# key_debouncer

### Cell sizes after repair, key_debouncer

(3 px per um)
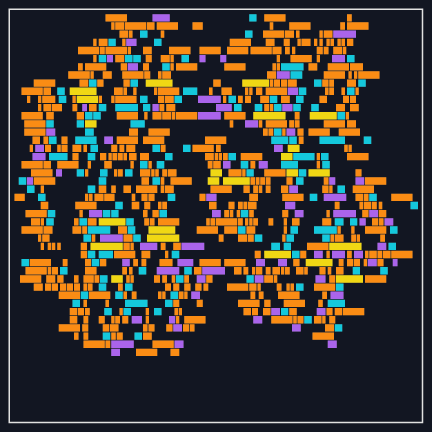
$ cat src/rtl/key_debouncer_pkg.sv
// Shared types and default timing constants for the push-button debouncer.
package key_debouncer_pkg;

  typedef enum logic [1:0] {
    IDLE       = 2'd0,
    PRESS_WAIT = 2'd1,
    HELD       = 2'd2,
    REL_WAIT   = 2'd3
  } db_state_e;

  localparam int unsigned DB_CYCLES_DEF   = 50000;
  localparam int unsigned LONG_CYCLES_DEF = 25000000;

endpackage

$ cat src/rtl/debounce_ch.sv
// Single button channel: two-flop synchroniser, debounce FSM, hold counter and
// registered level/press/release/long outputs.
module debounce_ch
  import key_debouncer_pkg::*;
#(
  parameter int unsigned DB_CYCLES   = DB_CYCLES_DEF,
  parameter int unsigned CNT_W       = 16,
  parameter int unsigned LONG_CYCLES = LONG_CYCLES_DEF,
  parameter int unsigned LONG_W      = 25
) (
  input  logic clk,
  input  logic rst,
  input  logic sw_i,
  output logic level_o,
  output logic press_o,
  output logic release_o,
  output logic long_o
);

  localparam logic [CNT_W-1:0]  CNT_LAST  = CNT_W'(DB_CYCLES - 1);
  localparam logic [LONG_W-1:0] LONG_LAST = LONG_W'(LONG_CYCLES - 1);
  localparam logic [LONG_W-1:0] LONG_PRE  = LONG_W'(LONG_CYCLES - 2);

  db_state_e         state_q, state_d;
  logic [CNT_W-1:0]  cnt_q, cnt_d;
  logic [LONG_W-1:0] hcnt_q, hcnt_d;
  logic              sync1_q, sync2_q;
  logic              level_q, level_d;
  logic              press_q, press_d;
  logic              release_q, release_d;
  logic              long_q, long_d;
  logic              p;

  assign p = ~sync2_q;

  always_ff @(posedge clk) begin
    if (rst) begin
      // Synchroniser resets to the released level so a held button is re-debounced.
      sync1_q   <= 1'b1;
      sync2_q   <= 1'b1;
      state_q   <= IDLE;
      cnt_q     <= '0;
      hcnt_q    <= '0;
      level_q   <= 1'b0;
      press_q   <= 1'b0;
      release_q <= 1'b0;
      long_q    <= 1'b0;
    end else begin
      sync1_q   <= sw_i;
      sync2_q   <= sync1_q;
      state_q   <= state_d;
      cnt_q     <= cnt_d;
      hcnt_q    <= hcnt_d;
      level_q   <= level_d;
      press_q   <= press_d;
      release_q <= release_d;
      long_q    <= long_d;
    end
  end

  always_comb begin
    state_d   = state_q;
    cnt_d     = cnt_q;
    hcnt_d    = hcnt_q;
    level_d   = level_q;
    press_d   = 1'b0;
    release_d = 1'b0;
    long_d    = 1'b0;
    case (state_q)
      IDLE: begin
        if (p) begin
          state_d = PRESS_WAIT;
          cnt_d   = '0;
        end
      end
      PRESS_WAIT: begin
        if (!p) begin
          state_d = IDLE;
        end else if (cnt_q == CNT_LAST) begin
          state_d = HELD;
          level_d = 1'b1;
          press_d = 1'b1;
          hcnt_d  = '0;
        end else begin
          cnt_d = cnt_q + 1'b1;
        end
      end
      HELD: begin
        // Saturating hold count; the strobe fires on the step into LONG_LAST only.
        if (hcnt_q < LONG_LAST) begin
          hcnt_d = hcnt_q + 1'b1;
          long_d = (hcnt_q == LONG_PRE);
        end
        if (!p) begin
          state_d = REL_WAIT;
          cnt_d   = '0;
        end
      end
      REL_WAIT: begin
        if (p) begin
          state_d = HELD;
        end else if (cnt_q == CNT_LAST) begin
          state_d   = IDLE;
          level_d   = 1'b0;
          release_d = 1'b1;
        end else begin
          cnt_d = cnt_q + 1'b1;
        end
      end
      default: state_d = IDLE;
    endcase
  end

  assign level_o   = level_q;
  assign press_o   = press_q;
  assign release_o = release_q;
  assign long_o    = long_q;

endmodule

$ cat src/rtl/key_debouncer.sv
// Two independent debounced button channels feeding the pulse-divider control FSM.
module key_debouncer
  import key_debouncer_pkg::*;
#(
  parameter int unsigned DB_CYCLES   = DB_CYCLES_DEF,
  parameter int unsigned CNT_W       = 16,
  parameter int unsigned LONG_CYCLES = LONG_CYCLES_DEF,
  parameter int unsigned LONG_W      = 25
) (
  input  logic clk,
  input  logic rst,
  input  logic sw_0,
  input  logic sw_1,
  output logic key0_level,
  output logic key1_level,
  output logic key0_press,
  output logic key1_press,
  output logic key0_release,
  output logic key1_release,
  output logic key0_long,
  output logic key1_long
);

  debounce_ch #(
    .DB_CYCLES  (DB_CYCLES),
    .CNT_W      (CNT_W),
    .LONG_CYCLES(LONG_CYCLES),
    .LONG_W     (LONG_W)
  ) u_ch0 (
    .clk      (clk),
    .rst      (rst),
    .sw_i     (sw_0),
    .level_o  (key0_level),
    .press_o  (key0_press),
    .release_o(key0_release),
    .long_o   (key0_long)
  );

  debounce_ch #(
    .DB_CYCLES  (DB_CYCLES),
    .CNT_W      (CNT_W),
    .LONG_CYCLES(LONG_CYCLES),
    .LONG_W     (LONG_W)
  ) u_ch1 (
    .clk      (clk),
    .rst      (rst),
    .sw_i     (sw_1),
    .level_o  (key1_level),
    .press_o  (key1_press),
    .release_o(key1_release),
    .long_o   (key1_long)
  );

endmodule

$ cat config.mk
export PLATFORM = sky130hd
export DESIGN_NAME = key_debouncer
export DESIGN_NICKNAME = d
export VERILOG_FILES = /design/src/rtl/key_debouncer_pkg.sv /design/src/rtl/debounce_ch.sv /design/src/rtl/key_debouncer.sv
export SDC_FILE = /design/constraint.sdc
export NUM_CORES = 1
export LEC_CHECK = 0
export ABC_CLOCK_PERIOD_IN_PS = 2000
export CORE_UTILIZATION = 28
export DETAILED_ROUTE_END_ITERATION = 10
export PLACE_DENSITY_LB_ADDON = 0.2
export SYNTH_ARGS = -nofsm -noshare
export SYNTH_HDL_FRONTEND = slang
export SYNTH_HIERARCHICAL = 1
export SYNTH_SLANG_ARGS = --single-unit
$ cat constraint.sdc
create_clock -name clk -period 2 [get_ports clk]
set_input_delay 0.6 -clock clk [delete_from_list [all_inputs] [get_ports clk]]
set_output_delay 0.6 -clock clk [all_outputs]
set_load 0.05 [all_outputs]
==> changes_impl.md <==
### Physical design

- Outcome: finished, violations left
- Violated checks: negative setup slack
- Pin count of the biggest net entering global routing: 20
- Unrepaired setup endpoints after global routing: yes
- Clock network power: 0.00213 W
- Dominant synthesized flop cell: sky130_fd_sc_hd__dfxtp_1
- Fraction of the yosys area taken by sequential cells: 38.3%
- Top Layout Cells: sky130_fd_sc_hd__buf_4 (118), sky130_fd_sc_hd__dfxtp_1 (88), sky130_fd_sc_hd__nor2_1 (75)
- Worst setup path startpoint: u_ch0/cnt_q[12]
- Signal buffers: 131
- Final critical-path setup slack: -0.101 ns
- Post-layout nets: 747
- Post-layout instance count excluding filler cells: 971
- Setup violators final: 37
- Count of instantiated cells in the yosys netlist: 619
- Post-synthesis share of cell area spent on and, or, nand and nor gates: 32.5%
- Share of the synthesized netlist area taken by xor and xnor gates: 4.96%
- Most instantiated library cell after synthesis: sky130_fd_sc_hd__dfxtp_1
## Picture notes: 'Cell sizes after repair' of key_debouncer
legend:
  cyan:
    size: x3 and x4
    cells: 138
  orange:
    size: x1 and smaller
    cells: 510
  yellow:
    size: x6 and larger
    cells: 23
  purple:
    size: x2
    cells: 71


# uart_dbg_mem_server_flat

### Cells colored by class, uart_dbg_mem_server_flat

(1 px per um)
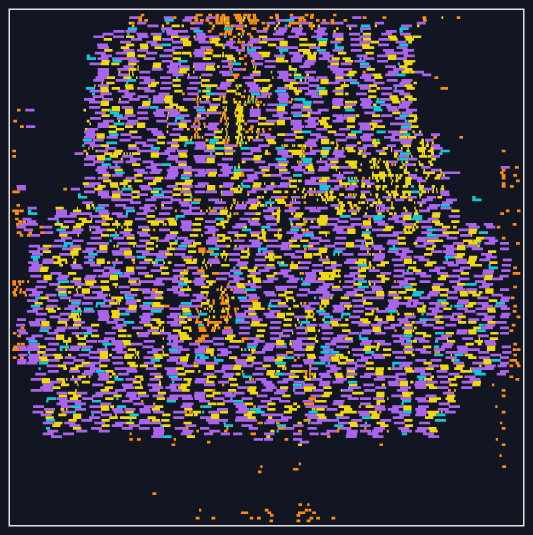
### Sequential cells colored by netlist name, uart_dbg_mem_server_flat

(1 px per um) Other sequential cells in the stronger gray, the rest of the logic in the fainter gray.
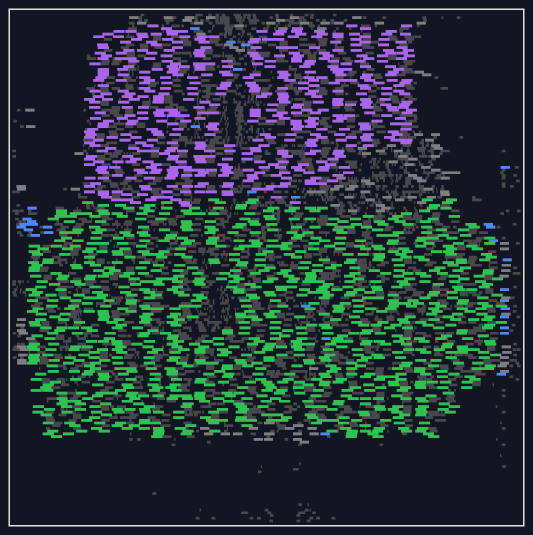
### Signal wires on met3, uart_dbg_mem_server_flat

(1 px per um)
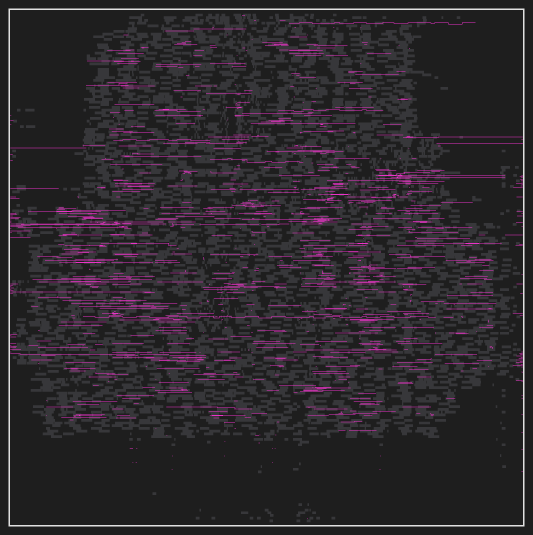
### config.mk
export PLATFORM = sky130hd
export DESIGN_NAME = uart_dbg_mem_server_flat
export DESIGN_NICKNAME = d
export VERILOG_FILES = /design/src/rtl/uart_dbg_mem_server_if.sv /design/src/rtl/uart_dbg_mem_server.sv /design/src/flat_wrapper.sv
export SDC_FILE = /design/constraint.sdc
export NUM_CORES = 2
export LEC_CHECK = 0
export CORE_AREA = 2 2 511 513
export DETAILED_ROUTE_END_ITERATION = 12
export DIE_AREA = 0 0 513 515
export PLACE_DENSITY = 0.5
export RECOVER_POWER = 100
export SLEW_MARGIN = 25
export SYNTH_ARGS = -nofsm -noshare
export SYNTH_HDL_FRONTEND = slang
export SYNTH_SLANG_ARGS = --single-unit
### constraint.sdc
create_clock -name core_clk -period 6.3 [get_ports core_clk]
set_input_delay 0.945 -clock core_clk [delete_from_list [all_inputs] [get_ports core_clk]]
set_output_delay 0.945 -clock core_clk [all_outputs]
set_load 0.005 [all_outputs]
### src/rtl/uart_dbg_mem_server_if.sv
// uart_dbg_mem_server_if: instruction fetch and data access bus between core and memory server
interface uart_dbg_mem_server_if #(
  parameter int ADDR_WIDTH = 8
);
  logic                  instr_req_i;
  logic [ADDR_WIDTH-1:0] instr_addr_i;
  logic                  instr_gnt_o;
  logic                  instr_rvalid_o;
  logic [31:0]           instr_rdata_o;
  logic                  data_req_i;
  logic                  data_we_i;
  logic [31:0]           data_addr_i;
  logic [3:0]            data_be_i;
  logic [31:0]           data_wdata_i;
  logic                  data_gnt_o;
  logic                  data_rvalid_o;
  logic [31:0]           data_rdata_o;
  modport master (
    output instr_req_i, instr_addr_i, data_req_i, data_we_i, data_addr_i, data_be_i, data_wdata_i,
    input  instr_gnt_o, instr_rvalid_o, instr_rdata_o, data_gnt_o, data_rvalid_o, data_rdata_o
  );
  modport slave (
    input  instr_req_i, instr_addr_i, data_req_i, data_we_i, data_addr_i, data_be_i, data_wdata_i,
    output instr_gnt_o, instr_rvalid_o, instr_rdata_o, data_gnt_o, data_rvalid_o, data_rdata_o
  );
endinterface

### src/rtl/uart_dbg_mem_server.sv
// uart_dbg_mem_server: debugger-loaded instruction/data memory server with throttled fetch engine
module uart_dbg_mem_server #(
  parameter int IDEPTH     = 32,
  parameter int DDEPTH     = 16,
  parameter int ADDR_WIDTH = 8,
  parameter int LAT_W      = 4
) (
  input  logic        core_clk,
  input  logic        rst,
  input  logic [7:0]  reg_addr,
  input  logic [31:0] reg_wr_data,
  input  logic        reg_wr_en,
  input  logic        reg_rd_en,
  output logic [31:0] reg_rd_data,
  output logic        reg_rd_done,
  input  logic        start_test,
  output logic        test_running,
  output logic        test_done,
  uart_dbg_mem_server_if.slave bus
);
  localparam int IW = $clog2(IDEPTH);
  localparam int DW = $clog2(DDEPTH);
  typedef enum logic [1:0] {IDLE, RUN, DRAIN, DONE} state_t;
  state_t state;
  logic [31:0] imem [IDEPTH];
  logic [31:0] dmem [DDEPTH];
  logic [LAT_W-1:0] latency, wait_cnt;
  logic [15:0] inst_limit, fetch_count;
  logic addr_err, busy_wr_err, lat_err;
  logic [IW-1:0] lat_idx;
  logic [ADDR_WIDTH-1:0] iaddr;
  logic [31:0] ia, rd_mux;
  logic [DW-1:0] d_idx;
  logic wr_ctrl, start, abort, wr_imem, wr_dmem, grant, i_oor, d_oor, limit_hit, unused;
  assign iaddr     = bus.instr_addr_i;
  assign ia        = 32'(iaddr);
  assign wr_ctrl   = reg_wr_en && reg_addr == 8'h00;
  assign start     = start_test | (wr_ctrl & reg_wr_data[0]);
  assign abort     = wr_ctrl & reg_wr_data[1];
  assign wr_imem   = reg_wr_en && reg_addr[7:6] == 2'b01;
  assign wr_dmem   = reg_wr_en && reg_addr[7:6] == 2'b10;
  assign i_oor     = ia[31:2] >= 30'(IDEPTH) || ia[1:0] != 2'b00;
  assign d_oor     = bus.data_addr_i[31:2] >= 30'(DDEPTH);
  assign d_idx     = bus.data_addr_i[DW+1:2];
  assign limit_hit = inst_limit != 16'd0 && fetch_count == inst_limit;
  assign grant     = state == RUN && bus.instr_req_i && wait_cnt >= latency && !bus.instr_gnt_o;
  assign bus.data_gnt_o = bus.data_req_i & test_running;
  assign unused    = ^bus.data_addr_i[1:0];
  always_comb
    rd_mux = reg_addr[7:6] == 2'b01 ? imem[reg_addr[IW-1:0]] :
             reg_addr[7:6] == 2'b10 ? dmem[reg_addr[DW-1:0]] :
             reg_addr == 8'h01      ? {28'd0, busy_wr_err, addr_err, state} :
             reg_addr == 8'h02      ? 32'(latency) :
             reg_addr == 8'h03      ? {16'd0, inst_limit} :
             reg_addr == 8'h04      ? {16'd0, fetch_count} : 32'd0;
  // memory windows are frozen for the debugger while a test owns them
  always_ff @(posedge core_clk) begin
    if (wr_imem && !test_running) imem[reg_addr[IW-1:0]] <= reg_wr_data;
    if (wr_dmem && !test_running) dmem[reg_addr[DW-1:0]] <= reg_wr_data;
    else if (bus.data_gnt_o && bus.data_we_i && !d_oor)
      for (int b = 0; b < 4; b++)
        if (bus.data_be_i[b]) dmem[d_idx][8*b +: 8] <= bus.data_wdata_i[8*b +: 8];
  end
  always_ff @(posedge core_clk or posedge rst)
    if (rst) begin
      state              <= IDLE;
      test_running       <= 1'b0;
      test_done          <= 1'b0;
      reg_rd_data        <= '0;
      reg_rd_done        <= 1'b0;
      latency            <= '0;
      wait_cnt           <= '0;
      inst_limit         <= 16'd2;
      fetch_count        <= '0;
      addr_err           <= 1'b0;
      busy_wr_err        <= 1'b0;
      lat_idx            <= '0;
      lat_err            <= 1'b0;
      bus.instr_gnt_o    <= 1'b0;
      bus.instr_rvalid_o <= 1'b0;
      bus.instr_rdata_o  <= '0;
      bus.data_rvalid_o  <= 1'b0;
      bus.data_rdata_o   <= '0;
    end else begin
      reg_rd_done        <= reg_rd_en;
      reg_rd_data        <= reg_rd_en ? rd_mux : '0;
      bus.instr_gnt_o    <= grant;
      bus.instr_rvalid_o <= bus.instr_gnt_o;
      bus.instr_rdata_o  <= bus.instr_gnt_o ? (lat_err ? 32'h0000_0013 : imem[lat_idx]) : '0;
      bus.data_rvalid_o  <= bus.data_gnt_o;
      bus.data_rdata_o   <= bus.data_gnt_o && !bus.data_we_i && !d_oor ? dmem[d_idx] : '0;
      if (reg_wr_en && reg_addr == 8'h02) latency <= reg_wr_data[LAT_W-1:0];
      if (reg_wr_en && reg_addr == 8'h03) inst_limit <= reg_wr_data[15:0];
      if (reg_wr_en && reg_addr == 8'h01) begin
        addr_err    <= 1'b0;
        busy_wr_err <= 1'b0;
      end
      if ((grant && i_oor) || (bus.data_gnt_o && d_oor)) addr_err <= 1'b1;
      if ((wr_imem || wr_dmem) && test_running) busy_wr_err <= 1'b1;
      if (grant) begin
        fetch_count <= fetch_count + 16'd1;
        wait_cnt    <= '0;
        lat_idx     <= ia[IW+1:2];
        lat_err     <= i_oor;
      end else if (state == RUN && bus.instr_req_i && !bus.instr_gnt_o && wait_cnt < latency)
        wait_cnt <= wait_cnt + 1'b1;
      // an outstanding grant always owes its rvalid before the test may end
      case (state)
        IDLE: if (start) begin
          state        <= RUN;
          test_running <= 1'b1;
          fetch_count  <= '0;
          wait_cnt     <= '0;
        end
        RUN: if (limit_hit || abort) state <= DRAIN;
        DRAIN: if (!bus.instr_gnt_o) begin
          state        <= DONE;
          test_running <= 1'b0;
          test_done    <= 1'b1;
        end
        default: begin
          state     <= IDLE;
          test_done <= 1'b0;
        end
      endcase
    end
endmodule

### src/flat_wrapper.sv
// flat-port wrapper written by rule: the top's interface ports become plain ports
module uart_dbg_mem_server_flat 
#(
  parameter int IDEPTH     = 32,
  parameter int DDEPTH     = 16,
  parameter int ADDR_WIDTH = 8,
  parameter int LAT_W      = 4
)
  (core_clk, rst, reg_addr, reg_wr_data, reg_wr_en, reg_rd_en, reg_rd_data, reg_rd_done, start_test, test_running, test_done, bus_instr_req_i, bus_instr_addr_i, bus_data_req_i, bus_data_we_i, bus_data_addr_i, bus_data_be_i, bus_data_wdata_i, bus_instr_gnt_o, bus_instr_rvalid_o, bus_instr_rdata_o, bus_data_gnt_o, bus_data_rvalid_o, bus_data_rdata_o);
  uart_dbg_mem_server_if #(.ADDR_WIDTH(ADDR_WIDTH)) bus_i ();
  input  logic core_clk;
  input  logic rst;
  input  logic [7:0] reg_addr;
  input  logic [31:0] reg_wr_data;
  input  logic reg_wr_en;
  input  logic reg_rd_en;
  output logic [31:0] reg_rd_data;
  output logic reg_rd_done;
  input  logic start_test;
  output logic test_running;
  output logic test_done;
  input wire logic [$bits(bus_i.instr_req_i)-1:0] bus_instr_req_i;
  input wire logic [$bits(bus_i.instr_addr_i)-1:0] bus_instr_addr_i;
  input wire logic [$bits(bus_i.data_req_i)-1:0] bus_data_req_i;
  input wire logic [$bits(bus_i.data_we_i)-1:0] bus_data_we_i;
  input wire logic [$bits(bus_i.data_addr_i)-1:0] bus_data_addr_i;
  input wire logic [$bits(bus_i.data_be_i)-1:0] bus_data_be_i;
  input wire logic [$bits(bus_i.data_wdata_i)-1:0] bus_data_wdata_i;
  output wire logic [$bits(bus_i.instr_gnt_o)-1:0] bus_instr_gnt_o;
  output wire logic [$bits(bus_i.instr_rvalid_o)-1:0] bus_instr_rvalid_o;
  output wire logic [$bits(bus_i.instr_rdata_o)-1:0] bus_instr_rdata_o;
  output wire logic [$bits(bus_i.data_gnt_o)-1:0] bus_data_gnt_o;
  output wire logic [$bits(bus_i.data_rvalid_o)-1:0] bus_data_rvalid_o;
  output wire logic [$bits(bus_i.data_rdata_o)-1:0] bus_data_rdata_o;
  assign bus_i.instr_req_i = bus_instr_req_i;
  assign bus_i.instr_addr_i = bus_instr_addr_i;
  assign bus_i.data_req_i = bus_data_req_i;
  assign bus_i.data_we_i = bus_data_we_i;
  assign bus_i.data_addr_i = bus_data_addr_i;
  assign bus_i.data_be_i = bus_data_be_i;
  assign bus_i.data_wdata_i = bus_data_wdata_i;
  assign bus_instr_gnt_o = bus_i.instr_gnt_o;
  assign bus_instr_rvalid_o = bus_i.instr_rvalid_o;
  assign bus_instr_rdata_o = bus_i.instr_rdata_o;
  assign bus_data_gnt_o = bus_i.data_gnt_o;
  assign bus_data_rvalid_o = bus_i.data_rvalid_o;
  assign bus_data_rdata_o = bus_i.data_rdata_o;
  uart_dbg_mem_server #(.IDEPTH(IDEPTH), .DDEPTH(DDEPTH), .ADDR_WIDTH(ADDR_WIDTH), .LAT_W(LAT_W)) u_core (.core_clk(core_clk), .rst(rst), .reg_addr(reg_addr), .reg_wr_data(reg_wr_data), .reg_wr_en(reg_wr_en), .reg_rd_en(reg_rd_en), .reg_rd_data(reg_rd_data), .reg_rd_done(reg_rd_done), .start_test(start_test), .test_running(test_running), .test_done(test_done), .bus(bus_i));
endmodule
==> changes_impl.md <==
### Physical design

- Reported sequential group power: 0.0128 W
- Post-layout instance count excluding filler cells: 7779
- Family with the most delay on the worst path: buffers and inverters
- Violated checks: max-capacitance violations, max-slew violations
- Remaining Overflow, GRT: 0
- Post-Syn Area per Cell: 20.0 um^2
- Count of cell instances traversed by the critical path: 8
- Router iterations before antenna repair: 7
- Initial antenna violation count: 17
- Beginning of the worst register-to-register path: u_core.test_running
- Count of cell types in the netlist: 63
- Int Pwr: 0.0218 W
- Max-cap violations: 67
- Outcome: finished, violations left
- Mean number of vias per cell: 5.57
- Number of max-slew violations in the final report: 1582
- Area of the core: 259000 um^2
- Top Layout Cells: sky130_fd_sc_hd__edfxtp_1 (1536), sky130_fd_sc_hd__mux4_2 (883), sky130_fd_sc_hd__nand2_1 (197)
- Register clock-pin slew on the reported worst setup and hold paths: 0.06 ns
- Worst stage delay on the critical path: 1.13 ns
- Number of placed instances with taps included: 7423
Notes on 'Cells colored by class' of uart_dbg_mem_server_flat above:
legend:
  orange:
    class: remaining buffers and delay cells
    cells: 445
    share_of_their_area: 4.4%
  yellow:
    class: remaining logic cells
    cells: 1889
    share_of_their_area: 30%
  purple:
    class: registers
    cells: 1688
    share_of_their_area: 58%
  cyan:
    class: clock drivers and dummy loads
    cells: 348
    share_of_their_area: 7.4%

Notes on 'Sequential cells colored by netlist name' of uart_dbg_mem_server_flat above:
legend:
  green:
    name_in_the_netlist: u_core.imem
    sequential_cells: 1024
  blue:
    name_in_the_netlist: u_core.reg_rd_data
    sequential_cells: 32
  purple:
    name_in_the_netlist: u_core.dmem
    sequential_cells: 512

Notes on 'Signal wires on met3' of uart_dbg_mem_server_flat above:
share of all routed wire: 6.3%
nets with wire on the layer: 516
longest straight run: 140 um
main direction: horizontal
wire length on this layer: 16800 um


# serial_adder

### Cell sizes after repair, serial_adder

(4 px per um)
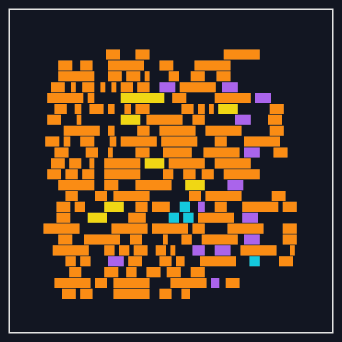
### Placement view, serial_adder

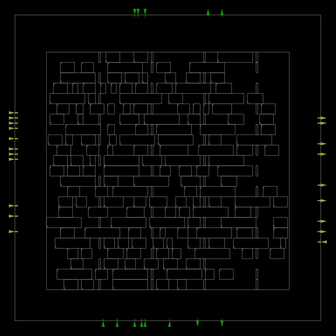
### Sequential cells colored by netlist name, serial_adder

(4 px per um) Other sequential cells in the stronger gray, the rest of the logic in the fainter gray.
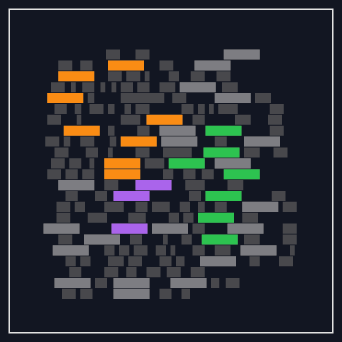
## src/rtl/serial_adder.sv

```systemverilog
// Digit-serial add/subtract: WIDTH-bit operands processed DIGIT bits per clock, LSB first.
// Result, carry-out and signed overflow load together at the end of each operation.
//   state  | meaning
//   S_IDLE | waiting for i_start
//   S_RUN  | one digit per clock, N = WIDTH/DIGIT clocks
//   S_DONE | result just loaded; o_done high for this one cycle
module serial_adder #(
  parameter int WIDTH = 8,
  parameter int DIGIT = 1
) (
  input  logic             clk,
  input  logic             rst,
  input  logic             i_start,
  input  logic             i_sub,
  input  logic [WIDTH-1:0] i_a,
  input  logic [WIDTH-1:0] i_b,
  input  logic             i_cin,
  output logic             o_busy,
  output logic             o_done,
  output logic [WIDTH-1:0] o_sum,
  output logic             o_co,
  output logic             o_ovf
);

  localparam int N  = WIDTH / DIGIT;
  localparam int CW = (N > 1) ? $clog2(N) : 1;

  typedef enum logic [1:0] {
    S_IDLE = 2'd0,
    S_RUN  = 2'd1,
    S_DONE = 2'd2
  } state_t;

  state_t           r_state;
  state_t           w_state_nxt;
  logic             w_load;
  logic             w_last;
  logic [WIDTH-1:0] r_a;
  logic [WIDTH-1:0] r_b;
  logic [WIDTH-1:0] r_acc;
  logic             r_carry;
  logic [CW-1:0]    r_cnt;
  logic [DIGIT+1:0] w_digit;
  logic [DIGIT-1:0] w_dsum;
  logic             w_cout;
  logic             w_cmsb;
  logic [WIDTH-1:0] w_acc_nxt;

  // Returns {carry into top bit, carry out, DIGIT-bit sum} of a full-adder ripple.
  function automatic logic [DIGIT+1:0] f_digit_add(
    input logic [DIGIT-1:0] x,
    input logic [DIGIT-1:0] y,
    input logic             c_in
  );
    logic [DIGIT-1:0] s;
    logic             c;
    logic             c_top;
    s     = '0;
    c     = c_in;
    c_top = c_in;
    for (int i = 0; i < DIGIT; i++) begin
      c_top = c;
      s[i]  = x[i] ^ y[i] ^ c;
      c     = (x[i] & y[i]) | (c & (x[i] ^ y[i]));
    end
    return {c_top, c, s};
  endfunction

  assign w_digit   = f_digit_add(r_a[DIGIT-1:0], r_b[DIGIT-1:0], r_carry);
  assign w_dsum    = w_digit[DIGIT-1:0];
  assign w_cout    = w_digit[DIGIT];
  assign w_cmsb    = w_digit[DIGIT+1];
  assign w_acc_nxt = WIDTH'({w_dsum, r_acc} >> DIGIT);
  assign w_last    = (r_cnt == CW'(N - 1));

  always_ff @(posedge clk or posedge rst) begin
    if (rst) r_state <= S_IDLE;
    else     r_state <= w_state_nxt;
  end

  always_comb begin
    w_state_nxt = r_state;
    w_load      = 1'b0;
    case (r_state)
      S_IDLE: begin
        if (i_start) begin
          w_state_nxt = S_RUN;
          w_load      = 1'b1;
        end
      end
      S_RUN: begin
        if (w_last) w_state_nxt = S_DONE;
      end
      S_DONE: begin
        if (i_start) begin
          w_state_nxt = S_RUN;
          w_load      = 1'b1;
        end else begin
          w_state_nxt = S_IDLE;
        end
      end
      default: w_state_nxt = S_IDLE;
    endcase
  end

  assign o_busy = (r_state == S_RUN);
  assign o_done = (r_state == S_DONE);

  always_ff @(posedge clk or posedge rst) begin
    if (rst) begin
      r_a     <= '0;
      r_b     <= '0;
      r_acc   <= '0;
      r_carry <= 1'b0;
      r_cnt   <= '0;
      o_sum   <= '0;
      o_co    <= 1'b0;
      o_ovf   <= 1'b0;
    end else if (w_load) begin
      r_a     <= i_a;
      r_b     <= i_sub ? ~i_b : i_b;
      r_acc   <= '0;
      r_carry <= i_sub | i_cin;
      r_cnt   <= '0;
    end else if (r_state == S_RUN) begin
      r_a     <= r_a >> DIGIT;
      r_b     <= r_b >> DIGIT;
      r_acc   <= w_acc_nxt;
      r_carry <= w_cout;
      r_cnt   <= r_cnt + CW'(1);
      // Final digit: publish the result; outputs change only here.
      if (w_last) begin
        o_sum <= w_acc_nxt;
        o_co  <= w_cout;
        o_ovf <= w_cmsb ^ w_cout;
      end
    end
  end

endmodule
```

## config.mk

```make
export PLATFORM = sky130hd
export DESIGN_NAME = serial_adder
export DESIGN_NICKNAME = d
export VERILOG_FILES = /design/src/rtl/serial_adder.sv
export SDC_FILE = /design/constraint.sdc
export NUM_CORES = 1
export LEC_CHECK = 0
export CELL_PAD_IN_SITES_DETAIL_PLACEMENT = 1
export CELL_PAD_IN_SITES_GLOBAL_PLACEMENT = 1
export CORE_MARGIN = 8
export CORE_UTILIZATION = 41
export DETAILED_ROUTE_END_ITERATION = 12
export HOLD_SLACK_MARGIN = 0.15
export PLACE_DENSITY = 0.8
export SYNTH_ARGS = -nofsm -noshare
export SYNTH_HDL_FRONTEND = slang
export SYNTH_SLANG_ARGS = --single-unit
```

## constraint.sdc

```tcl
create_clock -name clk -period 2 [get_ports clk]
set_input_delay 0.2 -clock clk [delete_from_list [all_inputs] [get_ports clk]]
set_output_delay 0.2 -clock clk [all_outputs]
set_load 0.02 [all_outputs]
```

==> changes_impl.md <==
### Physical design

- Outcome: completed
- Area reported by Yosys stat: 1710 um^2
- Signal buffers: 36
- Combined global-route utilization of all metal layers: 12.5%
- Power per cell area: 1600 nW/um^2
- Reported sequential group power: 0.00135 W
- Top-area cell type share of the netlist area: 57.2%
- Router iterations before antenna repair: 4
- Wire length on met1: 1640 um
- Residual antenna-violating net count after detailed routing: 0
- Count of cell instances traversed by the critical path: 2
- First-pass GRT wire length: 6410 um
- Clock root buffer: sky130_fd_sc_hd__clkbuf_8
- PostCTS Resize Cnt: 0
- Wire length on met3: 209 um
- Met1 Usage GRT: 14.9%
About 'Cell sizes after repair' of serial_adder:
legend:
  cyan:
    size: x3 and x4
    cells: 4
  orange:
    size: x1 and smaller
    cells: 140
  purple:
    size: x2
    cells: 13
  yellow:
    size: x6 and larger
    cells: 7

About 'Placement view' of serial_adder:
post-layout instance count excluding filler cells: 214
Layout Utilization: 54.1%
std cell rows: 23

About 'Sequential cells colored by netlist name' of serial_adder:
legend:
  green:
    name_in_the_netlist: r_acc
    sequential_cells: 7
  purple:
    name_in_the_netlist: r_cnt
    sequential_cells: 3
  orange:
    name_in_the_netlist: r_b
    sequential_cells: 8
not colored: 21


# audio_dac_tx

### Signal wires on met3, audio_dac_tx

(1.5 px per um)
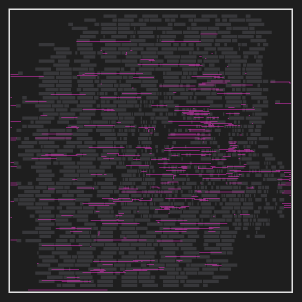
### Cell sizes after repair, audio_dac_tx

(2 px per um)
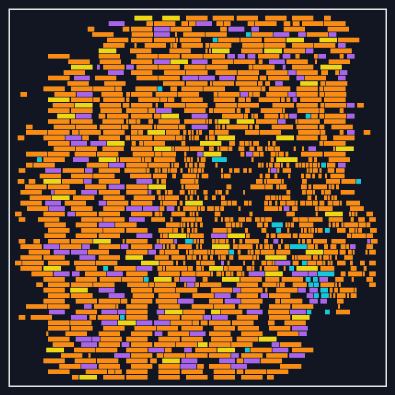
**src/rtl/audio_pkg.sv**
```systemverilog
// audio_pkg -- shared definitions for the audio DAC transmitter.
//   * Mode encoding for the serial format (left-justified / I2S).
//   * Legal ranges for the transmitter parameters.
//   * aud_slot_bit(): the data bit carried at a given slot position.
package audio_pkg;

    localparam logic AUD_MODE_LJ  = 1'b0;
    localparam logic AUD_MODE_I2S = 1'b1;

    localparam int AUD_SAMPLE_W_MIN   = 8;
    localparam int AUD_SAMPLE_W_MAX   = 32;
    localparam int AUD_SLOT_MARGIN    = 1;   // SLOT_W must be >= SAMPLE_W + this
    localparam int AUD_BCLK_DIV_MIN   = 1;
    localparam int AUD_FIFO_DEPTH_MIN = 2;

    function automatic bit aud_is_pow2(input int value);
        return (value > 0) && ((value & (value - 1)) == 0);
    endfunction

    // Bit at slot position pos for a sample right-aligned in 32 bits.
    // LJ puts the MSB at pos 0; I2S delays it by one BCLK.
    function automatic logic aud_slot_bit(input logic [31:0]  sample,
                                          input int unsigned  sample_w,
                                          input int unsigned  pos,
                                          input logic         mode);
        logic [31:0] shifted;
        shifted = '0;
        if (mode == AUD_MODE_LJ) begin
            if (pos < sample_w) begin
                shifted = sample >> (sample_w - 1 - pos);
            end
        end else begin
            if ((pos >= 1) && (pos <= sample_w)) begin
                shifted = sample >> (sample_w - pos);
            end
        end
        return shifted[0];
    endfunction

endpackage

```
**src/rtl/audio_sample_fifo.sv**
```systemverilog
// audio_sample_fifo -- synchronous show-ahead FIFO holding stereo pairs.
// Ports:
//   clk, reset         : clock, synchronous active-high reset (empties FIFO)
//   push, wdata        : write request and data (ignored when full)
//   pop                : read request (ignored when empty)
//   rdata              : head entry, valid whenever empty=0
//   empty, full, level : occupancy status
module audio_sample_fifo #(
    parameter int WIDTH = 48,
    parameter int DEPTH = 8
) (
    input  logic                     clk,
    input  logic                     reset,
    input  logic                     push,
    input  logic [WIDTH-1:0]         wdata,
    input  logic                     pop,
    output logic [WIDTH-1:0]         rdata,
    output logic                     empty,
    output logic                     full,
    output logic [$clog2(DEPTH):0]   level
);

    localparam int AW = $clog2(DEPTH);

    logic [WIDTH-1:0] mem [DEPTH];
    // One extra pointer bit distinguishes full from empty.
    logic [AW:0]      wr_ptr;
    logic [AW:0]      rd_ptr;
    logic             push_ok;
    logic             pop_ok;

    assign level   = wr_ptr - rd_ptr;
    assign empty   = (level == '0);
    assign full    = (level == (AW + 1)'(DEPTH));
    assign push_ok = push && !full;
    assign pop_ok  = pop && !empty;
    assign rdata   = mem[rd_ptr[AW-1:0]];

    always_ff @(posedge clk) begin
        if (push_ok) begin
            mem[wr_ptr[AW-1:0]] <= wdata;
        end
    end

    always_ff @(posedge clk) begin
        if (reset) begin
            wr_ptr <= '0;
            rd_ptr <= '0;
        end else begin
            if (push_ok) begin
                wr_ptr <= wr_ptr + (AW + 1)'(1);
            end
            if (pop_ok) begin
                rd_ptr <= rd_ptr + (AW + 1)'(1);
            end
        end
    end

endmodule

```
**src/rtl/audio_dac_tx.sv**
```systemverilog
// audio_dac_tx -- stereo sample-pair FIFO feeding a DAC serial bus
// (BCLK / LRCK / DATA) in left-justified or I2S format.
// Ports:
//   clk, reset            : clock, synchronous active-high reset
//   en                    : serializer run; low forces the bus idle
//   mode                  : 0 = left-justified, 1 = I2S (taken at frame start)
//   s_valid/s_ready       : pair handshake, transfer when both are 1
//   s_left, s_right       : two's-complement samples of the pair
//   fifo_level            : occupied FIFO entries
//   underrun, underrun_clr: sticky "empty at frame start" flag and its clear
//   aud_bclk, aud_daclrck, aud_dacdat : registered DAC serial bus
// Build option: define AUDIO_DAC_TX_DEBUG_EN to add debug_daclrck and
// debug_dacdat, copies of aud_daclrck and aud_dacdat.
module audio_dac_tx
    import audio_pkg::*;
#(
    parameter int SAMPLE_W   = 24,
    parameter int SLOT_W     = 32,
    parameter int BCLK_DIV   = 2,
    parameter int FIFO_DEPTH = 8
) (
    input  logic                          clk,
    input  logic                          reset,
    input  logic                          en,
    input  logic                          mode,
    input  logic                          s_valid,
    output logic                          s_ready,
    input  logic [SAMPLE_W-1:0]           s_left,
    input  logic [SAMPLE_W-1:0]           s_right,
    output logic [$clog2(FIFO_DEPTH):0]   fifo_level,
    output logic                          underrun,
    input  logic                          underrun_clr,
    output logic                          aud_bclk,
    output logic                          aud_daclrck,
    output logic                          aud_dacdat
`ifdef AUDIO_DAC_TX_DEBUG_EN
    ,
    output logic                          debug_daclrck,
    output logic                          debug_dacdat
`endif
);

    localparam int FRAME_BITS = 2 * SLOT_W;
    localparam int POS_W      = $clog2(FRAME_BITS);
    localparam int DIV_W      = $clog2(BCLK_DIV + 1);

    if ((SAMPLE_W < AUD_SAMPLE_W_MIN) || (SAMPLE_W > AUD_SAMPLE_W_MAX)) begin : g_bad_sample_w
        $error("audio_dac_tx: SAMPLE_W out of range");
    end
    if (SLOT_W < SAMPLE_W + AUD_SLOT_MARGIN) begin : g_bad_slot_w
        $error("audio_dac_tx: SLOT_W must be at least SAMPLE_W+1");
    end
    if (BCLK_DIV < AUD_BCLK_DIV_MIN) begin : g_bad_bclk_div
        $error("audio_dac_tx: BCLK_DIV must be at least 1");
    end
    if (!aud_is_pow2(FIFO_DEPTH) || (FIFO_DEPTH < AUD_FIFO_DEPTH_MIN)) begin : g_bad_depth
        $error("audio_dac_tx: FIFO_DEPTH must be a power of 2 and at least 2");
    end

    // ---------------- sample FIFO ----------------
    logic [2*SAMPLE_W-1:0] head;
    logic                  fifo_empty;
    logic                  fifo_full;
    logic                  push;
    logic                  pop;

    // Ready depends only on full: a pop in the same cycle does not open a slot.
    assign s_ready = !fifo_full;
    assign push    = s_valid && s_ready;

    audio_sample_fifo #(
        .WIDTH (2 * SAMPLE_W),
        .DEPTH (FIFO_DEPTH)
    ) u_fifo (
        .clk   (clk),
        .reset (reset),
        .push  (push),
        .wdata ({s_left, s_right}),
        .pop   (pop),
        .rdata (head),
        .empty (fifo_empty),
        .full  (fifo_full),
        .level (fifo_level)
    );

    // ---------------- bit clock and frame position ----------------
    logic [DIV_W-1:0] div_cnt;
    // Position of the bit to be driven at the next BCLK fall; 0 means the
    // next fall starts a new frame (left slot, p=0).
    logic [POS_W-1:0] next_pos;
    logic             wrap;
    logic             fall;
    logic             boundary;

    assign wrap     = en && (div_cnt == DIV_W'(BCLK_DIV - 1));
    assign fall     = wrap && aud_bclk;
    assign boundary = fall && (next_pos == '0);
    assign pop      = boundary && !fifo_empty;

    // Pair and mode serialized during the current frame.
    logic [SAMPLE_W-1:0] frm_l;
    logic [SAMPLE_W-1:0] frm_r;
    logic                frm_mode;

    logic [SAMPLE_W-1:0] cur_l;
    logic [SAMPLE_W-1:0] cur_r;
    logic                cur_mode;
    logic [SAMPLE_W-1:0] smp;
    logic [POS_W-1:0]    slot_pos;
    logic                in_right;
    logic                next_bit;

    // At a boundary the first bit already belongs to the new frame, so the
    // FIFO head (or zeros on underrun) and the live mode are used directly.
    always_comb begin
        cur_l    = frm_l;
        cur_r    = frm_r;
        cur_mode = frm_mode;
        if (boundary) begin
            cur_l    = fifo_empty ? '0 : head[2*SAMPLE_W-1 -: SAMPLE_W];
            cur_r    = fifo_empty ? '0 : head[SAMPLE_W-1:0];
            cur_mode = mode;
        end
        in_right = 1'b0;
        slot_pos = next_pos;
        smp      = cur_l;
        if (next_pos >= POS_W'(SLOT_W)) begin
            in_right = 1'b1;
            slot_pos = next_pos - POS_W'(SLOT_W);
            smp      = cur_r;
        end
        next_bit = aud_slot_bit(32'(smp), SAMPLE_W, 32'(slot_pos), cur_mode);
    end

    always_ff @(posedge clk) begin
        if (reset || !en) begin
            div_cnt     <= '0;
            aud_bclk    <= 1'b0;
            aud_daclrck <= 1'b0;
            aud_dacdat  <= 1'b0;
            next_pos    <= '0;
        end else begin
            if (wrap) begin
                div_cnt  <= '0;
                aud_bclk <= !aud_bclk;
            end else begin
                div_cnt  <= div_cnt + DIV_W'(1);
            end
            if (fall) begin
                aud_daclrck <= in_right;
                aud_dacdat  <= next_bit;
                if (next_pos == POS_W'(FRAME_BITS - 1)) begin
                    next_pos <= '0;
                end else begin
                    next_pos <= next_pos + POS_W'(1);
                end
            end
        end
    end

    always_ff @(posedge clk) begin
        if (reset) begin
            frm_l    <= '0;
            frm_r    <= '0;
            frm_mode <= AUD_MODE_LJ;
        end else if (boundary) begin
            frm_l    <= cur_l;
            frm_r    <= cur_r;
            frm_mode <= cur_mode;
        end
    end

    // Setting on an empty boundary takes priority over a same-cycle clear.
    always_ff @(posedge clk) begin
        if (reset) begin
            underrun <= 1'b0;
        end else if (boundary && fifo_empty) begin
            underrun <= 1'b1;
        end else if (underrun_clr) begin
            underrun <= 1'b0;
        end
    end

`ifdef AUDIO_DAC_TX_DEBUG_EN
    assign debug_daclrck = aud_daclrck;
    assign debug_dacdat  = aud_dacdat;
`endif

endmodule

```
**config.mk**
```make
export PLATFORM = sky130hd
export DESIGN_NAME = audio_dac_tx
export DESIGN_NICKNAME = d
export VERILOG_FILES = /design/src/rtl/audio_pkg.sv /design/src/rtl/audio_sample_fifo.sv /design/src/rtl/audio_dac_tx.sv
export SDC_FILE = /design/constraint.sdc
export NUM_CORES = 1
export LEC_CHECK = 0
export CORE_MARGIN = 2
export CORE_UTILIZATION = 55
export CTS_BUF_LIST = sky130_fd_sc_hd__clkbuf_4 sky130_fd_sc_hd__clkbuf_8 sky130_fd_sc_hd__clkbuf_16
export CTS_CLUSTER_DIAMETER = 120
export DETAILED_ROUTE_END_ITERATION = 8
export PLACE_DENSITY = 0.79
export SLEW_MARGIN = 10
export SYNTH_ARGS = -nofsm -noshare
export SYNTH_HDL_FRONTEND = slang
export SYNTH_SLANG_ARGS = --single-unit
```
**constraint.sdc**
```tcl
create_clock -name clk -period 7.55 [get_ports clk]
set_clock_uncertainty 0.05 [all_clocks]
set_input_delay 0.755 -clock clk [delete_from_list [all_inputs] [get_ports clk]]
set_output_delay 0.755 -clock clk [all_outputs]
set_load 0.01 [all_outputs]
```
==> changes_impl.md <==
### Physical design

- Layout Utilization: 63.4%
- Yosys synthesis warning count: 0
- Layout cells sized above 1: 18.9%
- Placed cell area: 19600 um^2
- First-pass GRT wire length: 62500 um
- Fraction of met3 tracks used by global routing: 3.14%
- Part of the total power dissipated in combinational logic: 4.1%
- Number of placed instances with taps included: 1602
- P&R area growth vs syn: 13.9%
- Final Critical Period: 4.71 ns
- Cell area after layout: 21100 um^2
- Outcome: completed
- Post-synthesis share of cell area spent on and, or, nand and nor gates: 5.82%
- DRC viols: 0
- Max FFs per register: 384
- Share of the synthesized netlist area taken by xor and xnor gates: 0.566%
- Static leakage power: 6.60 nW
- Residual antenna-violating net count after detailed routing: 0
- Signal buffers: 77
- Net Sw Power: 0.00106 W
- Worst setup slack before clock tree synthesis: 2.94 ns
Notes on 'Signal wires on met3' of audio_dac_tx above:
main direction: horizontal
longest straight run: 52.7 um

Notes on 'Cell sizes after repair' of audio_dac_tx above:
legend:
  orange:
    size: x1 and smaller
    cells: 1001
  purple:
    size: x2
    cells: 146
  cyan:
    size: x3 and x4
    cells: 30
  yellow:
    size: x6 and larger
    cells: 57


# cfa_scan_ctrl

<file path="src/rtl/cfa_scan_ctrl_pkg.sv">
// Shared definitions for the CFA raster-scan sequencer: Bayer phase codes,
// CFA layout codes, FSM state encoding and default counter widths.
package cfa_scan_ctrl_pkg;

    localparam int DEF_ROW_W = 11;
    localparam int DEF_COL_W = 11;

    localparam logic [1:0] PH_R  = 2'd0;
    localparam logic [1:0] PH_GR = 2'd1;
    localparam logic [1:0] PH_GB = 2'd2;
    localparam logic [1:0] PH_B  = 2'd3;

    localparam logic [1:0] BAYER_RGGB = 2'd0;
    localparam logic [1:0] BAYER_GRBG = 2'd1;
    localparam logic [1:0] BAYER_GBRG = 2'd2;
    localparam logic [1:0] BAYER_BGGR = 2'd3;

    typedef enum logic [1:0] {
        ST_IDLE = 2'd0,
        ST_SCAN = 2'd1,
        ST_DONE = 2'd2
    } scan_state_e;

    // Row/column parity flipped by the layout code gives the colour phase.
    function automatic logic [1:0] bayer_phase(input logic row_lsb, input logic col_lsb,
                                               input logic [1:0] order);
        return {row_lsb ^ order[1], col_lsb ^ order[0]};
    endfunction

endpackage

</file>
<file path="src/rtl/cfa_scan_ctrl_address_gen.sv">
// Combinational linear address generator: addr = row * stride + col.
// DSP selects a plain multiply or an explicit partial-product sum.
module address_gen #(
    parameter int ROW_W = 11,
    parameter int COL_W = 11,
    parameter int DSP   = 0
) (
    input  logic [ROW_W-1:0]       row,
    input  logic [COL_W-1:0]       col,
    input  logic [COL_W-1:0]       stride,
    output logic [ROW_W+COL_W-1:0] addr
);

    localparam int AW = ROW_W + COL_W;

    generate
        if (DSP != 0) begin : g_mul
            assign addr = AW'(row) * AW'(stride) + AW'(col);
        end else begin : g_tree
            logic [AW-1:0] acc;

            // One shifted copy of row per set stride bit; col rides in as the seed term.
            always_comb begin
                acc = AW'(col);
                for (int i = 0; i < COL_W; i++) begin
                    if (stride[i]) begin
                        acc = acc + (AW'(row) << i);
                    end
                end
            end

            assign addr = acc;
        end
    endgenerate

endmodule

</file>
<file path="src/rtl/cfa_scan_ctrl.sv">
// Raster-scan sequencer for the CFA demosaic datapath: walks one frame
// row-major and presents one registered beat per (row, col) over valid/ready.
module cfa_scan_ctrl
    import cfa_scan_ctrl_pkg::*;
#(
    parameter int         ROW_W       = DEF_ROW_W,
    parameter int         COL_W       = DEF_COL_W,
    parameter int         DSP         = 0,
    parameter logic [1:0] BAYER_ORDER = BAYER_RGGB
) (
    input  logic                   clk,
    input  logic                   rst_n,
    input  logic                   start,
    input  logic                   abort,
    input  logic [COL_W-1:0]       col_max,
    input  logic [ROW_W-1:0]       row_max,
    output logic                   busy,
    output logic                   done,
    output logic                   addr_valid,
    input  logic                   addr_ready,
    output logic [ROW_W+COL_W-1:0] addr,
    output logic [ROW_W-1:0]       row_o,
    output logic [COL_W-1:0]       col_o,
    output logic [1:0]             bayer_ph,
    output logic                   first_row,
    output logic                   last_row,
    output logic                   first_col,
    output logic                   last_col,
    output logic [1:0]             fsm_state
);

    localparam int AW = ROW_W + COL_W;

    // Handshake: a beat transfers on any rising edge where addr_valid and
    // addr_ready are both 1. Once raised, addr_valid and the beat fields hold
    // until that transfer; only abort or reset withdraw a beat early.

    scan_state_e      state, state_n;
    logic [COL_W-1:0] cfg_col, cfg_col_n;
    logic [ROW_W-1:0] cfg_row, cfg_row_n;
    logic [ROW_W-1:0] row_q, row_n;
    logic [COL_W-1:0] col_q, col_n;
    logic [AW-1:0]    addr_n;
    logic             load;
    logic             handshake;
    logic             col_end;
    logic             row_end;

    assign handshake = (state == ST_SCAN) && addr_ready;
    assign col_end   = (col_q == cfg_col - COL_W'(1));
    assign row_end   = (row_q == cfg_row - ROW_W'(1));

    always_comb begin
        state_n   = state;
        cfg_col_n = cfg_col;
        cfg_row_n = cfg_row;
        row_n     = row_q;
        col_n     = col_q;
        load      = 1'b0;
        case (state)
            ST_IDLE: begin
                if (start) begin
                    cfg_col_n = col_max;
                    cfg_row_n = row_max;
                    if ((col_max == '0) || (row_max == '0)) begin
                        state_n = ST_DONE;
                    end else begin
                        state_n = ST_SCAN;
                        row_n   = '0;
                        col_n   = '0;
                        load    = 1'b1;
                    end
                end
            end
            ST_SCAN: begin
                // Abort wins over a coincident transfer: that beat is consumed, none follows.
                if (abort) begin
                    state_n = ST_IDLE;
                end else if (handshake) begin
                    if (row_end && col_end) begin
                        state_n = ST_DONE;
                    end else begin
                        load = 1'b1;
                        if (col_end) begin
                            col_n = '0;
                            row_n = row_q + ROW_W'(1);
                        end else begin
                            col_n = col_q + COL_W'(1);
                        end
                    end
                end
            end
            ST_DONE: begin
                state_n = ST_IDLE;
            end
            default: begin
                state_n = ST_IDLE;
            end
        endcase
    end

    // Fed with the next-beat coordinates so the address registers alongside them.
    address_gen #(
        .ROW_W (ROW_W),
        .COL_W (COL_W),
        .DSP   (DSP)
    ) u_address_gen (
        .row    (row_n),
        .col    (col_n),
        .stride (cfg_col_n),
        .addr   (addr_n)
    );

    always_ff @(posedge clk) begin
        if (!rst_n) begin
            state     <= ST_IDLE;
            cfg_col   <= '0;
            cfg_row   <= '0;
            row_q     <= '0;
            col_q     <= '0;
            addr      <= '0;
            bayer_ph  <= '0;
            first_row <= 1'b0;
            last_row  <= 1'b0;
            first_col <= 1'b0;
            last_col  <= 1'b0;
        end else begin
            state   <= state_n;
            cfg_col <= cfg_col_n;
            cfg_row <= cfg_row_n;
            if (load) begin
                row_q     <= row_n;
                col_q     <= col_n;
                addr      <= addr_n;
                bayer_ph  <= bayer_phase(row_n[0], col_n[0], BAYER_ORDER);
                first_row <= (row_n == '0);
                last_row  <= (row_n == cfg_row_n - ROW_W'(1));
                first_col <= (col_n == '0);
                last_col  <= (col_n == cfg_col_n - COL_W'(1));
            end
        end
    end

    // A beat is on offer exactly while scanning, so valid and busy share a decode.
    assign addr_valid = (state == ST_SCAN);
    assign busy       = (state == ST_SCAN);
    assign done       = (state == ST_DONE);
    assign row_o      = row_q;
    assign col_o      = col_q;
    assign fsm_state  = state;

endmodule

</file>
<file path="config.mk">
export PLATFORM = sky130hd
export DESIGN_NAME = cfa_scan_ctrl
export DESIGN_NICKNAME = d
export VERILOG_FILES = /design/src/rtl/cfa_scan_ctrl_pkg.sv /design/src/rtl/cfa_scan_ctrl_address_gen.sv /design/src/rtl/cfa_scan_ctrl.sv
export SDC_FILE = /design/constraint.sdc
export NUM_CORES = 1
export LEC_CHECK = 0
export CAP_MARGIN = 20
export CORE_MARGIN = 4
export CORE_UTILIZATION = 40
export DETAILED_ROUTE_END_ITERATION = 12
export PLACE_DENSITY = 0.6
export RECOVER_POWER = 50
export SLEW_MARGIN = 10
export SYNTH_ARGS = -nofsm -noshare
export SYNTH_HDL_FRONTEND = slang
export SYNTH_SLANG_ARGS = --single-unit
</file>
<file path="constraint.sdc">
create_clock -name clk -period 56.3 [get_ports clk]
set_clock_uncertainty 0.05 [all_clocks]
set_input_delay 16.89 -clock clk [delete_from_list [all_inputs] [get_ports clk]]
set_output_delay 16.89 -clock clk [all_outputs]
set_load 0.01 [all_outputs]
</file>
### Cell sizes after repair, cfa_scan_ctrl

(2 px per um)
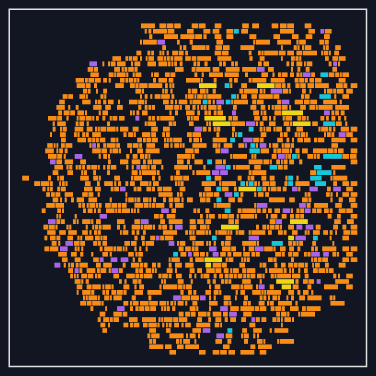
legend:
  cyan:
    size: x3 and x4
    cells: 37
  yellow:
    size: x6 and larger
    cells: 14
  orange:
    size: x1 and smaller
    cells: 1484
  purple:
    size: x2
    cells: 72

### Sequential cells colored by netlist name, cfa_scan_ctrl

(2 px per um) Other sequential cells in the stronger gray, the rest of the logic in the fainter gray.
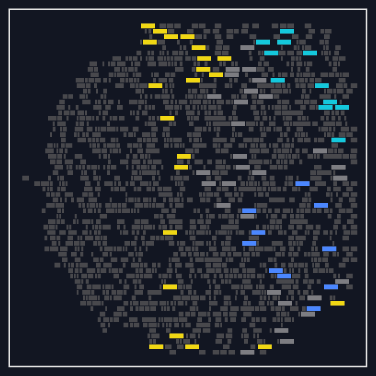
legend:
  yellow:
    name_in_the_netlist: addr
    sequential_cells: 22
  cyan:
    name_in_the_netlist: cfg_row
    sequential_cells: 11
    where: upper right
  blue:
    name_in_the_netlist: col_o
    sequential_cells: 10
not colored: 29

### Signal wires on met3, cfa_scan_ctrl

(1.5 px per um)
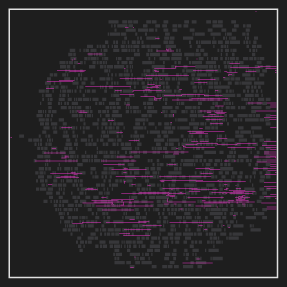
share of all routed wire: 5.3%
nets with wire on the layer: 162
main direction: horizontal
wire length on this layer: 2050 um
longest straight run: 39.6 um

==> changes_impl.md <==
### Physical design

- Total of hold buffers inserted after clock tree synthesis: 0
- Top-area cell type share of the netlist area: 13.8%
- Hold/Removal Path Class: flip-flop to flip-flop
- Endpoint of the worst hold-timing path: addr[4]
- Fraction of the cycle the final worst path needs: 63.6%
- Count of cell instances traversed by the critical path: 82
- Number of enable-type register cells in the synthesized netlist: 0
- Wire length on met1: 17700 um
- Number of max-slew violations in the final report: 49
- Clock Buffer Count: 11
- First-pass GRT wire length: 61100 um
- Yosys synthesis warning count: 0
- Max-cap violations: 1
- Post-layout nets: 1767
- Outcome: finished, violations left
- Endpoint of the lowest-slack register-to-register path: addr[21]
- Count of flip-flops and latches: 72
- Crit path kind: input pin to flip-flop
- Post-synthesis share of cell area spent on and, or, nand and nor gates: 22.6%
- Final critical-path setup slack: 20.47 ns
- Chip Height: 178 um
- Combinational power: 0.0000880 W
- Number of inverters outside the clock class in the layout: 62
- Violated checks: max-capacitance violations, max-slew violations
- Largest class: multi-input combinational cells
- Most common cell after layout, fill and taps aside: sky130_fd_sc_hd__nor2_1
- Adder and majority gate portion of the synthesized area: 15.7%
- Clock latency on the worst-skew pair: 0.36 ns

# mac_seq_ctrl

<file path="src/rtl/mac_ctrl_pkg.sv">
// Shared types and constants for the 3x3 MAC sequencer.
// Column layout: one 8-bit lane per row, weights in the low nibble.
package mac_ctrl_pkg;

  typedef enum logic [1:0] {
    ST_IDLE,
    ST_FETCH,
    ST_DRAIN,
    ST_DONE
  } state_e;

  localparam int PIX_W = 8;
  localparam int WGT_W = 4;
  localparam int ROWS  = 3;

  localparam int IMG_ROW1_LSB = 0;
  localparam int IMG_ROW2_LSB = 8;
  localparam int IMG_ROW3_LSB = 16;
  localparam int WGT_ROW1_LSB = 0;
  localparam int WGT_ROW2_LSB = 8;
  localparam int WGT_ROW3_LSB = 16;

  localparam int IMG_STRIDE = IMG_ROW2_LSB - IMG_ROW1_LSB;
  localparam int WGT_STRIDE = WGT_ROW2_LSB - WGT_ROW1_LSB;

  function automatic logic [PIX_W-1:0] img_row(
    input logic [23:0] col,
    input int          r
  );
    return col[IMG_ROW1_LSB + r*IMG_STRIDE +: PIX_W];
  endfunction

  function automatic logic [WGT_W-1:0] wgt_row(
    input logic [23:0] col,
    input int          r
  );
    return col[WGT_ROW1_LSB + r*WGT_STRIDE +: WGT_W];
  endfunction

endpackage

</file>
<file path="src/rtl/mac_win_shift.sv">
// 3x3 pixel/weight sliding window; each row shifts toward index 1
// when a new column is captured, newest column lands in the third slot.
module mac_win_shift
  import mac_ctrl_pkg::*;
(
  input  logic        clk,
  input  logic        i_rst,
  input  logic        i_shift,
  input  logic [23:0] i_img_col,
  input  logic [23:0] i_wgt_col,
  output logic [71:0] o_im_win,
  output logic [35:0] o_ker_win
);

  localparam int IRW = 3*PIX_W;
  localparam int KRW = 3*WGT_W;

  logic [71:0] im_q, im_d;
  logic [35:0] ker_q, ker_d;

  always_comb begin
    im_d  = im_q;
    ker_d = ker_q;
    if (i_shift) begin
      for (int r = 0; r < ROWS; r++) begin
        im_d[r*IRW +: IRW] =
          {img_row(i_img_col, r), im_q[r*IRW+PIX_W +: 2*PIX_W]};
        ker_d[r*KRW +: KRW] =
          {wgt_row(i_wgt_col, r), ker_q[r*KRW+WGT_W +: 2*WGT_W]};
      end
    end
  end

  always_ff @(posedge clk) begin
    if (i_rst) begin
      im_q  <= '0;
      ker_q <= '0;
    end else begin
      im_q  <= im_d;
      ker_q <= ker_d;
    end
  end

  assign o_im_win  = im_q;
  assign o_ker_win = ker_q;

endmodule

</file>
<file path="src/rtl/mac_seq_ctrl.sv">
// Fetch/window/write sequencer that drives the 3x3 mac datapath
// from a packed 3-row column buffer and stores its results.
module mac_seq_ctrl
  import mac_ctrl_pkg::*;
#(
  parameter int ADDR_W    = 17,
  parameter int DRAIN_MAX = 64,
  parameter int CYC_W     = 32
) (
  input  logic              clk,
  input  logic              i_rst,
  input  logic              i_start,
  input  logic [ADDR_W-1:0] i_n,
  input  logic              i_hold,
  output logic              o_busy,
  output logic              o_done,
  output logic              o_err,
  output logic              o_rd_en,
  output logic [ADDR_W-1:0] o_rd_addr,
  input  logic [23:0]       i_img_data,
  input  logic [23:0]       i_wgt_data,
  output logic [71:0]       o_im_win,
  output logic [35:0]       o_ker_win,
  output logic              o_mac_valid,
  input  logic              i_mac_valid,
  input  logic [15:0]       i_mac_conv,
  output logic              o_wr_en,
  output logic [ADDR_W-1:0] o_wr_addr,
  output logic [15:0]       o_wr_data,
  output logic [CYC_W-1:0]  o_cycles
);

  localparam int DW = $clog2(DRAIN_MAX + 1);

  state_e state_q, state_d;

  logic [ADDR_W-1:0] n_q, n_d;
  logic [ADDR_W-1:0] addr_q, addr_d;
  logic [ADDR_W-1:0] col_q, col_d;
  logic [ADDR_W-1:0] wr_cnt_q, wr_cnt_d;
  logic [ADDR_W-1:0] wr_addr_q, wr_addr_d;
  logic [15:0]       wr_data_q, wr_data_d;
  logic              wr_en_q, wr_en_d;
  logic              rd_vld_q, rd_vld_d;
  logic              mac_vld_q, mac_vld_d;
  logic              err_q, err_d;
  logic [CYC_W-1:0]  cyc_q, cyc_d;
  logic [DW-1:0]     drn_q, drn_d;

  logic              rd_en;
  logic              run;
  logic [ADDR_W-1:0] n_m2;

  assign rd_en = (state_q == ST_FETCH) && !i_hold;
  assign run   = (state_q == ST_FETCH) || (state_q == ST_DRAIN);
  assign n_m2  = n_q - ADDR_W'(2);

  always_comb begin
    state_d   = state_q;
    n_d       = n_q;
    addr_d    = addr_q;
    col_d     = col_q;
    wr_cnt_d  = wr_cnt_q;
    wr_addr_d = wr_addr_q;
    wr_data_d = wr_data_q;
    wr_en_d   = 1'b0;
    rd_vld_d  = rd_en;
    mac_vld_d = rd_vld_q && (col_q >= ADDR_W'(2));
    err_d     = err_q;
    cyc_d     = cyc_q;
    drn_d     = drn_q;

    if (rd_en)
      addr_d = addr_q + ADDR_W'(1);
    if (rd_vld_q)
      col_d = col_q + ADDR_W'(1);
    if (state_q != ST_IDLE)
      cyc_d = cyc_q + CYC_W'(1);

    // Results beyond the expected window count are flagged, not stored.
    if (run && i_mac_valid) begin
      if (wr_cnt_q == n_m2) begin
        err_d = 1'b1;
      end else begin
        wr_en_d   = 1'b1;
        wr_addr_d = wr_cnt_q;
        wr_data_d = i_mac_conv;
        wr_cnt_d  = wr_cnt_q + ADDR_W'(1);
      end
    end

    unique case (state_q)
      ST_IDLE: begin
        if (i_start) begin
          if (i_n >= ADDR_W'(3)) begin
            state_d  = ST_FETCH;
            n_d      = i_n;
            addr_d   = '0;
            col_d    = '0;
            wr_cnt_d = '0;
            cyc_d    = '0;
            drn_d    = '0;
            err_d    = 1'b0;
          end else begin
            err_d = 1'b1;
          end
        end
      end
      ST_FETCH: begin
        if (rd_en && (addr_q == n_q - ADDR_W'(1))) begin
          state_d = ST_DRAIN;
          drn_d   = '0;
        end
      end
      ST_DRAIN: begin
        drn_d = drn_q + DW'(1);
        if (wr_cnt_q == n_m2) begin
          state_d = ST_DONE;
        end else if (drn_q == DW'(DRAIN_MAX - 1)) begin
          state_d = ST_DONE;
          err_d   = 1'b1;
        end
      end
      ST_DONE: begin
        state_d = ST_IDLE;
      end
      default: begin
        state_d = ST_IDLE;
      end
    endcase
  end

  always_ff @(posedge clk) begin
    if (i_rst) begin
      state_q   <= ST_IDLE;
      n_q       <= '0;
      addr_q    <= '0;
      col_q     <= '0;
      wr_cnt_q  <= '0;
      wr_addr_q <= '0;
      wr_data_q <= '0;
      wr_en_q   <= 1'b0;
      rd_vld_q  <= 1'b0;
      mac_vld_q <= 1'b0;
      err_q     <= 1'b0;
      cyc_q     <= '0;
      drn_q     <= '0;
    end else begin
      state_q   <= state_d;
      n_q       <= n_d;
      addr_q    <= addr_d;
      col_q     <= col_d;
      wr_cnt_q  <= wr_cnt_d;
      wr_addr_q <= wr_addr_d;
      wr_data_q <= wr_data_d;
      wr_en_q   <= wr_en_d;
      rd_vld_q  <= rd_vld_d;
      mac_vld_q <= mac_vld_d;
      err_q     <= err_d;
      cyc_q     <= cyc_d;
      drn_q     <= drn_d;
    end
  end

  mac_win_shift u_win (
    .clk       (clk),
    .i_rst     (i_rst),
    .i_shift   (rd_vld_q),
    .i_img_col (i_img_data),
    .i_wgt_col (i_wgt_data),
    .o_im_win  (o_im_win),
    .o_ker_win (o_ker_win)
  );

  assign o_busy      = (state_q != ST_IDLE);
  assign o_done      = (state_q == ST_DONE);
  assign o_err       = err_q;
  assign o_rd_en     = rd_en;
  assign o_rd_addr   = addr_q;
  assign o_mac_valid = mac_vld_q;
  assign o_wr_en     = wr_en_q;
  assign o_wr_addr   = wr_addr_q;
  assign o_wr_data   = wr_data_q;
  assign o_cycles    = cyc_q;

endmodule

</file>
<file path="config.mk">
export PLATFORM = sky130hd
export DESIGN_NAME = mac_seq_ctrl
export DESIGN_NICKNAME = d
export VERILOG_FILES = /design/src/rtl/mac_ctrl_pkg.sv /design/src/rtl/mac_win_shift.sv /design/src/rtl/mac_seq_ctrl.sv
export SDC_FILE = /design/constraint.sdc
export NUM_CORES = 1
export LEC_CHECK = 0
export CAP_MARGIN = 15
export CORE_UTILIZATION = 44
export CTS_CLUSTER_SIZE = 12
export DETAILED_ROUTE_END_ITERATION = 6
export PLACE_DENSITY = 0.79
export RECOVER_POWER = 50
export SLEW_MARGIN = 10
export SYNTH_ARGS = -nofsm -noshare
export SYNTH_HDL_FRONTEND = slang
export SYNTH_SLANG_ARGS = --single-unit
</file>
<file path="constraint.sdc">
create_clock -name clk -period 2.6 [get_ports clk]
set_input_delay 0.52 -clock clk [delete_from_list [all_inputs] [get_ports clk]]
set_output_delay 0.52 -clock clk [all_outputs]
set_load 0.02 [all_outputs]
</file>
### Signal wires on met3, mac_seq_ctrl

(1.5 px per um)
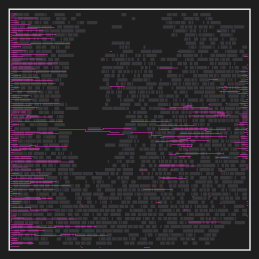
longest straight run: 44.2 um
share of all routed wire: 8.8%

### Cell sizes after repair, mac_seq_ctrl

(2 px per um)
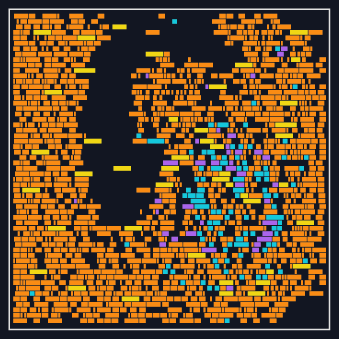
legend:
  orange:
    size: x1 and smaller
    cells: 1328
  yellow:
    size: x6 and larger
    cells: 44
  cyan:
    size: x3 and x4
    cells: 98
  purple:
    size: x2
    cells: 38

### Placement view, mac_seq_ctrl

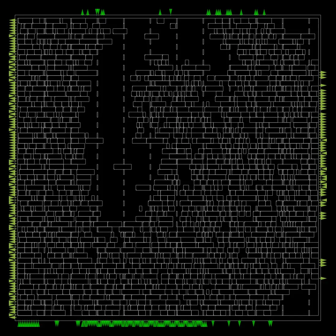
count of inserted tapcells: 324
post-layout instance count excluding filler cells: 1832

==> changes_impl.md <==
### Physical design

- Outcome: finished, violations left
- Violated checks: max-capacitance violations, max-slew violations, negative setup slack
- Number of max-slew violations in the final report: 115
- Number of instances in the synthesized netlist: 1169
- Net Sw Power: 0.00365 W
- Setup violators final: 44
- Final critical-path setup slack: -0.102 ns
- Count of flip-flops and latches: 254
- Area of the core: 24300 um^2
- Fraction of the yosys area taken by sequential cells: 46.6%
- Max-cap violations: 1
- Adder and majority gate portion of the synthesized area: 1.38%
- Wirelength per Cell: 16.1 um
- Largest class: multi-input combinational cells
- Dpl hpwl: 20900 um
- Clock Buffer Count: 41

# serial_tx_arbiter

## src/rtl/serial_tx_arbiter.sv

```systemverilog
// ---------------------------------------------------------------------------
// serial_tx_arbiter
//
// Shares one UART transmit line between two byte-stream requesters. Bytes are
// granted round-robin, one frame at a time; a requester may set its lock bit
// to keep the line for the next byte as well. Each granted byte goes out as
// 8N1 (start bit, 8 data bits LSB first, stop bit), CLKS_PER_BIT clocks per bit.
//
// Handshake: a byte moves from requester N to the arbiter in any cycle where
// reqN_valid and reqN_ready are both high at the rising edge of CLK. Ready is
// combinational, only ever high in IDLE, and never high for both requesters.
// A requester may drop valid before ready; that byte is then simply not sent.
//
// Ports:
//   CLK, RST_N             clock (rising edge), asynchronous active-low reset
//   req0_valid/data/lock   requester 0 byte offer and lock request
//   req0_ready             requester 0 byte accepted this cycle
//   req1_valid/data/lock   requester 1 byte offer and lock request
//   req1_ready             requester 1 byte accepted this cycle
//   busy                   frame in progress
//   grant_id               requester whose byte is on the line (valid while busy)
//   serial_txd             UART TX line, idle high
// ---------------------------------------------------------------------------
module serial_tx_arbiter #(
    parameter int CLKS_PER_BIT = 417
) (
    input  logic       CLK,
    input  logic       RST_N,
    input  logic       req0_valid,
    input  logic [7:0] req0_data,
    input  logic       req0_lock,
    output logic       req0_ready,
    input  logic       req1_valid,
    input  logic [7:0] req1_data,
    input  logic       req1_lock,
    output logic       req1_ready,
    output logic       busy,
    output logic       grant_id,
    output logic       serial_txd
);

    localparam int CW = $clog2(CLKS_PER_BIT);
    localparam logic [CW-1:0] BAUD_LAST = CW'(CLKS_PER_BIT - 1);

    typedef enum logic [1:0] {
        IDLE  = 2'd0,
        START = 2'd1,
        DATA  = 2'd2,
        STOP  = 2'd3
    } state_t;

    state_t          r_state;
    state_t          w_state_nxt;
    logic            r_pri;
    logic            r_lock_hold;
    logic            r_grant_id;
    logic            r_busy;
    logic            r_txd;
    logic [7:0]      r_shift;
    logic [2:0]      r_bit_idx;
    logic [CW-1:0]   r_baud_cnt;

    logic            w_ready0;
    logic            w_ready1;
    logic            w_xfer;
    logic            w_winner;
    logic            w_win_lock;
    logic [7:0]      w_win_data;
    logic            w_baud_wrap;

    assign w_baud_wrap = (r_baud_cnt == BAUD_LAST);
    assign w_xfer      = w_ready0 | w_ready1;
    assign w_winner    = w_ready1;
    assign w_win_lock  = w_winner ? req1_lock : req0_lock;
    assign w_win_data  = w_winner ? req1_data : req0_data;

    // Next-state and ready generation. Ready is also held low while RST_N is
    // asserted so nothing can look accepted during reset.
    always_comb begin
        w_state_nxt = r_state;
        w_ready0    = 1'b0;
        w_ready1    = 1'b0;
        case (r_state)
            IDLE: begin
                if (RST_N) begin
                    if (r_lock_hold) begin
                        // Locked: only the holder may go, even if it is not valid.
                        w_ready0 = req0_valid & ~r_pri;
                        w_ready1 = req1_valid &  r_pri;
                    end else begin
                        w_ready0 = req0_valid & (~r_pri | ~req1_valid);
                        w_ready1 = req1_valid & ( r_pri | ~req0_valid);
                    end
                end
                if (w_ready0 | w_ready1) begin
                    w_state_nxt = START;
                end
            end
            START: begin
                if (w_baud_wrap) begin
                    w_state_nxt = DATA;
                end
            end
            DATA: begin
                if (w_baud_wrap && (r_bit_idx == 3'd7)) begin
                    w_state_nxt = STOP;
                end
            end
            STOP: begin
                if (w_baud_wrap) begin
                    w_state_nxt = IDLE;
                end
            end
            default: w_state_nxt = IDLE;
        endcase
    end

    always_ff @(posedge CLK or negedge RST_N) begin
        if (!RST_N) begin
            r_state <= IDLE;
        end else begin
            r_state <= w_state_nxt;
        end
    end

    // Datapath. serial_txd is registered, so the start bit appears the cycle
    // after the handshake and each bit value is loaded at the bit boundary.
    always_ff @(posedge CLK or negedge RST_N) begin
        if (!RST_N) begin
            r_pri       <= 1'b0;
            r_lock_hold <= 1'b0;
            r_grant_id  <= 1'b0;
            r_busy      <= 1'b0;
            r_txd       <= 1'b1;
            r_shift     <= 8'h00;
            r_bit_idx   <= 3'd0;
            r_baud_cnt  <= '0;
        end else begin
            case (r_state)
                IDLE: begin
                    r_baud_cnt <= '0;
                    r_bit_idx  <= 3'd0;
                    if (w_xfer) begin
                        r_shift     <= w_win_data;
                        r_grant_id  <= w_winner;
                        r_busy      <= 1'b1;
                        r_txd       <= 1'b0;
                        // A locked byte keeps priority on the winner; an
                        // unlocked byte hands priority to the other side.
                        r_pri       <= w_win_lock ? w_winner : ~w_winner;
                        r_lock_hold <= w_win_lock;
                    end
                end
                START: begin
                    if (w_baud_wrap) begin
                        r_baud_cnt <= '0;
                        r_txd      <= r_shift[0];
                    end else begin
                        r_baud_cnt <= r_baud_cnt + CW'(1);
                    end
                end
                DATA: begin
                    if (w_baud_wrap) begin
                        r_baud_cnt <= '0;
                        if (r_bit_idx == 3'd7) begin
                            r_bit_idx <= 3'd0;
                            r_txd     <= 1'b1;
                        end else begin
                            r_bit_idx <= r_bit_idx + 3'd1;
                            r_shift   <= {1'b0, r_shift[7:1]};
                            r_txd     <= r_shift[1];
                        end
                    end else begin
                        r_baud_cnt <= r_baud_cnt + CW'(1);
                    end
                end
                STOP: begin
                    if (w_baud_wrap) begin
                        r_baud_cnt <= '0;
                        r_busy     <= 1'b0;
                    end else begin
                        r_baud_cnt <= r_baud_cnt + CW'(1);
                    end
                end
                default: begin
                    r_baud_cnt <= '0;
                end
            endcase
        end
    end

    assign req0_ready = w_ready0;
    assign req1_ready = w_ready1;
    assign busy       = r_busy;
    assign grant_id   = r_grant_id;
    assign serial_txd = r_txd;

endmodule

```

## config.mk

```make
export PLATFORM = sky130hd
export DESIGN_NAME = serial_tx_arbiter
export DESIGN_NICKNAME = d
export VERILOG_FILES = /design/src/rtl/serial_tx_arbiter.sv
export SDC_FILE = /design/constraint.sdc
export NUM_CORES = 1
export LEC_CHECK = 0
export ABC_AREA = 1
export CAP_MARGIN = 25
export CORE_AREA = 2 2 63 65
export DETAILED_ROUTE_END_ITERATION = 7
export DIE_AREA = 0 0 65 67
export PLACE_DENSITY = 0.79
export SLEW_MARGIN = 20
export SYNTH_ARGS = -nofsm -noshare
export SYNTH_HDL_FRONTEND = slang
export SYNTH_SLANG_ARGS = --single-unit
```

## constraint.sdc

```tcl
create_clock -name CLK -period 1.4 [get_ports CLK]
set_input_delay 0.42 -clock CLK [delete_from_list [all_inputs] [get_ports CLK]]
set_output_delay 0.42 -clock CLK [all_outputs]
set_load 0.05 [all_outputs]
```

==> changes_impl.md <==
### Physical design

- Adder and majority gate portion of the synthesized area: 5.83%
- Combinational power: 0.00367 W
- Top cell type by total area after synthesis: sky130_fd_sc_hd__dfrtp_1
- OpenROAD warning count: 33
- Placed cell area: 2280 um^2
- Final critical-path setup slack: -0.328 ns
- Setup violators final: 21
- Count of clock tree sinks: 27
- Clock Buffer Count: 3
- Compound Share, Synth: 6.34%
- Area of the core: 3610 um^2
- Number of inverters outside the clock class in the layout: 42
- P&R area growth vs syn: 63.2%
- Post-layout power: 0.00544 W
- Maximum clock insertion buffer count: 2
- Outcome: finished, violations left
- Number of instances in the synthesized netlist: 239
- Fraction of area in registers: 24.2%
- Met1 Usage GRT: 25.0%
- Hold/Removal Path Class: input pin to async pin
- Met2 usage in global routing: 38.7%
- Int Pwr: 0.00297 W
- Number of endpoints with negative hold slack in the final report: 0
- Violated checks: negative setup slack
- Largest class: multi-input combinational cells
### Placement view, serial_tx_arbiter

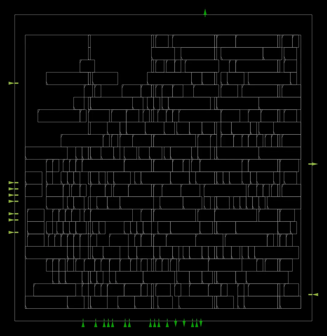
count of inserted tapcells: 48
Layout Utilization: 77.8%

### Cells colored by class, serial_tx_arbiter

(8 px per um)
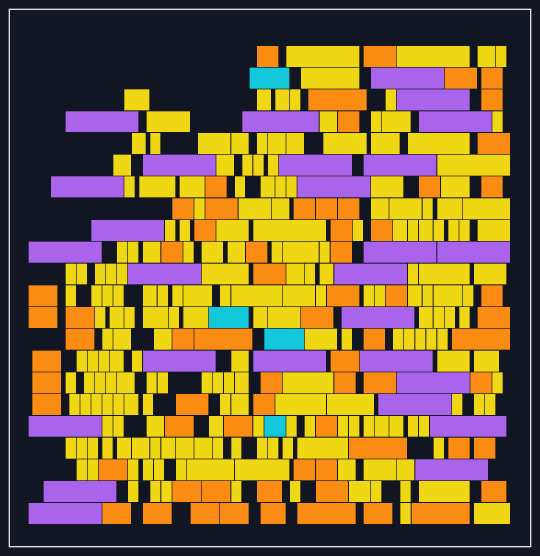
legend:
  purple:
    class: registers
    cells: 27
    share_of_their_area: 25%
  orange:
    class: remaining buffers and delay cells
    cells: 68
    share_of_their_area: 25%
  yellow:
    class: remaining logic cells
    cells: 209
    share_of_their_area: 49%
  cyan:
    class: clock drivers and dummy loads
    cells: 4
    share_of_their_area: 1.8%

### Signal wires on met3, serial_tx_arbiter

(4 px per um)
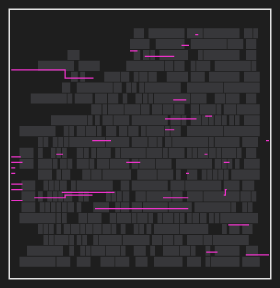
main direction: horizontal
nets with wire on the layer: 22
longest straight run: 23.0 um
wire length on this layer: 143 um


# conv_result_reader

File: config.mk
export PLATFORM = sky130hd
export DESIGN_NAME = conv_result_reader
export DESIGN_NICKNAME = d
export VERILOG_FILES = /design/src/rtl/conv_pkg.sv /design/src/rtl/conv_result_reader.sv
export SDC_FILE = /design/constraint.sdc
export NUM_CORES = 1
export LEC_CHECK = 0
export CAP_MARGIN = 10
export CORE_MARGIN = 2
export CORE_UTILIZATION = 29
export CTS_BUF_LIST = sky130_fd_sc_hd__clkbuf_4 sky130_fd_sc_hd__clkbuf_8
export DETAILED_ROUTE_END_ITERATION = 8
export GPL_ROUTABILITY_DRIVEN = 1
export PLACE_DENSITY = 0.76
export SLEW_MARGIN = 20
export SYNTH_ARGS = -nofsm -noshare
export SYNTH_HDL_FRONTEND = slang
export SYNTH_SLANG_ARGS = --single-unit
File: constraint.sdc
create_clock -name clk -period 1.7 [get_ports clk]
set_input_delay 0.255 -clock clk [delete_from_list [all_inputs] [get_ports clk]]
set_output_delay 0.255 -clock clk [all_outputs]
set_load 0.01 [all_outputs]
File: src/rtl/conv_pkg.sv
// Shared definitions for the convolution coprocessor: readout FSM states,
// config field offsets and the result-length helper. The convolution core
// uses the same config decode.
package conv_pkg;

  // Width of each sizeX/sizeY config field.
  localparam int CONV_ADDR_WIDTH = 5;

  // Bit offsets of the size fields inside the config word.
  localparam int SIZEX_LSB = 0;
  localparam int SIZEY_LSB = CONV_ADDR_WIDTH;

  // Result length is one bit wider than a size field.
  localparam int LEN_WIDTH = CONV_ADDR_WIDTH + 1;

  localparam logic [LEN_WIDTH-1:0] LEN_ONE = LEN_WIDTH'(1);

  // Readout FSM states.
  typedef enum logic [2:0] {
    ST_IDLE = 3'd0,
    ST_LOAD = 3'd1,
    ST_LO   = 3'd2,
    ST_HI   = 3'd3,
    ST_DONE = 3'd4
  } rd_state_e;

  // Full linear convolution length: sizeX + sizeY - 1.
  // The widened sum cannot overflow because each size is at most 2^A-1.
  // The caller must handle a zero-sized operand separately. In that case the
  // result is meaningless.
  function automatic logic [LEN_WIDTH-1:0] conv_len(
    input logic [CONV_ADDR_WIDTH-1:0] size_x,
    input logic [CONV_ADDR_WIDTH-1:0] size_y
  );
    logic [LEN_WIDTH-1:0] sum;
    sum = {1'b0, size_x} + {1'b0, size_y};
    return sum - LEN_ONE;
  endfunction

  // True when either operand is empty, which makes the readout empty.
  function automatic logic conv_empty(
    input logic [CONV_ADDR_WIDTH-1:0] size_x,
    input logic [CONV_ADDR_WIDTH-1:0] size_y
  );
    return (size_x == '0) || (size_y == '0);
  endfunction

endpackage

File: src/rtl/conv_result_reader.sv
// Readout engine for the convolution result memory (memZ).
// It walks memZ from address 0 to N-1, where N = sizeX+sizeY-1. Each
// 2*DATA_WIDTH entry is streamed to the host as two DATA_WIDTH words, with
// the low half first.
//
// Output handshake: a word transfers on a rising edge where
// out_valid && out_ready. Once out_valid rises, out_data, out_last and
// memZ_addr stay constant until that transfer happens. out_valid never
// depends on out_ready.
//
// memZ has a registered read, so dataZ follows memZ_addr by one cycle. The
// address is held from LOAD through HI. Because of this, dataZ is stable
// while both halves are presented, and no local data register is needed.
module conv_result_reader
  import conv_pkg::*;
#(
  parameter int DATA_WIDTH = 32,
  parameter int ADDR_WIDTH = CONV_ADDR_WIDTH
) (
  input  logic                    clk,
  input  logic                    rst,
  input  logic                    start,
  input  logic [DATA_WIDTH-1:0]   config_in,
  output logic [ADDR_WIDTH:0]     memZ_addr,
  input  logic [2*DATA_WIDTH-1:0] dataZ,
  output logic [DATA_WIDTH-1:0]   out_data,
  output logic                    out_valid,
  input  logic                    out_ready,
  output logic                    out_last,
  output logic                    busy_out,
  output logic                    done_out,
  output logic [2:0]              dbg_state_o
);

  rd_state_e             state_q, state_d;
  logic [ADDR_WIDTH:0]   idx_q, idx_d;
  logic [ADDR_WIDTH:0]   last_idx_q, last_idx_d;

  logic [ADDR_WIDTH-1:0] cfg_size_x;
  logic [ADDR_WIDTH-1:0] cfg_size_y;
  logic                  cfg_empty;
  logic [ADDR_WIDTH:0]   cfg_len;
  logic                  at_last;
  logic                  unused_cfg;

  // Decode the size fields from the config word presented with start.
  assign cfg_size_x = config_in[SIZEX_LSB +: ADDR_WIDTH];
  assign cfg_size_y = config_in[SIZEY_LSB +: ADDR_WIDTH];
  assign cfg_empty  = conv_empty(cfg_size_x, cfg_size_y);
  assign cfg_len    = conv_len(cfg_size_x, cfg_size_y);

  // The upper config bits belong to other consumers of the config word.
  assign unused_cfg = ^config_in[DATA_WIDTH-1:2*ADDR_WIDTH];

  assign at_last = (idx_q == last_idx_q);

  // The index itself is the memZ read address, so the address is registered.
  assign memZ_addr   = idx_q;
  assign dbg_state_o = state_q;

  // Next state, index update and state-decoded outputs.
  always_comb begin
    state_d    = state_q;
    idx_d      = idx_q;
    last_idx_d = last_idx_q;
    out_valid  = 1'b0;
    out_data   = '0;
    out_last   = 1'b0;
    busy_out   = 1'b0;
    done_out   = 1'b0;

    unique case (state_q)
      ST_IDLE: begin
        if (start) begin
          // The last index is computed once here. After this, the
          // per-element check is only an equality compare.
          last_idx_d = cfg_len - LEN_ONE;
          idx_d      = '0;
          state_d    = cfg_empty ? ST_DONE : ST_LOAD;
        end
      end

      ST_LOAD: begin
        // Wait one cycle for the registered memZ read of idx_q.
        busy_out = 1'b1;
        state_d  = ST_LO;
      end

      ST_LO: begin
        busy_out  = 1'b1;
        out_valid = 1'b1;
        out_data  = dataZ[DATA_WIDTH-1:0];
        if (out_ready) begin
          state_d = ST_HI;
        end
      end

      ST_HI: begin
        busy_out  = 1'b1;
        out_valid = 1'b1;
        out_data  = dataZ[2*DATA_WIDTH-1:DATA_WIDTH];
        out_last  = at_last;
        if (out_ready) begin
          if (at_last) begin
            state_d = ST_DONE;
          end else begin
            idx_d   = idx_q + 1'b1;
            state_d = ST_LOAD;
          end
        end
      end

      ST_DONE: begin
        done_out = 1'b1;
        state_d  = ST_IDLE;
      end

      default: begin
        state_d = ST_IDLE;
      end
    endcase
  end

  // State, index and latched length registers with synchronous reset.
  always_ff @(posedge clk) begin
    if (rst) begin
      state_q    <= ST_IDLE;
      idx_q      <= '0;
      last_idx_q <= '0;
    end else begin
      state_q    <= state_d;
      idx_q      <= idx_d;
      last_idx_q <= last_idx_d;
    end
  end

endmodule

### Sequential cells colored by netlist name, conv_result_reader

(4 px per um) Other sequential cells in the stronger gray, the rest of the logic in the fainter gray.
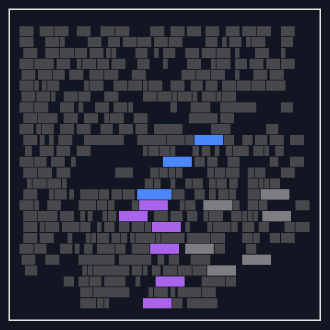
legend:
  blue:
    name_in_the_netlist: dbg_state_o
    sequential_cells: 3
  purple:
    name_in_the_netlist: last_idx_q
    sequential_cells: 6
    where: bottom center
not colored: 6

### Cell sizes after repair, conv_result_reader

(4 px per um)
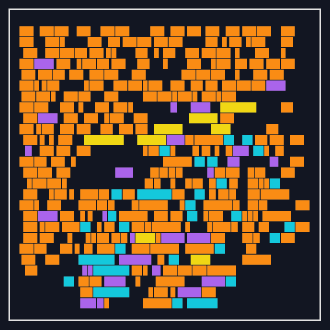
legend:
  yellow:
    size: x6 and larger
    cells: 8
  purple:
    size: x2
    cells: 26
  orange:
    size: x1 and smaller
    cells: 281
  cyan:
    size: x3 and x4
    cells: 29

==> changes_impl.md <==
### Physical design

- Outcome: finished, violations left
- Violated checks: negative setup slack
- Clock root buffer: sky130_fd_sc_hd__clkbuf_8
- Part of the total power dissipated in combinational logic: 57.3%
- Maximum clock insertion buffer count: 2
- Count of inserted tapcells: 70
- Yosys synthesis warning count: 0
- Routed vias: 1933
- Count of clock tree sinks: 15
- Power per cell area: 523 nW/um^2
- Setup violators final: 1
- Post-synth design cell area: 1560 um^2
- Count of cell types in the netlist: 36
- Final critical-path setup slack: -0.00830 ns
- Clock-cell share of area: 1.45%
- Wirelength per Cell: 13.5 um
- Pin count of the biggest net entering global routing: 35
- Main combinational cell family by area after synthesis: multiplexers
- Max transition margin: 77.1%
- Switching fraction of total power: 34.6%
- Highest Signal Layer: met4
- Number of global-route vias before repair: 1914

# soc_event_tx

$ cat src/rtl/soc_event_tx_pkg.sv
// -----------------------------------------------------------------------------
// soc_event_tx_pkg
// Shared definitions for the SoC event transmitter:
//   - default parameter constants for soc_event_tx
//   - FSM state encoding
//   - population-count helper used by the optional drop counter
// -----------------------------------------------------------------------------
package soc_event_tx_pkg;

    localparam int unsigned NB_SRC_DEF     = 32;
    localparam int unsigned EVNT_WIDTH_DEF = 8;
    localparam int unsigned DROP_CNT_W_DEF = 16;

    // IDLE: nothing in the output register; SEND: evt_valid_o high
    typedef enum logic {
        ST_IDLE = 1'b0,
        ST_SEND = 1'b1
    } evt_state_t;

    // Counts set bits of a vector zero-extended to the maximum source count
    function automatic logic [8:0] popcount256(input logic [255:0] v);
        logic [8:0] n;
        n = '0;
        for (int unsigned i = 0; i < 256; i++) begin
            n = n + 9'(v[i]);
        end
        return n;
    endfunction

endpackage

$ cat src/rtl/soc_evt_rr_pick.sv
// -----------------------------------------------------------------------------
// soc_evt_rr_pick
// Combinational round-robin picker. Searches the pending vector upward from
// (i_last + 1) modulo NB_SRC and returns the first set position.
// Ports:
//   i_pending  [NB_SRC-1:0]  pending event bits
//   i_last     [IDX_W-1:0]   index granted last time
//   o_valid                  at least one pending bit set
//   o_idx      [IDX_W-1:0]   winning source index (0 when o_valid is low)
// -----------------------------------------------------------------------------
module soc_evt_rr_pick #(
    parameter int unsigned NB_SRC = 32,
    parameter int unsigned IDX_W  = $clog2(NB_SRC)
) (
    input  logic [NB_SRC-1:0] i_pending,
    input  logic [IDX_W-1:0]  i_last,
    output logic              o_valid,
    output logic [IDX_W-1:0]  o_idx
);

    always_comb begin
        int unsigned       w_pos;
        logic [IDX_W-1:0]  w_cand;
        o_valid = 1'b0;
        o_idx   = '0;
        w_pos   = 0;
        w_cand  = '0;
        for (int unsigned i = 0; i < NB_SRC; i++) begin
            // i_last < NB_SRC, so a single wrap subtraction is enough
            w_pos = 32'(i_last) + i + 1;
            if (w_pos >= NB_SRC) begin
                w_pos = w_pos - NB_SRC;
            end
            w_cand = IDX_W'(w_pos);
            if (!o_valid && i_pending[w_cand]) begin
                o_valid = 1'b1;
                o_idx   = w_cand;
            end
        end
    end

endmodule

$ cat src/rtl/soc_event_tx.sv
// -----------------------------------------------------------------------------
// soc_event_tx
// Collects single-cycle SoC peripheral event pulses into a pending register and
// streams the source indices, round-robin, over a valid/ready interface.
// Ports:
//   clk_i        clock, rising edge
//   rst_ni       asynchronous active-low reset
//   evt_i        [NB_SRC-1:0]     event pulses, one bit per source
//   evt_valid_o                   event ID valid
//   evt_ready_i                   receiver ready
//   evt_data_o   [EVNT_WIDTH-1:0] source index, zero-extended
//   pending_o    [NB_SRC-1:0]     pending register
//   err_o                         sticky drop flag
//   err_clr_i                     clears err_o and the drop counter
//   drop_cnt_o   [DROP_CNT_W-1:0] saturating dropped-event count
// Build option:
//   SOC_EVENT_TX_DROP_CNT_EN  defined -> drop counter present;
//                             undefined -> drop_cnt_o tied to zero.
// -----------------------------------------------------------------------------
module soc_event_tx
    import soc_event_tx_pkg::*;
#(
    parameter int unsigned NB_SRC     = NB_SRC_DEF,
    parameter int unsigned EVNT_WIDTH = EVNT_WIDTH_DEF,
    parameter int unsigned DROP_CNT_W = DROP_CNT_W_DEF
) (
    input  logic                  clk_i,
    input  logic                  rst_ni,
    input  logic [NB_SRC-1:0]     evt_i,
    output logic                  evt_valid_o,
    input  logic                  evt_ready_i,
    output logic [EVNT_WIDTH-1:0] evt_data_o,
    output logic [NB_SRC-1:0]     pending_o,
    output logic                  err_o,
    input  logic                  err_clr_i,
    output logic [DROP_CNT_W-1:0] drop_cnt_o
);

    localparam int unsigned IDX_W = $clog2(NB_SRC);

    if (EVNT_WIDTH < IDX_W) begin : g_bad_width
        $error("soc_event_tx: EVNT_WIDTH too small for NB_SRC");
    end

    evt_state_t            r_state;
    evt_state_t            w_state_nxt;
    logic [NB_SRC-1:0]     r_pending;
    logic [NB_SRC-1:0]     w_grant_mask;
    logic [NB_SRC-1:0]     w_drops;
    logic [EVNT_WIDTH-1:0] r_data;
    logic [IDX_W-1:0]      r_last;
    logic [IDX_W-1:0]      w_pick_idx;
    logic                  w_pick_valid;
    logic                  w_load;
    logic                  r_err;

    soc_evt_rr_pick #(
        .NB_SRC (NB_SRC),
        .IDX_W  (IDX_W)
    ) u_rr_pick (
        .i_pending (r_pending),
        .i_last    (r_last),
        .o_valid   (w_pick_valid),
        .o_idx     (w_pick_idx)
    );

    // Next state; w_load means the winner enters the output register this edge
    always_comb begin
        w_state_nxt = r_state;
        w_load      = 1'b0;
        case (r_state)
            ST_IDLE: begin
                if (w_pick_valid) begin
                    w_load      = 1'b1;
                    w_state_nxt = ST_SEND;
                end
            end
            ST_SEND: begin
                if (evt_ready_i) begin
                    if (w_pick_valid) begin
                        w_load = 1'b1;
                    end else begin
                        w_state_nxt = ST_IDLE;
                    end
                end
            end
            default: w_state_nxt = ST_IDLE;
        endcase
    end

    assign w_grant_mask = w_load ? (NB_SRC'(1) << w_pick_idx) : '0;
    // A pulse on a bit being granted this edge re-pends rather than drops
    assign w_drops      = evt_i & r_pending & ~w_grant_mask;

    always_ff @(posedge clk_i or negedge rst_ni) begin
        if (!rst_ni) begin
            r_state   <= ST_IDLE;
            r_pending <= '0;
            r_data    <= '0;
            r_last    <= IDX_W'(NB_SRC - 1);
            r_err     <= 1'b0;
        end else begin
            r_state   <= w_state_nxt;
            r_pending <= (r_pending & ~w_grant_mask) | evt_i;
            if (w_load) begin
                r_data <= EVNT_WIDTH'(w_pick_idx);
                r_last <= w_pick_idx;
            end
            if (err_clr_i) begin
                r_err <= 1'b0;
            end else if (|w_drops) begin
                r_err <= 1'b1;
            end
        end
    end

`ifdef SOC_EVENT_TX_DROP_CNT_EN
    localparam int unsigned SUM_W = ((DROP_CNT_W > 9) ? DROP_CNT_W : 9) + 1;

    logic [DROP_CNT_W-1:0] r_drop_cnt;
    logic [SUM_W-1:0]      w_drop_sum;

    assign w_drop_sum = SUM_W'(r_drop_cnt) + SUM_W'(popcount256(256'(w_drops)));

    always_ff @(posedge clk_i or negedge rst_ni) begin
        if (!rst_ni) begin
            r_drop_cnt <= '0;
        end else if (err_clr_i) begin
            r_drop_cnt <= '0;
        end else if (|w_drop_sum[SUM_W-1:DROP_CNT_W]) begin
            r_drop_cnt <= '1;
        end else begin
            r_drop_cnt <= w_drop_sum[DROP_CNT_W-1:0];
        end
    end

    assign drop_cnt_o = r_drop_cnt;
`else
    assign drop_cnt_o = '0;
`endif

    assign evt_valid_o = (r_state == ST_SEND);
    assign evt_data_o  = r_data;
    assign pending_o   = r_pending;
    assign err_o       = r_err;

    a_data_stable: assert property (@(posedge clk_i) disable iff (!rst_ni)
        (evt_valid_o && !evt_ready_i) |=> (evt_valid_o && $stable(evt_data_o)));

endmodule

$ cat config.mk
export PLATFORM = sky130hd
export DESIGN_NAME = soc_event_tx
export DESIGN_NICKNAME = d
export VERILOG_FILES = /design/src/rtl/soc_event_tx_pkg.sv /design/src/rtl/soc_evt_rr_pick.sv /design/src/rtl/soc_event_tx.sv
export SDC_FILE = /design/constraint.sdc
export NUM_CORES = 1
export LEC_CHECK = 0
export CELL_PAD_IN_SITES_DETAIL_PLACEMENT = 0
export CELL_PAD_IN_SITES_GLOBAL_PLACEMENT = 1
export CORE_ASPECT_RATIO = 1.4
export CORE_MARGIN = 2
export CORE_UTILIZATION = 45
export CTS_CLUSTER_DIAMETER = 200
export DETAILED_ROUTE_END_ITERATION = 8
export PLACE_DENSITY = 0.93
export SLEW_MARGIN = 5
export SYNTH_ARGS = -nofsm -noshare
export SYNTH_HDL_FRONTEND = slang
export SYNTH_SLANG_ARGS = --single-unit
$ cat constraint.sdc
create_clock -name clk_i -period 10.1 [get_ports clk_i]
set_input_delay 1.01 -clock clk_i [delete_from_list [all_inputs] [get_ports clk_i]]
set_output_delay 1.01 -clock clk_i [all_outputs]
set_load 0.03 [all_outputs]
==> changes_impl.md <==
### Physical design

- Outcome: completed
- Fraction of met3 tracks used by global routing: 7.89%
- Yosys synthesis warning count: 0
- Post-synth design cell area: 9600 um^2
- Routed Wire Length: 47600 um
- Setup_tns: 0 ns
- Worst reg-to-reg path cell count: 18
- Fraction of the cycle the final worst path needs: 86.9%
- Initial antenna violation count: 0
- Placed cell area: 10400 um^2
- Port-buffer cells: 74
- Fraction of area in registers: 10.5%
- CP required: 10.26 ns
- WP data arrival: 8.93 ns
- DRC viols: 0
- Kind of launch point of the worst setup path: flip-flop
- Mean number of vias per cell: 7.59
- Critical path endpoint: err_o
### Sequential cells colored by netlist name, soc_event_tx

(2 px per um) Other sequential cells in the stronger gray, the rest of the logic in the fainter gray.
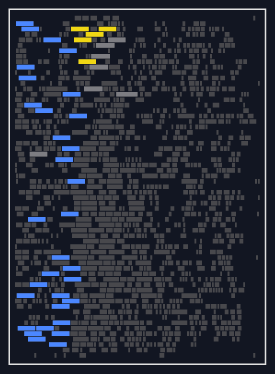
legend:
  blue:
    name_in_the_netlist: pending_o
    sequential_cells: 32
    where: a vertical strip on the left
  yellow:
    name_in_the_netlist: evt_data_o
    sequential_cells: 5
not colored: 7

### Cells colored by class, soc_event_tx

(3 px per um)
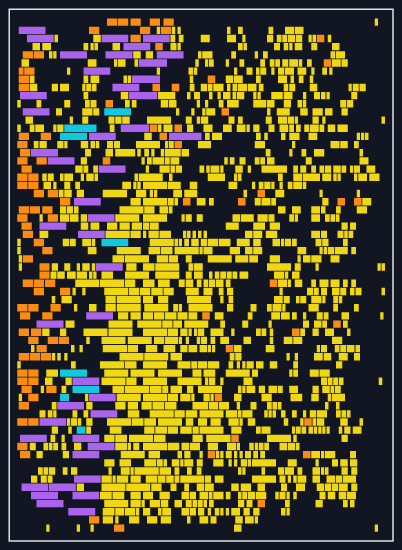
legend:
  cyan:
    class: clock drivers and dummy loads
    cells: 8
    share_of_their_area: 1.7%
  yellow:
    class: remaining logic cells
    cells: 1060
    share_of_their_area: 78%
  orange:
    class: remaining buffers and delay cells
    cells: 103
    share_of_their_area: 9.3%
  purple:
    class: registers
    cells: 44
    share_of_their_area: 11%


# fifo_rd_packer_flat

### Signal wires on met3, fifo_rd_packer_flat

(3 px per um)
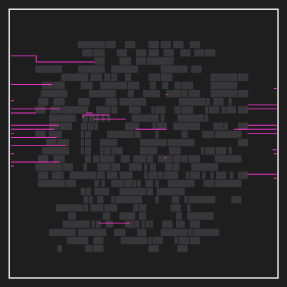
### Sequential cells colored by netlist name, fifo_rd_packer_flat

(4 px per um) Other sequential cells in the stronger gray, the rest of the logic in the fainter gray.
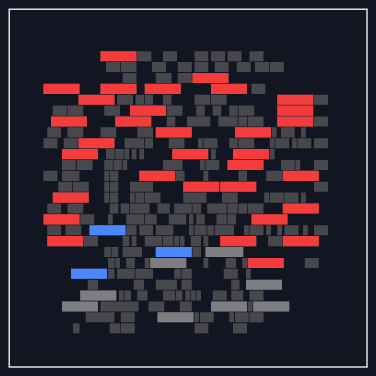
### Cell sizes after repair, fifo_rd_packer_flat

(4 px per um)
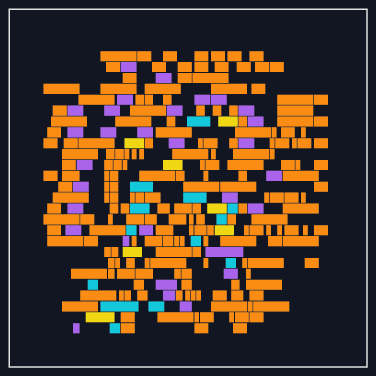
$ cat config.mk
export PLATFORM = sky130hd
export DESIGN_NAME = fifo_rd_packer_flat
export DESIGN_NICKNAME = d
export VERILOG_FILES = /design/src/rtl/fifo_rd_packer_if.sv /design/src/rtl/fifo_rd_packer.sv /design/src/flat_wrapper.sv
export SDC_FILE = /design/constraint.sdc
export NUM_CORES = 1
export LEC_CHECK = 0
export CORE_MARGIN = 8
export CORE_UTILIZATION = 40
export CTS_CLUSTER_SIZE = 16
export DETAILED_ROUTE_END_ITERATION = 10
export HOLD_SLACK_MARGIN = 0.1
export PLACE_DENSITY = 0.64
export SETUP_SLACK_MARGIN = 0.15
export SLEW_MARGIN = 20
export SYNTH_ARGS = -nofsm -noshare
export SYNTH_HDL_FRONTEND = slang
export SYNTH_SLANG_ARGS = --single-unit
export TNS_END_PERCENT = 100
$ cat constraint.sdc
create_clock -name clk -period 2.3 [get_ports clk]
set_clock_uncertainty 0.15 [all_clocks]
set_input_delay 0.46 -clock clk [delete_from_list [all_inputs] [get_ports clk]]
set_output_delay 0.46 -clock clk [all_outputs]
set_load 0.05 [all_outputs]
$ cat src/rtl/fifo_rd_packer_if.sv
// FIFO read port plus packed valid/ready output stream for fifo_rd_packer.
// master = packer side, slave = FIFO/sink/environment side.
interface fifo_rd_packer_if #(
  parameter int WIDTH = 8,
  parameter int RATIO = 4
);
  localparam int LANE_W = $clog2(RATIO) + 1;

  logic                     fifo_empty;
  logic                     fifo_rd_en;
  logic [WIDTH-1:0]         fifo_data;
  logic                     flush;
  logic                     out_valid;
  logic                     out_ready;
  logic [WIDTH*RATIO-1:0]   out_data;
  logic [LANE_W-1:0]        out_lanes;

  modport master (
    input  fifo_empty, fifo_data, flush, out_ready,
    output fifo_rd_en, out_valid, out_data, out_lanes
  );

  modport slave (
    output fifo_empty, fifo_data, flush, out_ready,
    input  fifo_rd_en, out_valid, out_data, out_lanes
  );
endinterface

$ cat src/rtl/fifo_rd_packer.sv
// Drains a 1-cycle-latency FIFO and packs RATIO words into one valid/ready beat; flush emits a partial word.
// Optional macro PACKER_MSB_FIRST_EN: first captured word lands in the top lane, later words descend.
module fifo_rd_packer #(
  parameter int WIDTH = 8,
  parameter int RATIO = 4
) (
  input  logic              clk,
  input  logic              rst,
  fifo_rd_packer_if.master  bus
);
  localparam int LANE_W = $clog2(RATIO) + 1;
  localparam int DW     = WIDTH * RATIO;
  localparam logic [LANE_W-1:0] FULL = LANE_W'(RATIO);

  typedef enum logic {S_FILL, S_OUT} state_t;

  state_t              r_state,     w_state_nxt;
  logic [LANE_W-1:0]   r_cnt,       w_cnt_nxt;
  logic                r_pend;
  logic                r_flush_req, w_flush_req_nxt;
  logic                r_flushed,   w_flushed_nxt;
  logic                r_valid,     w_valid_nxt;
  logic [DW-1:0]       r_data,      w_data_nxt;
  logic [LANE_W-1:0]   r_lanes,     w_lanes_nxt;

  logic                w_rd_en;
  logic                w_hs;
  logic [LANE_W:0]     w_inflight;
  logic [LANE_W-1:0]   w_lane;

  // Words already held plus the one still in flight bound the next read.
  assign w_inflight = {1'b0, r_cnt} + {{LANE_W{1'b0}}, r_pend};
  assign w_rd_en    = rst && (r_state == S_FILL) && !bus.fifo_empty && !r_flush_req
                      && (w_inflight < {1'b0, FULL});
  assign w_hs       = r_valid && bus.out_ready;

`ifdef PACKER_MSB_FIRST_EN
  assign w_lane = FULL - LANE_W'(1) - r_cnt;
`else
  assign w_lane = r_cnt;
`endif

  always_comb begin
    w_state_nxt     = r_state;
    w_cnt_nxt       = r_cnt;
    w_flush_req_nxt = r_flush_req | bus.flush;
    w_flushed_nxt   = r_flushed;
    w_valid_nxt     = r_valid;
    w_data_nxt      = r_data;
    w_lanes_nxt     = r_lanes;
    case (r_state)
      S_FILL: begin
        // A pending capture always lands before a flush is honoured.
        if (r_pend) begin
          w_data_nxt[int'(w_lane)*WIDTH +: WIDTH] = bus.fifo_data;
          w_cnt_nxt = r_cnt + LANE_W'(1);
          if (r_cnt == FULL - LANE_W'(1)) begin
            w_state_nxt   = S_OUT;
            w_valid_nxt   = 1'b1;
            w_lanes_nxt   = FULL;
            w_flushed_nxt = 1'b0;
          end
        end else if (r_flush_req) begin
          if (r_cnt != '0) begin
            w_state_nxt   = S_OUT;
            w_valid_nxt   = 1'b1;
            w_lanes_nxt   = r_cnt;
            w_flushed_nxt = 1'b1;
          end else begin
            w_flush_req_nxt = 1'b0;
          end
        end
      end
      S_OUT: begin
        if (w_hs) begin
          w_state_nxt   = S_FILL;
          w_valid_nxt   = 1'b0;
          w_cnt_nxt     = '0;
          w_data_nxt    = '0;
          w_lanes_nxt   = '0;
          w_flushed_nxt = 1'b0;
          if (r_flushed) w_flush_req_nxt = 1'b0;
        end
      end
      default: w_state_nxt = S_FILL;
    endcase
  end

  always_ff @(posedge clk or negedge rst) begin
    if (!rst) begin
      r_state     <= S_FILL;
      r_cnt       <= '0;
      r_pend      <= 1'b0;
      r_flush_req <= 1'b0;
      r_flushed   <= 1'b0;
      r_valid     <= 1'b0;
      r_data      <= '0;
      r_lanes     <= '0;
    end else begin
      r_state     <= w_state_nxt;
      r_cnt       <= w_cnt_nxt;
      r_pend      <= w_rd_en;
      r_flush_req <= w_flush_req_nxt;
      r_flushed   <= w_flushed_nxt;
      r_valid     <= w_valid_nxt;
      r_data      <= w_data_nxt;
      r_lanes     <= w_lanes_nxt;
    end
  end

  assign bus.fifo_rd_en = w_rd_en;
  assign bus.out_valid  = r_valid;
  assign bus.out_data   = r_data;
  assign bus.out_lanes  = r_lanes;
endmodule
$ cat src/flat_wrapper.sv
// flat-port wrapper written by rule: the top's interface ports become plain ports
module fifo_rd_packer_flat 
#(
  parameter int WIDTH = 8,
  parameter int RATIO = 4
)
  (clk, rst, bus_fifo_empty, bus_fifo_data, bus_flush, bus_out_ready, bus_fifo_rd_en, bus_out_valid, bus_out_data, bus_out_lanes);
  fifo_rd_packer_if #(.WIDTH(WIDTH), .RATIO(RATIO)) bus_i ();
  input  logic clk;
  input  logic rst;
  input wire logic [$bits(bus_i.fifo_empty)-1:0] bus_fifo_empty;
  input wire logic [$bits(bus_i.fifo_data)-1:0] bus_fifo_data;
  input wire logic [$bits(bus_i.flush)-1:0] bus_flush;
  input wire logic [$bits(bus_i.out_ready)-1:0] bus_out_ready;
  output wire logic [$bits(bus_i.fifo_rd_en)-1:0] bus_fifo_rd_en;
  output wire logic [$bits(bus_i.out_valid)-1:0] bus_out_valid;
  output wire logic [$bits(bus_i.out_data)-1:0] bus_out_data;
  output wire logic [$bits(bus_i.out_lanes)-1:0] bus_out_lanes;
  assign bus_i.fifo_empty = bus_fifo_empty;
  assign bus_i.fifo_data = bus_fifo_data;
  assign bus_i.flush = bus_flush;
  assign bus_i.out_ready = bus_out_ready;
  assign bus_fifo_rd_en = bus_i.fifo_rd_en;
  assign bus_out_valid = bus_i.out_valid;
  assign bus_out_data = bus_i.out_data;
  assign bus_out_lanes = bus_i.out_lanes;
  fifo_rd_packer #(.WIDTH(WIDTH), .RATIO(RATIO)) u_core (.clk(clk), .rst(rst), .bus(bus_i));
endmodule
==> changes_impl.md <==
### Physical design

- Outcome: completed
- Top Layout Cells: sky130_fd_sc_hd__clkdlybuf4s50_1 (45), sky130_fd_sc_hd__dfrtp_1 (42), sky130_fd_sc_hd__nand2_1 (27)
- Weighted congestion at the end of routability-driven global placement: 0.778
- Number of inverters outside the clock class in the layout: 12
- Largest cells by area: sky130_fd_sc_hd__dfrtp_1 (50%), sky130_fd_sc_hd__mux2_2 (12%), sky130_fd_sc_hd__nand2_1 (4.7%)
- Std cell rows: 26
- Number of placed instances with taps included: 306
- Part of the total power dissipated in combinational logic: 44.5%
- Main combinational cell family by area after synthesis: simple AND/OR/NAND/NOR gates
- PostCTS Resize Cnt: 5
- Net Sw Power: 0.00106 W
- DRC viols: 0
- Wire length on met3: 255 um
- Worst stage delay on the critical path: 0.81 ns
- Sequential standard cell area: 1080 um^2
- Static leakage power: 1.39 nW
- Number of endpoints with negative hold slack in the final report: 0
- Remaining Overflow, GRT: 0
- Number of setup buffers added after CTS: 2
- Area of the core: 5140 um^2
- Width of the chip: 89.1 um
- Dominant synthesized flop cell: sky130_fd_sc_hd__dfrtp_1
- Beginning of the worst register-to-register path: u_core.r_cnt[0]
- Residual antenna-violating net count after detailed routing: 0
- Worst path slowest cell: sky130_fd_sc_hd__clkdlybuf4s50_1
Notes on 'Signal wires on met3' of fifo_rd_packer_flat above:
nets with wire on the layer: 27
main direction: horizontal

Notes on 'Sequential cells colored by netlist name' of fifo_rd_packer_flat above:
legend:
  blue:
    name_in_the_netlist: u_core.r_cnt
    sequential_cells: 3
  red:
    name_in_the_netlist: u_core.bus.out_data
    sequential_cells: 32

Notes on 'Cell sizes after repair' of fifo_rd_packer_flat above:
legend:
  purple:
    size: x2
    cells: 30
  orange:
    size: x1 and smaller
    cells: 195
  cyan:
    size: x3 and x4
    cells: 13
  yellow:
    size: x6 and larger
    cells: 7


# panel_ldst_sequencer

### Placement view, panel_ldst_sequencer

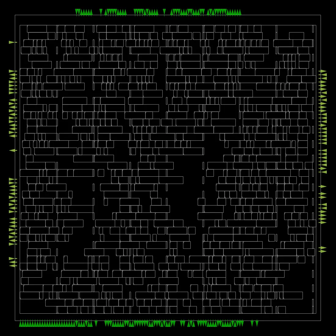
### Cell sizes after repair, panel_ldst_sequencer

(3 px per um)
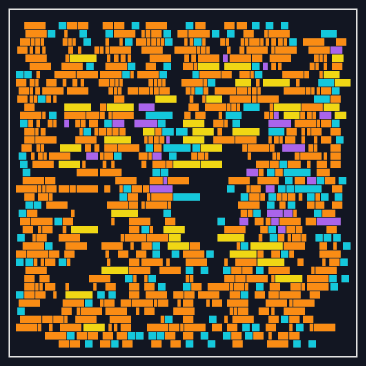
File: config.mk
export PLATFORM = sky130hd
export DESIGN_NAME = panel_ldst_sequencer
export DESIGN_NICKNAME = d
export VERILOG_FILES = /design/src/rtl/panel_pkg.sv /design/src/rtl/panel_ldst_sequencer_debounce.sv /design/src/rtl/panel_ldst_sequencer.sv
export SDC_FILE = /design/constraint.sdc
export NUM_CORES = 1
export LEC_CHECK = 0
export CAP_MARGIN = 20
export CORE_MARGIN = 1.5
export CORE_UTILIZATION = 37
export CTS_BUF_LIST = sky130_fd_sc_hd__clkbuf_16
export DETAILED_ROUTE_END_ITERATION = 12
export PLACE_DENSITY_LB_ADDON = 0.12
export SYNTH_ARGS = -nofsm -noshare
export SYNTH_HDL_FRONTEND = slang
export SYNTH_SLANG_ARGS = --single-unit
export TNS_END_PERCENT = 50
File: constraint.sdc
create_clock -name clk -period 1.5 [get_ports clk]
set_input_delay 0.225 -clock clk [delete_from_list [all_inputs] [get_ports clk]]
set_output_delay 0.225 -clock clk [all_outputs]
set_load 0.05 [all_outputs]
File: src/rtl/panel_pkg.sv
// Shared types and switch-word layout helpers for the front-panel load/store sequencer.
package panel_pkg;

    typedef enum logic [1:0] {
        IDLE = 2'd0,
        ADDR = 2'd1,
        MEM  = 2'd2,
        WB   = 2'd3
    } state_e;

    typedef enum logic {
        OP_LD = 1'b0,
        OP_ST = 1'b1
    } op_e;

    // Switch word, LSB first: off, base, rt, op, one unused bit.
    localparam int SW_OFF_LSB = 0;

    function automatic int sw_base_lsb(input int off_w);
        return off_w;
    endfunction

    function automatic int sw_rt_lsb(input int reg_aw, input int off_w);
        return off_w + reg_aw;
    endfunction

    function automatic int sw_op_bit(input int reg_aw, input int off_w);
        return off_w + 2 * reg_aw;
    endfunction

    function automatic int sw_width(input int reg_aw, input int off_w);
        return 2 + 2 * reg_aw + off_w;
    endfunction

    function automatic int page_width(input int data_w, input int led_w);
        int n_pages;
        n_pages = data_w / led_w;
        return (n_pages <= 1) ? 1 : $clog2(n_pages);
    endfunction

endpackage

File: src/rtl/panel_ldst_sequencer_debounce.sv
// Two-flop synchroniser, symmetric debounce counter and one-cycle pulse on each accepted press.
module btn_debounce_pulse #(
    parameter int DEBOUNCE_CYC = 2
) (
    input  logic clk,
    input  logic reset,
    input  logic btn,
    output logic pulse
);
    localparam int CNT_W = $clog2(DEBOUNCE_CYC + 1);

    logic             sync1_q;
    logic             sync2_q;
    logic             level_q;
    logic [CNT_W-1:0] cnt_q;

    // cnt_q counts consecutive samples that disagree with the accepted level.
    always_ff @(posedge clk) begin
        if (reset) begin
            sync1_q <= 1'b0;
            sync2_q <= 1'b0;
            level_q <= 1'b0;
            cnt_q   <= '0;
            pulse   <= 1'b0;
        end else begin
            sync1_q <= btn;
            sync2_q <= sync1_q;
            pulse   <= 1'b0;
            if (sync2_q == level_q) begin
                cnt_q <= '0;
            end else if (cnt_q == CNT_W'(DEBOUNCE_CYC - 1)) begin
                level_q <= sync2_q;
                cnt_q   <= '0;
                pulse   <= sync2_q;
            end else begin
                cnt_q <= cnt_q + 1'b1;
            end
        end
    end

endmodule

File: src/rtl/panel_ldst_sequencer.sv
// Front-panel LD/ST sequencer: decode switches, read regs, add address, run a req/ack memory
// transaction, write back loads, and show a paged LED view of the selected register.
module panel_ldst_sequencer
    import panel_pkg::*;
#(
    parameter int DATA_W       = 32,
    parameter int REG_AW       = 4,
    parameter int MEM_AW       = 8,
    parameter int OFF_W        = 6,
    parameter int LED_W        = 16,
    parameter int DEBOUNCE_CYC = 2,
    parameter int TIMEOUT_CYC  = 16,
    localparam int SW_W        = sw_width(REG_AW, OFF_W),
    localparam int PAGE_W      = page_width(DATA_W, LED_W)
) (
    input  logic              clk,
    input  logic              reset_btn,
    input  logic              execute_btn,
    input  logic [SW_W-1:0]   sw,
    input  logic [PAGE_W-1:0] disp_page,
    output logic [REG_AW-1:0] rf_raddr_a,
    input  logic [DATA_W-1:0] rf_rdata_a,
    output logic [REG_AW-1:0] rf_raddr_b,
    input  logic [DATA_W-1:0] rf_rdata_b,
    output logic              rf_we,
    output logic [REG_AW-1:0] rf_waddr,
    output logic [DATA_W-1:0] rf_wdata,
    output logic              mem_req,
    output logic              mem_we,
    output logic [MEM_AW-1:0] mem_addr,
    output logic [DATA_W-1:0] mem_wdata,
    input  logic              mem_ack,
    input  logic [DATA_W-1:0] mem_rdata,
    output logic [LED_W-1:0]  led,
    output logic              busy,
    output logic              err
);
    localparam int N_PAGES  = DATA_W / LED_W;
    localparam int TMO_W    = $clog2(TIMEOUT_CYC + 1);
    localparam int OP_BIT   = sw_op_bit(REG_AW, OFF_W);
    localparam int RT_LSB   = sw_rt_lsb(REG_AW, OFF_W);
    localparam int BASE_LSB = sw_base_lsb(OFF_W);

    state_e              state_q, state_d;
    op_e                 op_q;
    logic [REG_AW-1:0]   rt_q, base_q;
    logic [OFF_W-1:0]    off_q;
    logic [DATA_W-1:0]   ld_data_q;
    logic [TMO_W-1:0]    tmo_q;
    logic [LED_W-1:0]    led_d;
    logic                exec_pulse;
    logic                tmo_hit;

    logic [REG_AW-1:0]   sw_rt, sw_base;
    logic [OFF_W-1:0]    sw_off;
    logic                sw_op;
    logic                unused_bits;

    assign sw_op       = sw[OP_BIT];
    assign sw_rt       = sw[RT_LSB +: REG_AW];
    assign sw_base     = sw[BASE_LSB +: REG_AW];
    assign sw_off      = sw[SW_OFF_LSB +: OFF_W];
    assign unused_bits = ^{sw[SW_W-1], rf_rdata_a[DATA_W-1:MEM_AW]};

    btn_debounce_pulse #(.DEBOUNCE_CYC(DEBOUNCE_CYC)) u_debounce (
        .clk   (clk),
        .reset (reset_btn),
        .btn   (execute_btn),
        .pulse (exec_pulse)
    );

    assign tmo_hit = (tmo_q == TMO_W'(TIMEOUT_CYC - 1));

    always_comb begin
        state_d = state_q;
        case (state_q)
            IDLE:    if (exec_pulse) state_d = ADDR;
            ADDR:    state_d = MEM;
            MEM: begin
                // An ack in the expiry cycle still completes the transaction.
                if (mem_ack)      state_d = (op_q == OP_ST) ? IDLE : WB;
                else if (tmo_hit) state_d = IDLE;
            end
            WB:      state_d = IDLE;
            default: state_d = IDLE;
        endcase
    end

    assign busy       = (state_q != IDLE);
    assign mem_req    = (state_q == MEM);
    assign rf_we      = (state_q == WB);
    assign rf_waddr   = rt_q;
    assign rf_wdata   = ld_data_q;
    assign rf_raddr_a = (state_q == IDLE) ? sw_base : base_q;
    assign rf_raddr_b = (state_q == IDLE) ? sw_rt   : rt_q;

    // Out-of-range pages fall through to zero.
    always_comb begin
        led_d = '0;
        for (int p = 0; p < N_PAGES; p++) begin
            if (disp_page == PAGE_W'(p)) led_d = rf_rdata_b[p*LED_W +: LED_W];
        end
    end

    always_ff @(posedge clk) begin
        if (reset_btn) begin
            state_q   <= IDLE;
            op_q      <= OP_LD;
            rt_q      <= '0;
            base_q    <= '0;
            off_q     <= '0;
            ld_data_q <= '0;
            tmo_q     <= '0;
            mem_we    <= 1'b0;
            mem_addr  <= '0;
            mem_wdata <= '0;
            led       <= '0;
            err       <= 1'b0;
        end else begin
            state_q <= state_d;
            led     <= led_d;
            case (state_q)
                IDLE: begin
                    if (exec_pulse) begin
                        op_q   <= op_e'(sw_op);
                        rt_q   <= sw_rt;
                        base_q <= sw_base;
                        off_q  <= sw_off;
                        err    <= 1'b0;
                    end
                end
                ADDR: begin
                    mem_addr  <= rf_rdata_a[MEM_AW-1:0] + MEM_AW'(off_q);
                    mem_wdata <= rf_rdata_b;
                    mem_we    <= op_q;
                    tmo_q     <= '0;
                end
                MEM: begin
                    tmo_q <= tmo_q + 1'b1;
                    if (mem_ack) begin
                        if (op_q == OP_LD) ld_data_q <= mem_rdata;
                    end else if (tmo_hit) begin
                        err <= 1'b1;
                    end
                end
                default: ;
            endcase
        end
    end

endmodule

==> changes_impl.md <==
### Physical design

- Signal buffers: 238
- Clock Power Share: 29.9%
- Hold Worst Slack: 0.147 ns
- Outcome: finished, violations left
- WP data arrival: 1.56 ns
- Unrepaired setup endpoints after global routing: yes
- Endpoint of the worst hold-timing path: mem_addr[2]
- Wirelength per Cell: 13.5 um
- Kind of launch point of the worst setup path: flip-flop
- Violated checks: negative setup slack
- Setup violators final: 14
- Most instantiated library cell after synthesis: sky130_fd_sc_hd__dfxtp_1
- Max-cap violations: 0
- Cell area after layout: 7580 um^2
- Main combinational cell family by area after synthesis: simple AND/OR/NAND/NOR gates
- Nets in the synthesized netlist: 640
- Combined global-route utilization of all metal layers: 18.7%
- Beginning of the worst register-to-register path: off_q[0]
- Final critical-path setup slack: -0.280 ns
- Number of global-route vias before repair: 4200
- Diode count: 0
- Starting density of the core: 38.4%
- Multi-input gates: 348
Notes on 'Placement view' of panel_ldst_sequencer above:
fraction of area in registers: 31.2%
count of flip-flops and latches: 118
std cell rows: 40
post-layout instance count excluding filler cells: 913
area of the core: 12200 um^2

Notes on 'Cell sizes after repair' of panel_ldst_sequencer above:
legend:
  orange:
    size: x1 and smaller
    cells: 537
  cyan:
    size: x3 and x4
    cells: 143
  yellow:
    size: x6 and larger
    cells: 40
  purple:
    size: x2
    cells: 25


# bist_seq_controller_flat

### Signal wires on met3, bist_seq_controller_flat

(3 px per um)
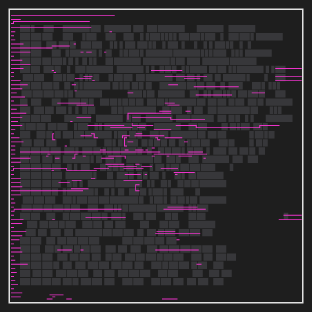
### Sequential cells colored by netlist name, bist_seq_controller_flat

(4 px per um) Other sequential cells in the stronger gray, the rest of the logic in the fainter gray.
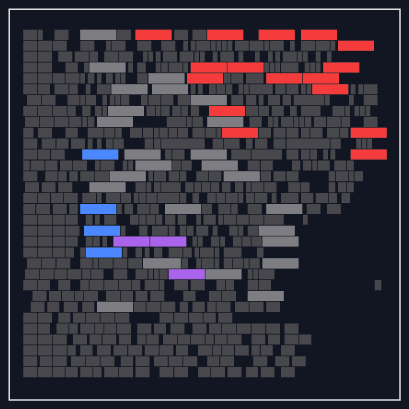
### src/rtl/bist_seq_controller_if.sv
// Handshake/result bundle between the test top-level and bist_seq_controller.
// The test top-level drives the master side; the sequencer owns the slave side.
interface bist_seq_controller_if #(
  parameter int NUM_CH = 4,
  parameter int CNT_W  = 16,
  parameter int SIG_W  = 16
);
  localparam int CH_W = $clog2(NUM_CH) + 1;

  logic                    start;
  logic                    abort;
  logic [CNT_W-1:0]        cycles;
  logic [NUM_CH-1:0]       ch_mask;
  logic [NUM_CH*SIG_W-1:0] sig_in;
  logic [NUM_CH*SIG_W-1:0] golden;
  logic                    ack;

  logic                    busy;
  logic [CH_W-1:0]         ch_sel;
  logic [NUM_CH-1:0]       init;
  logic                    running;
  logic                    toggle;
  logic                    finish;
  logic                    bist_end;
  logic                    pass;
  logic [NUM_CH-1:0]       fail_map;
  logic                    aborted;
  logic                    timed_out;

  modport master (
    output start, abort, cycles, ch_mask, sig_in, golden, ack,
    input  busy, ch_sel, init, running, toggle, finish, bist_end,
           pass, fail_map, aborted, timed_out
  );

  modport slave (
    input  start, abort, cycles, ch_mask, sig_in, golden, ack,
    output busy, ch_sel, init, running, toggle, finish, bist_end,
           pass, fail_map, aborted, timed_out
  );
endinterface

### src/rtl/bist_seq_controller.sv
// Multi-channel BIST sequencer: walks enabled channels in ascending order
// (init, run, finish, compare) and reports pass/fail. BIST_TIMEOUT_EN adds an END ack watchdog.
module bist_seq_controller #(
  parameter int NUM_CH  = 4,
  parameter int CNT_W   = 16,
  parameter int SIG_W   = 16,
  parameter int TIMEOUT = 1024
) (
  input  logic clk_i,
  input  logic rst_ni,
  bist_seq_controller_if.slave bus
);
  localparam int CH_W = $clog2(NUM_CH) + 1;

  typedef enum logic [2:0] {
    S_IDLE, S_START, S_INIT, S_RUN, S_FINISH, S_CMP, S_END
  } state_e;

  state_e            state_q, state_d;
  logic              armed_q, armed_d;
  logic [CNT_W-1:0]  cycles_q, cycles_d;
  logic [CNT_W-1:0]  ncnt_q, ncnt_d;
  logic [NUM_CH-1:0] mask_q, mask_d;
  logic [CH_W-1:0]   ch_q, ch_d;
  logic [NUM_CH-1:0] fail_q, fail_d;
  logic              abrt_q, abrt_d;
  logic              pass_q, pass_d;
  logic              tmo_q, tmo_d;
  logic              accept;
  logic              wd_expire;

  logic [NUM_CH-1:0] mism;
  logic [NUM_CH-1:0] ch_oh;

  for (genvar gi = 0; gi < NUM_CH; gi++) begin : g_cmp
    assign mism[gi] = bus.sig_in[gi*SIG_W +: SIG_W] != bus.golden[gi*SIG_W +: SIG_W];
  end

  assign ch_oh = NUM_CH'(1) << ch_q;

  // low_ch: first channel of the incoming mask; next_ch: next enabled channel above ch_q
  logic [CH_W-1:0] low_ch, next_ch;
  logic            next_vld;
  always_comb begin
    low_ch   = '0;
    next_ch  = '0;
    next_vld = 1'b0;
    for (int i = NUM_CH - 1; i >= 0; i--) begin
      if (bus.ch_mask[i]) low_ch = CH_W'(i);
      if (mask_q[i] && (CH_W'(i) > ch_q)) begin
        next_ch  = CH_W'(i);
        next_vld = 1'b1;
      end
    end
  end

`ifdef BIST_TIMEOUT_EN
  localparam int WD_W = $clog2(TIMEOUT + 1);
  logic [WD_W-1:0] wd_q;
  always_ff @(posedge clk_i or negedge rst_ni) begin
    if (!rst_ni)                wd_q <= '0;
    else if (state_q == S_END)  wd_q <= wd_q + WD_W'(1);
    else                        wd_q <= '0;
  end
  assign wd_expire = (state_q == S_END) && (wd_q == WD_W'(TIMEOUT - 1));
`else
  assign wd_expire = 1'b0;
`endif

  always_comb begin
    state_d  = state_q;
    armed_d  = armed_q;
    cycles_d = cycles_q;
    ncnt_d   = ncnt_q;
    mask_d   = mask_q;
    ch_d     = ch_q;
    fail_d   = fail_q;
    abrt_d   = abrt_q;
    pass_d   = pass_q;
    tmo_d    = tmo_q;
    accept   = (state_q == S_IDLE) && bus.start && armed_q;

    if (!bus.start)  armed_d = 1'b1;
    else if (accept) armed_d = 1'b0;

    case (state_q)
      S_IDLE: if (accept) begin
        cycles_d = bus.cycles;
        mask_d   = bus.ch_mask;
        ch_d     = low_ch;
        fail_d   = '0;
        abrt_d   = 1'b0;
        tmo_d    = 1'b0;
        pass_d   = 1'b0;
        state_d  = S_START;
      end
      S_START: state_d = (mask_q == '0) ? S_END : S_INIT;
      S_INIT: begin
        ncnt_d  = '0;
        state_d = (cycles_q == '0) ? S_FINISH : S_RUN;
      end
      S_RUN: begin
        if (ncnt_q == cycles_q - CNT_W'(1)) state_d = S_FINISH;
        else                                ncnt_d  = ncnt_q + CNT_W'(1);
      end
      S_FINISH: state_d = S_CMP;
      S_CMP: begin
        fail_d = fail_q | (ch_oh & mism);
        if (next_vld) begin
          ch_d    = next_ch;
          state_d = S_INIT;
        end else begin
          state_d = S_END;
        end
      end
      S_END: begin
        if (bus.ack) state_d = S_IDLE;
        else if (wd_expire) begin
          tmo_d   = 1'b1;
          state_d = S_IDLE;
        end
      end
      default: state_d = S_IDLE;
    endcase

    // Abort overrides everything mid-test, including the compare of the current channel.
    if (bus.abort && (state_q != S_IDLE) && (state_q != S_END)) begin
      state_d = S_END;
      abrt_d  = 1'b1;
      fail_d  = fail_q;
      ch_d    = ch_q;
    end

    if ((state_d == S_END) && (state_q != S_END))
      pass_d = (fail_d == '0) && !abrt_d;
  end

  always_ff @(posedge clk_i or negedge rst_ni) begin
    if (!rst_ni) begin
      state_q  <= S_IDLE;
      armed_q  <= 1'b1;
      cycles_q <= '0;
      ncnt_q   <= '0;
      mask_q   <= '0;
      ch_q     <= '0;
      fail_q   <= '0;
      abrt_q   <= 1'b0;
      pass_q   <= 1'b0;
      tmo_q    <= 1'b0;
    end else begin
      state_q  <= state_d;
      armed_q  <= armed_d;
      cycles_q <= cycles_d;
      ncnt_q   <= ncnt_d;
      mask_q   <= mask_d;
      ch_q     <= ch_d;
      fail_q   <= fail_d;
      abrt_q   <= abrt_d;
      pass_q   <= pass_d;
      tmo_q    <= tmo_d;
    end
  end

  assign bus.busy      = (state_q != S_IDLE);
  assign bus.ch_sel    = ch_q;
  assign bus.init      = (state_q == S_INIT) ? ch_oh : '0;
  assign bus.running   = (state_q == S_RUN);
  assign bus.toggle    = (state_q == S_RUN) && !ncnt_q[0];
  assign bus.finish    = (state_q == S_FINISH);
  assign bus.bist_end  = (state_q == S_END);
  assign bus.pass      = pass_q;
  assign bus.fail_map  = fail_q;
  assign bus.aborted   = abrt_q;
  assign bus.timed_out = tmo_q;
endmodule

### src/flat_wrapper.sv
// flat-port wrapper written by rule: the top's interface ports become plain ports
module bist_seq_controller_flat 
#(
  parameter int NUM_CH  = 4,
  parameter int CNT_W   = 16,
  parameter int SIG_W   = 16,
  parameter int TIMEOUT = 1024
)
  (clk_i, rst_ni, bus_start, bus_abort, bus_cycles, bus_ch_mask, bus_sig_in, bus_golden, bus_ack, bus_busy, bus_ch_sel, bus_init, bus_running, bus_toggle, bus_finish, bus_bist_end, bus_pass, bus_fail_map, bus_aborted, bus_timed_out);
  bist_seq_controller_if #(.NUM_CH(NUM_CH), .CNT_W(CNT_W), .SIG_W(SIG_W)) bus_i ();
  input  logic clk_i;
  input  logic rst_ni;
  input wire logic [$bits(bus_i.start)-1:0] bus_start;
  input wire logic [$bits(bus_i.abort)-1:0] bus_abort;
  input wire logic [$bits(bus_i.cycles)-1:0] bus_cycles;
  input wire logic [$bits(bus_i.ch_mask)-1:0] bus_ch_mask;
  input wire logic [$bits(bus_i.sig_in)-1:0] bus_sig_in;
  input wire logic [$bits(bus_i.golden)-1:0] bus_golden;
  input wire logic [$bits(bus_i.ack)-1:0] bus_ack;
  output wire logic [$bits(bus_i.busy)-1:0] bus_busy;
  output wire logic [$bits(bus_i.ch_sel)-1:0] bus_ch_sel;
  output wire logic [$bits(bus_i.init)-1:0] bus_init;
  output wire logic [$bits(bus_i.running)-1:0] bus_running;
  output wire logic [$bits(bus_i.toggle)-1:0] bus_toggle;
  output wire logic [$bits(bus_i.finish)-1:0] bus_finish;
  output wire logic [$bits(bus_i.bist_end)-1:0] bus_bist_end;
  output wire logic [$bits(bus_i.pass)-1:0] bus_pass;
  output wire logic [$bits(bus_i.fail_map)-1:0] bus_fail_map;
  output wire logic [$bits(bus_i.aborted)-1:0] bus_aborted;
  output wire logic [$bits(bus_i.timed_out)-1:0] bus_timed_out;
  assign bus_i.start = bus_start;
  assign bus_i.abort = bus_abort;
  assign bus_i.cycles = bus_cycles;
  assign bus_i.ch_mask = bus_ch_mask;
  assign bus_i.sig_in = bus_sig_in;
  assign bus_i.golden = bus_golden;
  assign bus_i.ack = bus_ack;
  assign bus_busy = bus_i.busy;
  assign bus_ch_sel = bus_i.ch_sel;
  assign bus_init = bus_i.init;
  assign bus_running = bus_i.running;
  assign bus_toggle = bus_i.toggle;
  assign bus_finish = bus_i.finish;
  assign bus_bist_end = bus_i.bist_end;
  assign bus_pass = bus_i.pass;
  assign bus_fail_map = bus_i.fail_map;
  assign bus_aborted = bus_i.aborted;
  assign bus_timed_out = bus_i.timed_out;
  bist_seq_controller #(.NUM_CH(NUM_CH), .CNT_W(CNT_W), .SIG_W(SIG_W), .TIMEOUT(TIMEOUT)) u_core (.clk_i(clk_i), .rst_ni(rst_ni), .bus(bus_i));
endmodule
### config.mk
export PLATFORM = sky130hd
export DESIGN_NAME = bist_seq_controller_flat
export DESIGN_NICKNAME = d
export VERILOG_FILES = /design/src/rtl/bist_seq_controller_if.sv /design/src/rtl/bist_seq_controller.sv /design/src/flat_wrapper.sv
export SDC_FILE = /design/constraint.sdc
export NUM_CORES = 1
export LEC_CHECK = 0
export CORE_MARGIN = 3
export CORE_UTILIZATION = 46
export DETAILED_ROUTE_END_ITERATION = 12
export GPL_TIMING_DRIVEN = 1
export MAX_ROUTING_LAYER = met4
export PLACE_DENSITY = 0.95
export SYNTH_ARGS = -nofsm -noshare
export SYNTH_HDL_FRONTEND = slang
export SYNTH_SLANG_ARGS = --single-unit
### constraint.sdc
create_clock -name clk_i -period 6.3 [get_ports clk_i]
set_input_delay 0.63 -clock clk_i [delete_from_list [all_inputs] [get_ports clk_i]]
set_output_delay 0.63 -clock clk_i [all_outputs]
set_load 0.05 [all_outputs]
==> changes_impl.md <==
### Physical design

- Combinational share of cell area: 43.9%
- Count of flip-flops and latches: 48
- Clock Buffer Count: 5
- Number of instances in the synthesized netlist: 455
- DRC viols: 0
- Outcome: completed
- Critical path cell sequence: nor2b_1 -> nand2b_1 -> nor3b_1 -> clkdlybuf4s50_1
- Count of inserted tapcells: 102
- Worst path slowest cell: sky130_fd_sc_hd__clkdlybuf4s50_1
- Most heavily used metal layer in global routing: met2
- Critical Path Sink Type: output port
- Ports: 172
- Number of enable-type register cells in the synthesized netlist: 0
- Width of the chip: 97.3 um
- Top-area cell type share of the netlist area: 30.6%
- Layout cells sized above 1: 4.90%
- Largest class: multi-input combinational cells
- Top Layout Cells: sky130_fd_sc_hd__clkdlybuf4s50_1 (168), sky130_fd_sc_hd__nand2_1 (87), sky130_fd_sc_hd__dfrtp_1 (47)
- Switching fraction of total power: 46.4%
- First-pass GRT wire length: 22300 um
- Routed Wire Length: 13900 um
- Worst setup slack before clock tree synthesis: 3.15 ns
- Number of DRC markers in iteration 0: 308
- Static leakage power: 2.28 nW
- Fill cells: 566
- Clock-cell share of area: 2.42%
About 'Signal wires on met3' of bist_seq_controller_flat:
wire length on this layer: 910 um
share of all routed wire: 6.5%

About 'Sequential cells colored by netlist name' of bist_seq_controller_flat:
legend:
  purple:
    name_in_the_netlist: u_core.state_q
    sequential_cells: 3
  red:
    name_in_the_netlist: u_core.cycles_q
    sequential_cells: 16
  blue:
    name_in_the_netlist: u_core.bus.fail_map
    sequential_cells: 4
    where: middle left
not colored: 25


# btn_debounce_rx

### Signal wires on met3, btn_debounce_rx

(6 px per um)
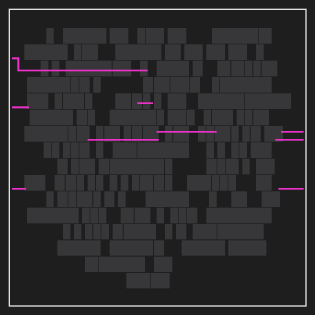
### Sequential cells colored by netlist name, btn_debounce_rx

(8 px per um) Other sequential cells in the stronger gray, the rest of the logic in the fainter gray.
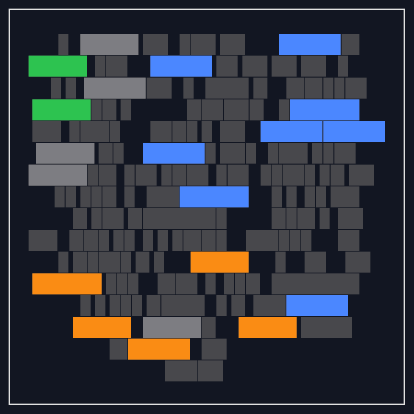
===== src/rtl/btn_debounce_rx.sv =====
// Button receiver: two-flop synchroniser, debounce FSM, press/release pulses and press counter.
// Optional long-press pulse enabled by defining BTN_LONG_PRESS_EN.
module btn_debounce_rx #(
  parameter int unsigned DEBOUNCE_CYCLES = 16,
  parameter int unsigned LONG_CYCLES     = 64,
  parameter int unsigned CNT_W           = 8
) (
  input  logic             CLK,
  input  logic             RST_X,
  input  logic             BTN_IN,
  output logic             BTN_LEVEL,
  output logic             BTN_PRESS,
  output logic             BTN_RELEASE,
  output logic [CNT_W-1:0] PRESS_CNT,
  output logic             BTN_LONG
);

  localparam int unsigned DB_W = $clog2(DEBOUNCE_CYCLES + 1);

  if (DEBOUNCE_CYCLES < 1 || LONG_CYCLES < 1) begin : g_param_chk
    $error("btn_debounce_rx: DEBOUNCE_CYCLES and LONG_CYCLES must be >= 1");
  end

  typedef enum logic [1:0] {
    IDLE    = 2'd0,
    P_WAIT  = 2'd1,
    PRESSED = 2'd2,
    R_WAIT  = 2'd3
  } state_e;

  state_e           state_q, state_d;
  logic [1:0]       sync_q, sync_d;
  logic [DB_W-1:0]  cnt_q, cnt_d;
  logic             level_q, level_d;
  logic             press_q, press_d;
  logic             release_q, release_d;
  logic [CNT_W-1:0] press_cnt_q, press_cnt_d;
  logic             s;

  assign s = sync_q[1];

  always_ff @(posedge CLK) begin
    if (RST_X) begin
      state_q     <= IDLE;
      sync_q      <= 2'b00;
      cnt_q       <= '0;
      level_q     <= 1'b0;
      press_q     <= 1'b0;
      release_q   <= 1'b0;
      press_cnt_q <= '0;
    end else begin
      state_q     <= state_d;
      sync_q      <= sync_d;
      cnt_q       <= cnt_d;
      level_q     <= level_d;
      press_q     <= press_d;
      release_q   <= release_d;
      press_cnt_q <= press_cnt_d;
    end
  end

  // Next-state: a transition is accepted only after DEBOUNCE_CYCLES+1 agreeing samples.
  always_comb begin
    state_d     = state_q;
    sync_d      = {sync_q[0], BTN_IN};
    cnt_d       = cnt_q;
    level_d     = level_q;
    press_d     = 1'b0;
    release_d   = 1'b0;
    press_cnt_d = press_cnt_q;
    case (state_q)
      IDLE: begin
        if (s) begin
          state_d = P_WAIT;
          cnt_d   = DB_W'(1);
        end
      end
      P_WAIT: begin
        if (!s) begin
          state_d = IDLE;
          cnt_d   = '0;
        end else if (cnt_q == DB_W'(DEBOUNCE_CYCLES)) begin
          state_d     = PRESSED;
          cnt_d       = '0;
          level_d     = 1'b1;
          press_d     = 1'b1;
          press_cnt_d = press_cnt_q + CNT_W'(1);
        end else begin
          cnt_d = cnt_q + DB_W'(1);
        end
      end
      PRESSED: begin
        if (!s) begin
          state_d = R_WAIT;
          cnt_d   = DB_W'(1);
        end
      end
      R_WAIT: begin
        if (s) begin
          state_d = PRESSED;
          cnt_d   = '0;
        end else if (cnt_q == DB_W'(DEBOUNCE_CYCLES)) begin
          state_d   = IDLE;
          cnt_d     = '0;
          level_d   = 1'b0;
          release_d = 1'b1;
        end else begin
          cnt_d = cnt_q + DB_W'(1);
        end
      end
      default: begin
        state_d = IDLE;
        cnt_d   = '0;
      end
    endcase
  end

  assign BTN_LEVEL   = level_q;
  assign BTN_PRESS   = press_q;
  assign BTN_RELEASE = release_q;
  assign PRESS_CNT   = press_cnt_q;

`ifdef BTN_LONG_PRESS_EN
  localparam int unsigned LG_W = $clog2(LONG_CYCLES + 1);

  logic [LG_W-1:0] long_cnt_q, long_cnt_d;
  logic            long_q, long_d;

  always_ff @(posedge CLK) begin
    if (RST_X) begin
      long_cnt_q <= '0;
      long_q     <= 1'b0;
    end else begin
      long_cnt_q <= long_cnt_d;
      long_q     <= long_d;
    end
  end

  // Held-time counter saturates at LONG_CYCLES so the pulse fires once per press.
  always_comb begin
    long_cnt_d = long_cnt_q;
    long_d     = 1'b0;
    if (state_q == IDLE) begin
      long_cnt_d = '0;
    end else if (state_q == P_WAIT && state_d == PRESSED) begin
      long_cnt_d = '0;
    end else if ((state_q == PRESSED || state_q == R_WAIT) &&
                 long_cnt_q != LG_W'(LONG_CYCLES)) begin
      long_cnt_d = long_cnt_q + LG_W'(1);
      long_d     = (long_cnt_q == LG_W'(LONG_CYCLES - 1));
    end
  end

  assign BTN_LONG = long_q;
`else
  assign BTN_LONG = 1'b0;
`endif

endmodule


===== config.mk =====
export PLATFORM = sky130hd
export DESIGN_NAME = btn_debounce_rx
export DESIGN_NICKNAME = d
export VERILOG_FILES = /design/src/rtl/btn_debounce_rx.sv
export SDC_FILE = /design/constraint.sdc
export NUM_CORES = 1
export LEC_CHECK = 0
export ABC_AREA = 1
export CAP_MARGIN = 0
export CORE_MARGIN = 2
export CORE_UTILIZATION = 46
export CTS_CLUSTER_DIAMETER = 50
export DETAILED_ROUTE_END_ITERATION = 16
export GPL_TIMING_DRIVEN = 0
export PLACE_DENSITY = 0.75
export SYNTH_ARGS = -nofsm -noshare
export SYNTH_HDL_FRONTEND = slang
export SYNTH_SLANG_ARGS = --single-unit

===== constraint.sdc =====
create_clock -name CLK -period 1.29 [get_ports CLK]
set_input_delay 0.258 -clock CLK [delete_from_list [all_inputs] [get_ports CLK]]
set_output_delay 0.258 -clock CLK [all_outputs]
set_load 0.005 [all_outputs]

==> changes_impl.md <==
### Physical design

- Outcome: finished, violations left
- Violated checks: negative setup slack
- Critical Path Sink Type: flip-flop
- Nets in the synthesized netlist: 140
- DRC viols: 0
- Number of inverters outside the clock class in the layout: 19
- Maximum level of the CTS H-tree: 1
- Number of buffer and inverter stages on the critical path: 3
- Largest cells by area: sky130_fd_sc_hd__dfxtp_1 (43%), sky130_fd_sc_hd__nand2_1 (14%), sky130_fd_sc_hd__inv_1 (7.6%)
- PostCTS Resize Cnt: 36
- Power per cell area: 909 nW/um^2
- Final critical-path setup slack: -0.0230 ns
- Clock root buffer: sky130_fd_sc_hd__clkbuf_4
- Post-synth design cell area: 940 um^2
- Static leakage power: 0.593 nW
- Count of instantiated cells in the yosys netlist: 134
- P&R area growth vs syn: 39.9%
- Total die size: 2420 um^2
- Area of the core: 1940 um^2
- Wire length on met3: 64 um
- Setup violators final: 5
- Adder and majority gate portion of the synthesized area: 3.99%
- Number of endpoints with negative hold slack in the final report: 0
- Dpl hpwl: 1280 um
- Fraction of met3 tracks used by global routing: 6.44%
- Mean number of vias per cell: 4.67
- Yosys synthesis warning count: 0
Notes on 'Signal wires on met3' of btn_debounce_rx above:
longest straight run: 21.4 um
share of all routed wire: 3.1%
nets with wire on the layer: 8
wire length on this layer: 64.2 um
main direction: horizontal

Notes on 'Sequential cells colored by netlist name' of btn_debounce_rx above:
legend:
  green:
    name_in_the_netlist: sync_q
    sequential_cells: 2
  orange:
    name_in_the_netlist: cnt_q
    sequential_cells: 5
  blue:
    name_in_the_netlist: PRESS_CNT
    sequential_cells: 8
not colored: 5


# execute

[src/rtl/execute.sv]
// ---------------------------------------------------------------------------
// execute -- execute stage of the 1st-generation pipelined core.
//
// Latches the decoded instruction and its operands into the D/E registers on
// a pipeline advance, then produces the ALU result, the writeback value and
// the store data combinationally from those registers. DIV/DIVU/REM/REMU run
// on a radix-2 restoring divider (one quotient bit per cycle) that holds the
// pipeline by dropping fin while it iterates.
//
// Build option:
//   DIV_EN  defined   -> multi-cycle divider built
//           undefined -> no divider; aluop B..E yields 0 and fin is always 1
//
// Parameters:
//   DIV_CYCLES  divider iterations (quotient bits), default 32
//
// Ports:
//   clk         clock
//   rstn        synchronous active-low reset
//   enable      global pipeline advance (only asserted when every stage fin)
//   fin         outputs valid for the current instruction
//   inst        decoded instruction (aluop, alusrc, imm, jump)
//   pc          PC of inst
//   rdata1      rs1 value (already forwarded)
//   rdata2      rs2 value (already forwarded)
//   inst_out    registered instruction
//   aluresult   ALU output / memory address
//   result      writeback value: pc+4 for jumps, otherwise aluresult
//   rdata1_out  registered rs2 value forwarded to memory as store data
// ---------------------------------------------------------------------------
package execute_pkg;

  // Decoded instruction as produced by decode (only the fields used here).
  typedef struct packed {
    logic [3:0]  aluop;
    logic        alusrc;
    logic [31:0] imm;
    logic        jump;
  } inst_t;

  localparam logic [3:0] ALU_ADD   = 4'h0;
  localparam logic [3:0] ALU_SUB   = 4'h1;
  localparam logic [3:0] ALU_AND   = 4'h2;
  localparam logic [3:0] ALU_OR    = 4'h3;
  localparam logic [3:0] ALU_XOR   = 4'h4;
  localparam logic [3:0] ALU_SLL   = 4'h5;
  localparam logic [3:0] ALU_SRL   = 4'h6;
  localparam logic [3:0] ALU_SRA   = 4'h7;
  localparam logic [3:0] ALU_SLT   = 4'h8;
  localparam logic [3:0] ALU_SLTU  = 4'h9;
  localparam logic [3:0] ALU_MUL   = 4'hA;
  localparam logic [3:0] ALU_DIV   = 4'hB;
  localparam logic [3:0] ALU_DIVU  = 4'hC;
  localparam logic [3:0] ALU_REM   = 4'hD;
  localparam logic [3:0] ALU_REMU  = 4'hE;
  localparam logic [3:0] ALU_PASSB = 4'hF;

endpackage

module execute
  import execute_pkg::*;
#(
  parameter int DIV_CYCLES = 32
) (
  input  logic        clk,
  input  logic        rstn,
  input  logic        enable,
  output logic        fin,
  input  inst_t       inst,
  input  logic [31:0] pc,
  input  logic [31:0] rdata1,
  input  logic [31:0] rdata2,
  output inst_t       inst_out,
  output logic [31:0] aluresult,
  output logic [31:0] result,
  output logic [31:0] rdata1_out
);

  inst_t       inst_q;
  logic [31:0] pc_q;
  logic [31:0] a_q;
  logic [31:0] b_q;
  logic [31:0] op_b;
  logic [31:0] div_out;
  logic        capture;

  assign capture = enable && fin;

  // D/E pipeline registers.
  always_ff @(posedge clk) begin
    // NOTE: sequential state is written with <= so every register samples
    // the pre-edge values, independent of block ordering.
    if (!rstn) begin
      inst_q <= '0;
      pc_q   <= '0;
      a_q    <= '0;
      b_q    <= '0;
    end else if (capture) begin
      inst_q <= inst;
      pc_q   <= pc;
      a_q    <= rdata1;
      b_q    <= rdata2;
    end
  end

  assign op_b = inst_q.alusrc ? inst_q.imm : b_q;

`ifdef DIV_EN

  typedef enum logic [1:0] {IDLE, BUSY, DONE} state_e;

  localparam int CNT_W = $clog2(DIV_CYCLES + 1);

  function automatic logic is_div_op(input logic [3:0] op);
    return (op >= ALU_DIV) && (op <= ALU_REMU);
  endfunction

  function automatic logic is_signed_div(input logic [3:0] op);
    return (op == ALU_DIV) || (op == ALU_REM);
  endfunction

  // Divide by zero and signed overflow finish without iterating.
  function automatic logic is_special(input logic [3:0]  op,
                                      input logic [31:0] a,
                                      input logic [31:0] b);
    return (b == '0) ||
           (is_signed_div(op) && (a == 32'h8000_0000) && (b == 32'hFFFF_FFFF));
  endfunction

  function automatic logic [31:0] special_result(input logic [3:0]  op,
                                                 input logic [31:0] a,
                                                 input logic [31:0] b);
    if ((op == ALU_DIV) || (op == ALU_DIVU)) return (b == '0) ? 32'hFFFF_FFFF : 32'h8000_0000;
    else                                     return (b == '0) ? a : 32'h0;
  endfunction

  function automatic logic [31:0] abs32(input logic [31:0] v);
    return v[31] ? -v : v;
  endfunction

  state_e           state;
  state_e           state_next;
  logic [CNT_W-1:0] cnt;
  logic [31:0]      quo;      // dividend shifts out, quotient bits shift in
  logic [31:0]      rem;
  logic [31:0]      dvs;
  logic             neg_q;
  logic             neg_r;
  logic [31:0]      in_b;
  logic             in_signed;
  logic             start_div;
  logic [32:0]      shifted;
  logic [32:0]      diff;

  assign in_b      = inst.alusrc ? inst.imm : rdata2;
  assign in_signed = is_signed_div(inst.aluop);
  assign start_div = capture && is_div_op(inst.aluop) && !is_special(inst.aluop, rdata1, in_b);

  // One restoring step: a borrow out of diff means the trial subtract failed.
  assign shifted = {rem, quo[31]};
  assign diff    = shifted - {1'b0, dvs};

  always_ff @(posedge clk) begin
    if (!rstn) state <= IDLE;
    else       state <= state_next;
  end

  always_comb begin
    // NOTE: default assignment first keeps this block free of inferred latches.
    state_next = state;
    unique case (state)
      IDLE:    if (start_div) state_next = BUSY;
      BUSY:    if (cnt == CNT_W'(1)) state_next = DONE;
      DONE:    if (capture) state_next = start_div ? BUSY : IDLE;
      default: state_next = IDLE;
    endcase
  end

  always_comb begin
    fin = (state != BUSY);
  end

  // Divider datapath. start_div can only fire while not BUSY.
  always_ff @(posedge clk) begin
    if (!rstn) begin
      cnt   <= '0;
      quo   <= '0;
      rem   <= '0;
      dvs   <= '0;
      neg_q <= 1'b0;
      neg_r <= 1'b0;
    end else if (start_div) begin
      cnt   <= CNT_W'(DIV_CYCLES);
      quo   <= in_signed ? abs32(rdata1) : rdata1;
      dvs   <= in_signed ? abs32(in_b) : in_b;
      rem   <= '0;
      neg_q <= in_signed && (rdata1[31] ^ in_b[31]);
      neg_r <= in_signed && rdata1[31];
    end else if (state == BUSY) begin
      cnt <= cnt - CNT_W'(1);
      quo <= {quo[30:0], ~diff[32]};
      rem <= diff[32] ? shifted[31:0] : diff[31:0];
    end
  end

  always_comb begin
    div_out = '0;
    if (is_special(inst_q.aluop, a_q, op_b))
      div_out = special_result(inst_q.aluop, a_q, op_b);
    else if ((inst_q.aluop == ALU_DIV) || (inst_q.aluop == ALU_DIVU))
      div_out = neg_q ? -quo : quo;
    else
      div_out = neg_r ? -rem : rem;
  end

`else

  logic unused_cfg;   // DIV_CYCLES has no role without the divider

  assign unused_cfg = (DIV_CYCLES > 0);
  assign fin        = 1'b1;
  assign div_out    = '0;

`endif

  always_comb begin
    aluresult = '0;
    case (inst_q.aluop)
      ALU_ADD:   aluresult = a_q + op_b;
      ALU_SUB:   aluresult = a_q - op_b;
      ALU_AND:   aluresult = a_q & op_b;
      ALU_OR:    aluresult = a_q | op_b;
      ALU_XOR:   aluresult = a_q ^ op_b;
      ALU_SLL:   aluresult = a_q << op_b[4:0];
      ALU_SRL:   aluresult = a_q >> op_b[4:0];
      ALU_SRA:   aluresult = $unsigned($signed(a_q) >>> op_b[4:0]);
      ALU_SLT:   aluresult = {31'b0, $signed(a_q) < $signed(op_b)};
      ALU_SLTU:  aluresult = {31'b0, a_q < op_b};
      ALU_MUL:   aluresult = a_q * op_b;   // low half is sign-agnostic
      ALU_DIV, ALU_DIVU, ALU_REM, ALU_REMU: aluresult = div_out;
      ALU_PASSB: aluresult = op_b;
      default:   aluresult = '0;
    endcase
  end

  assign result     = inst_q.jump ? (pc_q + 32'd4) : aluresult;
  assign rdata1_out = b_q;
  assign inst_out   = inst_q;

endmodule

[config.mk]
export PLATFORM = sky130hd
export DESIGN_NAME = execute
export DESIGN_NICKNAME = d
export VERILOG_FILES = /design/src/rtl/execute.sv
export SDC_FILE = /design/constraint.sdc
export NUM_CORES = 2
export LEC_CHECK = 0
export ABC_CLOCK_PERIOD_IN_PS = 9390
export CAP_MARGIN = 20
export CORE_ASPECT_RATIO = 1.5
export CORE_UTILIZATION = 50
export DETAILED_ROUTE_END_ITERATION = 10
export PLACE_DENSITY = 0.73
export RECOVER_POWER = 100
export SLEW_MARGIN = 40
export SYNTH_ARGS = -nofsm -noshare
export SYNTH_HDL_FRONTEND = slang
export SYNTH_SLANG_ARGS = --single-unit
export TNS_END_PERCENT = 100
[constraint.sdc]
create_clock -name clk -period 9.39 [get_ports clk]
set_input_delay 1.4085 -clock clk [delete_from_list [all_inputs] [get_ports clk]]
set_output_delay 1.4085 -clock clk [all_outputs]
set_load 0.005 [all_outputs]
==> changes_impl.md <==
### Physical design

- Maximum level of the CTS H-tree: 4
- Static leakage power: 17.8 nW
- Violated checks: max-capacitance violations, max-slew violations, negative setup slack
- Max-cap violations: 2
- Number of max-slew violations in the final report: 137
- Width of the chip: 205 um
- Crit path kind: flip-flop to output port
- Unrepaired setup endpoints after global routing: yes
- Worst setup path startpoint: inst_out[33]
- Source of the worst hold timing path: pc_q[0]
- Clock Buffer Count: 17
- Wire length on met1: 49900 um
- Final critical-path setup slack: -0.720 ns
- Number of placed instances with taps included: 4933
- First-pass GRT wire length: 212000 um
- Number of buffer and inverter stages on the critical path: 12
- Worst stage delay on the critical path: 0.60 ns
- Worst path slowest cell: sky130_fd_sc_hd__fa_1
- Port-buffer cells: 270
- Met1 Usage GRT: 53.6%
- Clock Power Share: 16.5%
- Outcome: finished, violations left
- Router iterations before antenna repair: 9
- Total of hold buffers inserted after clock tree synthesis: 0
- Most heavily used metal layer in global routing: met2
- Setup violators final: 39
- DRC viols: 0
- Clock latency on the worst-skew pair: 0.53 ns
- Wire length on met3: 17500 um
- Worst slew pin tran: 7.05 ns
### Placement view, execute

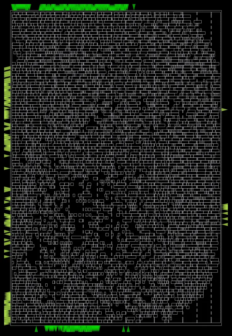
fraction of area in registers: 6.78%
Layout Utilization: 64.9%
Fill cells: 5120
count of inserted tapcells: 791

### Cells colored by class, execute

(1.5 px per um)
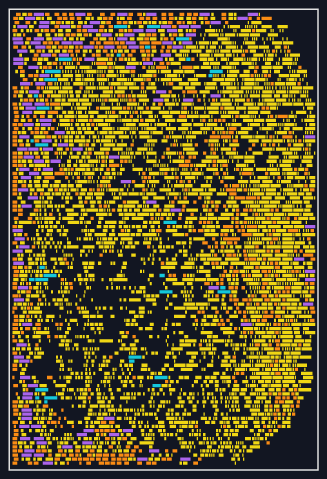
legend:
  purple:
    class: registers
    cells: 134
    share_of_their_area: 7.0%
  yellow:
    class: remaining logic cells
    cells: 3329
    share_of_their_area: 74%
  cyan:
    class: clock drivers and dummy loads
    cells: 32
    share_of_their_area: 1.5%
  orange:
    class: remaining buffers and delay cells
    cells: 738
    share_of_their_area: 17%

### Signal wires on met3, execute

(1 px per um)
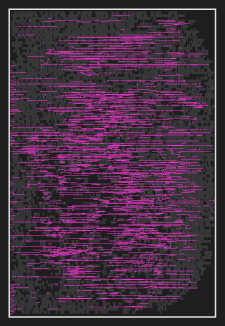
main direction: horizontal
share of all routed wire: 12%
nets with wire on the layer: 728
longest straight run: 168 um


# obi_uart_baudgen_flat

<file path="config.mk">
export PLATFORM = sky130hd
export DESIGN_NAME = obi_uart_baudgen_flat
export DESIGN_NICKNAME = d
export VERILOG_FILES = /design/src/rtl/obi_uart_baudgen_if.sv /design/src/rtl/obi_uart_baudgen.sv /design/src/flat_wrapper.sv
export SDC_FILE = /design/constraint.sdc
export NUM_CORES = 1
export LEC_CHECK = 0
export CORE_UTILIZATION = 25
export DETAILED_ROUTE_END_ITERATION = 8
export GPL_TIMING_DRIVEN = 0
export RECOVER_POWER = 50
export SKIP_LAST_GASP = 1
export SLEW_MARGIN = 5
export SYNTH_ARGS = -nofsm -noshare
export SYNTH_HDL_FRONTEND = slang
export SYNTH_SLANG_ARGS = --single-unit
</file>
<file path="constraint.sdc">
create_clock -name clk_i -period 4.7 [get_ports clk_i]
set_input_delay 0.94 -clock clk_i [delete_from_list [all_inputs] [get_ports clk_i]]
set_output_delay 0.94 -clock clk_i [all_outputs]
set_load 0.05 [all_outputs]
</file>
<file path="src/rtl/obi_uart_baudgen_if.sv">
// rtl/obi_uart_baudgen_if.sv - divisor programming inputs and strobe outputs of the baud-rate generator
interface obi_uart_baudgen_if #(
  parameter int DIV_WIDTH = 16
);
  logic [DIV_WIDTH-1:0] divisor_i;
  logic [3:0]           frac_i;
  logic                 divisor_valid_i;
  logic                 oversample_edge_o;
  logic                 baud_rate_edge_o;
  logic                 double_rate_edge_o;

  modport master (
    output divisor_i, frac_i, divisor_valid_i,
    input  oversample_edge_o, baud_rate_edge_o, double_rate_edge_o
  );

  modport slave (
    input  divisor_i, frac_i, divisor_valid_i,
    output oversample_edge_o, baud_rate_edge_o, double_rate_edge_o
  );
endinterface

</file>
<file path="src/rtl/obi_uart_baudgen.sv">
// rtl/obi_uart_baudgen.sv - UART baud-rate generator: oversample, baud and double-rate strobes
// Optional fractional divisor: OBI_UART_BAUD_FRAC_EN
module obi_uart_baudgen #(
  parameter int DIV_WIDTH = 16,
  parameter int OVS       = 16
) (
  input logic               clk_i,
  input logic               rst_ni,
  obi_uart_baudgen_if.slave bus
);
  localparam int OvsW = $clog2(OVS);
  localparam logic [OvsW-1:0] OvsLast = OvsW'(OVS - 1);
  localparam logic [OvsW-1:0] OvsMid  = OvsW'(OVS / 2 - 1);

  logic [DIV_WIDTH-1:0] div_q;
  logic [DIV_WIDTH-1:0] pre_q;
  logic [OvsW-1:0]      ovs_q;
  logic                 ext_q;
  logic [DIV_WIDTH:0]   period_end;
  logic                 restart;
  logic                 enabled;
  logic                 tick;
  logic                 ovs_edge_q;
  logic                 baud_edge_q;
  logic                 dbl_edge_q;

  assign restart = bus.divisor_valid_i;
  assign enabled = (div_q != '0);

  // One extra bit so an extended period at the maximum divisor still compares correctly
  assign period_end = ext_q ? {1'b0, div_q} : ({1'b0, div_q} - 1'b1);
  assign tick       = enabled && ({1'b0, pre_q} == period_end);

  always_ff @(posedge clk_i or negedge rst_ni) begin
    if (!rst_ni) begin
      div_q       <= '0;
      pre_q       <= '0;
      ovs_q       <= '0;
      ovs_edge_q  <= 1'b0;
      baud_edge_q <= 1'b0;
      dbl_edge_q  <= 1'b0;
    end else if (restart) begin
      div_q       <= bus.divisor_i;
      pre_q       <= '0;
      ovs_q       <= '0;
      ovs_edge_q  <= 1'b0;
      baud_edge_q <= 1'b0;
      dbl_edge_q  <= 1'b0;
    end else if (!enabled) begin
      pre_q       <= '0;
      ovs_q       <= '0;
      ovs_edge_q  <= 1'b0;
      baud_edge_q <= 1'b0;
      dbl_edge_q  <= 1'b0;
    end else begin
      ovs_edge_q  <= tick;
      baud_edge_q <= tick && (ovs_q == OvsLast);
      dbl_edge_q  <= tick && ((ovs_q == OvsLast) || (ovs_q == OvsMid));
      if (tick) begin
        pre_q <= '0;
        ovs_q <= ovs_q + 1'b1;
      end else begin
        pre_q <= pre_q + 1'b1;
      end
    end
  end

`ifdef OBI_UART_BAUD_FRAC_EN
  logic [3:0] frac_q;
  logic [3:0] acc_q;
  logic [4:0] acc_sum;

  assign acc_sum = {1'b0, acc_q} + {1'b0, frac_q};

  // Carry out of the sixteenths accumulator stretches the following tick period by one cycle
  always_ff @(posedge clk_i or negedge rst_ni) begin
    if (!rst_ni) begin
      frac_q <= '0;
      acc_q  <= '0;
      ext_q  <= 1'b0;
    end else if (restart) begin
      frac_q <= bus.frac_i;
      acc_q  <= '0;
      ext_q  <= 1'b0;
    end else if (!enabled) begin
      acc_q  <= '0;
      ext_q  <= 1'b0;
    end else if (tick) begin
      acc_q  <= acc_sum[3:0];
      ext_q  <= acc_sum[4];
    end
  end
`else
  assign ext_q = 1'b0;
`endif

  assign bus.oversample_edge_o  = ovs_edge_q;
  assign bus.baud_rate_edge_o   = baud_edge_q;
  assign bus.double_rate_edge_o = dbl_edge_q;
endmodule

</file>
<file path="src/flat_wrapper.sv">
// flat-port wrapper written by rule: the top's interface ports become plain ports
module obi_uart_baudgen_flat 
#(
  parameter int DIV_WIDTH = 16,
  parameter int OVS       = 16
)
  (clk_i, rst_ni, bus_divisor_i, bus_frac_i, bus_divisor_valid_i, bus_oversample_edge_o, bus_baud_rate_edge_o, bus_double_rate_edge_o);
  obi_uart_baudgen_if #(.DIV_WIDTH(DIV_WIDTH)) bus_i ();
  input logic clk_i;
  input logic rst_ni;
  input wire logic [$bits(bus_i.divisor_i)-1:0] bus_divisor_i;
  input wire logic [$bits(bus_i.frac_i)-1:0] bus_frac_i;
  input wire logic [$bits(bus_i.divisor_valid_i)-1:0] bus_divisor_valid_i;
  output wire logic [$bits(bus_i.oversample_edge_o)-1:0] bus_oversample_edge_o;
  output wire logic [$bits(bus_i.baud_rate_edge_o)-1:0] bus_baud_rate_edge_o;
  output wire logic [$bits(bus_i.double_rate_edge_o)-1:0] bus_double_rate_edge_o;
  assign bus_i.divisor_i = bus_divisor_i;
  assign bus_i.frac_i = bus_frac_i;
  assign bus_i.divisor_valid_i = bus_divisor_valid_i;
  assign bus_oversample_edge_o = bus_i.oversample_edge_o;
  assign bus_baud_rate_edge_o = bus_i.baud_rate_edge_o;
  assign bus_double_rate_edge_o = bus_i.double_rate_edge_o;
  obi_uart_baudgen #(.DIV_WIDTH(DIV_WIDTH), .OVS(OVS)) u_core (.clk_i(clk_i), .rst_ni(rst_ni), .bus(bus_i));
endmodule
</file>
### Placement view, obi_uart_baudgen_flat

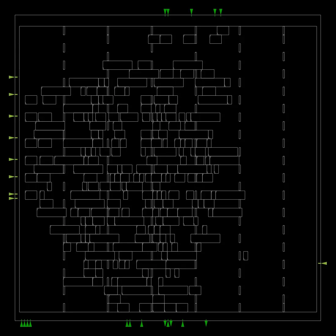
fraction of area in registers: 37.2%
count of flip-flops and latches: 39
area of the core: 8380 um^2

### Cells colored by class, obi_uart_baudgen_flat

(4 px per um)
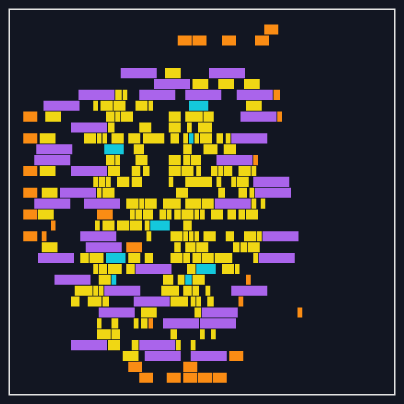
legend:
  yellow:
    class: remaining logic cells
    cells: 171
    share_of_their_area: 48%
  orange:
    class: remaining buffers and delay cells
    cells: 30
    share_of_their_area: 10%
  cyan:
    class: clock drivers and dummy loads
    cells: 8
    share_of_their_area: 3.3%
  purple:
    class: registers
    cells: 39
    share_of_their_area: 39%

==> changes_impl.md <==
### Physical design

- Source of the worst hold timing path: u_core.pre_q[15]
- Worst setup slack before clock tree synthesis: 2.07 ns
- Beginning of the worst register-to-register path: u_core.div_q[0]
- Setup_tns: 0 ns
- Endpoint of the worst hold-timing path: u_core.pre_q[15]
- Combinational power: 0.000101 W
- Outcome: completed
- Met1 Usage GRT: 14.0%
- Fraction of met3 tracks used by global routing: 2.61%
- MI comb area: 1170 um^2
- Count of cell types in the netlist: 40
- Unrepaired setup endpoints after global routing: no
- PostCTS Resize Cnt: 0
- Remaining Overflow, GRT: 0
- Most instantiated library cell after synthesis: sky130_fd_sc_hd__dfrtp_1
- Post-synth design cell area: 2210 um^2
- Final Critical Period: 2.65 ns
- Total of hold buffers inserted after clock tree synthesis: 0
- Routed vias: 1609
### Cell sizes after repair, obi_uart_baudgen_flat

(4 px per um)
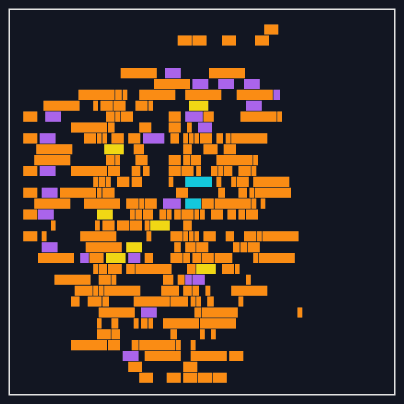
legend:
  orange:
    size: x1 and smaller
    cells: 217
  purple:
    size: x2
    cells: 22
  yellow:
    size: x6 and larger
    cells: 7
  cyan:
    size: x3 and x4
    cells: 2


# segway_pid

### Placement view, segway_pid

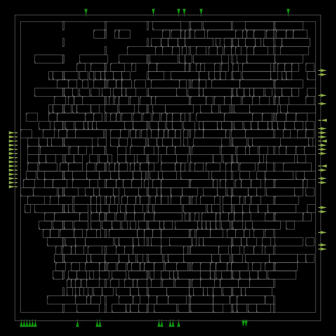
### Cell sizes after repair, segway_pid

(4 px per um)
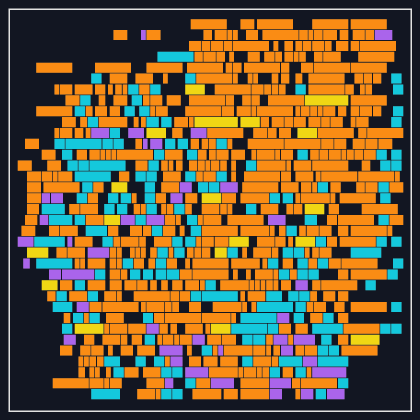
### Cells colored by class, segway_pid

(4 px per um)
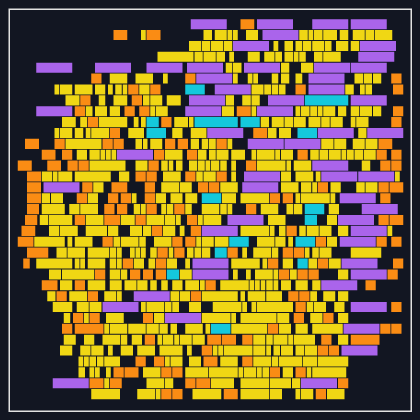
<file path="src/rtl/segway_pkg.sv">
// Shared widths, default gain and signed clipping helper for the Segway datapath.
package segway_pkg;

    localparam int unsigned PTCH_W   = 16;
    localparam int unsigned ERR_W    = 10;
    localparam int unsigned INT_W    = 18;
    localparam int unsigned PID_W    = 12;
    localparam int unsigned SUM_W    = 15;
    localparam int unsigned SS_CNT_W = 27;
    localparam int unsigned SS_W     = 8;

    localparam logic [4:0] P_COEFF_DEF = 5'h0C;

    // Clip a signed 16-bit value into the signed range of 'width' bits.
    // The result is returned sign-extended to 16 bits; callers truncate.
    function automatic logic signed [15:0] sat_signed(
        input logic signed [15:0] value,
        input int unsigned        width
    );
        logic signed [15:0] hi;
        logic signed [15:0] lo;
        hi = 16'sh7FFF >>> (16 - width);
        lo = ~hi;
        if (value > hi) begin
            return hi;
        end else if (value < lo) begin
            return lo;
        end else begin
            return value;
        end
    endfunction

endpackage

</file>
<file path="src/rtl/segway_pid_soft_start_tmr.sv">
// Soft-start ramp: 27-bit counter whose top byte scales torque in after power-up.
module soft_start_tmr
    import segway_pkg::*;
#(
    parameter logic FAST_SIM = 1'b0
) (
    input  logic            clk,
    input  logic            rst,
    input  logic            pwr_up,
    output logic [SS_W-1:0] ss_tmr
);

    localparam logic [SS_CNT_W-1:0] STEP = FAST_SIM ? SS_CNT_W'(256) : SS_CNT_W'(1);

    logic [SS_CNT_W-1:0] cnt_q;
    logic [SS_CNT_W-1:0] cnt_d;

    // Clear while powered down, climb while powered, stop once the top byte is full.
    always_comb begin
        cnt_d = cnt_q;
        if (!pwr_up) begin
            cnt_d = '0;
        end else if (cnt_q[SS_CNT_W-1 -: SS_W] != '1) begin
            cnt_d = cnt_q + STEP;
        end
    end

    // Counter register.
    always_ff @(posedge clk or posedge rst) begin
        if (rst) begin
            cnt_q <= '0;
        end else begin
            cnt_q <= cnt_d;
        end
    end

    assign ss_tmr = cnt_q[SS_CNT_W-1 -: SS_W];

endmodule

</file>
<file path="src/rtl/segway_pid.sv">
// Segway balance controller: saturated PID on pitch / pitch rate plus soft-start ramp.
module segway_pid
    import segway_pkg::*;
#(
    parameter logic [4:0] P_COEFF  = P_COEFF_DEF,
    parameter logic       FAST_SIM = 1'b0
) (
    input  logic                     clk,
    input  logic                     rst,
    input  logic                     vld,
    input  logic signed [PTCH_W-1:0] ptch,
    input  logic signed [PTCH_W-1:0] ptch_rt,
    input  logic                     pwr_up,
    input  logic                     rider_off,
    output logic signed [PID_W-1:0]  PID_cntrl,
    output logic [SS_W-1:0]          ss_tmr
);

    logic signed [ERR_W-1:0]  err_sat;
    logic signed [INT_W-1:0]  err_ext;
    logic signed [INT_W-1:0]  int_sum;
    logic signed [INT_W-1:0]  integ_q;
    logic signed [INT_W-1:0]  integ_d;
    logic signed [PTCH_W-1:0] rt_shift;
    logic signed [SUM_W-1:0]  p_term;
    logic signed [SUM_W-1:0]  i_term;
    logic signed [SUM_W-1:0]  d_term;
    logic signed [SUM_W-1:0]  pid_sum;
    logic signed [PID_W-1:0]  pid_q;
    logic signed [PID_W-1:0]  pid_d;

    // Error saturation and the three PID terms.
    always_comb begin
        err_sat  = ERR_W'(sat_signed(ptch, ERR_W));
        p_term   = SUM_W'(err_sat) * SUM_W'($signed({1'b0, P_COEFF}));
        i_term   = SUM_W'($signed(integ_q[INT_W-1:6]));
        rt_shift = ptch_rt >>> 6;
        d_term   = -SUM_W'(rt_shift);
        pid_sum  = p_term + i_term + d_term;
        pid_d    = PID_W'(sat_signed(16'(pid_sum), PID_W));
    end

    // Integrator next state: rider_off clears, vld accumulates unless the add would overflow.
    always_comb begin
        err_ext = INT_W'(err_sat);
        int_sum = integ_q + err_ext;
        integ_d = integ_q;
        if (rider_off) begin
            integ_d = '0;
        end else if (vld) begin
            if ((integ_q[INT_W-1] == err_ext[INT_W-1]) &&
                (int_sum[INT_W-1] != integ_q[INT_W-1])) begin
                integ_d = integ_q;
            end else begin
                integ_d = int_sum;
            end
        end
    end

    // Integrator and output command registers.
    always_ff @(posedge clk or posedge rst) begin
        if (rst) begin
            integ_q <= '0;
            pid_q   <= '0;
        end else begin
            integ_q <= integ_d;
            pid_q   <= pid_d;
        end
    end

    assign PID_cntrl = pid_q;

    soft_start_tmr #(
        .FAST_SIM(FAST_SIM)
    ) u_soft_start (
        .clk   (clk),
        .rst   (rst),
        .pwr_up(pwr_up),
        .ss_tmr(ss_tmr)
    );

endmodule
</file>
<file path="config.mk">
export PLATFORM = sky130hd
export DESIGN_NAME = segway_pid
export DESIGN_NICKNAME = d
export VERILOG_FILES = /design/src/rtl/segway_pkg.sv /design/src/rtl/segway_pid_soft_start_tmr.sv /design/src/rtl/segway_pid.sv
export SDC_FILE = /design/constraint.sdc
export NUM_CORES = 1
export LEC_CHECK = 0
export CORE_MARGIN = 1.5
export CORE_UTILIZATION = 52
export CTS_CLUSTER_SIZE = 40
export DETAILED_ROUTE_END_ITERATION = 12
export PLACE_DENSITY = 0.78
export SLEW_MARGIN = 20
export SYNTH_ARGS = -nofsm -noshare
export SYNTH_HDL_FRONTEND = slang
export SYNTH_SLANG_ARGS = --single-unit
export TNS_END_PERCENT = 10
</file>
<file path="constraint.sdc">
create_clock -name clk -period 2.9 [get_ports clk]
set_input_delay 0.29 -clock clk [delete_from_list [all_inputs] [get_ports clk]]
set_output_delay 0.29 -clock clk [all_outputs]
set_load 0.1 [all_outputs]
</file>
==> changes_impl.md <==
### Physical design

- Combinational share of cell area: 51.8%
- Number of max-slew violations in the final report: 0
- Maximum clock insertion buffer count: 2
- Post-synth design cell area: 4900 um^2
- Fraction of met3 tracks used by global routing: 4.04%
- Setup violators final: 29
- Sequential standard cell area: 1430 um^2
- Violated checks: negative setup slack
- Routed Wire Length: 12700 um
- Area reported by Yosys stat: 4900 um^2
- Final critical-path setup slack: -1.79 ns
- Max FFs per register: 27
- Chip Height: 100 um
- Number of endpoints with negative hold slack in the final report: 0
- Count of cell types in the netlist: 55
- Clock root buffer: sky130_fd_sc_hd__clkbuf_8
- Outcome: finished, violations left
## Picture notes: 'Placement view' of segway_pid
std cell rows: 35
Fill cells: 610
area of the core: 9200 um^2
count of inserted tapcells: 111

## Picture notes: 'Cell sizes after repair' of segway_pid
legend:
  cyan:
    size: x3 and x4
    cells: 152
  orange:
    size: x1 and smaller
    cells: 473
  purple:
    size: x2
    cells: 43
  yellow:
    size: x6 and larger
    cells: 18

## Picture notes: 'Cells colored by class' of segway_pid
legend:
  cyan:
    class: clock drivers and dummy loads
    cells: 16
    share_of_their_area: 3.4%
  orange:
    class: remaining buffers and delay cells
    cells: 160
    share_of_their_area: 20%
  yellow:
    class: remaining logic cells
    cells: 453
    share_of_their_area: 55%
  purple:
    class: registers
    cells: 57
    share_of_their_area: 21%


# instr_issue_queue

### Signal wires on met3, instr_issue_queue

(1.5 px per um)
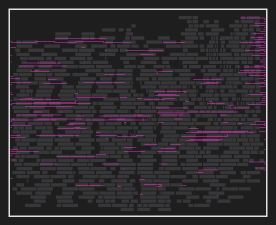
$ cat src/rtl/copro_pkg.sv
// Shared coprocessor definitions: opcode encodings, opcode field position and
// the issue-sequencer state encoding.
package copro_pkg;

    localparam int OPC_LSB = 0;
    localparam int OPC_W   = 4;

    localparam logic [OPC_W-1:0] OP_READ  = 4'b0001;
    localparam logic [OPC_W-1:0] OP_WRITE = 4'b0010;
    localparam logic [OPC_W-1:0] OP_SUM   = 4'b0011;
    localparam logic [OPC_W-1:0] OP_SUB   = 4'b0100;
    localparam logic [OPC_W-1:0] OP_MUL   = 4'b0101;
    localparam logic [OPC_W-1:0] OP_SCALE = 4'b0110;
    localparam logic [OPC_W-1:0] OP_TRANS = 4'b0111;
    localparam logic [OPC_W-1:0] OP_DOT   = 4'b1000;
    localparam logic [OPC_W-1:0] OP_DET2  = 4'b1001;
    localparam logic [OPC_W-1:0] OP_DET3  = 4'b1010;
    localparam logic [OPC_W-1:0] OP_DET4  = 4'b1011;
    localparam logic [OPC_W-1:0] OP_DET5  = 4'b1100;

    typedef enum logic [1:0] {
        ST_IDLE   = 2'd0,
        ST_ACCEPT = 2'd1,
        ST_RUN    = 2'd2
    } issue_state_e;

    function automatic logic [OPC_W-1:0] opcode_of(input logic [31:0] instr);
        return instr[OPC_LSB +: OPC_W];
    endfunction

endpackage

$ cat src/rtl/instr_fifo.sv
// Single-clock instruction FIFO; head entry is visible combinationally on dout.
module instr_fifo
    import copro_pkg::*;
#(
    parameter int DEPTH = 8,
    parameter int WIDTH = 32
) (
    input  logic                       clk,
    input  logic                       reset_n,
    input  logic                       push,
    input  logic [WIDTH-1:0]           din,
    input  logic                       pop,
    output logic [WIDTH-1:0]           dout,
    output logic                       full,
    output logic                       empty,
    output logic [$clog2(DEPTH):0]     level
);

    localparam int AW = $clog2(DEPTH);

    logic [WIDTH-1:0] mem_q [DEPTH];
    logic [AW-1:0]    wr_ptr_q, wr_ptr_d;
    logic [AW-1:0]    rd_ptr_q, rd_ptr_d;
    logic [AW:0]      level_q, level_d;
    logic             do_push, do_pop;

    assign full    = (level_q == (AW+1)'(DEPTH));
    assign empty   = (level_q == '0);
    assign do_push = push && !full;
    assign do_pop  = pop && !empty;
    assign dout    = mem_q[rd_ptr_q];
    assign level   = level_q;

    // Pointers wrap for free because DEPTH is a power of two.
    always_comb begin
        wr_ptr_d = wr_ptr_q;
        rd_ptr_d = rd_ptr_q;
        level_d  = level_q;
        if (do_push) wr_ptr_d = wr_ptr_q + 1'b1;
        if (do_pop)  rd_ptr_d = rd_ptr_q + 1'b1;
        case ({do_push, do_pop})
            2'b10:   level_d = level_q + 1'b1;
            2'b01:   level_d = level_q - 1'b1;
            default: level_d = level_q;
        endcase
    end

    always_ff @(posedge clk or negedge reset_n) begin
        if (!reset_n) begin
            wr_ptr_q <= '0;
            rd_ptr_q <= '0;
            level_q  <= '0;
        end else begin
            wr_ptr_q <= wr_ptr_d;
            rd_ptr_q <= rd_ptr_d;
            level_q  <= level_d;
        end
    end

    always_ff @(posedge clk) begin
        if (do_push) mem_q[wr_ptr_q] <= din;
    end

endmodule

$ cat src/rtl/instr_issue_queue.sv
// Buffers HPS-bridge instructions and issues them one at a time to the
// coprocessor, waiting for completion and capturing READ results.
module instr_issue_queue
    import copro_pkg::*;
#(
    parameter int DEPTH          = 8,
    parameter int ACCEPT_TIMEOUT = 15
) (
    input  logic                       clk,
    input  logic                       reset_n,
    input  logic [31:0]                wr_instruction,
    input  logic                       wr_valid,
    output logic                       wr_ready,
    output logic [31:0]                instruction,
    output logic                       activate_instruction,
    input  logic                       cop_busy,
    input  logic [15:0]                data_read,
    output logic [15:0]                result,
    output logic                       result_valid,
    input  logic                       result_ack,
    output logic [$clog2(DEPTH):0]     level,
    output logic                       timeout_err,
    input  logic                       err_clr
);

    localparam int CNT_W = $clog2(ACCEPT_TIMEOUT + 1);

    issue_state_e     state_q, state_d;
    logic [31:0]      instr_q, instr_d;
    logic             act_q, act_d;
    logic [CNT_W-1:0] cnt_q, cnt_d;
    logic             is_read_q, is_read_d;
    logic [15:0]      result_q, result_d;
    logic             rv_q, rv_d;
    logic             err_q, err_d;
    logic             issue;
    logic [31:0]      head;
    logic             full, empty;

    instr_fifo #(.DEPTH(DEPTH), .WIDTH(32)) u_fifo (
        .clk     (clk),
        .reset_n (reset_n),
        .push    (wr_valid),
        .din     (wr_instruction),
        .pop     (issue),
        .dout    (head),
        .full    (full),
        .empty   (empty),
        .level   (level)
    );

    assign wr_ready             = !full;
    assign instruction          = instr_q;
    assign activate_instruction = act_q;
    assign result               = result_q;
    assign result_valid         = rv_q;
    assign timeout_err          = err_q;

    // Set terms are applied after the clear terms so a same-edge capture or
    // timeout wins over the acknowledge/clear.
    always_comb begin
        state_d   = state_q;
        instr_d   = instr_q;
        act_d     = 1'b0;
        cnt_d     = cnt_q;
        is_read_d = is_read_q;
        result_d  = result_q;
        rv_d      = rv_q && !result_ack;
        err_d     = err_q && !err_clr;
        issue     = 1'b0;
        case (state_q)
            ST_IDLE: begin
                if (!empty && !cop_busy && !(opcode_of(head) == OP_READ && rv_q)) begin
                    issue     = 1'b1;
                    instr_d   = head;
                    act_d     = 1'b1;
                    cnt_d     = '0;
                    is_read_d = (opcode_of(head) == OP_READ);
                    state_d   = ST_ACCEPT;
                end
            end
            ST_ACCEPT: begin
                if (cop_busy) begin
                    state_d = ST_RUN;
                end else if (cnt_q == CNT_W'(ACCEPT_TIMEOUT - 1)) begin
                    err_d   = 1'b1;
                    state_d = ST_IDLE;
                end else begin
                    cnt_d = cnt_q + 1'b1;
                end
            end
            ST_RUN: begin
                if (!cop_busy) begin
                    if (is_read_q) begin
                        result_d = data_read;
                        rv_d     = 1'b1;
                    end
                    state_d = ST_IDLE;
                end
            end
            default: state_d = ST_IDLE;
        endcase
    end

    always_ff @(posedge clk or negedge reset_n) begin
        if (!reset_n) begin
            state_q   <= ST_IDLE;
            instr_q   <= '0;
            act_q     <= 1'b0;
            cnt_q     <= '0;
            is_read_q <= 1'b0;
            result_q  <= '0;
            rv_q      <= 1'b0;
            err_q     <= 1'b0;
        end else begin
            state_q   <= state_d;
            instr_q   <= instr_d;
            act_q     <= act_d;
            cnt_q     <= cnt_d;
            is_read_q <= is_read_d;
            result_q  <= result_d;
            rv_q      <= rv_d;
            err_q     <= err_d;
        end
    end

endmodule
$ cat config.mk
export PLATFORM = sky130hd
export DESIGN_NAME = instr_issue_queue
export DESIGN_NICKNAME = d
export VERILOG_FILES = /design/src/rtl/copro_pkg.sv /design/src/rtl/instr_fifo.sv /design/src/rtl/instr_issue_queue.sv
export SDC_FILE = /design/constraint.sdc
export NUM_CORES = 1
export LEC_CHECK = 0
export CAP_MARGIN = 5
export CORE_ASPECT_RATIO = 0.8
export CORE_MARGIN = 1
export CORE_UTILIZATION = 55
export DETAILED_ROUTE_END_ITERATION = 8
export GPL_TIMING_DRIVEN = 0
export PLACE_DENSITY = 0.81
export SETUP_SLACK_MARGIN = 0.02
export SKIP_LAST_GASP = 1
export SYNTH_ARGS = -nofsm -noshare
export SYNTH_HDL_FRONTEND = slang
export SYNTH_SLANG_ARGS = --single-unit
$ cat constraint.sdc
create_clock -name clk -period 4.8 [get_ports clk]
set_input_delay 0.96 -clock clk [delete_from_list [all_inputs] [get_ports clk]]
set_output_delay 0.96 -clock clk [all_outputs]
set_load 0.02 [all_outputs]
==> changes_impl.md <==
### Physical design

- VDD IR-drop max: 0.492 mV
- Part of the total power dissipated in combinational logic: 34.0%
- Post-synth design cell area: 12500 um^2
- Yosys synthesis warning count: 0
- Worst slew pin tran: 1.13 ns
- Outcome: completed
- Largest cells by area: sky130_fd_sc_hd__edfxtp_1 (61%), sky130_fd_sc_hd__dfrtp_1 (14%), sky130_fd_sc_hd__mux4_2 (12%)
- Compound Share, Synth: 1.32%
- Met1 Usage GRT: 31.7%
- Pin count of the biggest net entering global routing: 69
- Endpoint of the lowest-slack register-to-register path: u_fifo.level[3]
- Wire length on met1: 10500 um
- Worst path slowest cell: sky130_fd_sc_hd__clkbuf_1
- Initial antenna violation count: 2
- Metal2 WL: 12800 um
- Remaining Overflow, GRT: 0
- Number of placed instances with taps included: 1002
- Dominant synthesized flop cell: sky130_fd_sc_hd__edfxtp_1
- Residual antenna-violating net count after detailed routing: 0
## Picture notes: 'Signal wires on met3' of instr_issue_queue
nets with wire on the layer: 133
longest straight run: 52.9 um
wire length on this layer: 1790 um
share of all routed wire: 7.0%
main direction: horizontal


# reorder_frame_packer

**src/rtl/reorder_frame_packer.sv**
```systemverilog
// reorder_frame_packer
// Packs RATIO consecutive DW-bit words from the ordered reorder stream into
// one DW*RATIO-bit beat. The first word of a beat sits in the least
// significant lane. The final beat of each 2^AW-word frame is flagged with
// pk_if3_last.
// Optional build macro PK_FRAME_CNT_EN adds a 16-bit count of completed
// frames (pk_frame_cnt), which advances on each drained last beat.
module reorder_frame_packer #(
    parameter int DW    = 32,
    parameter int AW    = 10,
    parameter int RATIO = 4
) (
    input  logic                clk,
    input  logic                rst_n,
    input  logic [DW-1:0]       if2_pk_data,
    input  logic                if2_pk_vld,
    output logic                pk_if2_rdy,
    output logic [DW*RATIO-1:0] pk_if3_data,
    output logic                pk_if3_last,
    output logic                pk_if3_vld,
    input  logic                if3_pk_rdy
`ifdef PK_FRAME_CNT_EN
    ,
    output logic [15:0]         pk_frame_cnt
`endif
);

    // Lane and beat counters keep at least one bit so that the degenerate
    // cases (RATIO=1, or one beat per frame) still elaborate. In those cases
    // the counter simply stays at zero.
    localparam int LG    = $clog2(RATIO);
    localparam int LCW   = (LG > 0) ? LG : 1;
    localparam int BEATS = (1 << AW) / RATIO;
    localparam int BCW   = (BEATS > 1) ? $clog2(BEATS) : 1;
    localparam logic [LCW-1:0] LANE_TOP = LCW'(RATIO - 1);
    localparam logic [BCW-1:0] BEAT_TOP = BCW'(BEATS - 1);

    logic [LCW-1:0]       lane_cnt_reg;
    logic [BCW-1:0]       beat_cnt_reg;
    logic [DW*RATIO-1:0]  acc_reg;
    logic [DW*RATIO-1:0]  acc_next;
    logic                 or_free;
    logic                 lane_full;
    logic                 in_xfer;
    logic                 beat_done;

    assign or_free    = !pk_if3_vld || if3_pk_rdy;
    assign lane_full  = (lane_cnt_reg == LANE_TOP);
    // Stall only when a completing word would overwrite an undrained beat.
    assign pk_if2_rdy = !lane_full || or_free;
    assign in_xfer    = if2_pk_vld && pk_if2_rdy;
    assign beat_done  = in_xfer && lane_full;

    // Accumulator image with the incoming word merged into its lane. It feeds
    // both the accumulator register and, on completion, the output beat, so
    // the top lane never has to be stored before it is emitted.
    genvar gi;
    generate
        for (gi = 0; gi < RATIO; gi++) begin : g_lane
            assign acc_next[gi*DW +: DW] =
                (in_xfer && (lane_cnt_reg == LCW'(gi))) ? if2_pk_data
                                                        : acc_reg[gi*DW +: DW];
        end
    endgenerate

    // Lane position inside the current beat; wraps after the top lane.
    always_ff @(posedge clk or negedge rst_n) begin
        if (!rst_n)
            lane_cnt_reg <= '0;
        else if (in_xfer)
            lane_cnt_reg <= lane_full ? '0 : lane_cnt_reg + 1'b1;
    end

    // Beat position inside the frame; wraps after the frame's last beat.
    always_ff @(posedge clk or negedge rst_n) begin
        if (!rst_n)
            beat_cnt_reg <= '0;
        else if (beat_done)
            beat_cnt_reg <= (beat_cnt_reg == BEAT_TOP) ? '0 : beat_cnt_reg + 1'b1;
    end

    // Partial-beat accumulator; stale lanes are overwritten before reuse.
    always_ff @(posedge clk or negedge rst_n) begin
        if (!rst_n)
            acc_reg <= '0;
        else
            acc_reg <= acc_next;
    end

    // Output register: reloads on completion (even while draining) and
    // otherwise clears its valid once the beat is taken.
    always_ff @(posedge clk or negedge rst_n) begin
        if (!rst_n) begin
            pk_if3_vld  <= 1'b0;
            pk_if3_last <= 1'b0;
            pk_if3_data <= '0;
        end else if (beat_done) begin
            pk_if3_vld  <= 1'b1;
            pk_if3_last <= (beat_cnt_reg == BEAT_TOP);
            pk_if3_data <= acc_next;
        end else if (if3_pk_rdy) begin
            pk_if3_vld  <= 1'b0;
        end
    end

`ifdef PK_FRAME_CNT_EN
    // Completed-frame counter, advanced by each drained last beat.
    always_ff @(posedge clk or negedge rst_n) begin
        if (!rst_n)
            pk_frame_cnt <= '0;
        else if (pk_if3_vld && if3_pk_rdy && pk_if3_last)
            pk_frame_cnt <= pk_frame_cnt + 16'd1;
    end
`endif

endmodule

```
**config.mk**
```make
export PLATFORM = sky130hd
export DESIGN_NAME = reorder_frame_packer
export DESIGN_NICKNAME = d
export VERILOG_FILES = /design/src/rtl/reorder_frame_packer.sv
export SDC_FILE = /design/constraint.sdc
export NUM_CORES = 1
export LEC_CHECK = 0
export CORE_AREA = 5 5 116 173
export CTS_BUF_LIST = sky130_fd_sc_hd__clkbuf_8
export DETAILED_ROUTE_END_ITERATION = 8
export DIE_AREA = 0 0 121 178
export GPL_TIMING_DRIVEN = 1
export PLACE_DENSITY = 0.81
export SKIP_CTS_REPAIR_TIMING = 1
export SYNTH_ARGS = -nofsm -noshare
export SYNTH_HDL_FRONTEND = slang
export SYNTH_SLANG_ARGS = --single-unit
```
**constraint.sdc**
```tcl
create_clock -name clk -period 2.25 [get_ports clk]
set_input_delay 0.5625 -clock clk [delete_from_list [all_inputs] [get_ports clk]]
set_output_delay 0.5625 -clock clk [all_outputs]
set_load 0.005 [all_outputs]
```
### Placement view, reorder_frame_packer

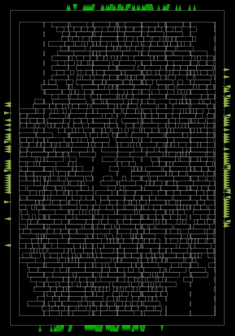
count of inserted tapcells: 252
area of the core: 18400 um^2
std cell rows: 61
Layout Utilization: 69.5%

==> changes_impl.md <==
### Physical design

- Outcome: completed
- Top-area cell type share of the netlist area: 59.3%
- Reg2Reg Setup Slack: 0.35 ns
- Clock latency on the worst-skew pair: 0.50 ns
- Largest cells by area: sky130_fd_sc_hd__dfrtp_1 (59%), sky130_fd_sc_hd__mux2_2 (14%), sky130_fd_sc_hd__mux2i_1 (9.8%)
- Worst setup slack before clock tree synthesis: -0.00620 ns
- Setup_tns: 0 ns
- Flops out of synthesis: 236
- Area reported by Yosys stat: 9970 um^2
- Post-layout power: 0.0180 W
- Top Layout Cells: sky130_fd_sc_hd__dfrtp_1 (234), sky130_fd_sc_hd__o21ai_0 (188), sky130_fd_sc_hd__clkdlybuf4s50_1 (164)
- Worst stage delay on the critical path: 0.54 ns
- Routed Wire Length: 23300 um
- Routed vias: 6800
- Sequential standard cell area: 5910 um^2
- Mux cell area share after synthesis: 24.6%
- Hold/Removal Path Class: flip-flop to flip-flop
- Initial antenna violation count: 0
- Layout cells sized above 1: 23.7%
- Worst slew pin tran: 0.525 ns
- Part of the power in registers: 40.4%
- Group drawing the most power: combinational logic
- Unrepaired setup endpoints after global routing: no
- Total die size: 21500 um^2
- Met1 Usage GRT: 26.8%
- Dominant synthesized flop cell: sky130_fd_sc_hd__dfrtp_1

# pong_match_ctrl

$ cat src/rtl/pong_match_ctrl.sv
// -----------------------------------------------------------------------------
// pong_match_ctrl
//   Match sequencer for the pong datapath. It turns the VGA pixel counters into
//   a registered once-per-frame tick, paces the ball with a one-cycle step
//   enable every N frames, and runs the serve / point / game-over sequence that
//   owns the left and right score registers.
//
// Ports
//   CLK, RST                 clock, synchronous active-high reset
//   H_CNT, V_CNT             VGA pixel pointers (frame tick source)
//   Button_A, Button_B       left / right player buttons (synchronised levels)
//   L_POINT, R_POINT         one-cycle score pulses from the ball FSM
//   PADDLE_HIT               one-cycle paddle reflection pulse from the ball FSM
//   BALL_STEP                one-cycle ball move enable
//   BALL_RST                 level, hold the ball at centre
//   SERVE_SIDE               0 = left serves, 1 = right serves
//   L_SCORE, R_SCORE         scores (never exceed MAX_SCORE)
//   GAME_OVER                level, match finished
//   STATE                    current FSM state, debug only
//
// Optional feature macro: PONG_SPEEDUP_EN
//   Defined   : every HITS_PER_SPEEDUP paddle hits shorten the step period by
//               one frame, saturating at STEP_FRAMES_MIN.
//   Undefined : PADDLE_HIT is ignored, step period fixed at STEP_FRAMES_INIT.
// -----------------------------------------------------------------------------
module pong_match_ctrl #(
   parameter int unsigned FRAME_LINE         = 769,
   parameter int unsigned STEP_FRAMES_INIT   = 4,
   parameter int unsigned STEP_FRAMES_MIN    = 1,
   parameter int unsigned HITS_PER_SPEEDUP   = 4,
   parameter int unsigned SERVE_DELAY_FRAMES = 60,
   parameter int unsigned POINT_HOLD_FRAMES  = 30,
   parameter int unsigned MAX_SCORE          = 9
) (
   input  logic        CLK,
   input  logic        RST,
   input  logic [10:0] H_CNT,
   input  logic [10:0] V_CNT,
   input  logic        Button_A,
   input  logic        Button_B,
   input  logic        L_POINT,
   input  logic        R_POINT,
   input  logic        PADDLE_HIT,
   output logic        BALL_STEP,
   output logic        BALL_RST,
   output logic        SERVE_SIDE,
   output logic [3:0]  L_SCORE,
   output logic [3:0]  R_SCORE,
   output logic        GAME_OVER,
   output logic [2:0]  STATE
);

   typedef enum logic [2:0] {
      S_IDLE       = 3'd0,
      S_SERVE_WAIT = 3'd1,
      S_PLAY       = 3'd2,
      S_POINT_HOLD = 3'd3,
      S_OVER       = 3'd4
   } state_t;

   localparam logic [10:0] LP_FRAME_LINE  = 11'(FRAME_LINE);
   localparam logic [3:0]  LP_STEP_INIT   = 4'(STEP_FRAMES_INIT);
   localparam logic [3:0]  LP_STEP_MIN    = 4'(STEP_FRAMES_MIN);
   localparam logic [3:0]  LP_MAX_SCORE   = 4'(MAX_SCORE);
   localparam logic [7:0]  LP_SERVE_DELAY = 8'(SERVE_DELAY_FRAMES);
   localparam logic [7:0]  LP_HOLD        = 8'(POINT_HOLD_FRAMES);

   state_t     r_state;
   state_t     w_next_state;
   logic       r_frame_tick;
   logic       r_btn_a_d;
   logic       r_btn_b_d;
   logic [7:0] r_delay_cnt;
   logic [7:0] r_hold_cnt;
   logic [3:0] r_step_cnt;
   logic [3:0] r_period;
   logic [3:0] r_l_score;
   logic [3:0] r_r_score;
   logic       r_serve_side;
   logic       r_ball_step;
   logic       r_ball_rst;
   logic       r_game_over;

   logic       w_start;
   logic       w_start_side;
   logic       w_serve;
   logic       w_l_pt;
   logic       w_r_pt;
   logic       w_hold_done;
   logic       w_step_due;
   logic       w_speedup;
   logic       w_btn_a_rise;
   logic       w_btn_b_rise;
   logic [3:0] w_l_inc;
   logic [3:0] w_r_inc;
   logic [3:0] w_step_inc;
   logic [7:0] w_hold_inc;

   assign w_l_inc      = r_l_score + 4'd1;
   assign w_r_inc      = r_r_score + 4'd1;
   assign w_step_inc   = r_step_cnt + 4'd1;
   assign w_hold_inc   = r_hold_cnt + 8'd1;
   // The delayed copies track the buttons in every state, so a level already
   // held when OVER is entered never looks like a fresh press.
   assign w_btn_a_rise = Button_A & ~r_btn_a_d;
   assign w_btn_b_rise = Button_B & ~r_btn_b_d;

`ifdef PONG_SPEEDUP_EN
   localparam logic [3:0] LP_HITS = 4'(HITS_PER_SPEEDUP);

   logic [3:0] r_hit_cnt;
   logic [3:0] w_hit_inc;
   logic       w_hit_ok;

   assign w_hit_inc = r_hit_cnt + 4'd1;
   // A hit in the same cycle as an accepted point belongs to a finished rally.
   assign w_hit_ok  = (r_state == S_PLAY) & PADDLE_HIT & ~L_POINT & ~R_POINT;
   assign w_speedup = w_hit_ok & (w_hit_inc >= LP_HITS);

   // Paddle hit counter: wraps every LP_HITS hits, cleared at match start.
   always_ff @(posedge CLK) begin
      if (RST) begin
         r_hit_cnt <= 4'd0;
      end else if (w_start || w_speedup) begin
         r_hit_cnt <= 4'd0;
      end else if (w_hit_ok) begin
         r_hit_cnt <= w_hit_inc;
      end
   end
`else
   localparam int unsigned LP_UNUSED_HITS = HITS_PER_SPEEDUP;
   logic w_unused_hit;

   assign w_unused_hit = PADDLE_HIT;
   assign w_speedup    = 1'b0;
`endif

   // FSM state register.
   always_ff @(posedge CLK) begin
      if (RST) begin
         r_state <= S_IDLE;
      end else begin
         r_state <= w_next_state;
      end
   end

   // FSM next-state and per-cycle control strobes.
   always_comb begin
      w_next_state = r_state;
      w_start      = 1'b0;
      w_start_side = 1'b0;
      w_serve      = 1'b0;
      w_l_pt       = 1'b0;
      w_r_pt       = 1'b0;
      w_hold_done  = 1'b0;
      w_step_due   = 1'b0;
      case (r_state)
         S_IDLE: begin
            if (Button_A) begin
               w_next_state = S_SERVE_WAIT;
               w_start      = 1'b1;
               w_start_side = 1'b0;
            end else if (Button_B) begin
               w_next_state = S_SERVE_WAIT;
               w_start      = 1'b1;
               w_start_side = 1'b1;
            end else begin
               w_next_state = S_IDLE;
            end
         end
         S_SERVE_WAIT: begin
            if ((r_delay_cnt >= LP_SERVE_DELAY) &&
                (r_serve_side ? Button_B : Button_A)) begin
               w_next_state = S_PLAY;
               w_serve      = 1'b1;
            end else begin
               w_next_state = S_SERVE_WAIT;
            end
         end
         S_PLAY: begin
            // Points take precedence over a due step: the rally has ended.
            if (L_POINT) begin
               w_l_pt       = 1'b1;
               w_next_state = (w_l_inc >= LP_MAX_SCORE) ? S_OVER : S_POINT_HOLD;
            end else if (R_POINT) begin
               w_r_pt       = 1'b1;
               w_next_state = (w_r_inc >= LP_MAX_SCORE) ? S_OVER : S_POINT_HOLD;
            end else if (r_frame_tick && (w_step_inc >= r_period)) begin
               w_step_due   = 1'b1;
            end else begin
               w_next_state = S_PLAY;
            end
         end
         S_POINT_HOLD: begin
            if (r_frame_tick && (w_hold_inc >= LP_HOLD)) begin
               w_next_state = S_SERVE_WAIT;
               w_hold_done  = 1'b1;
            end else begin
               w_next_state = S_POINT_HOLD;
            end
         end
         S_OVER: begin
            if (w_btn_a_rise || w_btn_b_rise) begin
               w_next_state = S_IDLE;
            end else begin
               w_next_state = S_OVER;
            end
         end
         default: begin
            w_next_state = S_IDLE;
         end
      endcase
   end

   // Frame tick, button history and registered status outputs.
   always_ff @(posedge CLK) begin
      if (RST) begin
         r_frame_tick <= 1'b0;
         r_btn_a_d    <= 1'b0;
         r_btn_b_d    <= 1'b0;
         r_ball_step  <= 1'b0;
         r_ball_rst   <= 1'b1;
         r_game_over  <= 1'b0;
      end else begin
         r_frame_tick <= (H_CNT == 11'd0) && (V_CNT == LP_FRAME_LINE);
         r_btn_a_d    <= Button_A;
         r_btn_b_d    <= Button_B;
         r_ball_step  <= w_step_due;
         r_ball_rst   <= ~((w_next_state == S_PLAY) || (w_next_state == S_POINT_HOLD));
         r_game_over  <= (w_next_state == S_OVER);
      end
   end

   // Frame counters: serve delay, point hold and ball step pacing.
   always_ff @(posedge CLK) begin
      if (RST) begin
         r_delay_cnt <= 8'd0;
         r_hold_cnt  <= 8'd0;
         r_step_cnt  <= 4'd0;
      end else begin
         if (w_start || w_hold_done) begin
            r_delay_cnt <= 8'd0;
         end else if ((r_state == S_SERVE_WAIT) && r_frame_tick &&
                      (r_delay_cnt < LP_SERVE_DELAY)) begin
            r_delay_cnt <= r_delay_cnt + 8'd1;
         end
         if (w_l_pt || w_r_pt) begin
            r_hold_cnt <= 8'd0;
         end else if ((r_state == S_POINT_HOLD) && r_frame_tick) begin
            r_hold_cnt <= w_hold_inc;
         end
         if (w_serve || w_step_due) begin
            r_step_cnt <= 4'd0;
         end else if ((r_state == S_PLAY) && r_frame_tick) begin
            r_step_cnt <= w_step_inc;
         end
      end
   end

   // Step period, scores and serving side.
   always_ff @(posedge CLK) begin
      if (RST) begin
         r_period     <= LP_STEP_INIT;
         r_l_score    <= 4'd0;
         r_r_score    <= 4'd0;
         r_serve_side <= 1'b0;
      end else begin
         if (w_start || w_serve) begin
            r_period <= LP_STEP_INIT;
         end else if (w_speedup && (r_period > LP_STEP_MIN)) begin
            r_period <= r_period - 4'd1;
         end
         if (w_start) begin
            r_l_score    <= 4'd0;
            r_r_score    <= 4'd0;
            r_serve_side <= w_start_side;
         end else if (w_l_pt) begin
            r_l_score    <= (r_l_score >= LP_MAX_SCORE) ? LP_MAX_SCORE : w_l_inc;
            r_serve_side <= 1'b1;
         end else if (w_r_pt) begin
            r_r_score    <= (r_r_score >= LP_MAX_SCORE) ? LP_MAX_SCORE : w_r_inc;
            r_serve_side <= 1'b0;
         end
      end
   end

   assign BALL_STEP  = r_ball_step;
   assign BALL_RST   = r_ball_rst;
   assign SERVE_SIDE = r_serve_side;
   assign L_SCORE    = r_l_score;
   assign R_SCORE    = r_r_score;
   assign GAME_OVER  = r_game_over;
   assign STATE      = r_state;

endmodule

$ cat config.mk
export PLATFORM = sky130hd
export DESIGN_NAME = pong_match_ctrl
export DESIGN_NICKNAME = d
export VERILOG_FILES = /design/src/rtl/pong_match_ctrl.sv
export SDC_FILE = /design/constraint.sdc
export NUM_CORES = 1
export LEC_CHECK = 0
export CORE_MARGIN = 2
export CORE_UTILIZATION = 55
export CTS_BUF_LIST = sky130_fd_sc_hd__clkbuf_4 sky130_fd_sc_hd__clkbuf_8 sky130_fd_sc_hd__clkbuf_16
export DETAILED_ROUTE_END_ITERATION = 8
export PLACE_DENSITY = 0.85
export SLEW_MARGIN = 30
export SYNTH_ARGS = -nofsm -noshare
export SYNTH_HDL_FRONTEND = slang
export SYNTH_SLANG_ARGS = --single-unit
$ cat constraint.sdc
create_clock -name CLK -period 4.1 [get_ports CLK]
set_input_delay 0.41 -clock CLK [delete_from_list [all_inputs] [get_ports CLK]]
set_output_delay 0.41 -clock CLK [all_outputs]
set_load 0.05 [all_outputs]
### Signal wires on met3, pong_match_ctrl

(4 px per um)
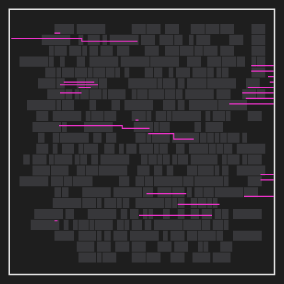
nets with wire on the layer: 20
longest straight run: 17.9 um
share of all routed wire: 4.5%
main direction: horizontal

==> changes_impl.md <==
### Physical design

- Outcome: completed
- Largest class: multi-input combinational cells
- Highest Signal Layer: met4
- PostCTS Resize Cnt: 0
- Fraction of the cycle the final worst path needs: 53.0%
- First-pass GRT wire length: 6800 um
- Fill cells: 302
- Total die size: 4350 um^2
- Clock root buffer: sky130_fd_sc_hd__clkbuf_8
- Wire length on met3: 187 um
- Part of the total power dissipated in combinational logic: 7.7%
- Ports: 44
- Post-layout nets: 327
- Number of instances in the synthesized netlist: 245
- Power per cell area: 265 nW/um^2
- Post-layout power: 0.000697 W
- Number of enable-type register cells in the synthesized netlist: 0
- Count of inserted tapcells: 48

# load_store_unit

### Signal wires on met3, load_store_unit

(2 px per um)
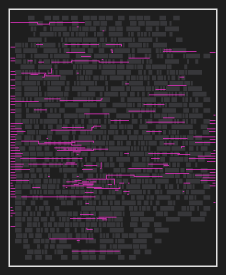
### Cells colored by class, load_store_unit

(4 px per um)
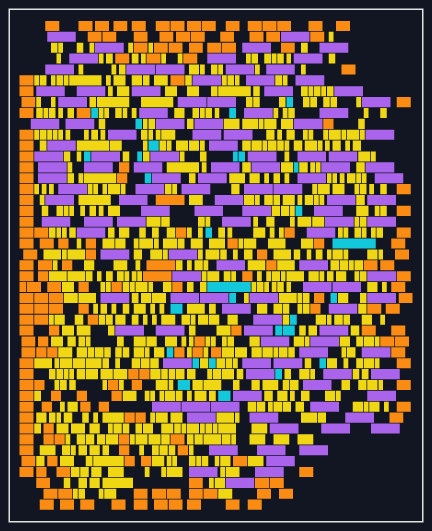
**src/rtl/load_store_unit.sv**
```systemverilog
// rtl/load_store_unit.sv - byte-serial load/store unit (B/H/W, signed/unsigned) to an 8-bit data memory
// Optional build macro: LSU_MISALIGN_TRAP_EN (misaligned halfword/word accesses take the error path).
module load_store_unit #(
    parameter int ADDR_WIDTH = 10
) (
    input  logic                  clock,
    input  logic                  reset,
    input  logic                  req_valid,
    output logic                  req_ready,
    input  logic                  req_write,
    input  logic [2:0]            funct3,
    input  logic [31:0]           endereco,
    input  logic [31:0]           write_data,
    output logic [ADDR_WIDTH-1:0] mem_endereco,
    output logic                  mem_read,
    output logic                  mem_write,
    output logic [7:0]            mem_wdata,
    input  logic [7:0]            mem_rdata,
    output logic                  resp_valid,
    output logic [31:0]           read_data,
    output logic                  resp_erro
);

    typedef enum logic [1:0] {IDLE, ACCESS, DONE} state_t;

    state_t      state;
    logic [1:0]  idx;
    logic [1:0]  last_q;
    logic        write_q;
    logic [2:0]  funct3_q;
    logic [31:0] wdata_q;
    logic [31:0] rbuf;

    logic [1:0]  req_last;
    logic        legal_f3;
    logic [32:0] end_addr;
    logic        out_of_range;
    logic        misaligned;
    logic        accept_ok;
    logic [1:0]  next_idx;
    logic [31:0] next_buf;
    logic [31:0] load_ext;

    always_comb begin
        case (funct3[1:0])
            2'b01:   req_last = 2'd1;
            2'b10:   req_last = 2'd3;
            default: req_last = 2'd0;
        endcase

        if (req_write)
            legal_f3 = (funct3 == 3'b000) || (funct3 == 3'b001) || (funct3 == 3'b010);
        else
            legal_f3 = (funct3 == 3'b000) || (funct3 == 3'b001) || (funct3 == 3'b010) ||
                       (funct3 == 3'b100) || (funct3 == 3'b101);

        // 33-bit sum so a 32-bit wrap also lands outside the memory window
        end_addr     = {1'b0, endereco} + {31'b0, req_last};
        out_of_range = (end_addr >> ADDR_WIDTH) != 33'd0;

`ifdef LSU_MISALIGN_TRAP_EN
        misaligned = ((funct3[1:0] == 2'b01) && endereco[0]) ||
                     ((funct3[1:0] == 2'b10) && (endereco[1:0] != 2'b00));
`else
        misaligned = 1'b0;
`endif

        accept_ok = legal_f3 && !out_of_range && !misaligned;
        next_idx  = idx + 2'd1;

        next_buf = rbuf;
        next_buf[{idx, 3'b000} +: 8] = mem_rdata;

        case (funct3_q)
            3'b000:  load_ext = {{24{next_buf[7]}}, next_buf[7:0]};
            3'b001:  load_ext = {{16{next_buf[15]}}, next_buf[15:0]};
            3'b100:  load_ext = {24'h000000, next_buf[7:0]};
            3'b101:  load_ext = {16'h0000, next_buf[15:0]};
            default: load_ext = next_buf;
        endcase
    end

    always_ff @(posedge clock) begin
        if (reset) begin
            state        <= IDLE;
            idx          <= 2'd0;
            last_q       <= 2'd0;
            write_q      <= 1'b0;
            funct3_q     <= 3'b000;
            wdata_q      <= 32'h0;
            rbuf         <= 32'h0;
            read_data    <= 32'h0;
            resp_valid   <= 1'b0;
            resp_erro    <= 1'b0;
            req_ready    <= 1'b1;
            mem_endereco <= '0;
            mem_read     <= 1'b0;
            mem_write    <= 1'b0;
            mem_wdata    <= 8'h00;
        end else begin
            case (state)
                IDLE: begin
                    if (req_valid) begin
                        req_ready <= 1'b0;
                        if (accept_ok) begin
                            state        <= ACCESS;
                            idx          <= 2'd0;
                            last_q       <= req_last;
                            write_q      <= req_write;
                            funct3_q     <= funct3;
                            wdata_q      <= write_data;
                            mem_endereco <= endereco[ADDR_WIDTH-1:0];
                            mem_read     <= !req_write;
                            mem_write    <= req_write;
                            mem_wdata    <= req_write ? write_data[7:0] : 8'h00;
                        end else begin
                            state      <= DONE;
                            resp_valid <= 1'b1;
                            resp_erro  <= 1'b1;
                        end
                    end
                end
                ACCESS: begin
                    if (!write_q)
                        rbuf <= next_buf;
                    if (idx == last_q) begin
                        state        <= DONE;
                        resp_valid   <= 1'b1;
                        resp_erro    <= 1'b0;
                        mem_endereco <= '0;
                        mem_read     <= 1'b0;
                        mem_write    <= 1'b0;
                        mem_wdata    <= 8'h00;
                        if (!write_q)
                            read_data <= load_ext;
                    end else begin
                        idx          <= next_idx;
                        mem_endereco <= mem_endereco + ADDR_WIDTH'(1);
                        mem_wdata    <= write_q ? wdata_q[{next_idx, 3'b000} +: 8] : 8'h00;
                    end
                end
                DONE: begin
                    state      <= IDLE;
                    resp_valid <= 1'b0;
                    resp_erro  <= 1'b0;
                    req_ready  <= 1'b1;
                end
                default: state <= IDLE;
            endcase
        end
    end

endmodule

```
**config.mk**
```make
export PLATFORM = sky130hd
export DESIGN_NAME = load_store_unit
export DESIGN_NICKNAME = d
export VERILOG_FILES = /design/src/rtl/load_store_unit.sv
export SDC_FILE = /design/constraint.sdc
export NUM_CORES = 1
export LEC_CHECK = 0
export CORE_ASPECT_RATIO = 1.25
export CORE_MARGIN = 2
export CORE_UTILIZATION = 54
export CTS_BUF_LIST = sky130_fd_sc_hd__clkbuf_2
export CTS_CLUSTER_DIAMETER = 150
export DETAILED_ROUTE_END_ITERATION = 6
export PLACE_DENSITY = 0.83
export SLEW_MARGIN = 20
export SYNTH_ARGS = -nofsm -noshare
export SYNTH_HDL_FRONTEND = slang
export SYNTH_SLANG_ARGS = --single-unit
```
**constraint.sdc**
```tcl
create_clock -name clock -period 3.2 [get_ports clock]
set_input_delay 0.32 -clock clock [delete_from_list [all_inputs] [get_ports clock]]
set_output_delay 0.32 -clock clock [all_outputs]
set_load 0.02 [all_outputs]
```
==> changes_impl.md <==
### Physical design

- Fraction of the cycle the final worst path needs: 91.4%
- Met1 Usage GRT: 34.7%
- Placed cell area: 8370 um^2
- Part of the total power dissipated in combinational logic: 10.3%
- Clock-cell share of area: 2.38%
- Share of final layout cell area taken by non-clock buffers: 20.9%
- Dpl hpwl: 12800 um
- Outcome: completed
- Combinational share of cell area: 43.4%
- Clock Power Share: 32.6%
- Number of instances in the synthesized netlist: 810
- Worst clock skew: 0.0225 ns
- Main combinational cell family by area after synthesis: simple AND/OR/NAND/NOR gates
- Number of enable-type register cells in the synthesized netlist: 0
- Worst slew pin tran: 1.01 ns
- Clock Buffer Count: 17
- Top-area cell type share of the netlist area: 39.0%
- Fraction of met3 tracks used by global routing: 7.03%
- Kind of launch point of the worst setup path: input pin
- Total of hold buffers inserted after clock tree synthesis: 0
- DRC viols: 0
## Picture notes: 'Signal wires on met3' of load_store_unit
share of all routed wire: 6.6%
main direction: horizontal
nets with wire on the layer: 136
wire length on this layer: 1170 um
longest straight run: 36.8 um

## Picture notes: 'Cells colored by class' of load_store_unit
legend:
  purple:
    class: registers
    cells: 129
    share_of_their_area: 31%
  orange:
    class: remaining buffers and delay cells
    cells: 190
    share_of_their_area: 21%
  yellow:
    class: remaining logic cells
    cells: 628
    share_of_their_area: 45%
  cyan:
    class: clock drivers and dummy loads
    cells: 28
    share_of_their_area: 2.4%


# ipvc_release_tracker

### config.mk
export PLATFORM = sky130hd
export DESIGN_NAME = ipvc_release_tracker
export DESIGN_NICKNAME = d
export VERILOG_FILES = /design/src/rtl/ipvc_release_tracker.sv
export SDC_FILE = /design/constraint.sdc
export NUM_CORES = 1
export LEC_CHECK = 0
export ABC_AREA = 1
export ABC_CLOCK_PERIOD_IN_PS = 3020
export CAP_MARGIN = 20
export CORE_ASPECT_RATIO = 0.8
export CORE_MARGIN = 2
export CORE_UTILIZATION = 33
export CTS_BUF_LIST = sky130_fd_sc_hd__clkbuf_2
export DETAILED_ROUTE_END_ITERATION = 8
export PLACE_DENSITY = 0.61
export SKIP_CTS_REPAIR_TIMING = 1
export SYNTH_ARGS = -nofsm -noshare
export SYNTH_HDL_FRONTEND = slang
export SYNTH_SLANG_ARGS = --single-unit
### constraint.sdc
create_clock -name i_clk -period 3.02 [get_ports i_clk]
set_clock_uncertainty 0.1 [all_clocks]
set_input_delay 0.906 -clock i_clk [delete_from_list [all_inputs] [get_ports i_clk]]
set_output_delay 0.906 -clock i_clk [all_outputs]
set_load 0.02 [all_outputs]
### src/rtl/ipvc_release_tracker.sv
// Downstream input-VC occupancy tracker. Frees a VC when its tail departs and
// returns one release pulse per freed VC upstream, one pulse per cycle per port.
module ipvc_port #(
  parameter int NUM_VCS = 4,
  parameter int CNT_W   = 3
) (
  input  logic               i_clk,
  input  logic               i_rst_n,
  input  logic [NUM_VCS-1:0] i_alloc,
  input  logic [NUM_VCS-1:0] i_tail,
  output logic [NUM_VCS-1:0] o_busy,
  output logic [CNT_W-1:0]   o_cnt,
  output logic               o_rel,
  output logic               o_err
);
  // One spare bit so pending + new releases can exceed NUM_VCS before saturating.
  localparam int SW = CNT_W + 1;

  logic [NUM_VCS-1:0] r_busy, w_busy_nxt, w_rel;
  logic [CNT_W-1:0]   r_cnt, w_cnt_nxt;
  logic [SW-1:0]      w_rel_cnt, w_sum;
  logic               w_vc_err, w_sat;

  always_comb begin
    w_rel      = '0;
    w_rel_cnt  = '0;
    w_vc_err   = 1'b0;
    w_busy_nxt = r_busy;
    for (int v = 0; v < NUM_VCS; v++) begin
      w_rel[v]  = i_tail[v] & r_busy[v];
      w_rel_cnt = w_rel_cnt + SW'(w_rel[v]);
      if (r_busy[v]) begin
        // Alloc on a busy VC keeps it busy even if its tail leaves this cycle.
        if (i_alloc[v])     w_vc_err      = 1'b1;
        else if (i_tail[v]) w_busy_nxt[v] = 1'b0;
      end else begin
        if (i_tail[v])  w_vc_err      = 1'b1;
        if (i_alloc[v]) w_busy_nxt[v] = 1'b1;
      end
    end
    w_sum     = SW'(r_cnt) - SW'(r_cnt != '0) + w_rel_cnt;
    w_sat     = (w_sum > SW'(NUM_VCS));
    w_cnt_nxt = w_sat ? CNT_W'(NUM_VCS) : w_sum[CNT_W-1:0];
  end

  always_ff @(posedge i_clk) begin
    if (!i_rst_n) begin
      r_busy <= '0;
      r_cnt  <= '0;
    end else begin
      r_busy <= w_busy_nxt;
      r_cnt  <= w_cnt_nxt;
    end
  end

  assign o_busy = r_busy;
  assign o_cnt  = r_cnt;
  assign o_rel  = (r_cnt != '0);
  assign o_err  = w_vc_err | w_sat;
endmodule

module ipvc_release_tracker #(
  parameter int NUM_PORTS = 5,
  parameter int NUM_VCS   = 4,
  parameter int CNT_W     = $clog2(NUM_VCS + 1)
) (
  input  logic                         i_clk,
  input  logic                         i_rst_n,
  input  logic [NUM_VCS*NUM_PORTS-1:0] i_vc_alloc,
  input  logic [NUM_VCS*NUM_PORTS-1:0] i_tail_depart,
  output logic [NUM_PORTS-1:0]         o_vc_release_out,
  output logic [NUM_VCS*NUM_PORTS-1:0] o_ipvc_busy,
  output logic [CNT_W*NUM_PORTS-1:0]   o_pending_cnt,
  output logic                         o_protocol_err
);
  logic [NUM_PORTS-1:0] w_port_err;
  logic                 r_err;

  for (genvar p = 0; p < NUM_PORTS; p++) begin : g_port
    ipvc_port #(.NUM_VCS(NUM_VCS), .CNT_W(CNT_W)) u_port (
      .i_clk   (i_clk),
      .i_rst_n (i_rst_n),
      .i_alloc (i_vc_alloc[p*NUM_VCS +: NUM_VCS]),
      .i_tail  (i_tail_depart[p*NUM_VCS +: NUM_VCS]),
      .o_busy  (o_ipvc_busy[p*NUM_VCS +: NUM_VCS]),
      .o_cnt   (o_pending_cnt[p*CNT_W +: CNT_W]),
      .o_rel   (o_vc_release_out[p]),
      .o_err   (w_port_err[p])
    );
  end

  // Sticky: only reset clears it.
  always_ff @(posedge i_clk) begin
    if (!i_rst_n) r_err <= 1'b0;
    else          r_err <= r_err | (|w_port_err);
  end

  assign o_protocol_err = r_err;
endmodule

### Cell sizes after repair, ipvc_release_tracker

(3 px per um)
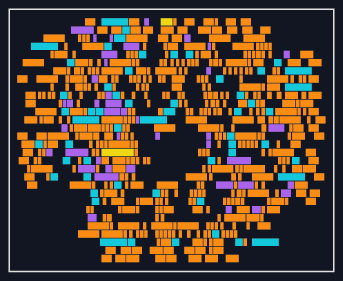
legend:
  yellow:
    size: x6 and larger
    cells: 2
  purple:
    size: x2
    cells: 41
  orange:
    size: x1 and smaller
    cells: 462
  cyan:
    size: x3 and x4
    cells: 55

### Cells colored by class, ipvc_release_tracker

(4 px per um)
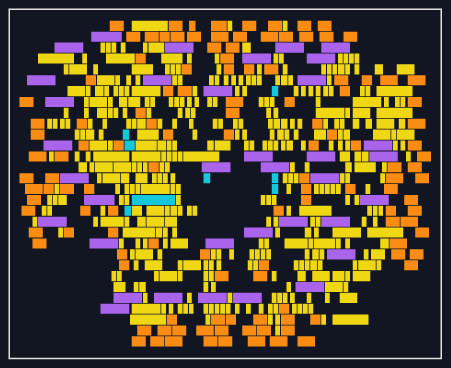
legend:
  orange:
    class: remaining buffers and delay cells
    cells: 124
    share_of_their_area: 28%
  purple:
    class: registers
    cells: 36
    share_of_their_area: 17%
  yellow:
    class: remaining logic cells
    cells: 392
    share_of_their_area: 54%
  cyan:
    class: clock drivers and dummy loads
    cells: 8
    share_of_their_area: 1.6%

==> changes_impl.md <==
### Physical design

- Number of buffer and inverter stages on the critical path: 3
- Fraction of met3 tracks used by global routing: 3.22%
- VDD IR-drop max: 0.433 mV
- Max FFs per register: 20
- Number of instances in the synthesized netlist: 436
- Number of max-slew violations in the final report: 0
- Clock Power Share: 8.9%
- Part of the power in registers: 16.5%
- Outcome: completed
- Area of the core: 8410 um^2
- Metal2 WL: 3450 um
- Endpoint of the lowest-slack register-to-register path: o_protocol_err
- Family with the most delay on the worst path: adder cells
- Worst path slowest cell: sky130_fd_sc_hd__fa_2
- Number of placed instances with taps included: 655
- Port-buffer cells: 82
- Worst setup path startpoint: i_tail_depart[6]
- Async S/R FF share, synth: 0%
- Hold Worst Slack: 0.514 ns
- Source of the worst hold timing path: g_port[3].u_port.o_busy[0]
- Number of endpoints with negative hold slack in the final report: 0
- Nets in the synthesized netlist: 528
- Multi-input gates: 290
- Final Critical Period: 2.97 ns
- Met1 Usage GRT: 21.4%
- Number of inverters outside the clock class in the layout: 102

# first_nios2_system_sysid_check_flat

## src/rtl/first_nios2_system_sysid_check_pkg.sv

```systemverilog
// Shared types and constants for the boot-time system-ID checker.
// Holds the FSM state encoding, the word addresses and the timeout counter width.
package sysid_check_pkg;

    typedef enum logic [2:0] {
        IDLE       = 3'd0,
        RD_ID_REQ  = 3'd1,
        RD_ID_WAIT = 3'd2,
        RD_TS_REQ  = 3'd3,
        RD_TS_WAIT = 3'd4,
        DONE       = 3'd5
    } state_t;

    localparam logic ADDR_ID = 1'b0;
    localparam logic ADDR_TS = 1'b1;

    localparam int CNT_W = 16;

    function automatic logic is_req(input state_t s);
        return (s == RD_ID_REQ) || (s == RD_TS_REQ);
    endfunction

    function automatic logic is_busy(input state_t s);
        return (s == RD_ID_REQ) || (s == RD_ID_WAIT) ||
               (s == RD_TS_REQ) || (s == RD_TS_WAIT);
    endfunction

endpackage

```

## src/rtl/first_nios2_system_sysid_check_if.sv

```systemverilog
// Avalon-MM read-only bus between the checker (master) and the system ID slave.
interface first_nios2_system_sysid_check_if;

    logic        avm_address;
    logic        avm_read;
    logic        avm_waitrequest;
    logic [31:0] avm_readdata;
    logic        avm_readdatavalid;

    modport master (
        output avm_address,
        output avm_read,
        input  avm_waitrequest,
        input  avm_readdata,
        input  avm_readdatavalid
    );

    modport slave (
        input  avm_address,
        input  avm_read,
        output avm_waitrequest,
        output avm_readdata,
        output avm_readdatavalid
    );

endinterface

```

## src/rtl/first_nios2_system_sysid_check_timer.sv

```systemverilog
// Per-transaction timeout counter: cleared on entry to a request, counts while enabled.
// terminal fires in the cycle whose increment would reach TIMEOUT_CYCLES.
module sysid_check_timer
    import sysid_check_pkg::*;
#(
    parameter int TIMEOUT_CYCLES = 255
) (
    input  logic clock,
    input  logic reset,
    input  logic clear,
    input  logic enable,
    output logic terminal
);

    localparam logic [CNT_W-1:0] TERM_VALUE = CNT_W'(TIMEOUT_CYCLES - 1);

    logic [CNT_W-1:0] count_reg;

    always_ff @(posedge clock) begin
        if (reset) begin
            count_reg <= '0;
        end else if (clear) begin
            count_reg <= '0;
        end else if (enable) begin
            count_reg <= count_reg + CNT_W'(1);
        end
    end

    // Firing one count early lets the FSM register DONE on the same edge the
    // count reaches TIMEOUT_CYCLES, so every output stays a plain register.
    assign terminal = enable && (count_reg == TERM_VALUE);

endmodule

```

## src/rtl/first_nios2_system_sysid_check.sv

```systemverilog
// Reads the system ID word and build timestamp over Avalon-MM and compares both
// against build-time constants; results gate LED status and boot-loader release.
module first_nios2_system_sysid_check
    import sysid_check_pkg::*;
#(
    parameter logic [31:0] EXPECTED_ID    = 32'h0000_0000,
    parameter logic [31:0] EXPECTED_TS    = 32'h56B5_E450,
    parameter int          TIMEOUT_CYCLES = 255,
    parameter bit          AUTO_START     = 1'b1
) (
    input  logic                             clock,
    input  logic                             reset,
    input  logic                             start,
    first_nios2_system_sysid_check_if.master avm,
    output logic                             busy,
    output logic                             done,
    output logic                             id_ok,
    output logic                             ts_ok,
    output logic                             timeout,
    output logic [31:0]                      id_value,
    output logic [31:0]                      ts_value
);

    state_t      state_reg, state_next;
    logic        avm_read_reg, avm_read_next;
    logic        avm_address_reg, avm_address_next;
    logic        busy_reg, busy_next;
    logic        done_reg, done_next;
    logic        id_ok_reg, id_ok_next;
    logic        ts_ok_reg, ts_ok_next;
    logic        timeout_reg, timeout_next;
    logic [31:0] id_value_reg, id_value_next;
    logic [31:0] ts_value_reg, ts_value_next;

    logic timer_clear;
    logic timer_enable;
    logic timer_terminal;

    sysid_check_timer #(
        .TIMEOUT_CYCLES(TIMEOUT_CYCLES)
    ) u_timer (
        .clock   (clock),
        .reset   (reset),
        .clear   (timer_clear),
        .enable  (timer_enable),
        .terminal(timer_terminal)
    );

    always_ff @(posedge clock) begin
        if (reset) begin
            state_reg <= IDLE;
        end else begin
            state_reg <= state_next;
        end
    end

    always_comb begin
        state_next    = state_reg;
        id_ok_next    = id_ok_reg;
        ts_ok_next    = ts_ok_reg;
        timeout_next  = timeout_reg;
        id_value_next = id_value_reg;
        ts_value_next = ts_value_reg;
        timer_enable  = 1'b0;

        case (state_reg)
            IDLE: begin
                if (start || AUTO_START) begin
                    state_next = RD_ID_REQ;
                end
            end
            // In request states a timeout wins over a late acceptance, so a
            // transaction can never slip past the terminal count.
            RD_ID_REQ: begin
                timer_enable = 1'b1;
                if (timer_terminal) begin
                    state_next   = DONE;
                    timeout_next = 1'b1;
                end else if (!avm.avm_waitrequest) begin
                    state_next = RD_ID_WAIT;
                end
            end
            RD_ID_WAIT: begin
                timer_enable = 1'b1;
                if (avm.avm_readdatavalid) begin
                    id_value_next = avm.avm_readdata;
                    id_ok_next    = (avm.avm_readdata == EXPECTED_ID);
                    state_next    = RD_TS_REQ;
                end else if (timer_terminal) begin
                    state_next   = DONE;
                    timeout_next = 1'b1;
                end
            end
            RD_TS_REQ: begin
                timer_enable = 1'b1;
                if (timer_terminal) begin
                    state_next   = DONE;
                    timeout_next = 1'b1;
                end else if (!avm.avm_waitrequest) begin
                    state_next = RD_TS_WAIT;
                end
            end
            RD_TS_WAIT: begin
                timer_enable = 1'b1;
                if (avm.avm_readdatavalid) begin
                    ts_value_next = avm.avm_readdata;
                    ts_ok_next    = (avm.avm_readdata == EXPECTED_TS);
                    state_next    = DONE;
                end else if (timer_terminal) begin
                    state_next   = DONE;
                    timeout_next = 1'b1;
                end
            end
            DONE: begin
                if (start) begin
                    id_ok_next    = 1'b0;
                    ts_ok_next    = 1'b0;
                    timeout_next  = 1'b0;
                    id_value_next = '0;
                    ts_value_next = '0;
                    state_next    = RD_ID_REQ;
                end
            end
            default: begin
                state_next = IDLE;
            end
        endcase

        timer_clear = is_req(state_next) && (state_next != state_reg);

        // Bus and status outputs are registered from the next state so they
        // line up with the state they describe without an extra cycle.
        avm_read_next    = is_req(state_next);
        avm_address_next = ((state_next == RD_TS_REQ) || (state_next == RD_TS_WAIT))
                           ? ADDR_TS : ADDR_ID;
        busy_next        = is_busy(state_next);
        done_next        = (state_next == DONE);
    end

    always_ff @(posedge clock) begin
        if (reset) begin
            avm_read_reg    <= 1'b0;
            avm_address_reg <= ADDR_ID;
            busy_reg        <= 1'b0;
            done_reg        <= 1'b0;
            id_ok_reg       <= 1'b0;
            ts_ok_reg       <= 1'b0;
            timeout_reg     <= 1'b0;
            id_value_reg    <= '0;
            ts_value_reg    <= '0;
        end else begin
            avm_read_reg    <= avm_read_next;
            avm_address_reg <= avm_address_next;
            busy_reg        <= busy_next;
            done_reg        <= done_next;
            id_ok_reg       <= id_ok_next;
            ts_ok_reg       <= ts_ok_next;
            timeout_reg     <= timeout_next;
            id_value_reg    <= id_value_next;
            ts_value_reg    <= ts_value_next;
        end
    end

    assign avm.avm_read    = avm_read_reg;
    assign avm.avm_address = avm_address_reg;
    assign busy            = busy_reg;
    assign done            = done_reg;
    assign id_ok           = id_ok_reg;
    assign ts_ok           = ts_ok_reg;
    assign timeout         = timeout_reg;
    assign id_value        = id_value_reg;
    assign ts_value        = ts_value_reg;

endmodule

```

## src/flat_wrapper.sv

```systemverilog
// flat-port wrapper written by rule: the top's interface ports become plain ports
module first_nios2_system_sysid_check_flat import sysid_check_pkg::*;
#(
    parameter logic [31:0] EXPECTED_ID    = 32'h0000_0000,
    parameter logic [31:0] EXPECTED_TS    = 32'h56B5_E450,
    parameter int          TIMEOUT_CYCLES = 255,
    parameter bit          AUTO_START     = 1'b1
)
  (clock, reset, start, busy, done, id_ok, ts_ok, timeout, id_value, ts_value, avm_avm_address, avm_avm_read, avm_avm_waitrequest, avm_avm_readdata, avm_avm_readdatavalid);
  first_nios2_system_sysid_check_if avm_i ();
  input  logic clock;
  input  logic reset;
  input  logic start;
  output logic busy;
  output logic done;
  output logic id_ok;
  output logic ts_ok;
  output logic timeout;
  output logic [31:0] id_value;
  output logic [31:0] ts_value;
  output wire logic [$bits(avm_i.avm_address)-1:0] avm_avm_address;
  output wire logic [$bits(avm_i.avm_read)-1:0] avm_avm_read;
  input wire logic [$bits(avm_i.avm_waitrequest)-1:0] avm_avm_waitrequest;
  input wire logic [$bits(avm_i.avm_readdata)-1:0] avm_avm_readdata;
  input wire logic [$bits(avm_i.avm_readdatavalid)-1:0] avm_avm_readdatavalid;
  assign avm_avm_address = avm_i.avm_address;
  assign avm_avm_read = avm_i.avm_read;
  assign avm_i.avm_waitrequest = avm_avm_waitrequest;
  assign avm_i.avm_readdata = avm_avm_readdata;
  assign avm_i.avm_readdatavalid = avm_avm_readdatavalid;
  first_nios2_system_sysid_check #(.EXPECTED_ID(EXPECTED_ID), .EXPECTED_TS(EXPECTED_TS), .TIMEOUT_CYCLES(TIMEOUT_CYCLES), .AUTO_START(AUTO_START)) u_core (.clock(clock), .reset(reset), .start(start), .avm(avm_i), .busy(busy), .done(done), .id_ok(id_ok), .ts_ok(ts_ok), .timeout(timeout), .id_value(id_value), .ts_value(ts_value));
endmodule
```

## config.mk

```make
export PLATFORM = sky130hd
export DESIGN_NAME = first_nios2_system_sysid_check_flat
export DESIGN_NICKNAME = d
export VERILOG_FILES = /design/src/rtl/first_nios2_system_sysid_check_pkg.sv /design/src/rtl/first_nios2_system_sysid_check_if.sv /design/src/rtl/first_nios2_system_sysid_check_timer.sv /design/src/rtl/first_nios2_system_sysid_check.sv /design/src/flat_wrapper.sv
export SDC_FILE = /design/constraint.sdc
export NUM_CORES = 1
export LEC_CHECK = 0
export ABC_AREA = 1
export ABC_CLOCK_PERIOD_IN_PS = 2530
export CAP_MARGIN = 20
export CORE_ASPECT_RATIO = 0.5
export CORE_MARGIN = 4
export CORE_UTILIZATION = 34
export CTS_BUF_LIST = sky130_fd_sc_hd__clkbuf_4 sky130_fd_sc_hd__clkbuf_8 sky130_fd_sc_hd__clkbuf_16
export CTS_CLUSTER_DIAMETER = 150
export DETAILED_ROUTE_END_ITERATION = 10
export PLACE_DENSITY = 0.71
export SYNTH_ARGS = -nofsm -noshare
export SYNTH_HDL_FRONTEND = slang
export SYNTH_SLANG_ARGS = --single-unit
```

## constraint.sdc

```tcl
create_clock -name clock -period 2.53 [get_ports clock]
set_clock_uncertainty 0.15 [all_clocks]
set_input_delay 0.506 -clock clock [delete_from_list [all_inputs] [get_ports clock]]
set_output_delay 0.506 -clock clock [all_outputs]
set_load 0.02 [all_outputs]
```

### Sequential cells colored by netlist name, first_nios2_system_sysid_check_flat

(3 px per um) Other sequential cells in the stronger gray, the rest of the logic in the fainter gray.
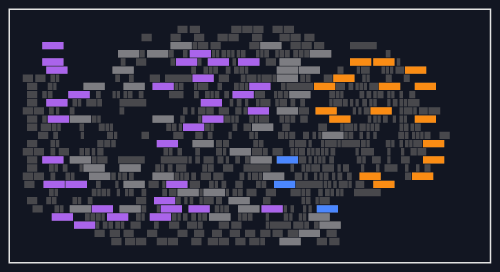
legend:
  blue:
    name_in_the_netlist: u_core.state_reg
    sequential_cells: 3
  orange:
    name_in_the_netlist: u_core.u_timer.count_reg
    sequential_cells: 16
  purple:
    name_in_the_netlist: u_core.ts_value
    sequential_cells: 32
not colored: 39

### Cell sizes after repair, first_nios2_system_sysid_check_flat

(3 px per um)
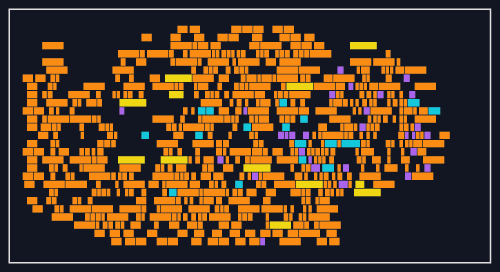
legend:
  cyan:
    size: x3 and x4
    cells: 17
  purple:
    size: x2
    cells: 29
  orange:
    size: x1 and smaller
    cells: 572
  yellow:
    size: x6 and larger
    cells: 12

==> changes_impl.md <==
### Physical design

- Initial antenna violation count: 0
- Outcome: completed
- Unrepaired setup endpoints after global routing: no
- Number of instances in the synthesized netlist: 526
- Setup violators final: 0
- Hold Worst Slack: 0.316 ns
- Area of the core: 11100 um^2
- Final critical-path setup slack: 0.545 ns
- Top post-synthesis cells by count: sky130_fd_sc_hd__nand2_1 (109), sky130_fd_sc_hd__dfxtp_1 (90), sky130_fd_sc_hd__nand3_1 (76)
- Wire length on met1: 4890 um
- Residual antenna-violating net count after detailed routing: 0
- Hold Path Depth: 2
- Weighted congestion at the end of routability-driven global placement: 0.820
- Reported sequential group power: 0.00150 W
- Critical path cell sequence: clkdlybuf4s50_1
- Clock Power Share: 38.8%
- Int Pwr: 0.00238 W
- Fraction of met3 tracks used by global routing: 4.14%
- Most heavily used metal layer in global routing: met2
- Clock Buffer Count: 12
### Signal wires on met3, first_nios2_system_sysid_check_flat

(2 px per um)
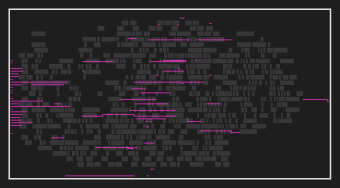
share of all routed wire: 5.1%
wire length on this layer: 567 um
main direction: horizontal
nets with wire on the layer: 51
longest straight run: 35.0 um


# filo_arbiter

### Cell sizes after repair, filo_arbiter

(4 px per um)
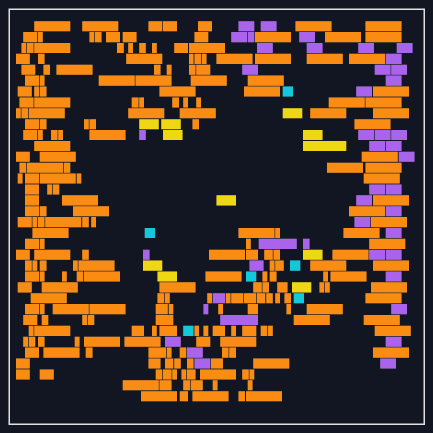
### Cells colored by class, filo_arbiter

(4 px per um)
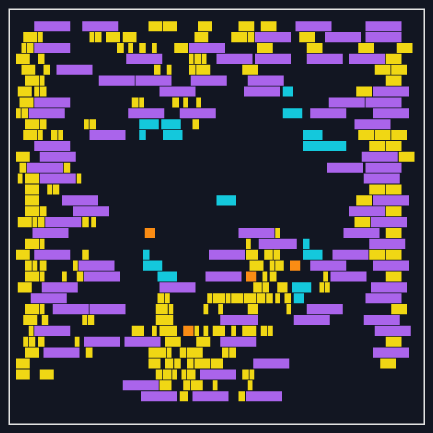
### Placement view, filo_arbiter

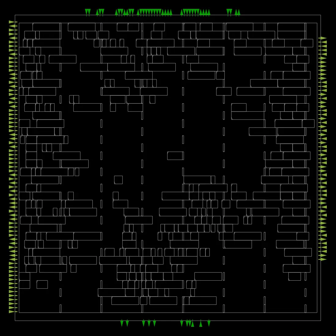
## config.mk

```make
export PLATFORM = sky130hd
export DESIGN_NAME = filo_arbiter
export DESIGN_NICKNAME = d
export VERILOG_FILES = /design/src/rtl/filo_arbiter.sv
export SDC_FILE = /design/constraint.sdc
export NUM_CORES = 1
export LEC_CHECK = 0
export ABC_AREA = 0
export CORE_UTILIZATION = 35
export CTS_BUF_LIST = sky130_fd_sc_hd__clkbuf_4 sky130_fd_sc_hd__clkbuf_8
export DETAILED_ROUTE_END_ITERATION = 16
export DONT_BUFFER_PORTS = 1
export PLACE_DENSITY = 0.57
export SKIP_LAST_GASP = 1
export SYNTH_ARGS = -nofsm -noshare
export SYNTH_HDL_FRONTEND = slang
export SYNTH_SLANG_ARGS = --single-unit
```

## constraint.sdc

```tcl
create_clock -name clk -period 4.15 [get_ports clk]
set_input_delay 1.0375 -clock clk [delete_from_list [all_inputs] [get_ports clk]]
set_output_delay 1.0375 -clock clk [all_outputs]
set_load 0.01 [all_outputs]
```

## src/rtl/filo_arbiter.sv

```systemverilog
// filo_arbiter: shares one LIFO stack between requesters A and B.
// Round-robin arbitration, one stack operation in flight, local occupancy tracking.
// Illegal operations (push when full, pop when empty) are answered with a nack
// and never reach the stack.
module filo_arbiter #(
    parameter int unsigned WIDTH = 32,
    parameter int unsigned DEPTH = 16,
    parameter int unsigned CW    = 6
) (
    input  logic             clk,
    input  logic             reset,
    input  logic             a_req,
    input  logic             a_op,
    input  logic [WIDTH-1:0] a_wdata,
    output logic             a_ack,
    output logic             a_nack,
    input  logic             b_req,
    input  logic             b_op,
    input  logic [WIDTH-1:0] b_wdata,
    output logic             b_ack,
    output logic             b_nack,
    output logic [WIDTH-1:0] rdata,
    output logic             stk_en,
    output logic             stk_read_write,
    output logic [WIDTH-1:0] stk_data_in,
    input  logic [WIDTH-1:0] stk_data_out,
    output logic [CW-1:0]    count,
    output logic             empty,
    output logic             full
);

    localparam logic [CW-1:0] DepthCnt = CW'(DEPTH);
    localparam logic [CW-1:0] OneCnt   = CW'(1);

    typedef enum logic [2:0] {
        StIdle,
        StIssue,
        StWait,
        StDone,
        StReject
    } state_e;

    state_e           state_q;
    logic             gnt_q;        // side being served: 0 = A, 1 = B
    logic             last_grant_q; // side served last: 0 = A, 1 = B
    logic             op_q;         // operation latched at grant: 0 = push, 1 = pop

    logic             grant_b;
    logic             sel_op;
    logic [WIDTH-1:0] sel_data;
    logic             refuse;

    // Pick a requester (tie goes to the side not served last) and judge legality.
    always_comb begin
        grant_b  = b_req & (~a_req | ~last_grant_q);
        sel_op   = grant_b ? b_op : a_op;
        sel_data = grant_b ? b_wdata : a_wdata;
        refuse   = sel_op ? empty : full;
    end

    // Operation sequencer; every output is a register written here.
    always_ff @(posedge clk or posedge reset) begin
        if (reset) begin
            state_q        <= StIdle;
            gnt_q          <= 1'b0;
            last_grant_q   <= 1'b1;
            op_q           <= 1'b0;
            a_ack          <= 1'b0;
            a_nack         <= 1'b0;
            b_ack          <= 1'b0;
            b_nack         <= 1'b0;
            rdata          <= '0;
            stk_en         <= 1'b0;
            stk_read_write <= 1'b0;
            stk_data_in    <= '0;
            count          <= '0;
            empty          <= 1'b1;
            full           <= 1'b0;
        end else begin
            // Pulses default low; each state raises at most one of them.
            a_ack  <= 1'b0;
            a_nack <= 1'b0;
            b_ack  <= 1'b0;
            b_nack <= 1'b0;
            stk_en <= 1'b0;
            unique case (state_q)
                StIdle: begin
                    if (a_req || b_req) begin
                        gnt_q        <= grant_b;
                        last_grant_q <= grant_b;
                        op_q         <= sel_op;
                        if (refuse) begin
                            state_q <= StReject;
                            if (grant_b) begin
                                b_nack <= 1'b1;
                            end else begin
                                a_nack <= 1'b1;
                            end
                        end else begin
                            state_q        <= StIssue;
                            stk_en         <= 1'b1;
                            stk_read_write <= sel_op;
                            stk_data_in    <= sel_data;
                            // Occupancy moves with the strobe so flags are current in ISSUE.
                            if (sel_op) begin
                                count <= count - OneCnt;
                                empty <= (count == OneCnt);
                                full  <= 1'b0;
                            end else begin
                                count <= count + OneCnt;
                                empty <= 1'b0;
                                full  <= (count == DepthCnt - OneCnt);
                            end
                        end
                    end
                end
                StIssue: begin
                    state_q <= StWait;
                end
                StWait: begin
                    // Stack pop data arrives one cycle after the strobe.
                    if (op_q) begin
                        rdata <= stk_data_out;
                    end
                    if (gnt_q) begin
                        b_ack <= 1'b1;
                    end else begin
                        a_ack <= 1'b1;
                    end
                    state_q <= StDone;
                end
                StDone: begin
                    state_q <= StIdle;
                end
                StReject: begin
                    state_q <= StIdle;
                end
                default: begin
                    state_q <= StIdle;
                end
            endcase
        end
    end

endmodule

```

==> changes_impl.md <==
### Physical design

- Outcome: completed
- Wire length on met3: 861 um
- Switching fraction of total power: 38.4%
- Routed Wire Length: 7300 um
- Chip Height: 103 um
- Dpl hpwl: 5280 um
- Worst setup path startpoint: b_req
- WP data arrival: 3.04 ns
- Number of buffers created by CTS: 9
- Number of endpoints with negative hold slack in the final report: 0
- CTS tree: built
- Dominant synthesized flop cell: sky130_fd_sc_hd__dfrtp_1
- Weighted congestion at the end of routability-driven global placement: 0.807
- Kind of launch point of the worst setup path: input pin
- Largest class: registers
- Starting density of the core: 36.4%
- First-pass GRT wire length: 10500 um
- Number of instances in the synthesized netlist: 301
- Multi-input gates: 195
- Std cell rows: 36
- Reg2Reg Setup Slack: 1.56 ns
Notes on 'Cell sizes after repair' of filo_arbiter above:
legend:
  cyan:
    size: x3 and x4
    cells: 6
  orange:
    size: x1 and smaller
    cells: 244
  yellow:
    size: x6 and larger
    cells: 11
  purple:
    size: x2
    cells: 44

Notes on 'Cells colored by class' of filo_arbiter above:
legend:
  cyan:
    class: clock drivers and dummy loads
    cells: 16
    share_of_their_area: 5.3%
  orange:
    class: remaining buffers and delay cells
    cells: 4
    share_of_their_area: 0.80%
  purple:
    class: registers
    cells: 84
    share_of_their_area: 56%
  yellow:
    class: remaining logic cells
    cells: 201
    share_of_their_area: 38%

Notes on 'Placement view' of filo_arbiter above:
count of inserted tapcells: 133
Fill cells: 943
Layout Utilization: 39.6%


# y86_register_file

### src/rtl/y86_register_file.sv
// Y86 register file: eight registers, two write ports, two read ports.
// Ports: clock/reset, regWrite/regReg/regValue x2, readReg/readValue x2, dump_* stream.
module y86_register_file #(
  parameter int              WIDTH      = 32,
  parameter int              SP_INDEX   = 6,
  parameter logic [WIDTH-1:0] STACK_INIT = 32'h0000_0100,
  parameter bit              BYPASS     = 1'b1
) (
  input  logic             clock,
  input  logic             reset,
  input  logic             regWrite1,
  input  logic [3:0]       regReg1,
  input  logic [WIDTH-1:0] regValue1,
  input  logic             regWrite2,
  input  logic [3:0]       regReg2,
  input  logic [WIDTH-1:0] regValue2,
  input  logic [3:0]       readReg1,
  output logic [WIDTH-1:0] readValue1,
  input  logic [3:0]       readReg2,
  output logic [WIDTH-1:0] readValue2,
  input  logic             dump_start,
  output logic             dump_busy,
  output logic             dump_valid,
  output logic [2:0]       dump_index,
  output logic [WIDTH-1:0] dump_value,
  output logic             dump_done
);

  typedef enum logic [1:0] {
    IDLE = 2'd0,
    SCAN = 2'd1,
    DONE = 2'd2
  } state_t;

  logic [WIDTH-1:0] regs [8];

  state_t           state, state_n;
  logic             busy_n, valid_n, done_n;
  logic [2:0]       index_n;
  logic [WIDTH-1:0] value_n;

  // Port 2 is applied last so it wins a same-register conflict
  always_ff @(posedge clock) begin
    if (reset) begin
      for (int i = 0; i < 8; i++) begin
        regs[i] <= '0;
      end
      regs[3'(SP_INDEX)] <= STACK_INIT;
    end else begin
      for (int i = 0; i < 8; i++) begin
        if (regWrite2 && regReg2 == 4'(i)) begin
          regs[i] <= regValue2;
        end else if (regWrite1 && regReg1 == 4'(i)) begin
          regs[i] <= regValue1;
        end
      end
    end
  end

  function automatic logic [WIDTH-1:0] rd(input logic [3:0] id);
    logic [WIDTH-1:0] v;
    v = '0;
    if (!id[3]) begin
      v = regs[id[2:0]];
      if (BYPASS) begin
        if (regWrite2 && regReg2 == id) begin
          v = regValue2;
        end else if (regWrite1 && regReg1 == id) begin
          v = regValue1;
        end
      end
    end
    return v;
  endfunction

  always_comb begin
    readValue1 = rd(readReg1);
    readValue2 = rd(readReg2);
  end

  always_ff @(posedge clock) begin
    if (reset) begin
      state      <= IDLE;
      dump_busy  <= 1'b0;
      dump_valid <= 1'b0;
      dump_done  <= 1'b0;
      dump_index <= '0;
      dump_value <= '0;
    end else begin
      state      <= state_n;
      dump_busy  <= busy_n;
      dump_valid <= valid_n;
      dump_done  <= done_n;
      dump_index <= index_n;
      dump_value <= value_n;
    end
  end

  // dump_index doubles as the scan counter; values are the
  // stored contents before this edge's writes land
  always_comb begin
    state_n = state;
    valid_n = 1'b0;
    done_n  = 1'b0;
    index_n = dump_index;
    value_n = dump_value;
    unique case (state)
      IDLE: begin
        if (dump_start) begin
          state_n = SCAN;
          valid_n = 1'b1;
          index_n = 3'd0;
          value_n = regs[0];
        end
      end
      SCAN: begin
        if (dump_index == 3'd7) begin
          state_n = DONE;
          done_n  = 1'b1;
        end else begin
          valid_n = 1'b1;
          index_n = dump_index + 3'd1;
          value_n = regs[index_n];
        end
      end
      DONE: begin
        state_n = IDLE;
      end
      default: begin
        state_n = IDLE;
      end
    endcase
    busy_n = (state_n != IDLE);
  end

endmodule

### config.mk
export PLATFORM = sky130hd
export DESIGN_NAME = y86_register_file
export DESIGN_NICKNAME = d
export VERILOG_FILES = /design/src/rtl/y86_register_file.sv
export SDC_FILE = /design/constraint.sdc
export NUM_CORES = 1
export LEC_CHECK = 0
export CAP_MARGIN = 20
export CORE_MARGIN = 2
export CORE_UTILIZATION = 39
export DETAILED_ROUTE_END_ITERATION = 16
export SYNTH_ARGS = -nofsm -noshare
export SYNTH_HDL_FRONTEND = slang
export SYNTH_SLANG_ARGS = --single-unit
### constraint.sdc
create_clock -name clock -period 6.05 [get_ports clock]
set_input_delay 1.21 -clock clock [delete_from_list [all_inputs] [get_ports clock]]
set_output_delay 1.21 -clock clock [all_outputs]
set_load 0.03 [all_outputs]
### Cell sizes after repair, y86_register_file

(1.5 px per um)
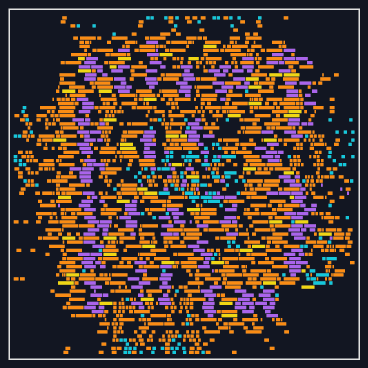
legend:
  purple:
    size: x2
    cells: 278
  yellow:
    size: x6 and larger
    cells: 55
  cyan:
    size: x3 and x4
    cells: 164
  orange:
    size: x1 and smaller
    cells: 1165

==> changes_impl.md <==
### Physical design

- Async S/R FF share, synth: 0%
- Number of DRC markers in iteration 0: 2686
- Compound Share, Synth: 20.2%
- Source of the worst hold timing path: dump_value[10]
- Register containing the most flip-flops in the final layout: regs
- Ports: 187
- VDD IR-drop max: 0.168 mV
- Nets in the synthesized netlist: 1677
- Critical path cell sequence: clkdlybuf4s50_1 -> nor2b_1 -> nor3_4 -> buf_4 -> nand4_1 -> a31oi_1 -> buf_4
- Reg2Reg Setup Slack: 3.36 ns
- Outcome: completed
- Routed Wire Length: 83500 um
- Worst setup slack before clock tree synthesis: 0.951 ns
- Post-synthesis share of cell area spent on and, or, nand and nor gates: 6.44%
- Met1 Usage GRT: 41.2%
- Number of instances in the synthesized netlist: 1590
- OpenROAD warning count: 26
### Placement view, y86_register_file

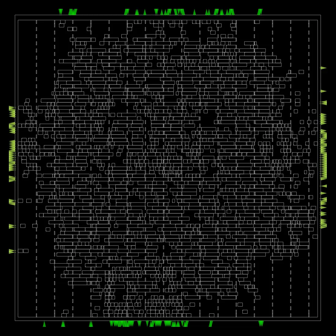
area of the core: 51400 um^2
Fill cells: 4575
count of flip-flops and latches: 296


# mem_rqst_scheduler

### Signal wires on met3, mem_rqst_scheduler

(1 px per um)
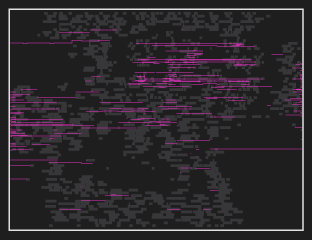
### Placement view, mem_rqst_scheduler

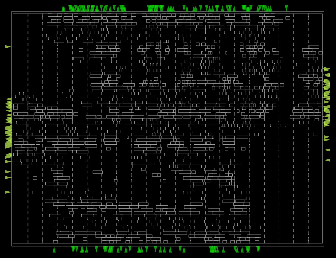
File: src/rtl/mem_rqst_scheduler.sv
// mem_rqst_scheduler
//
// Request scheduler in front of the memory controller. Client requests enter
// a FIFO through a valid/ready port. The FIFO head is issued at most once per
// cycle onto the controller's wr_*/rd_* pins, and only when all of these hold:
//   - the in-flight limit is not reached;
//   - no in-flight entry carries the same address.
// Each in-flight request lives in an outstanding table tagged by its address.
// Read/write acks retire matching entries and produce a one-cycle client
// response. An ack with no matching entry of the right type sets a sticky
// tag_err.
//
// Ports:
//   clk, rst_n                         clock, asynchronous active-low reset
//   req_valid/ready/write/address/data client request port (ready = FIFO not full)
//   wr_en/wr_address/wr_data           write issue to the controller
//   rd_en/rd_address                   read issue to the controller
//   wr_ret_ack/wr_ret_address          write completion from the controller
//   rd_ret_ack/rd_ret_address/data     read return from the controller
//   rd_rsp_valid/address/data          read response to the client
//   wr_done/wr_done_address            write completion to the client
//   outstanding                        number of in-flight requests
//   tag_err                            sticky unmatched-ack flag
module mem_rqst_scheduler #(
   parameter int FIFO_DEPTH = 4,
   parameter int MAX_OUT    = 4
) (
   input  logic                           clk,
   input  logic                           rst_n,
   input  logic                           req_valid,
   output logic                           req_ready,
   input  logic                           req_write,
   input  logic [15:0]                    req_address,
   input  logic [15:0]                    req_data,
   output logic [15:0]                    wr_address,
   output logic                           wr_en,
   output logic [15:0]                    wr_data,
   input  logic [15:0]                    wr_ret_address,
   input  logic                           wr_ret_ack,
   output logic [15:0]                    rd_address,
   output logic                           rd_en,
   input  logic [15:0]                    rd_ret_data,
   input  logic [15:0]                    rd_ret_address,
   input  logic                           rd_ret_ack,
   output logic                           rd_rsp_valid,
   output logic [15:0]                    rd_rsp_address,
   output logic [15:0]                    rd_rsp_data,
   output logic                           wr_done,
   output logic [15:0]                    wr_done_address,
   output logic [$clog2(MAX_OUT+1)-1:0]   outstanding,
   output logic                           tag_err
);

   localparam int AW    = $clog2(FIFO_DEPTH);
   localparam int CNT_W = $clog2(MAX_OUT + 1);
   localparam int IDX_W = (MAX_OUT > 1) ? $clog2(MAX_OUT) : 1;
   localparam logic [CNT_W-1:0] MAX_CNT = CNT_W'(MAX_OUT);
   localparam logic [AW:0]      PTR_ONE = {{AW{1'b0}}, 1'b1};

   // Request FIFO: pointers carry one extra wrap bit to tell full from empty.
   logic             fifo_write [FIFO_DEPTH];
   logic [15:0]      fifo_addr  [FIFO_DEPTH];
   logic [15:0]      fifo_data  [FIFO_DEPTH];
   logic [AW:0]      wr_ptr, rd_ptr;
   logic             fifo_empty, fifo_full, push;
   logic             head_write;
   logic [15:0]      head_addr, head_data;

   // Outstanding table.
   logic [MAX_OUT-1:0] tbl_valid, tbl_valid_nxt;
   logic               tbl_write [MAX_OUT];
   logic [15:0]        tbl_addr  [MAX_OUT];

   logic               hazard, free_found, rd_hit, wr_hit;
   logic [IDX_W-1:0]   free_idx, rd_idx, wr_idx;
   logic               issue, rd_free, wr_free;

   assign fifo_empty = (wr_ptr == rd_ptr);
   assign fifo_full  = (wr_ptr[AW] != rd_ptr[AW]) && (wr_ptr[AW-1:0] == rd_ptr[AW-1:0]);
   assign req_ready  = !fifo_full;
   assign push       = req_valid && !fifo_full;

   assign head_write = fifo_write[rd_ptr[AW-1:0]];
   assign head_addr  = fifo_addr[rd_ptr[AW-1:0]];
   assign head_data  = fifo_data[rd_ptr[AW-1:0]];

   // Table search. Descending loop so the lowest index wins for the free slot.
   // The hazard rule keeps addresses unique in the table, so at most one
   // entry can match each ack. All searches use the pre-edge valid bits:
   // a slot freed this cycle still blocks its address and cannot be reused.
   always_comb begin
      hazard     = 1'b0;
      free_found = 1'b0;
      free_idx   = '0;
      rd_hit     = 1'b0;
      rd_idx     = '0;
      wr_hit     = 1'b0;
      wr_idx     = '0;
      for (int i = MAX_OUT - 1; i >= 0; i--) begin
         if (!tbl_valid[i]) begin
            free_found = 1'b1;
            free_idx   = IDX_W'(i);
         end
         if (tbl_valid[i] && (tbl_addr[i] == head_addr))
            hazard = 1'b1;
         if (tbl_valid[i] && !tbl_write[i] && (tbl_addr[i] == rd_ret_address)) begin
            rd_hit = 1'b1;
            rd_idx = IDX_W'(i);
         end
         if (tbl_valid[i] && tbl_write[i] && (tbl_addr[i] == wr_ret_address)) begin
            wr_hit = 1'b1;
            wr_idx = IDX_W'(i);
         end
      end
   end

   assign rd_free = rd_ret_ack && rd_hit;
   assign wr_free = wr_ret_ack && wr_hit;
   assign issue   = !fifo_empty && (outstanding < MAX_CNT) && !hazard && free_found;

   always_comb begin
      tbl_valid_nxt = tbl_valid;
      if (rd_free) tbl_valid_nxt[rd_idx] = 1'b0;
      if (wr_free) tbl_valid_nxt[wr_idx] = 1'b0;
      if (issue)   tbl_valid_nxt[free_idx] = 1'b1;
   end

   // Control and registered outputs.
   always_ff @(posedge clk or negedge rst_n) begin
      if (!rst_n) begin
         wr_ptr          <= '0;
         rd_ptr          <= '0;
         tbl_valid       <= '0;
         outstanding     <= '0;
         wr_en           <= 1'b0;
         rd_en           <= 1'b0;
         wr_address      <= 16'h0000;
         wr_data         <= 16'h0000;
         rd_address      <= 16'h0000;
         rd_rsp_valid    <= 1'b0;
         rd_rsp_address  <= 16'h0000;
         rd_rsp_data     <= 16'h0000;
         wr_done         <= 1'b0;
         wr_done_address <= 16'h0000;
         tag_err         <= 1'b0;
      end else begin
         if (push)  wr_ptr <= wr_ptr + PTR_ONE;
         if (issue) rd_ptr <= rd_ptr + PTR_ONE;
         tbl_valid   <= tbl_valid_nxt;
         outstanding <= outstanding + CNT_W'(issue) - CNT_W'(rd_free) - CNT_W'(wr_free);

         wr_en <= issue && head_write;
         rd_en <= issue && !head_write;
         if (issue && head_write) begin
            wr_address <= head_addr;
            wr_data    <= head_data;
         end
         if (issue && !head_write)
            rd_address <= head_addr;

         rd_rsp_valid <= rd_free;
         if (rd_free) begin
            rd_rsp_address <= rd_ret_address;
            rd_rsp_data    <= rd_ret_data;
         end
         wr_done <= wr_free;
         if (wr_free)
            wr_done_address <= wr_ret_address;

         if ((rd_ret_ack && !rd_hit) || (wr_ret_ack && !wr_hit))
            tag_err <= 1'b1;
      end
   end

   // Storage arrays: contents are qualified by pointers/valid bits, so no reset.
   always_ff @(posedge clk) begin
      if (push) begin
         fifo_write[wr_ptr[AW-1:0]] <= req_write;
         fifo_addr[wr_ptr[AW-1:0]]  <= req_address;
         fifo_data[wr_ptr[AW-1:0]]  <= req_data;
      end
      if (issue) begin
         tbl_write[free_idx] <= head_write;
         tbl_addr[free_idx]  <= head_addr;
      end
   end

endmodule

File: config.mk
export PLATFORM = sky130hd
export DESIGN_NAME = mem_rqst_scheduler
export DESIGN_NICKNAME = d
export VERILOG_FILES = /design/src/rtl/mem_rqst_scheduler.sv
export SDC_FILE = /design/constraint.sdc
export NUM_CORES = 1
export LEC_CHECK = 0
export CORE_ASPECT_RATIO = 0.75
export CORE_MARGIN = 1
export CORE_UTILIZATION = 23
export CTS_CLUSTER_SIZE = 30
export DETAILED_ROUTE_END_ITERATION = 8
export PLACE_DENSITY = 0.48
export SYNTH_ARGS = -nofsm -noshare
export SYNTH_HDL_FRONTEND = slang
export SYNTH_SLANG_ARGS = --single-unit
File: constraint.sdc
create_clock -name clk -period 6.5 [get_ports clk]
set_clock_uncertainty 0.15 [all_clocks]
set_input_delay 1.3 -clock clk [delete_from_list [all_inputs] [get_ports clk]]
set_output_delay 1.3 -clock clk [all_outputs]
set_load 0.01 [all_outputs]
==> changes_impl.md <==
### Physical design

- Outcome: completed
- P&R area growth vs syn: 27.0%
- Reported sequential group power: 0.00309 W
- Wire length on met1: 24100 um
- Most common cell after layout, fill and taps aside: sky130_fd_sc_hd__edfxtp_1
- First-pass GRT wire length: 67300 um
- Clock root buffer: sky130_fd_sc_hd__clkbuf_16
- Count of inserted tapcells: 810
- Critical path endpoint: outstanding[2]
- Starting density of the core: 23.4%
- Worst setup path startpoint: rd_ret_address[0]
- Power per cell area: 424 nW/um^2
- Post-synthesis share of cell area spent on and, or, nand and nor gates: 7.38%
- Number of inverters outside the clock class in the layout: 11
- Initial antenna violation count: 1
- Source of the worst hold timing path: rd_ptr[2]
- Clock latency on the worst-skew pair: 0.56 ns
- Pin count of the biggest net entering global routing: 69
- Count of cell types in the netlist: 65
- Number of buffers created by CTS: 37
- Ports: 191
- Flops out of synthesis: 314
## Picture notes: 'Signal wires on met3' of mem_rqst_scheduler
wire length on this layer: 3500 um
longest straight run: 117 um
main direction: horizontal
share of all routed wire: 7.3%
nets with wire on the layer: 139

## Picture notes: 'Placement view' of mem_rqst_scheduler
area of the core: 62200 um^2
std cell rows: 79
count of flip-flops and latches: 314


# pipe_hazard_ctrl

### Placement view, pipe_hazard_ctrl

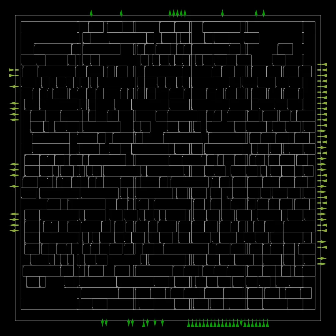
### Signal wires on met3, pipe_hazard_ctrl

(4 px per um)
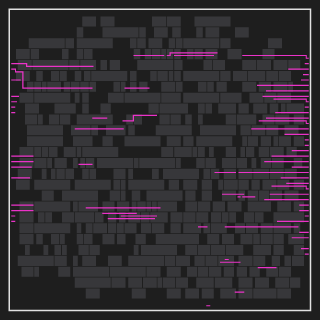
`src/rtl/pipe_hazard_pkg.sv`:
```
// Shared types for the pipeline hazard controller: EX operand-forward
// selects and multicycle-execute FSM states.
package pipe_hazard_pkg;

  typedef enum logic [1:0] {
    FWD_RF = 2'b00,
    FWD_WB = 2'b01,
    FWD_ME = 2'b10
  } fwd_sel_e;

  typedef enum logic {
    IDLE = 1'b0,
    BUSY = 1'b1
  } mc_state_e;

endpackage

```
`src/rtl/sat_counter.sv`:
```
// Saturating up-counter with synchronous clear; clear beats increment.
module sat_counter #(
  parameter int CNT_W = 16
) (
  input  logic             clk,
  input  logic             rst_n,
  input  logic             inc_i,
  input  logic             clr_i,
  output logic [CNT_W-1:0] cnt_o
);

  logic [CNT_W-1:0] cnt_q;
  logic [CNT_W-1:0] cnt_d;

  always_comb begin
    cnt_d = cnt_q;
    if (clr_i)                    cnt_d = '0;
    else if (inc_i && !(&cnt_q))  cnt_d = cnt_q + 1'b1;
  end

  // NOTE: state flops use non-blocking assignment so every flop samples
  // pre-edge values regardless of block ordering.
  always_ff @(posedge clk or negedge rst_n) begin
    if (!rst_n) cnt_q <= '0;
    else        cnt_q <= cnt_d;
  end

  assign cnt_o = cnt_q;

endmodule

```
`src/rtl/pipe_hazard_ctrl.sv`:
```
// Hazard, forwarding and stall controller for the FE/DE/EX/ME/WB pipeline:
// drives every inter-stage enable/clear plus EX forward selects.
module pipe_hazard_ctrl
  import pipe_hazard_pkg::*;
#(
  parameter int REG_AW = 5,
  parameter int MC_LAT = 4,
  parameter bit FWD_EN = 1'b1,
  parameter int CNT_W  = 16
) (
  input  logic              clk,
  input  logic              rst_n,
  input  logic [REG_AW-1:0] rs1_de,
  input  logic [REG_AW-1:0] rs2_de,
  input  logic              rs1_used_de,
  input  logic              rs2_used_de,
  input  logic [REG_AW-1:0] rs1_ex,
  input  logic [REG_AW-1:0] rs2_ex,
  input  logic [REG_AW-1:0] rd_ex,
  input  logic              RuWr_ex,
  input  logic              is_load_ex,
  input  logic              mc_start_ex,
  input  logic [REG_AW-1:0] rd_me,
  input  logic [REG_AW-1:0] rd_wb,
  input  logic              RuWr_me,
  input  logic              RuWr_wb,
  input  logic              NextPCSrc,
  input  logic              cnt_clr,
  output logic              en_pc_fe,
  output logic              en_fd,
  output logic              en_de,
  output logic              flush_fd,
  output logic              flush_de,
  output logic              flush_em,
  output logic [1:0]        fwd_a,
  output logic [1:0]        fwd_b,
  output logic              ex_hold,
  output logic              mc_done,
  output logic [CNT_W-1:0]  stall_cnt,
  output logic [CNT_W-1:0]  flush_cnt
);

  localparam int  LOAD     = (MC_LAT > 1) ? MC_LAT - 2 : 0;
  localparam int  CW       = $clog2(LOAD + 2);
  localparam bit  MC_MULTI = (MC_LAT > 1);

  mc_state_e     state_q;
  logic [CW-1:0] cnt_q;
  logic          mc_done_q;

  logic mc_launch, mc_stall, redirect;
  logic raw_ex, raw_me, raw_stall;

  assign mc_launch = MC_MULTI && (state_q == IDLE) && mc_start_ex && !NextPCSrc;
  assign mc_stall  = (state_q == BUSY) || mc_launch;
  assign redirect  = rst_n && !mc_stall && NextPCSrc;

  // mc_done_q is set one edge ahead so it is high exactly in the cnt==0 cycle.
  always_ff @(posedge clk or negedge rst_n) begin
    if (!rst_n) begin
      state_q   <= IDLE;
      cnt_q     <= '0;
      mc_done_q <= 1'b0;
    end else begin
      case (state_q)
        IDLE: if (mc_launch) begin
          state_q   <= BUSY;
          cnt_q     <= CW'(LOAD);
          mc_done_q <= (LOAD == 0);
        end
        BUSY: if (mc_done_q) begin
          state_q   <= IDLE;
          mc_done_q <= 1'b0;
        end else begin
          cnt_q     <= cnt_q - 1'b1;
          mc_done_q <= (cnt_q == CW'(1));
        end
        default: state_q <= IDLE;
      endcase
    end
  end

  assign raw_ex = RuWr_ex && (rd_ex != '0) &&
                  ((rs1_used_de && (rs1_de == rd_ex)) || (rs2_used_de && (rs2_de == rd_ex)));
  assign raw_me = RuWr_me && (rd_me != '0) &&
                  ((rs1_used_de && (rs1_de == rd_me)) || (rs2_used_de && (rs2_de == rd_me)));
  // Without forwarding any in-flight EX/ME producer must drain; WB writes before RF read.
  assign raw_stall = FWD_EN ? (raw_ex && is_load_ex) : (raw_ex || raw_me);

  // NOTE: every output gets a default first so no path through the
  // priority chain leaves one unassigned and infers a latch.
  always_comb begin
    en_pc_fe = 1'b1;
    en_fd    = 1'b1;
    en_de    = 1'b1;
    flush_fd = 1'b0;
    flush_de = 1'b0;
    flush_em = 1'b0;
    ex_hold  = 1'b0;
    if (!rst_n) begin
      en_pc_fe = 1'b0;
      en_fd    = 1'b0;
      en_de    = 1'b0;
      flush_fd = 1'b1;
      flush_de = 1'b1;
      flush_em = 1'b1;
    end else if (mc_stall) begin
      en_pc_fe = 1'b0;
      en_fd    = 1'b0;
      en_de    = 1'b0;
      flush_em = 1'b1;
      ex_hold  = mc_launch || !mc_done_q;
    end else if (redirect) begin
      flush_fd = 1'b1;
      flush_de = 1'b1;
    end else if (raw_stall) begin
      en_pc_fe = 1'b0;
      en_fd    = 1'b0;
      flush_de = 1'b1;
    end
  end

  function automatic fwd_sel_e fwd_pick(input logic [REG_AW-1:0] rs);
    if (RuWr_me && (rd_me != '0) && (rd_me == rs))      return FWD_ME;
    else if (RuWr_wb && (rd_wb != '0) && (rd_wb == rs)) return FWD_WB;
    else                                                return FWD_RF;
  endfunction

  assign fwd_a   = (FWD_EN && rst_n) ? fwd_pick(rs1_ex) : FWD_RF;
  assign fwd_b   = (FWD_EN && rst_n) ? fwd_pick(rs2_ex) : FWD_RF;
  assign mc_done = mc_done_q;

  sat_counter #(.CNT_W(CNT_W)) u_stall_cnt (
    .clk   (clk),
    .rst_n (rst_n),
    .inc_i (!en_fd),
    .clr_i (cnt_clr),
    .cnt_o (stall_cnt)
  );

  sat_counter #(.CNT_W(CNT_W)) u_flush_cnt (
    .clk   (clk),
    .rst_n (rst_n),
    .inc_i (redirect),
    .clr_i (cnt_clr),
    .cnt_o (flush_cnt)
  );

endmodule

```
`config.mk`:
```
export PLATFORM = sky130hd
export DESIGN_NAME = pipe_hazard_ctrl
export DESIGN_NICKNAME = d
export VERILOG_FILES = /design/src/rtl/pipe_hazard_pkg.sv /design/src/rtl/sat_counter.sv /design/src/rtl/pipe_hazard_ctrl.sv
export SDC_FILE = /design/constraint.sdc
export NUM_CORES = 1
export LEC_CHECK = 0
export CAP_MARGIN = 0
export CORE_UTILIZATION = 44
export DETAILED_ROUTE_END_ITERATION = 8
export GPL_ROUTABILITY_DRIVEN = 0
export HOLD_SLACK_MARGIN = 0.03
export PLACE_DENSITY = 0.78
export SLEW_MARGIN = 30
export SYNTH_ARGS = -nofsm -noshare
export SYNTH_HDL_FRONTEND = slang
export SYNTH_SLANG_ARGS = --single-unit
```
`constraint.sdc`:
```
create_clock -name clk -period 2.15 [get_ports clk]
set_input_delay 0.215 -clock clk [delete_from_list [all_inputs] [get_ports clk]]
set_output_delay 0.215 -clock clk [all_outputs]
set_load 0.03 [all_outputs]
```
==> changes_impl.md <==
### Physical design

- Reg2Reg Setup Slack: 0.12 ns
- Most common cell after layout, fill and taps aside: sky130_fd_sc_hd__clkdlybuf4s50_1
- Flops out of synthesis: 36
- Post-layout power: 0.00220 W
- Number of global-route vias before repair: 2253
- Multi-input gates: 207
- Most heavily used metal layer in global routing: met2
- Clock latency on the worst-skew pair: 0.28 ns
- Number of endpoints with negative hold slack in the final report: 0
- Count of cell types in the netlist: 45
- Maximum fanout encountered on the critical timing path: 2
- Initial antenna violation count: 0
- Combined global-route utilization of all metal layers: 23.1%
- Met2 usage in global routing: 42.3%
- Wire length on met3: 472 um
- Worst path slowest cell: sky130_fd_sc_hd__or4_1
- Dominant synthesized flop cell: sky130_fd_sc_hd__dfrtp_1
- Outcome: completed
- Combinational power: 0.000784 W
- Post-Syn Area per Cell: 9.04 um^2
- Number of buffers created by CTS: 5
- Number of DRC markers in iteration 0: 88
About 'Placement view' of pipe_hazard_ctrl:
count of flip-flops and latches: 36
Fill cells: 399
fraction of area in registers: 24.2%
std cell rows: 26
count of inserted tapcells: 70

About 'Signal wires on met3' of pipe_hazard_ctrl:
wire length on this layer: 472 um
longest straight run: 18.4 um
share of all routed wire: 7.2%
nets with wire on the layer: 65



==> screenshots <==
Placement view.
Plate I
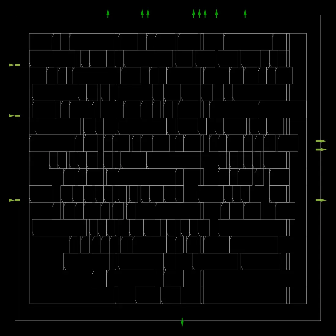
Plate II
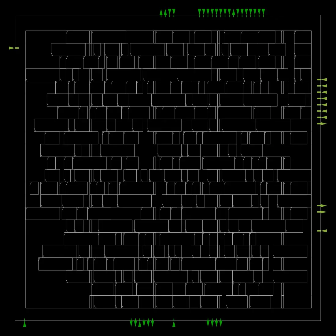
Plate III
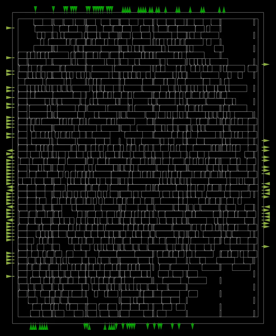
Plate IV
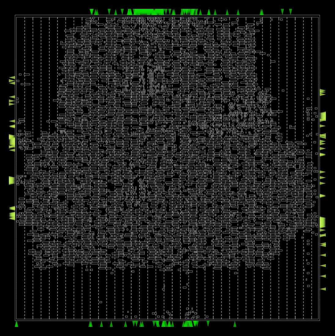
Plate V
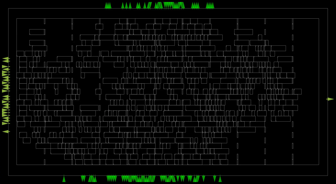
Plate VI
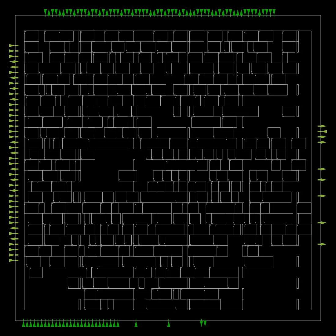
pong_match_ctrl: Plate II
load_store_unit: Plate III
first_nios2_system_sysid_check_flat: Plate V
uart_dbg_mem_server_flat: Plate IV
btn_debounce_rx: Plate I
conv_result_reader: Plate VI


## Gallery

Sequential cells colored by netlist name.
panel A
(1 px per um) Other sequential cells in the stronger gray, the rest of the logic in the fainter gray.
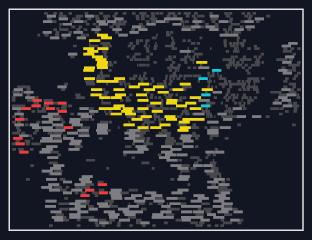
panel B
(2 px per um) Other sequential cells in the stronger gray, the rest of the logic in the fainter gray.
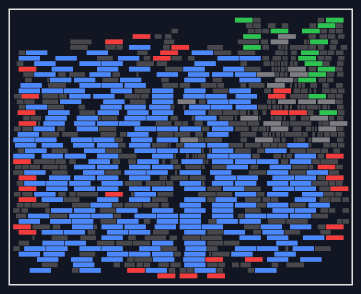
panel C
(1.5 px per um) Other sequential cells in the stronger gray, the rest of the logic in the fainter gray.
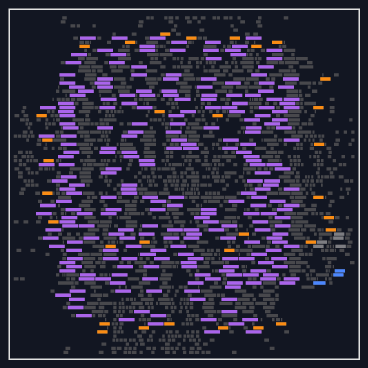
panel D
(4 px per um) Other sequential cells in the stronger gray, the rest of the logic in the fainter gray.
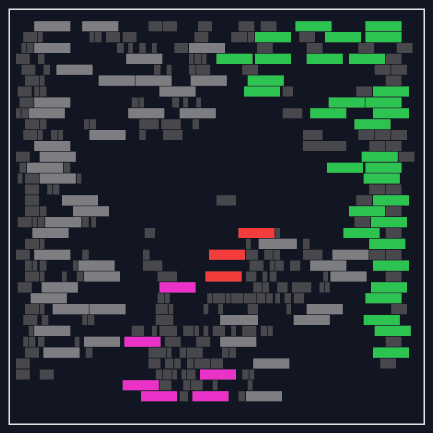
panel E
(3 px per um) Other sequential cells in the stronger gray, the rest of the logic in the fainter gray.
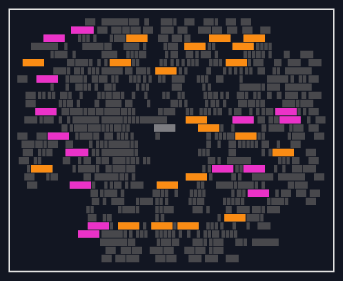
panel F
(4 px per um) Other sequential cells in the stronger gray, the rest of the logic in the fainter gray.
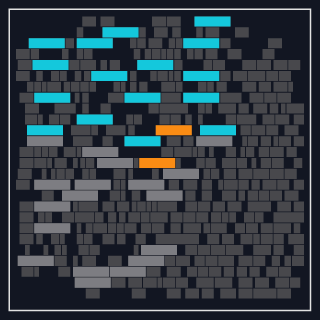
y86_register_file -> panel C
instr_issue_queue -> panel B
pipe_hazard_ctrl -> panel F
filo_arbiter -> panel D
ipvc_release_tracker -> panel E
mem_rqst_scheduler -> panel A

Key to panel D:
legend:
  green:
    name_in_the_netlist: rdata
    sequential_cells: 32
  magenta:
    name_in_the_netlist: count
    sequential_cells: 6
  red:
    name_in_the_netlist: state_q
    sequential_cells: 3

Power and IR drop assume default switching activity.
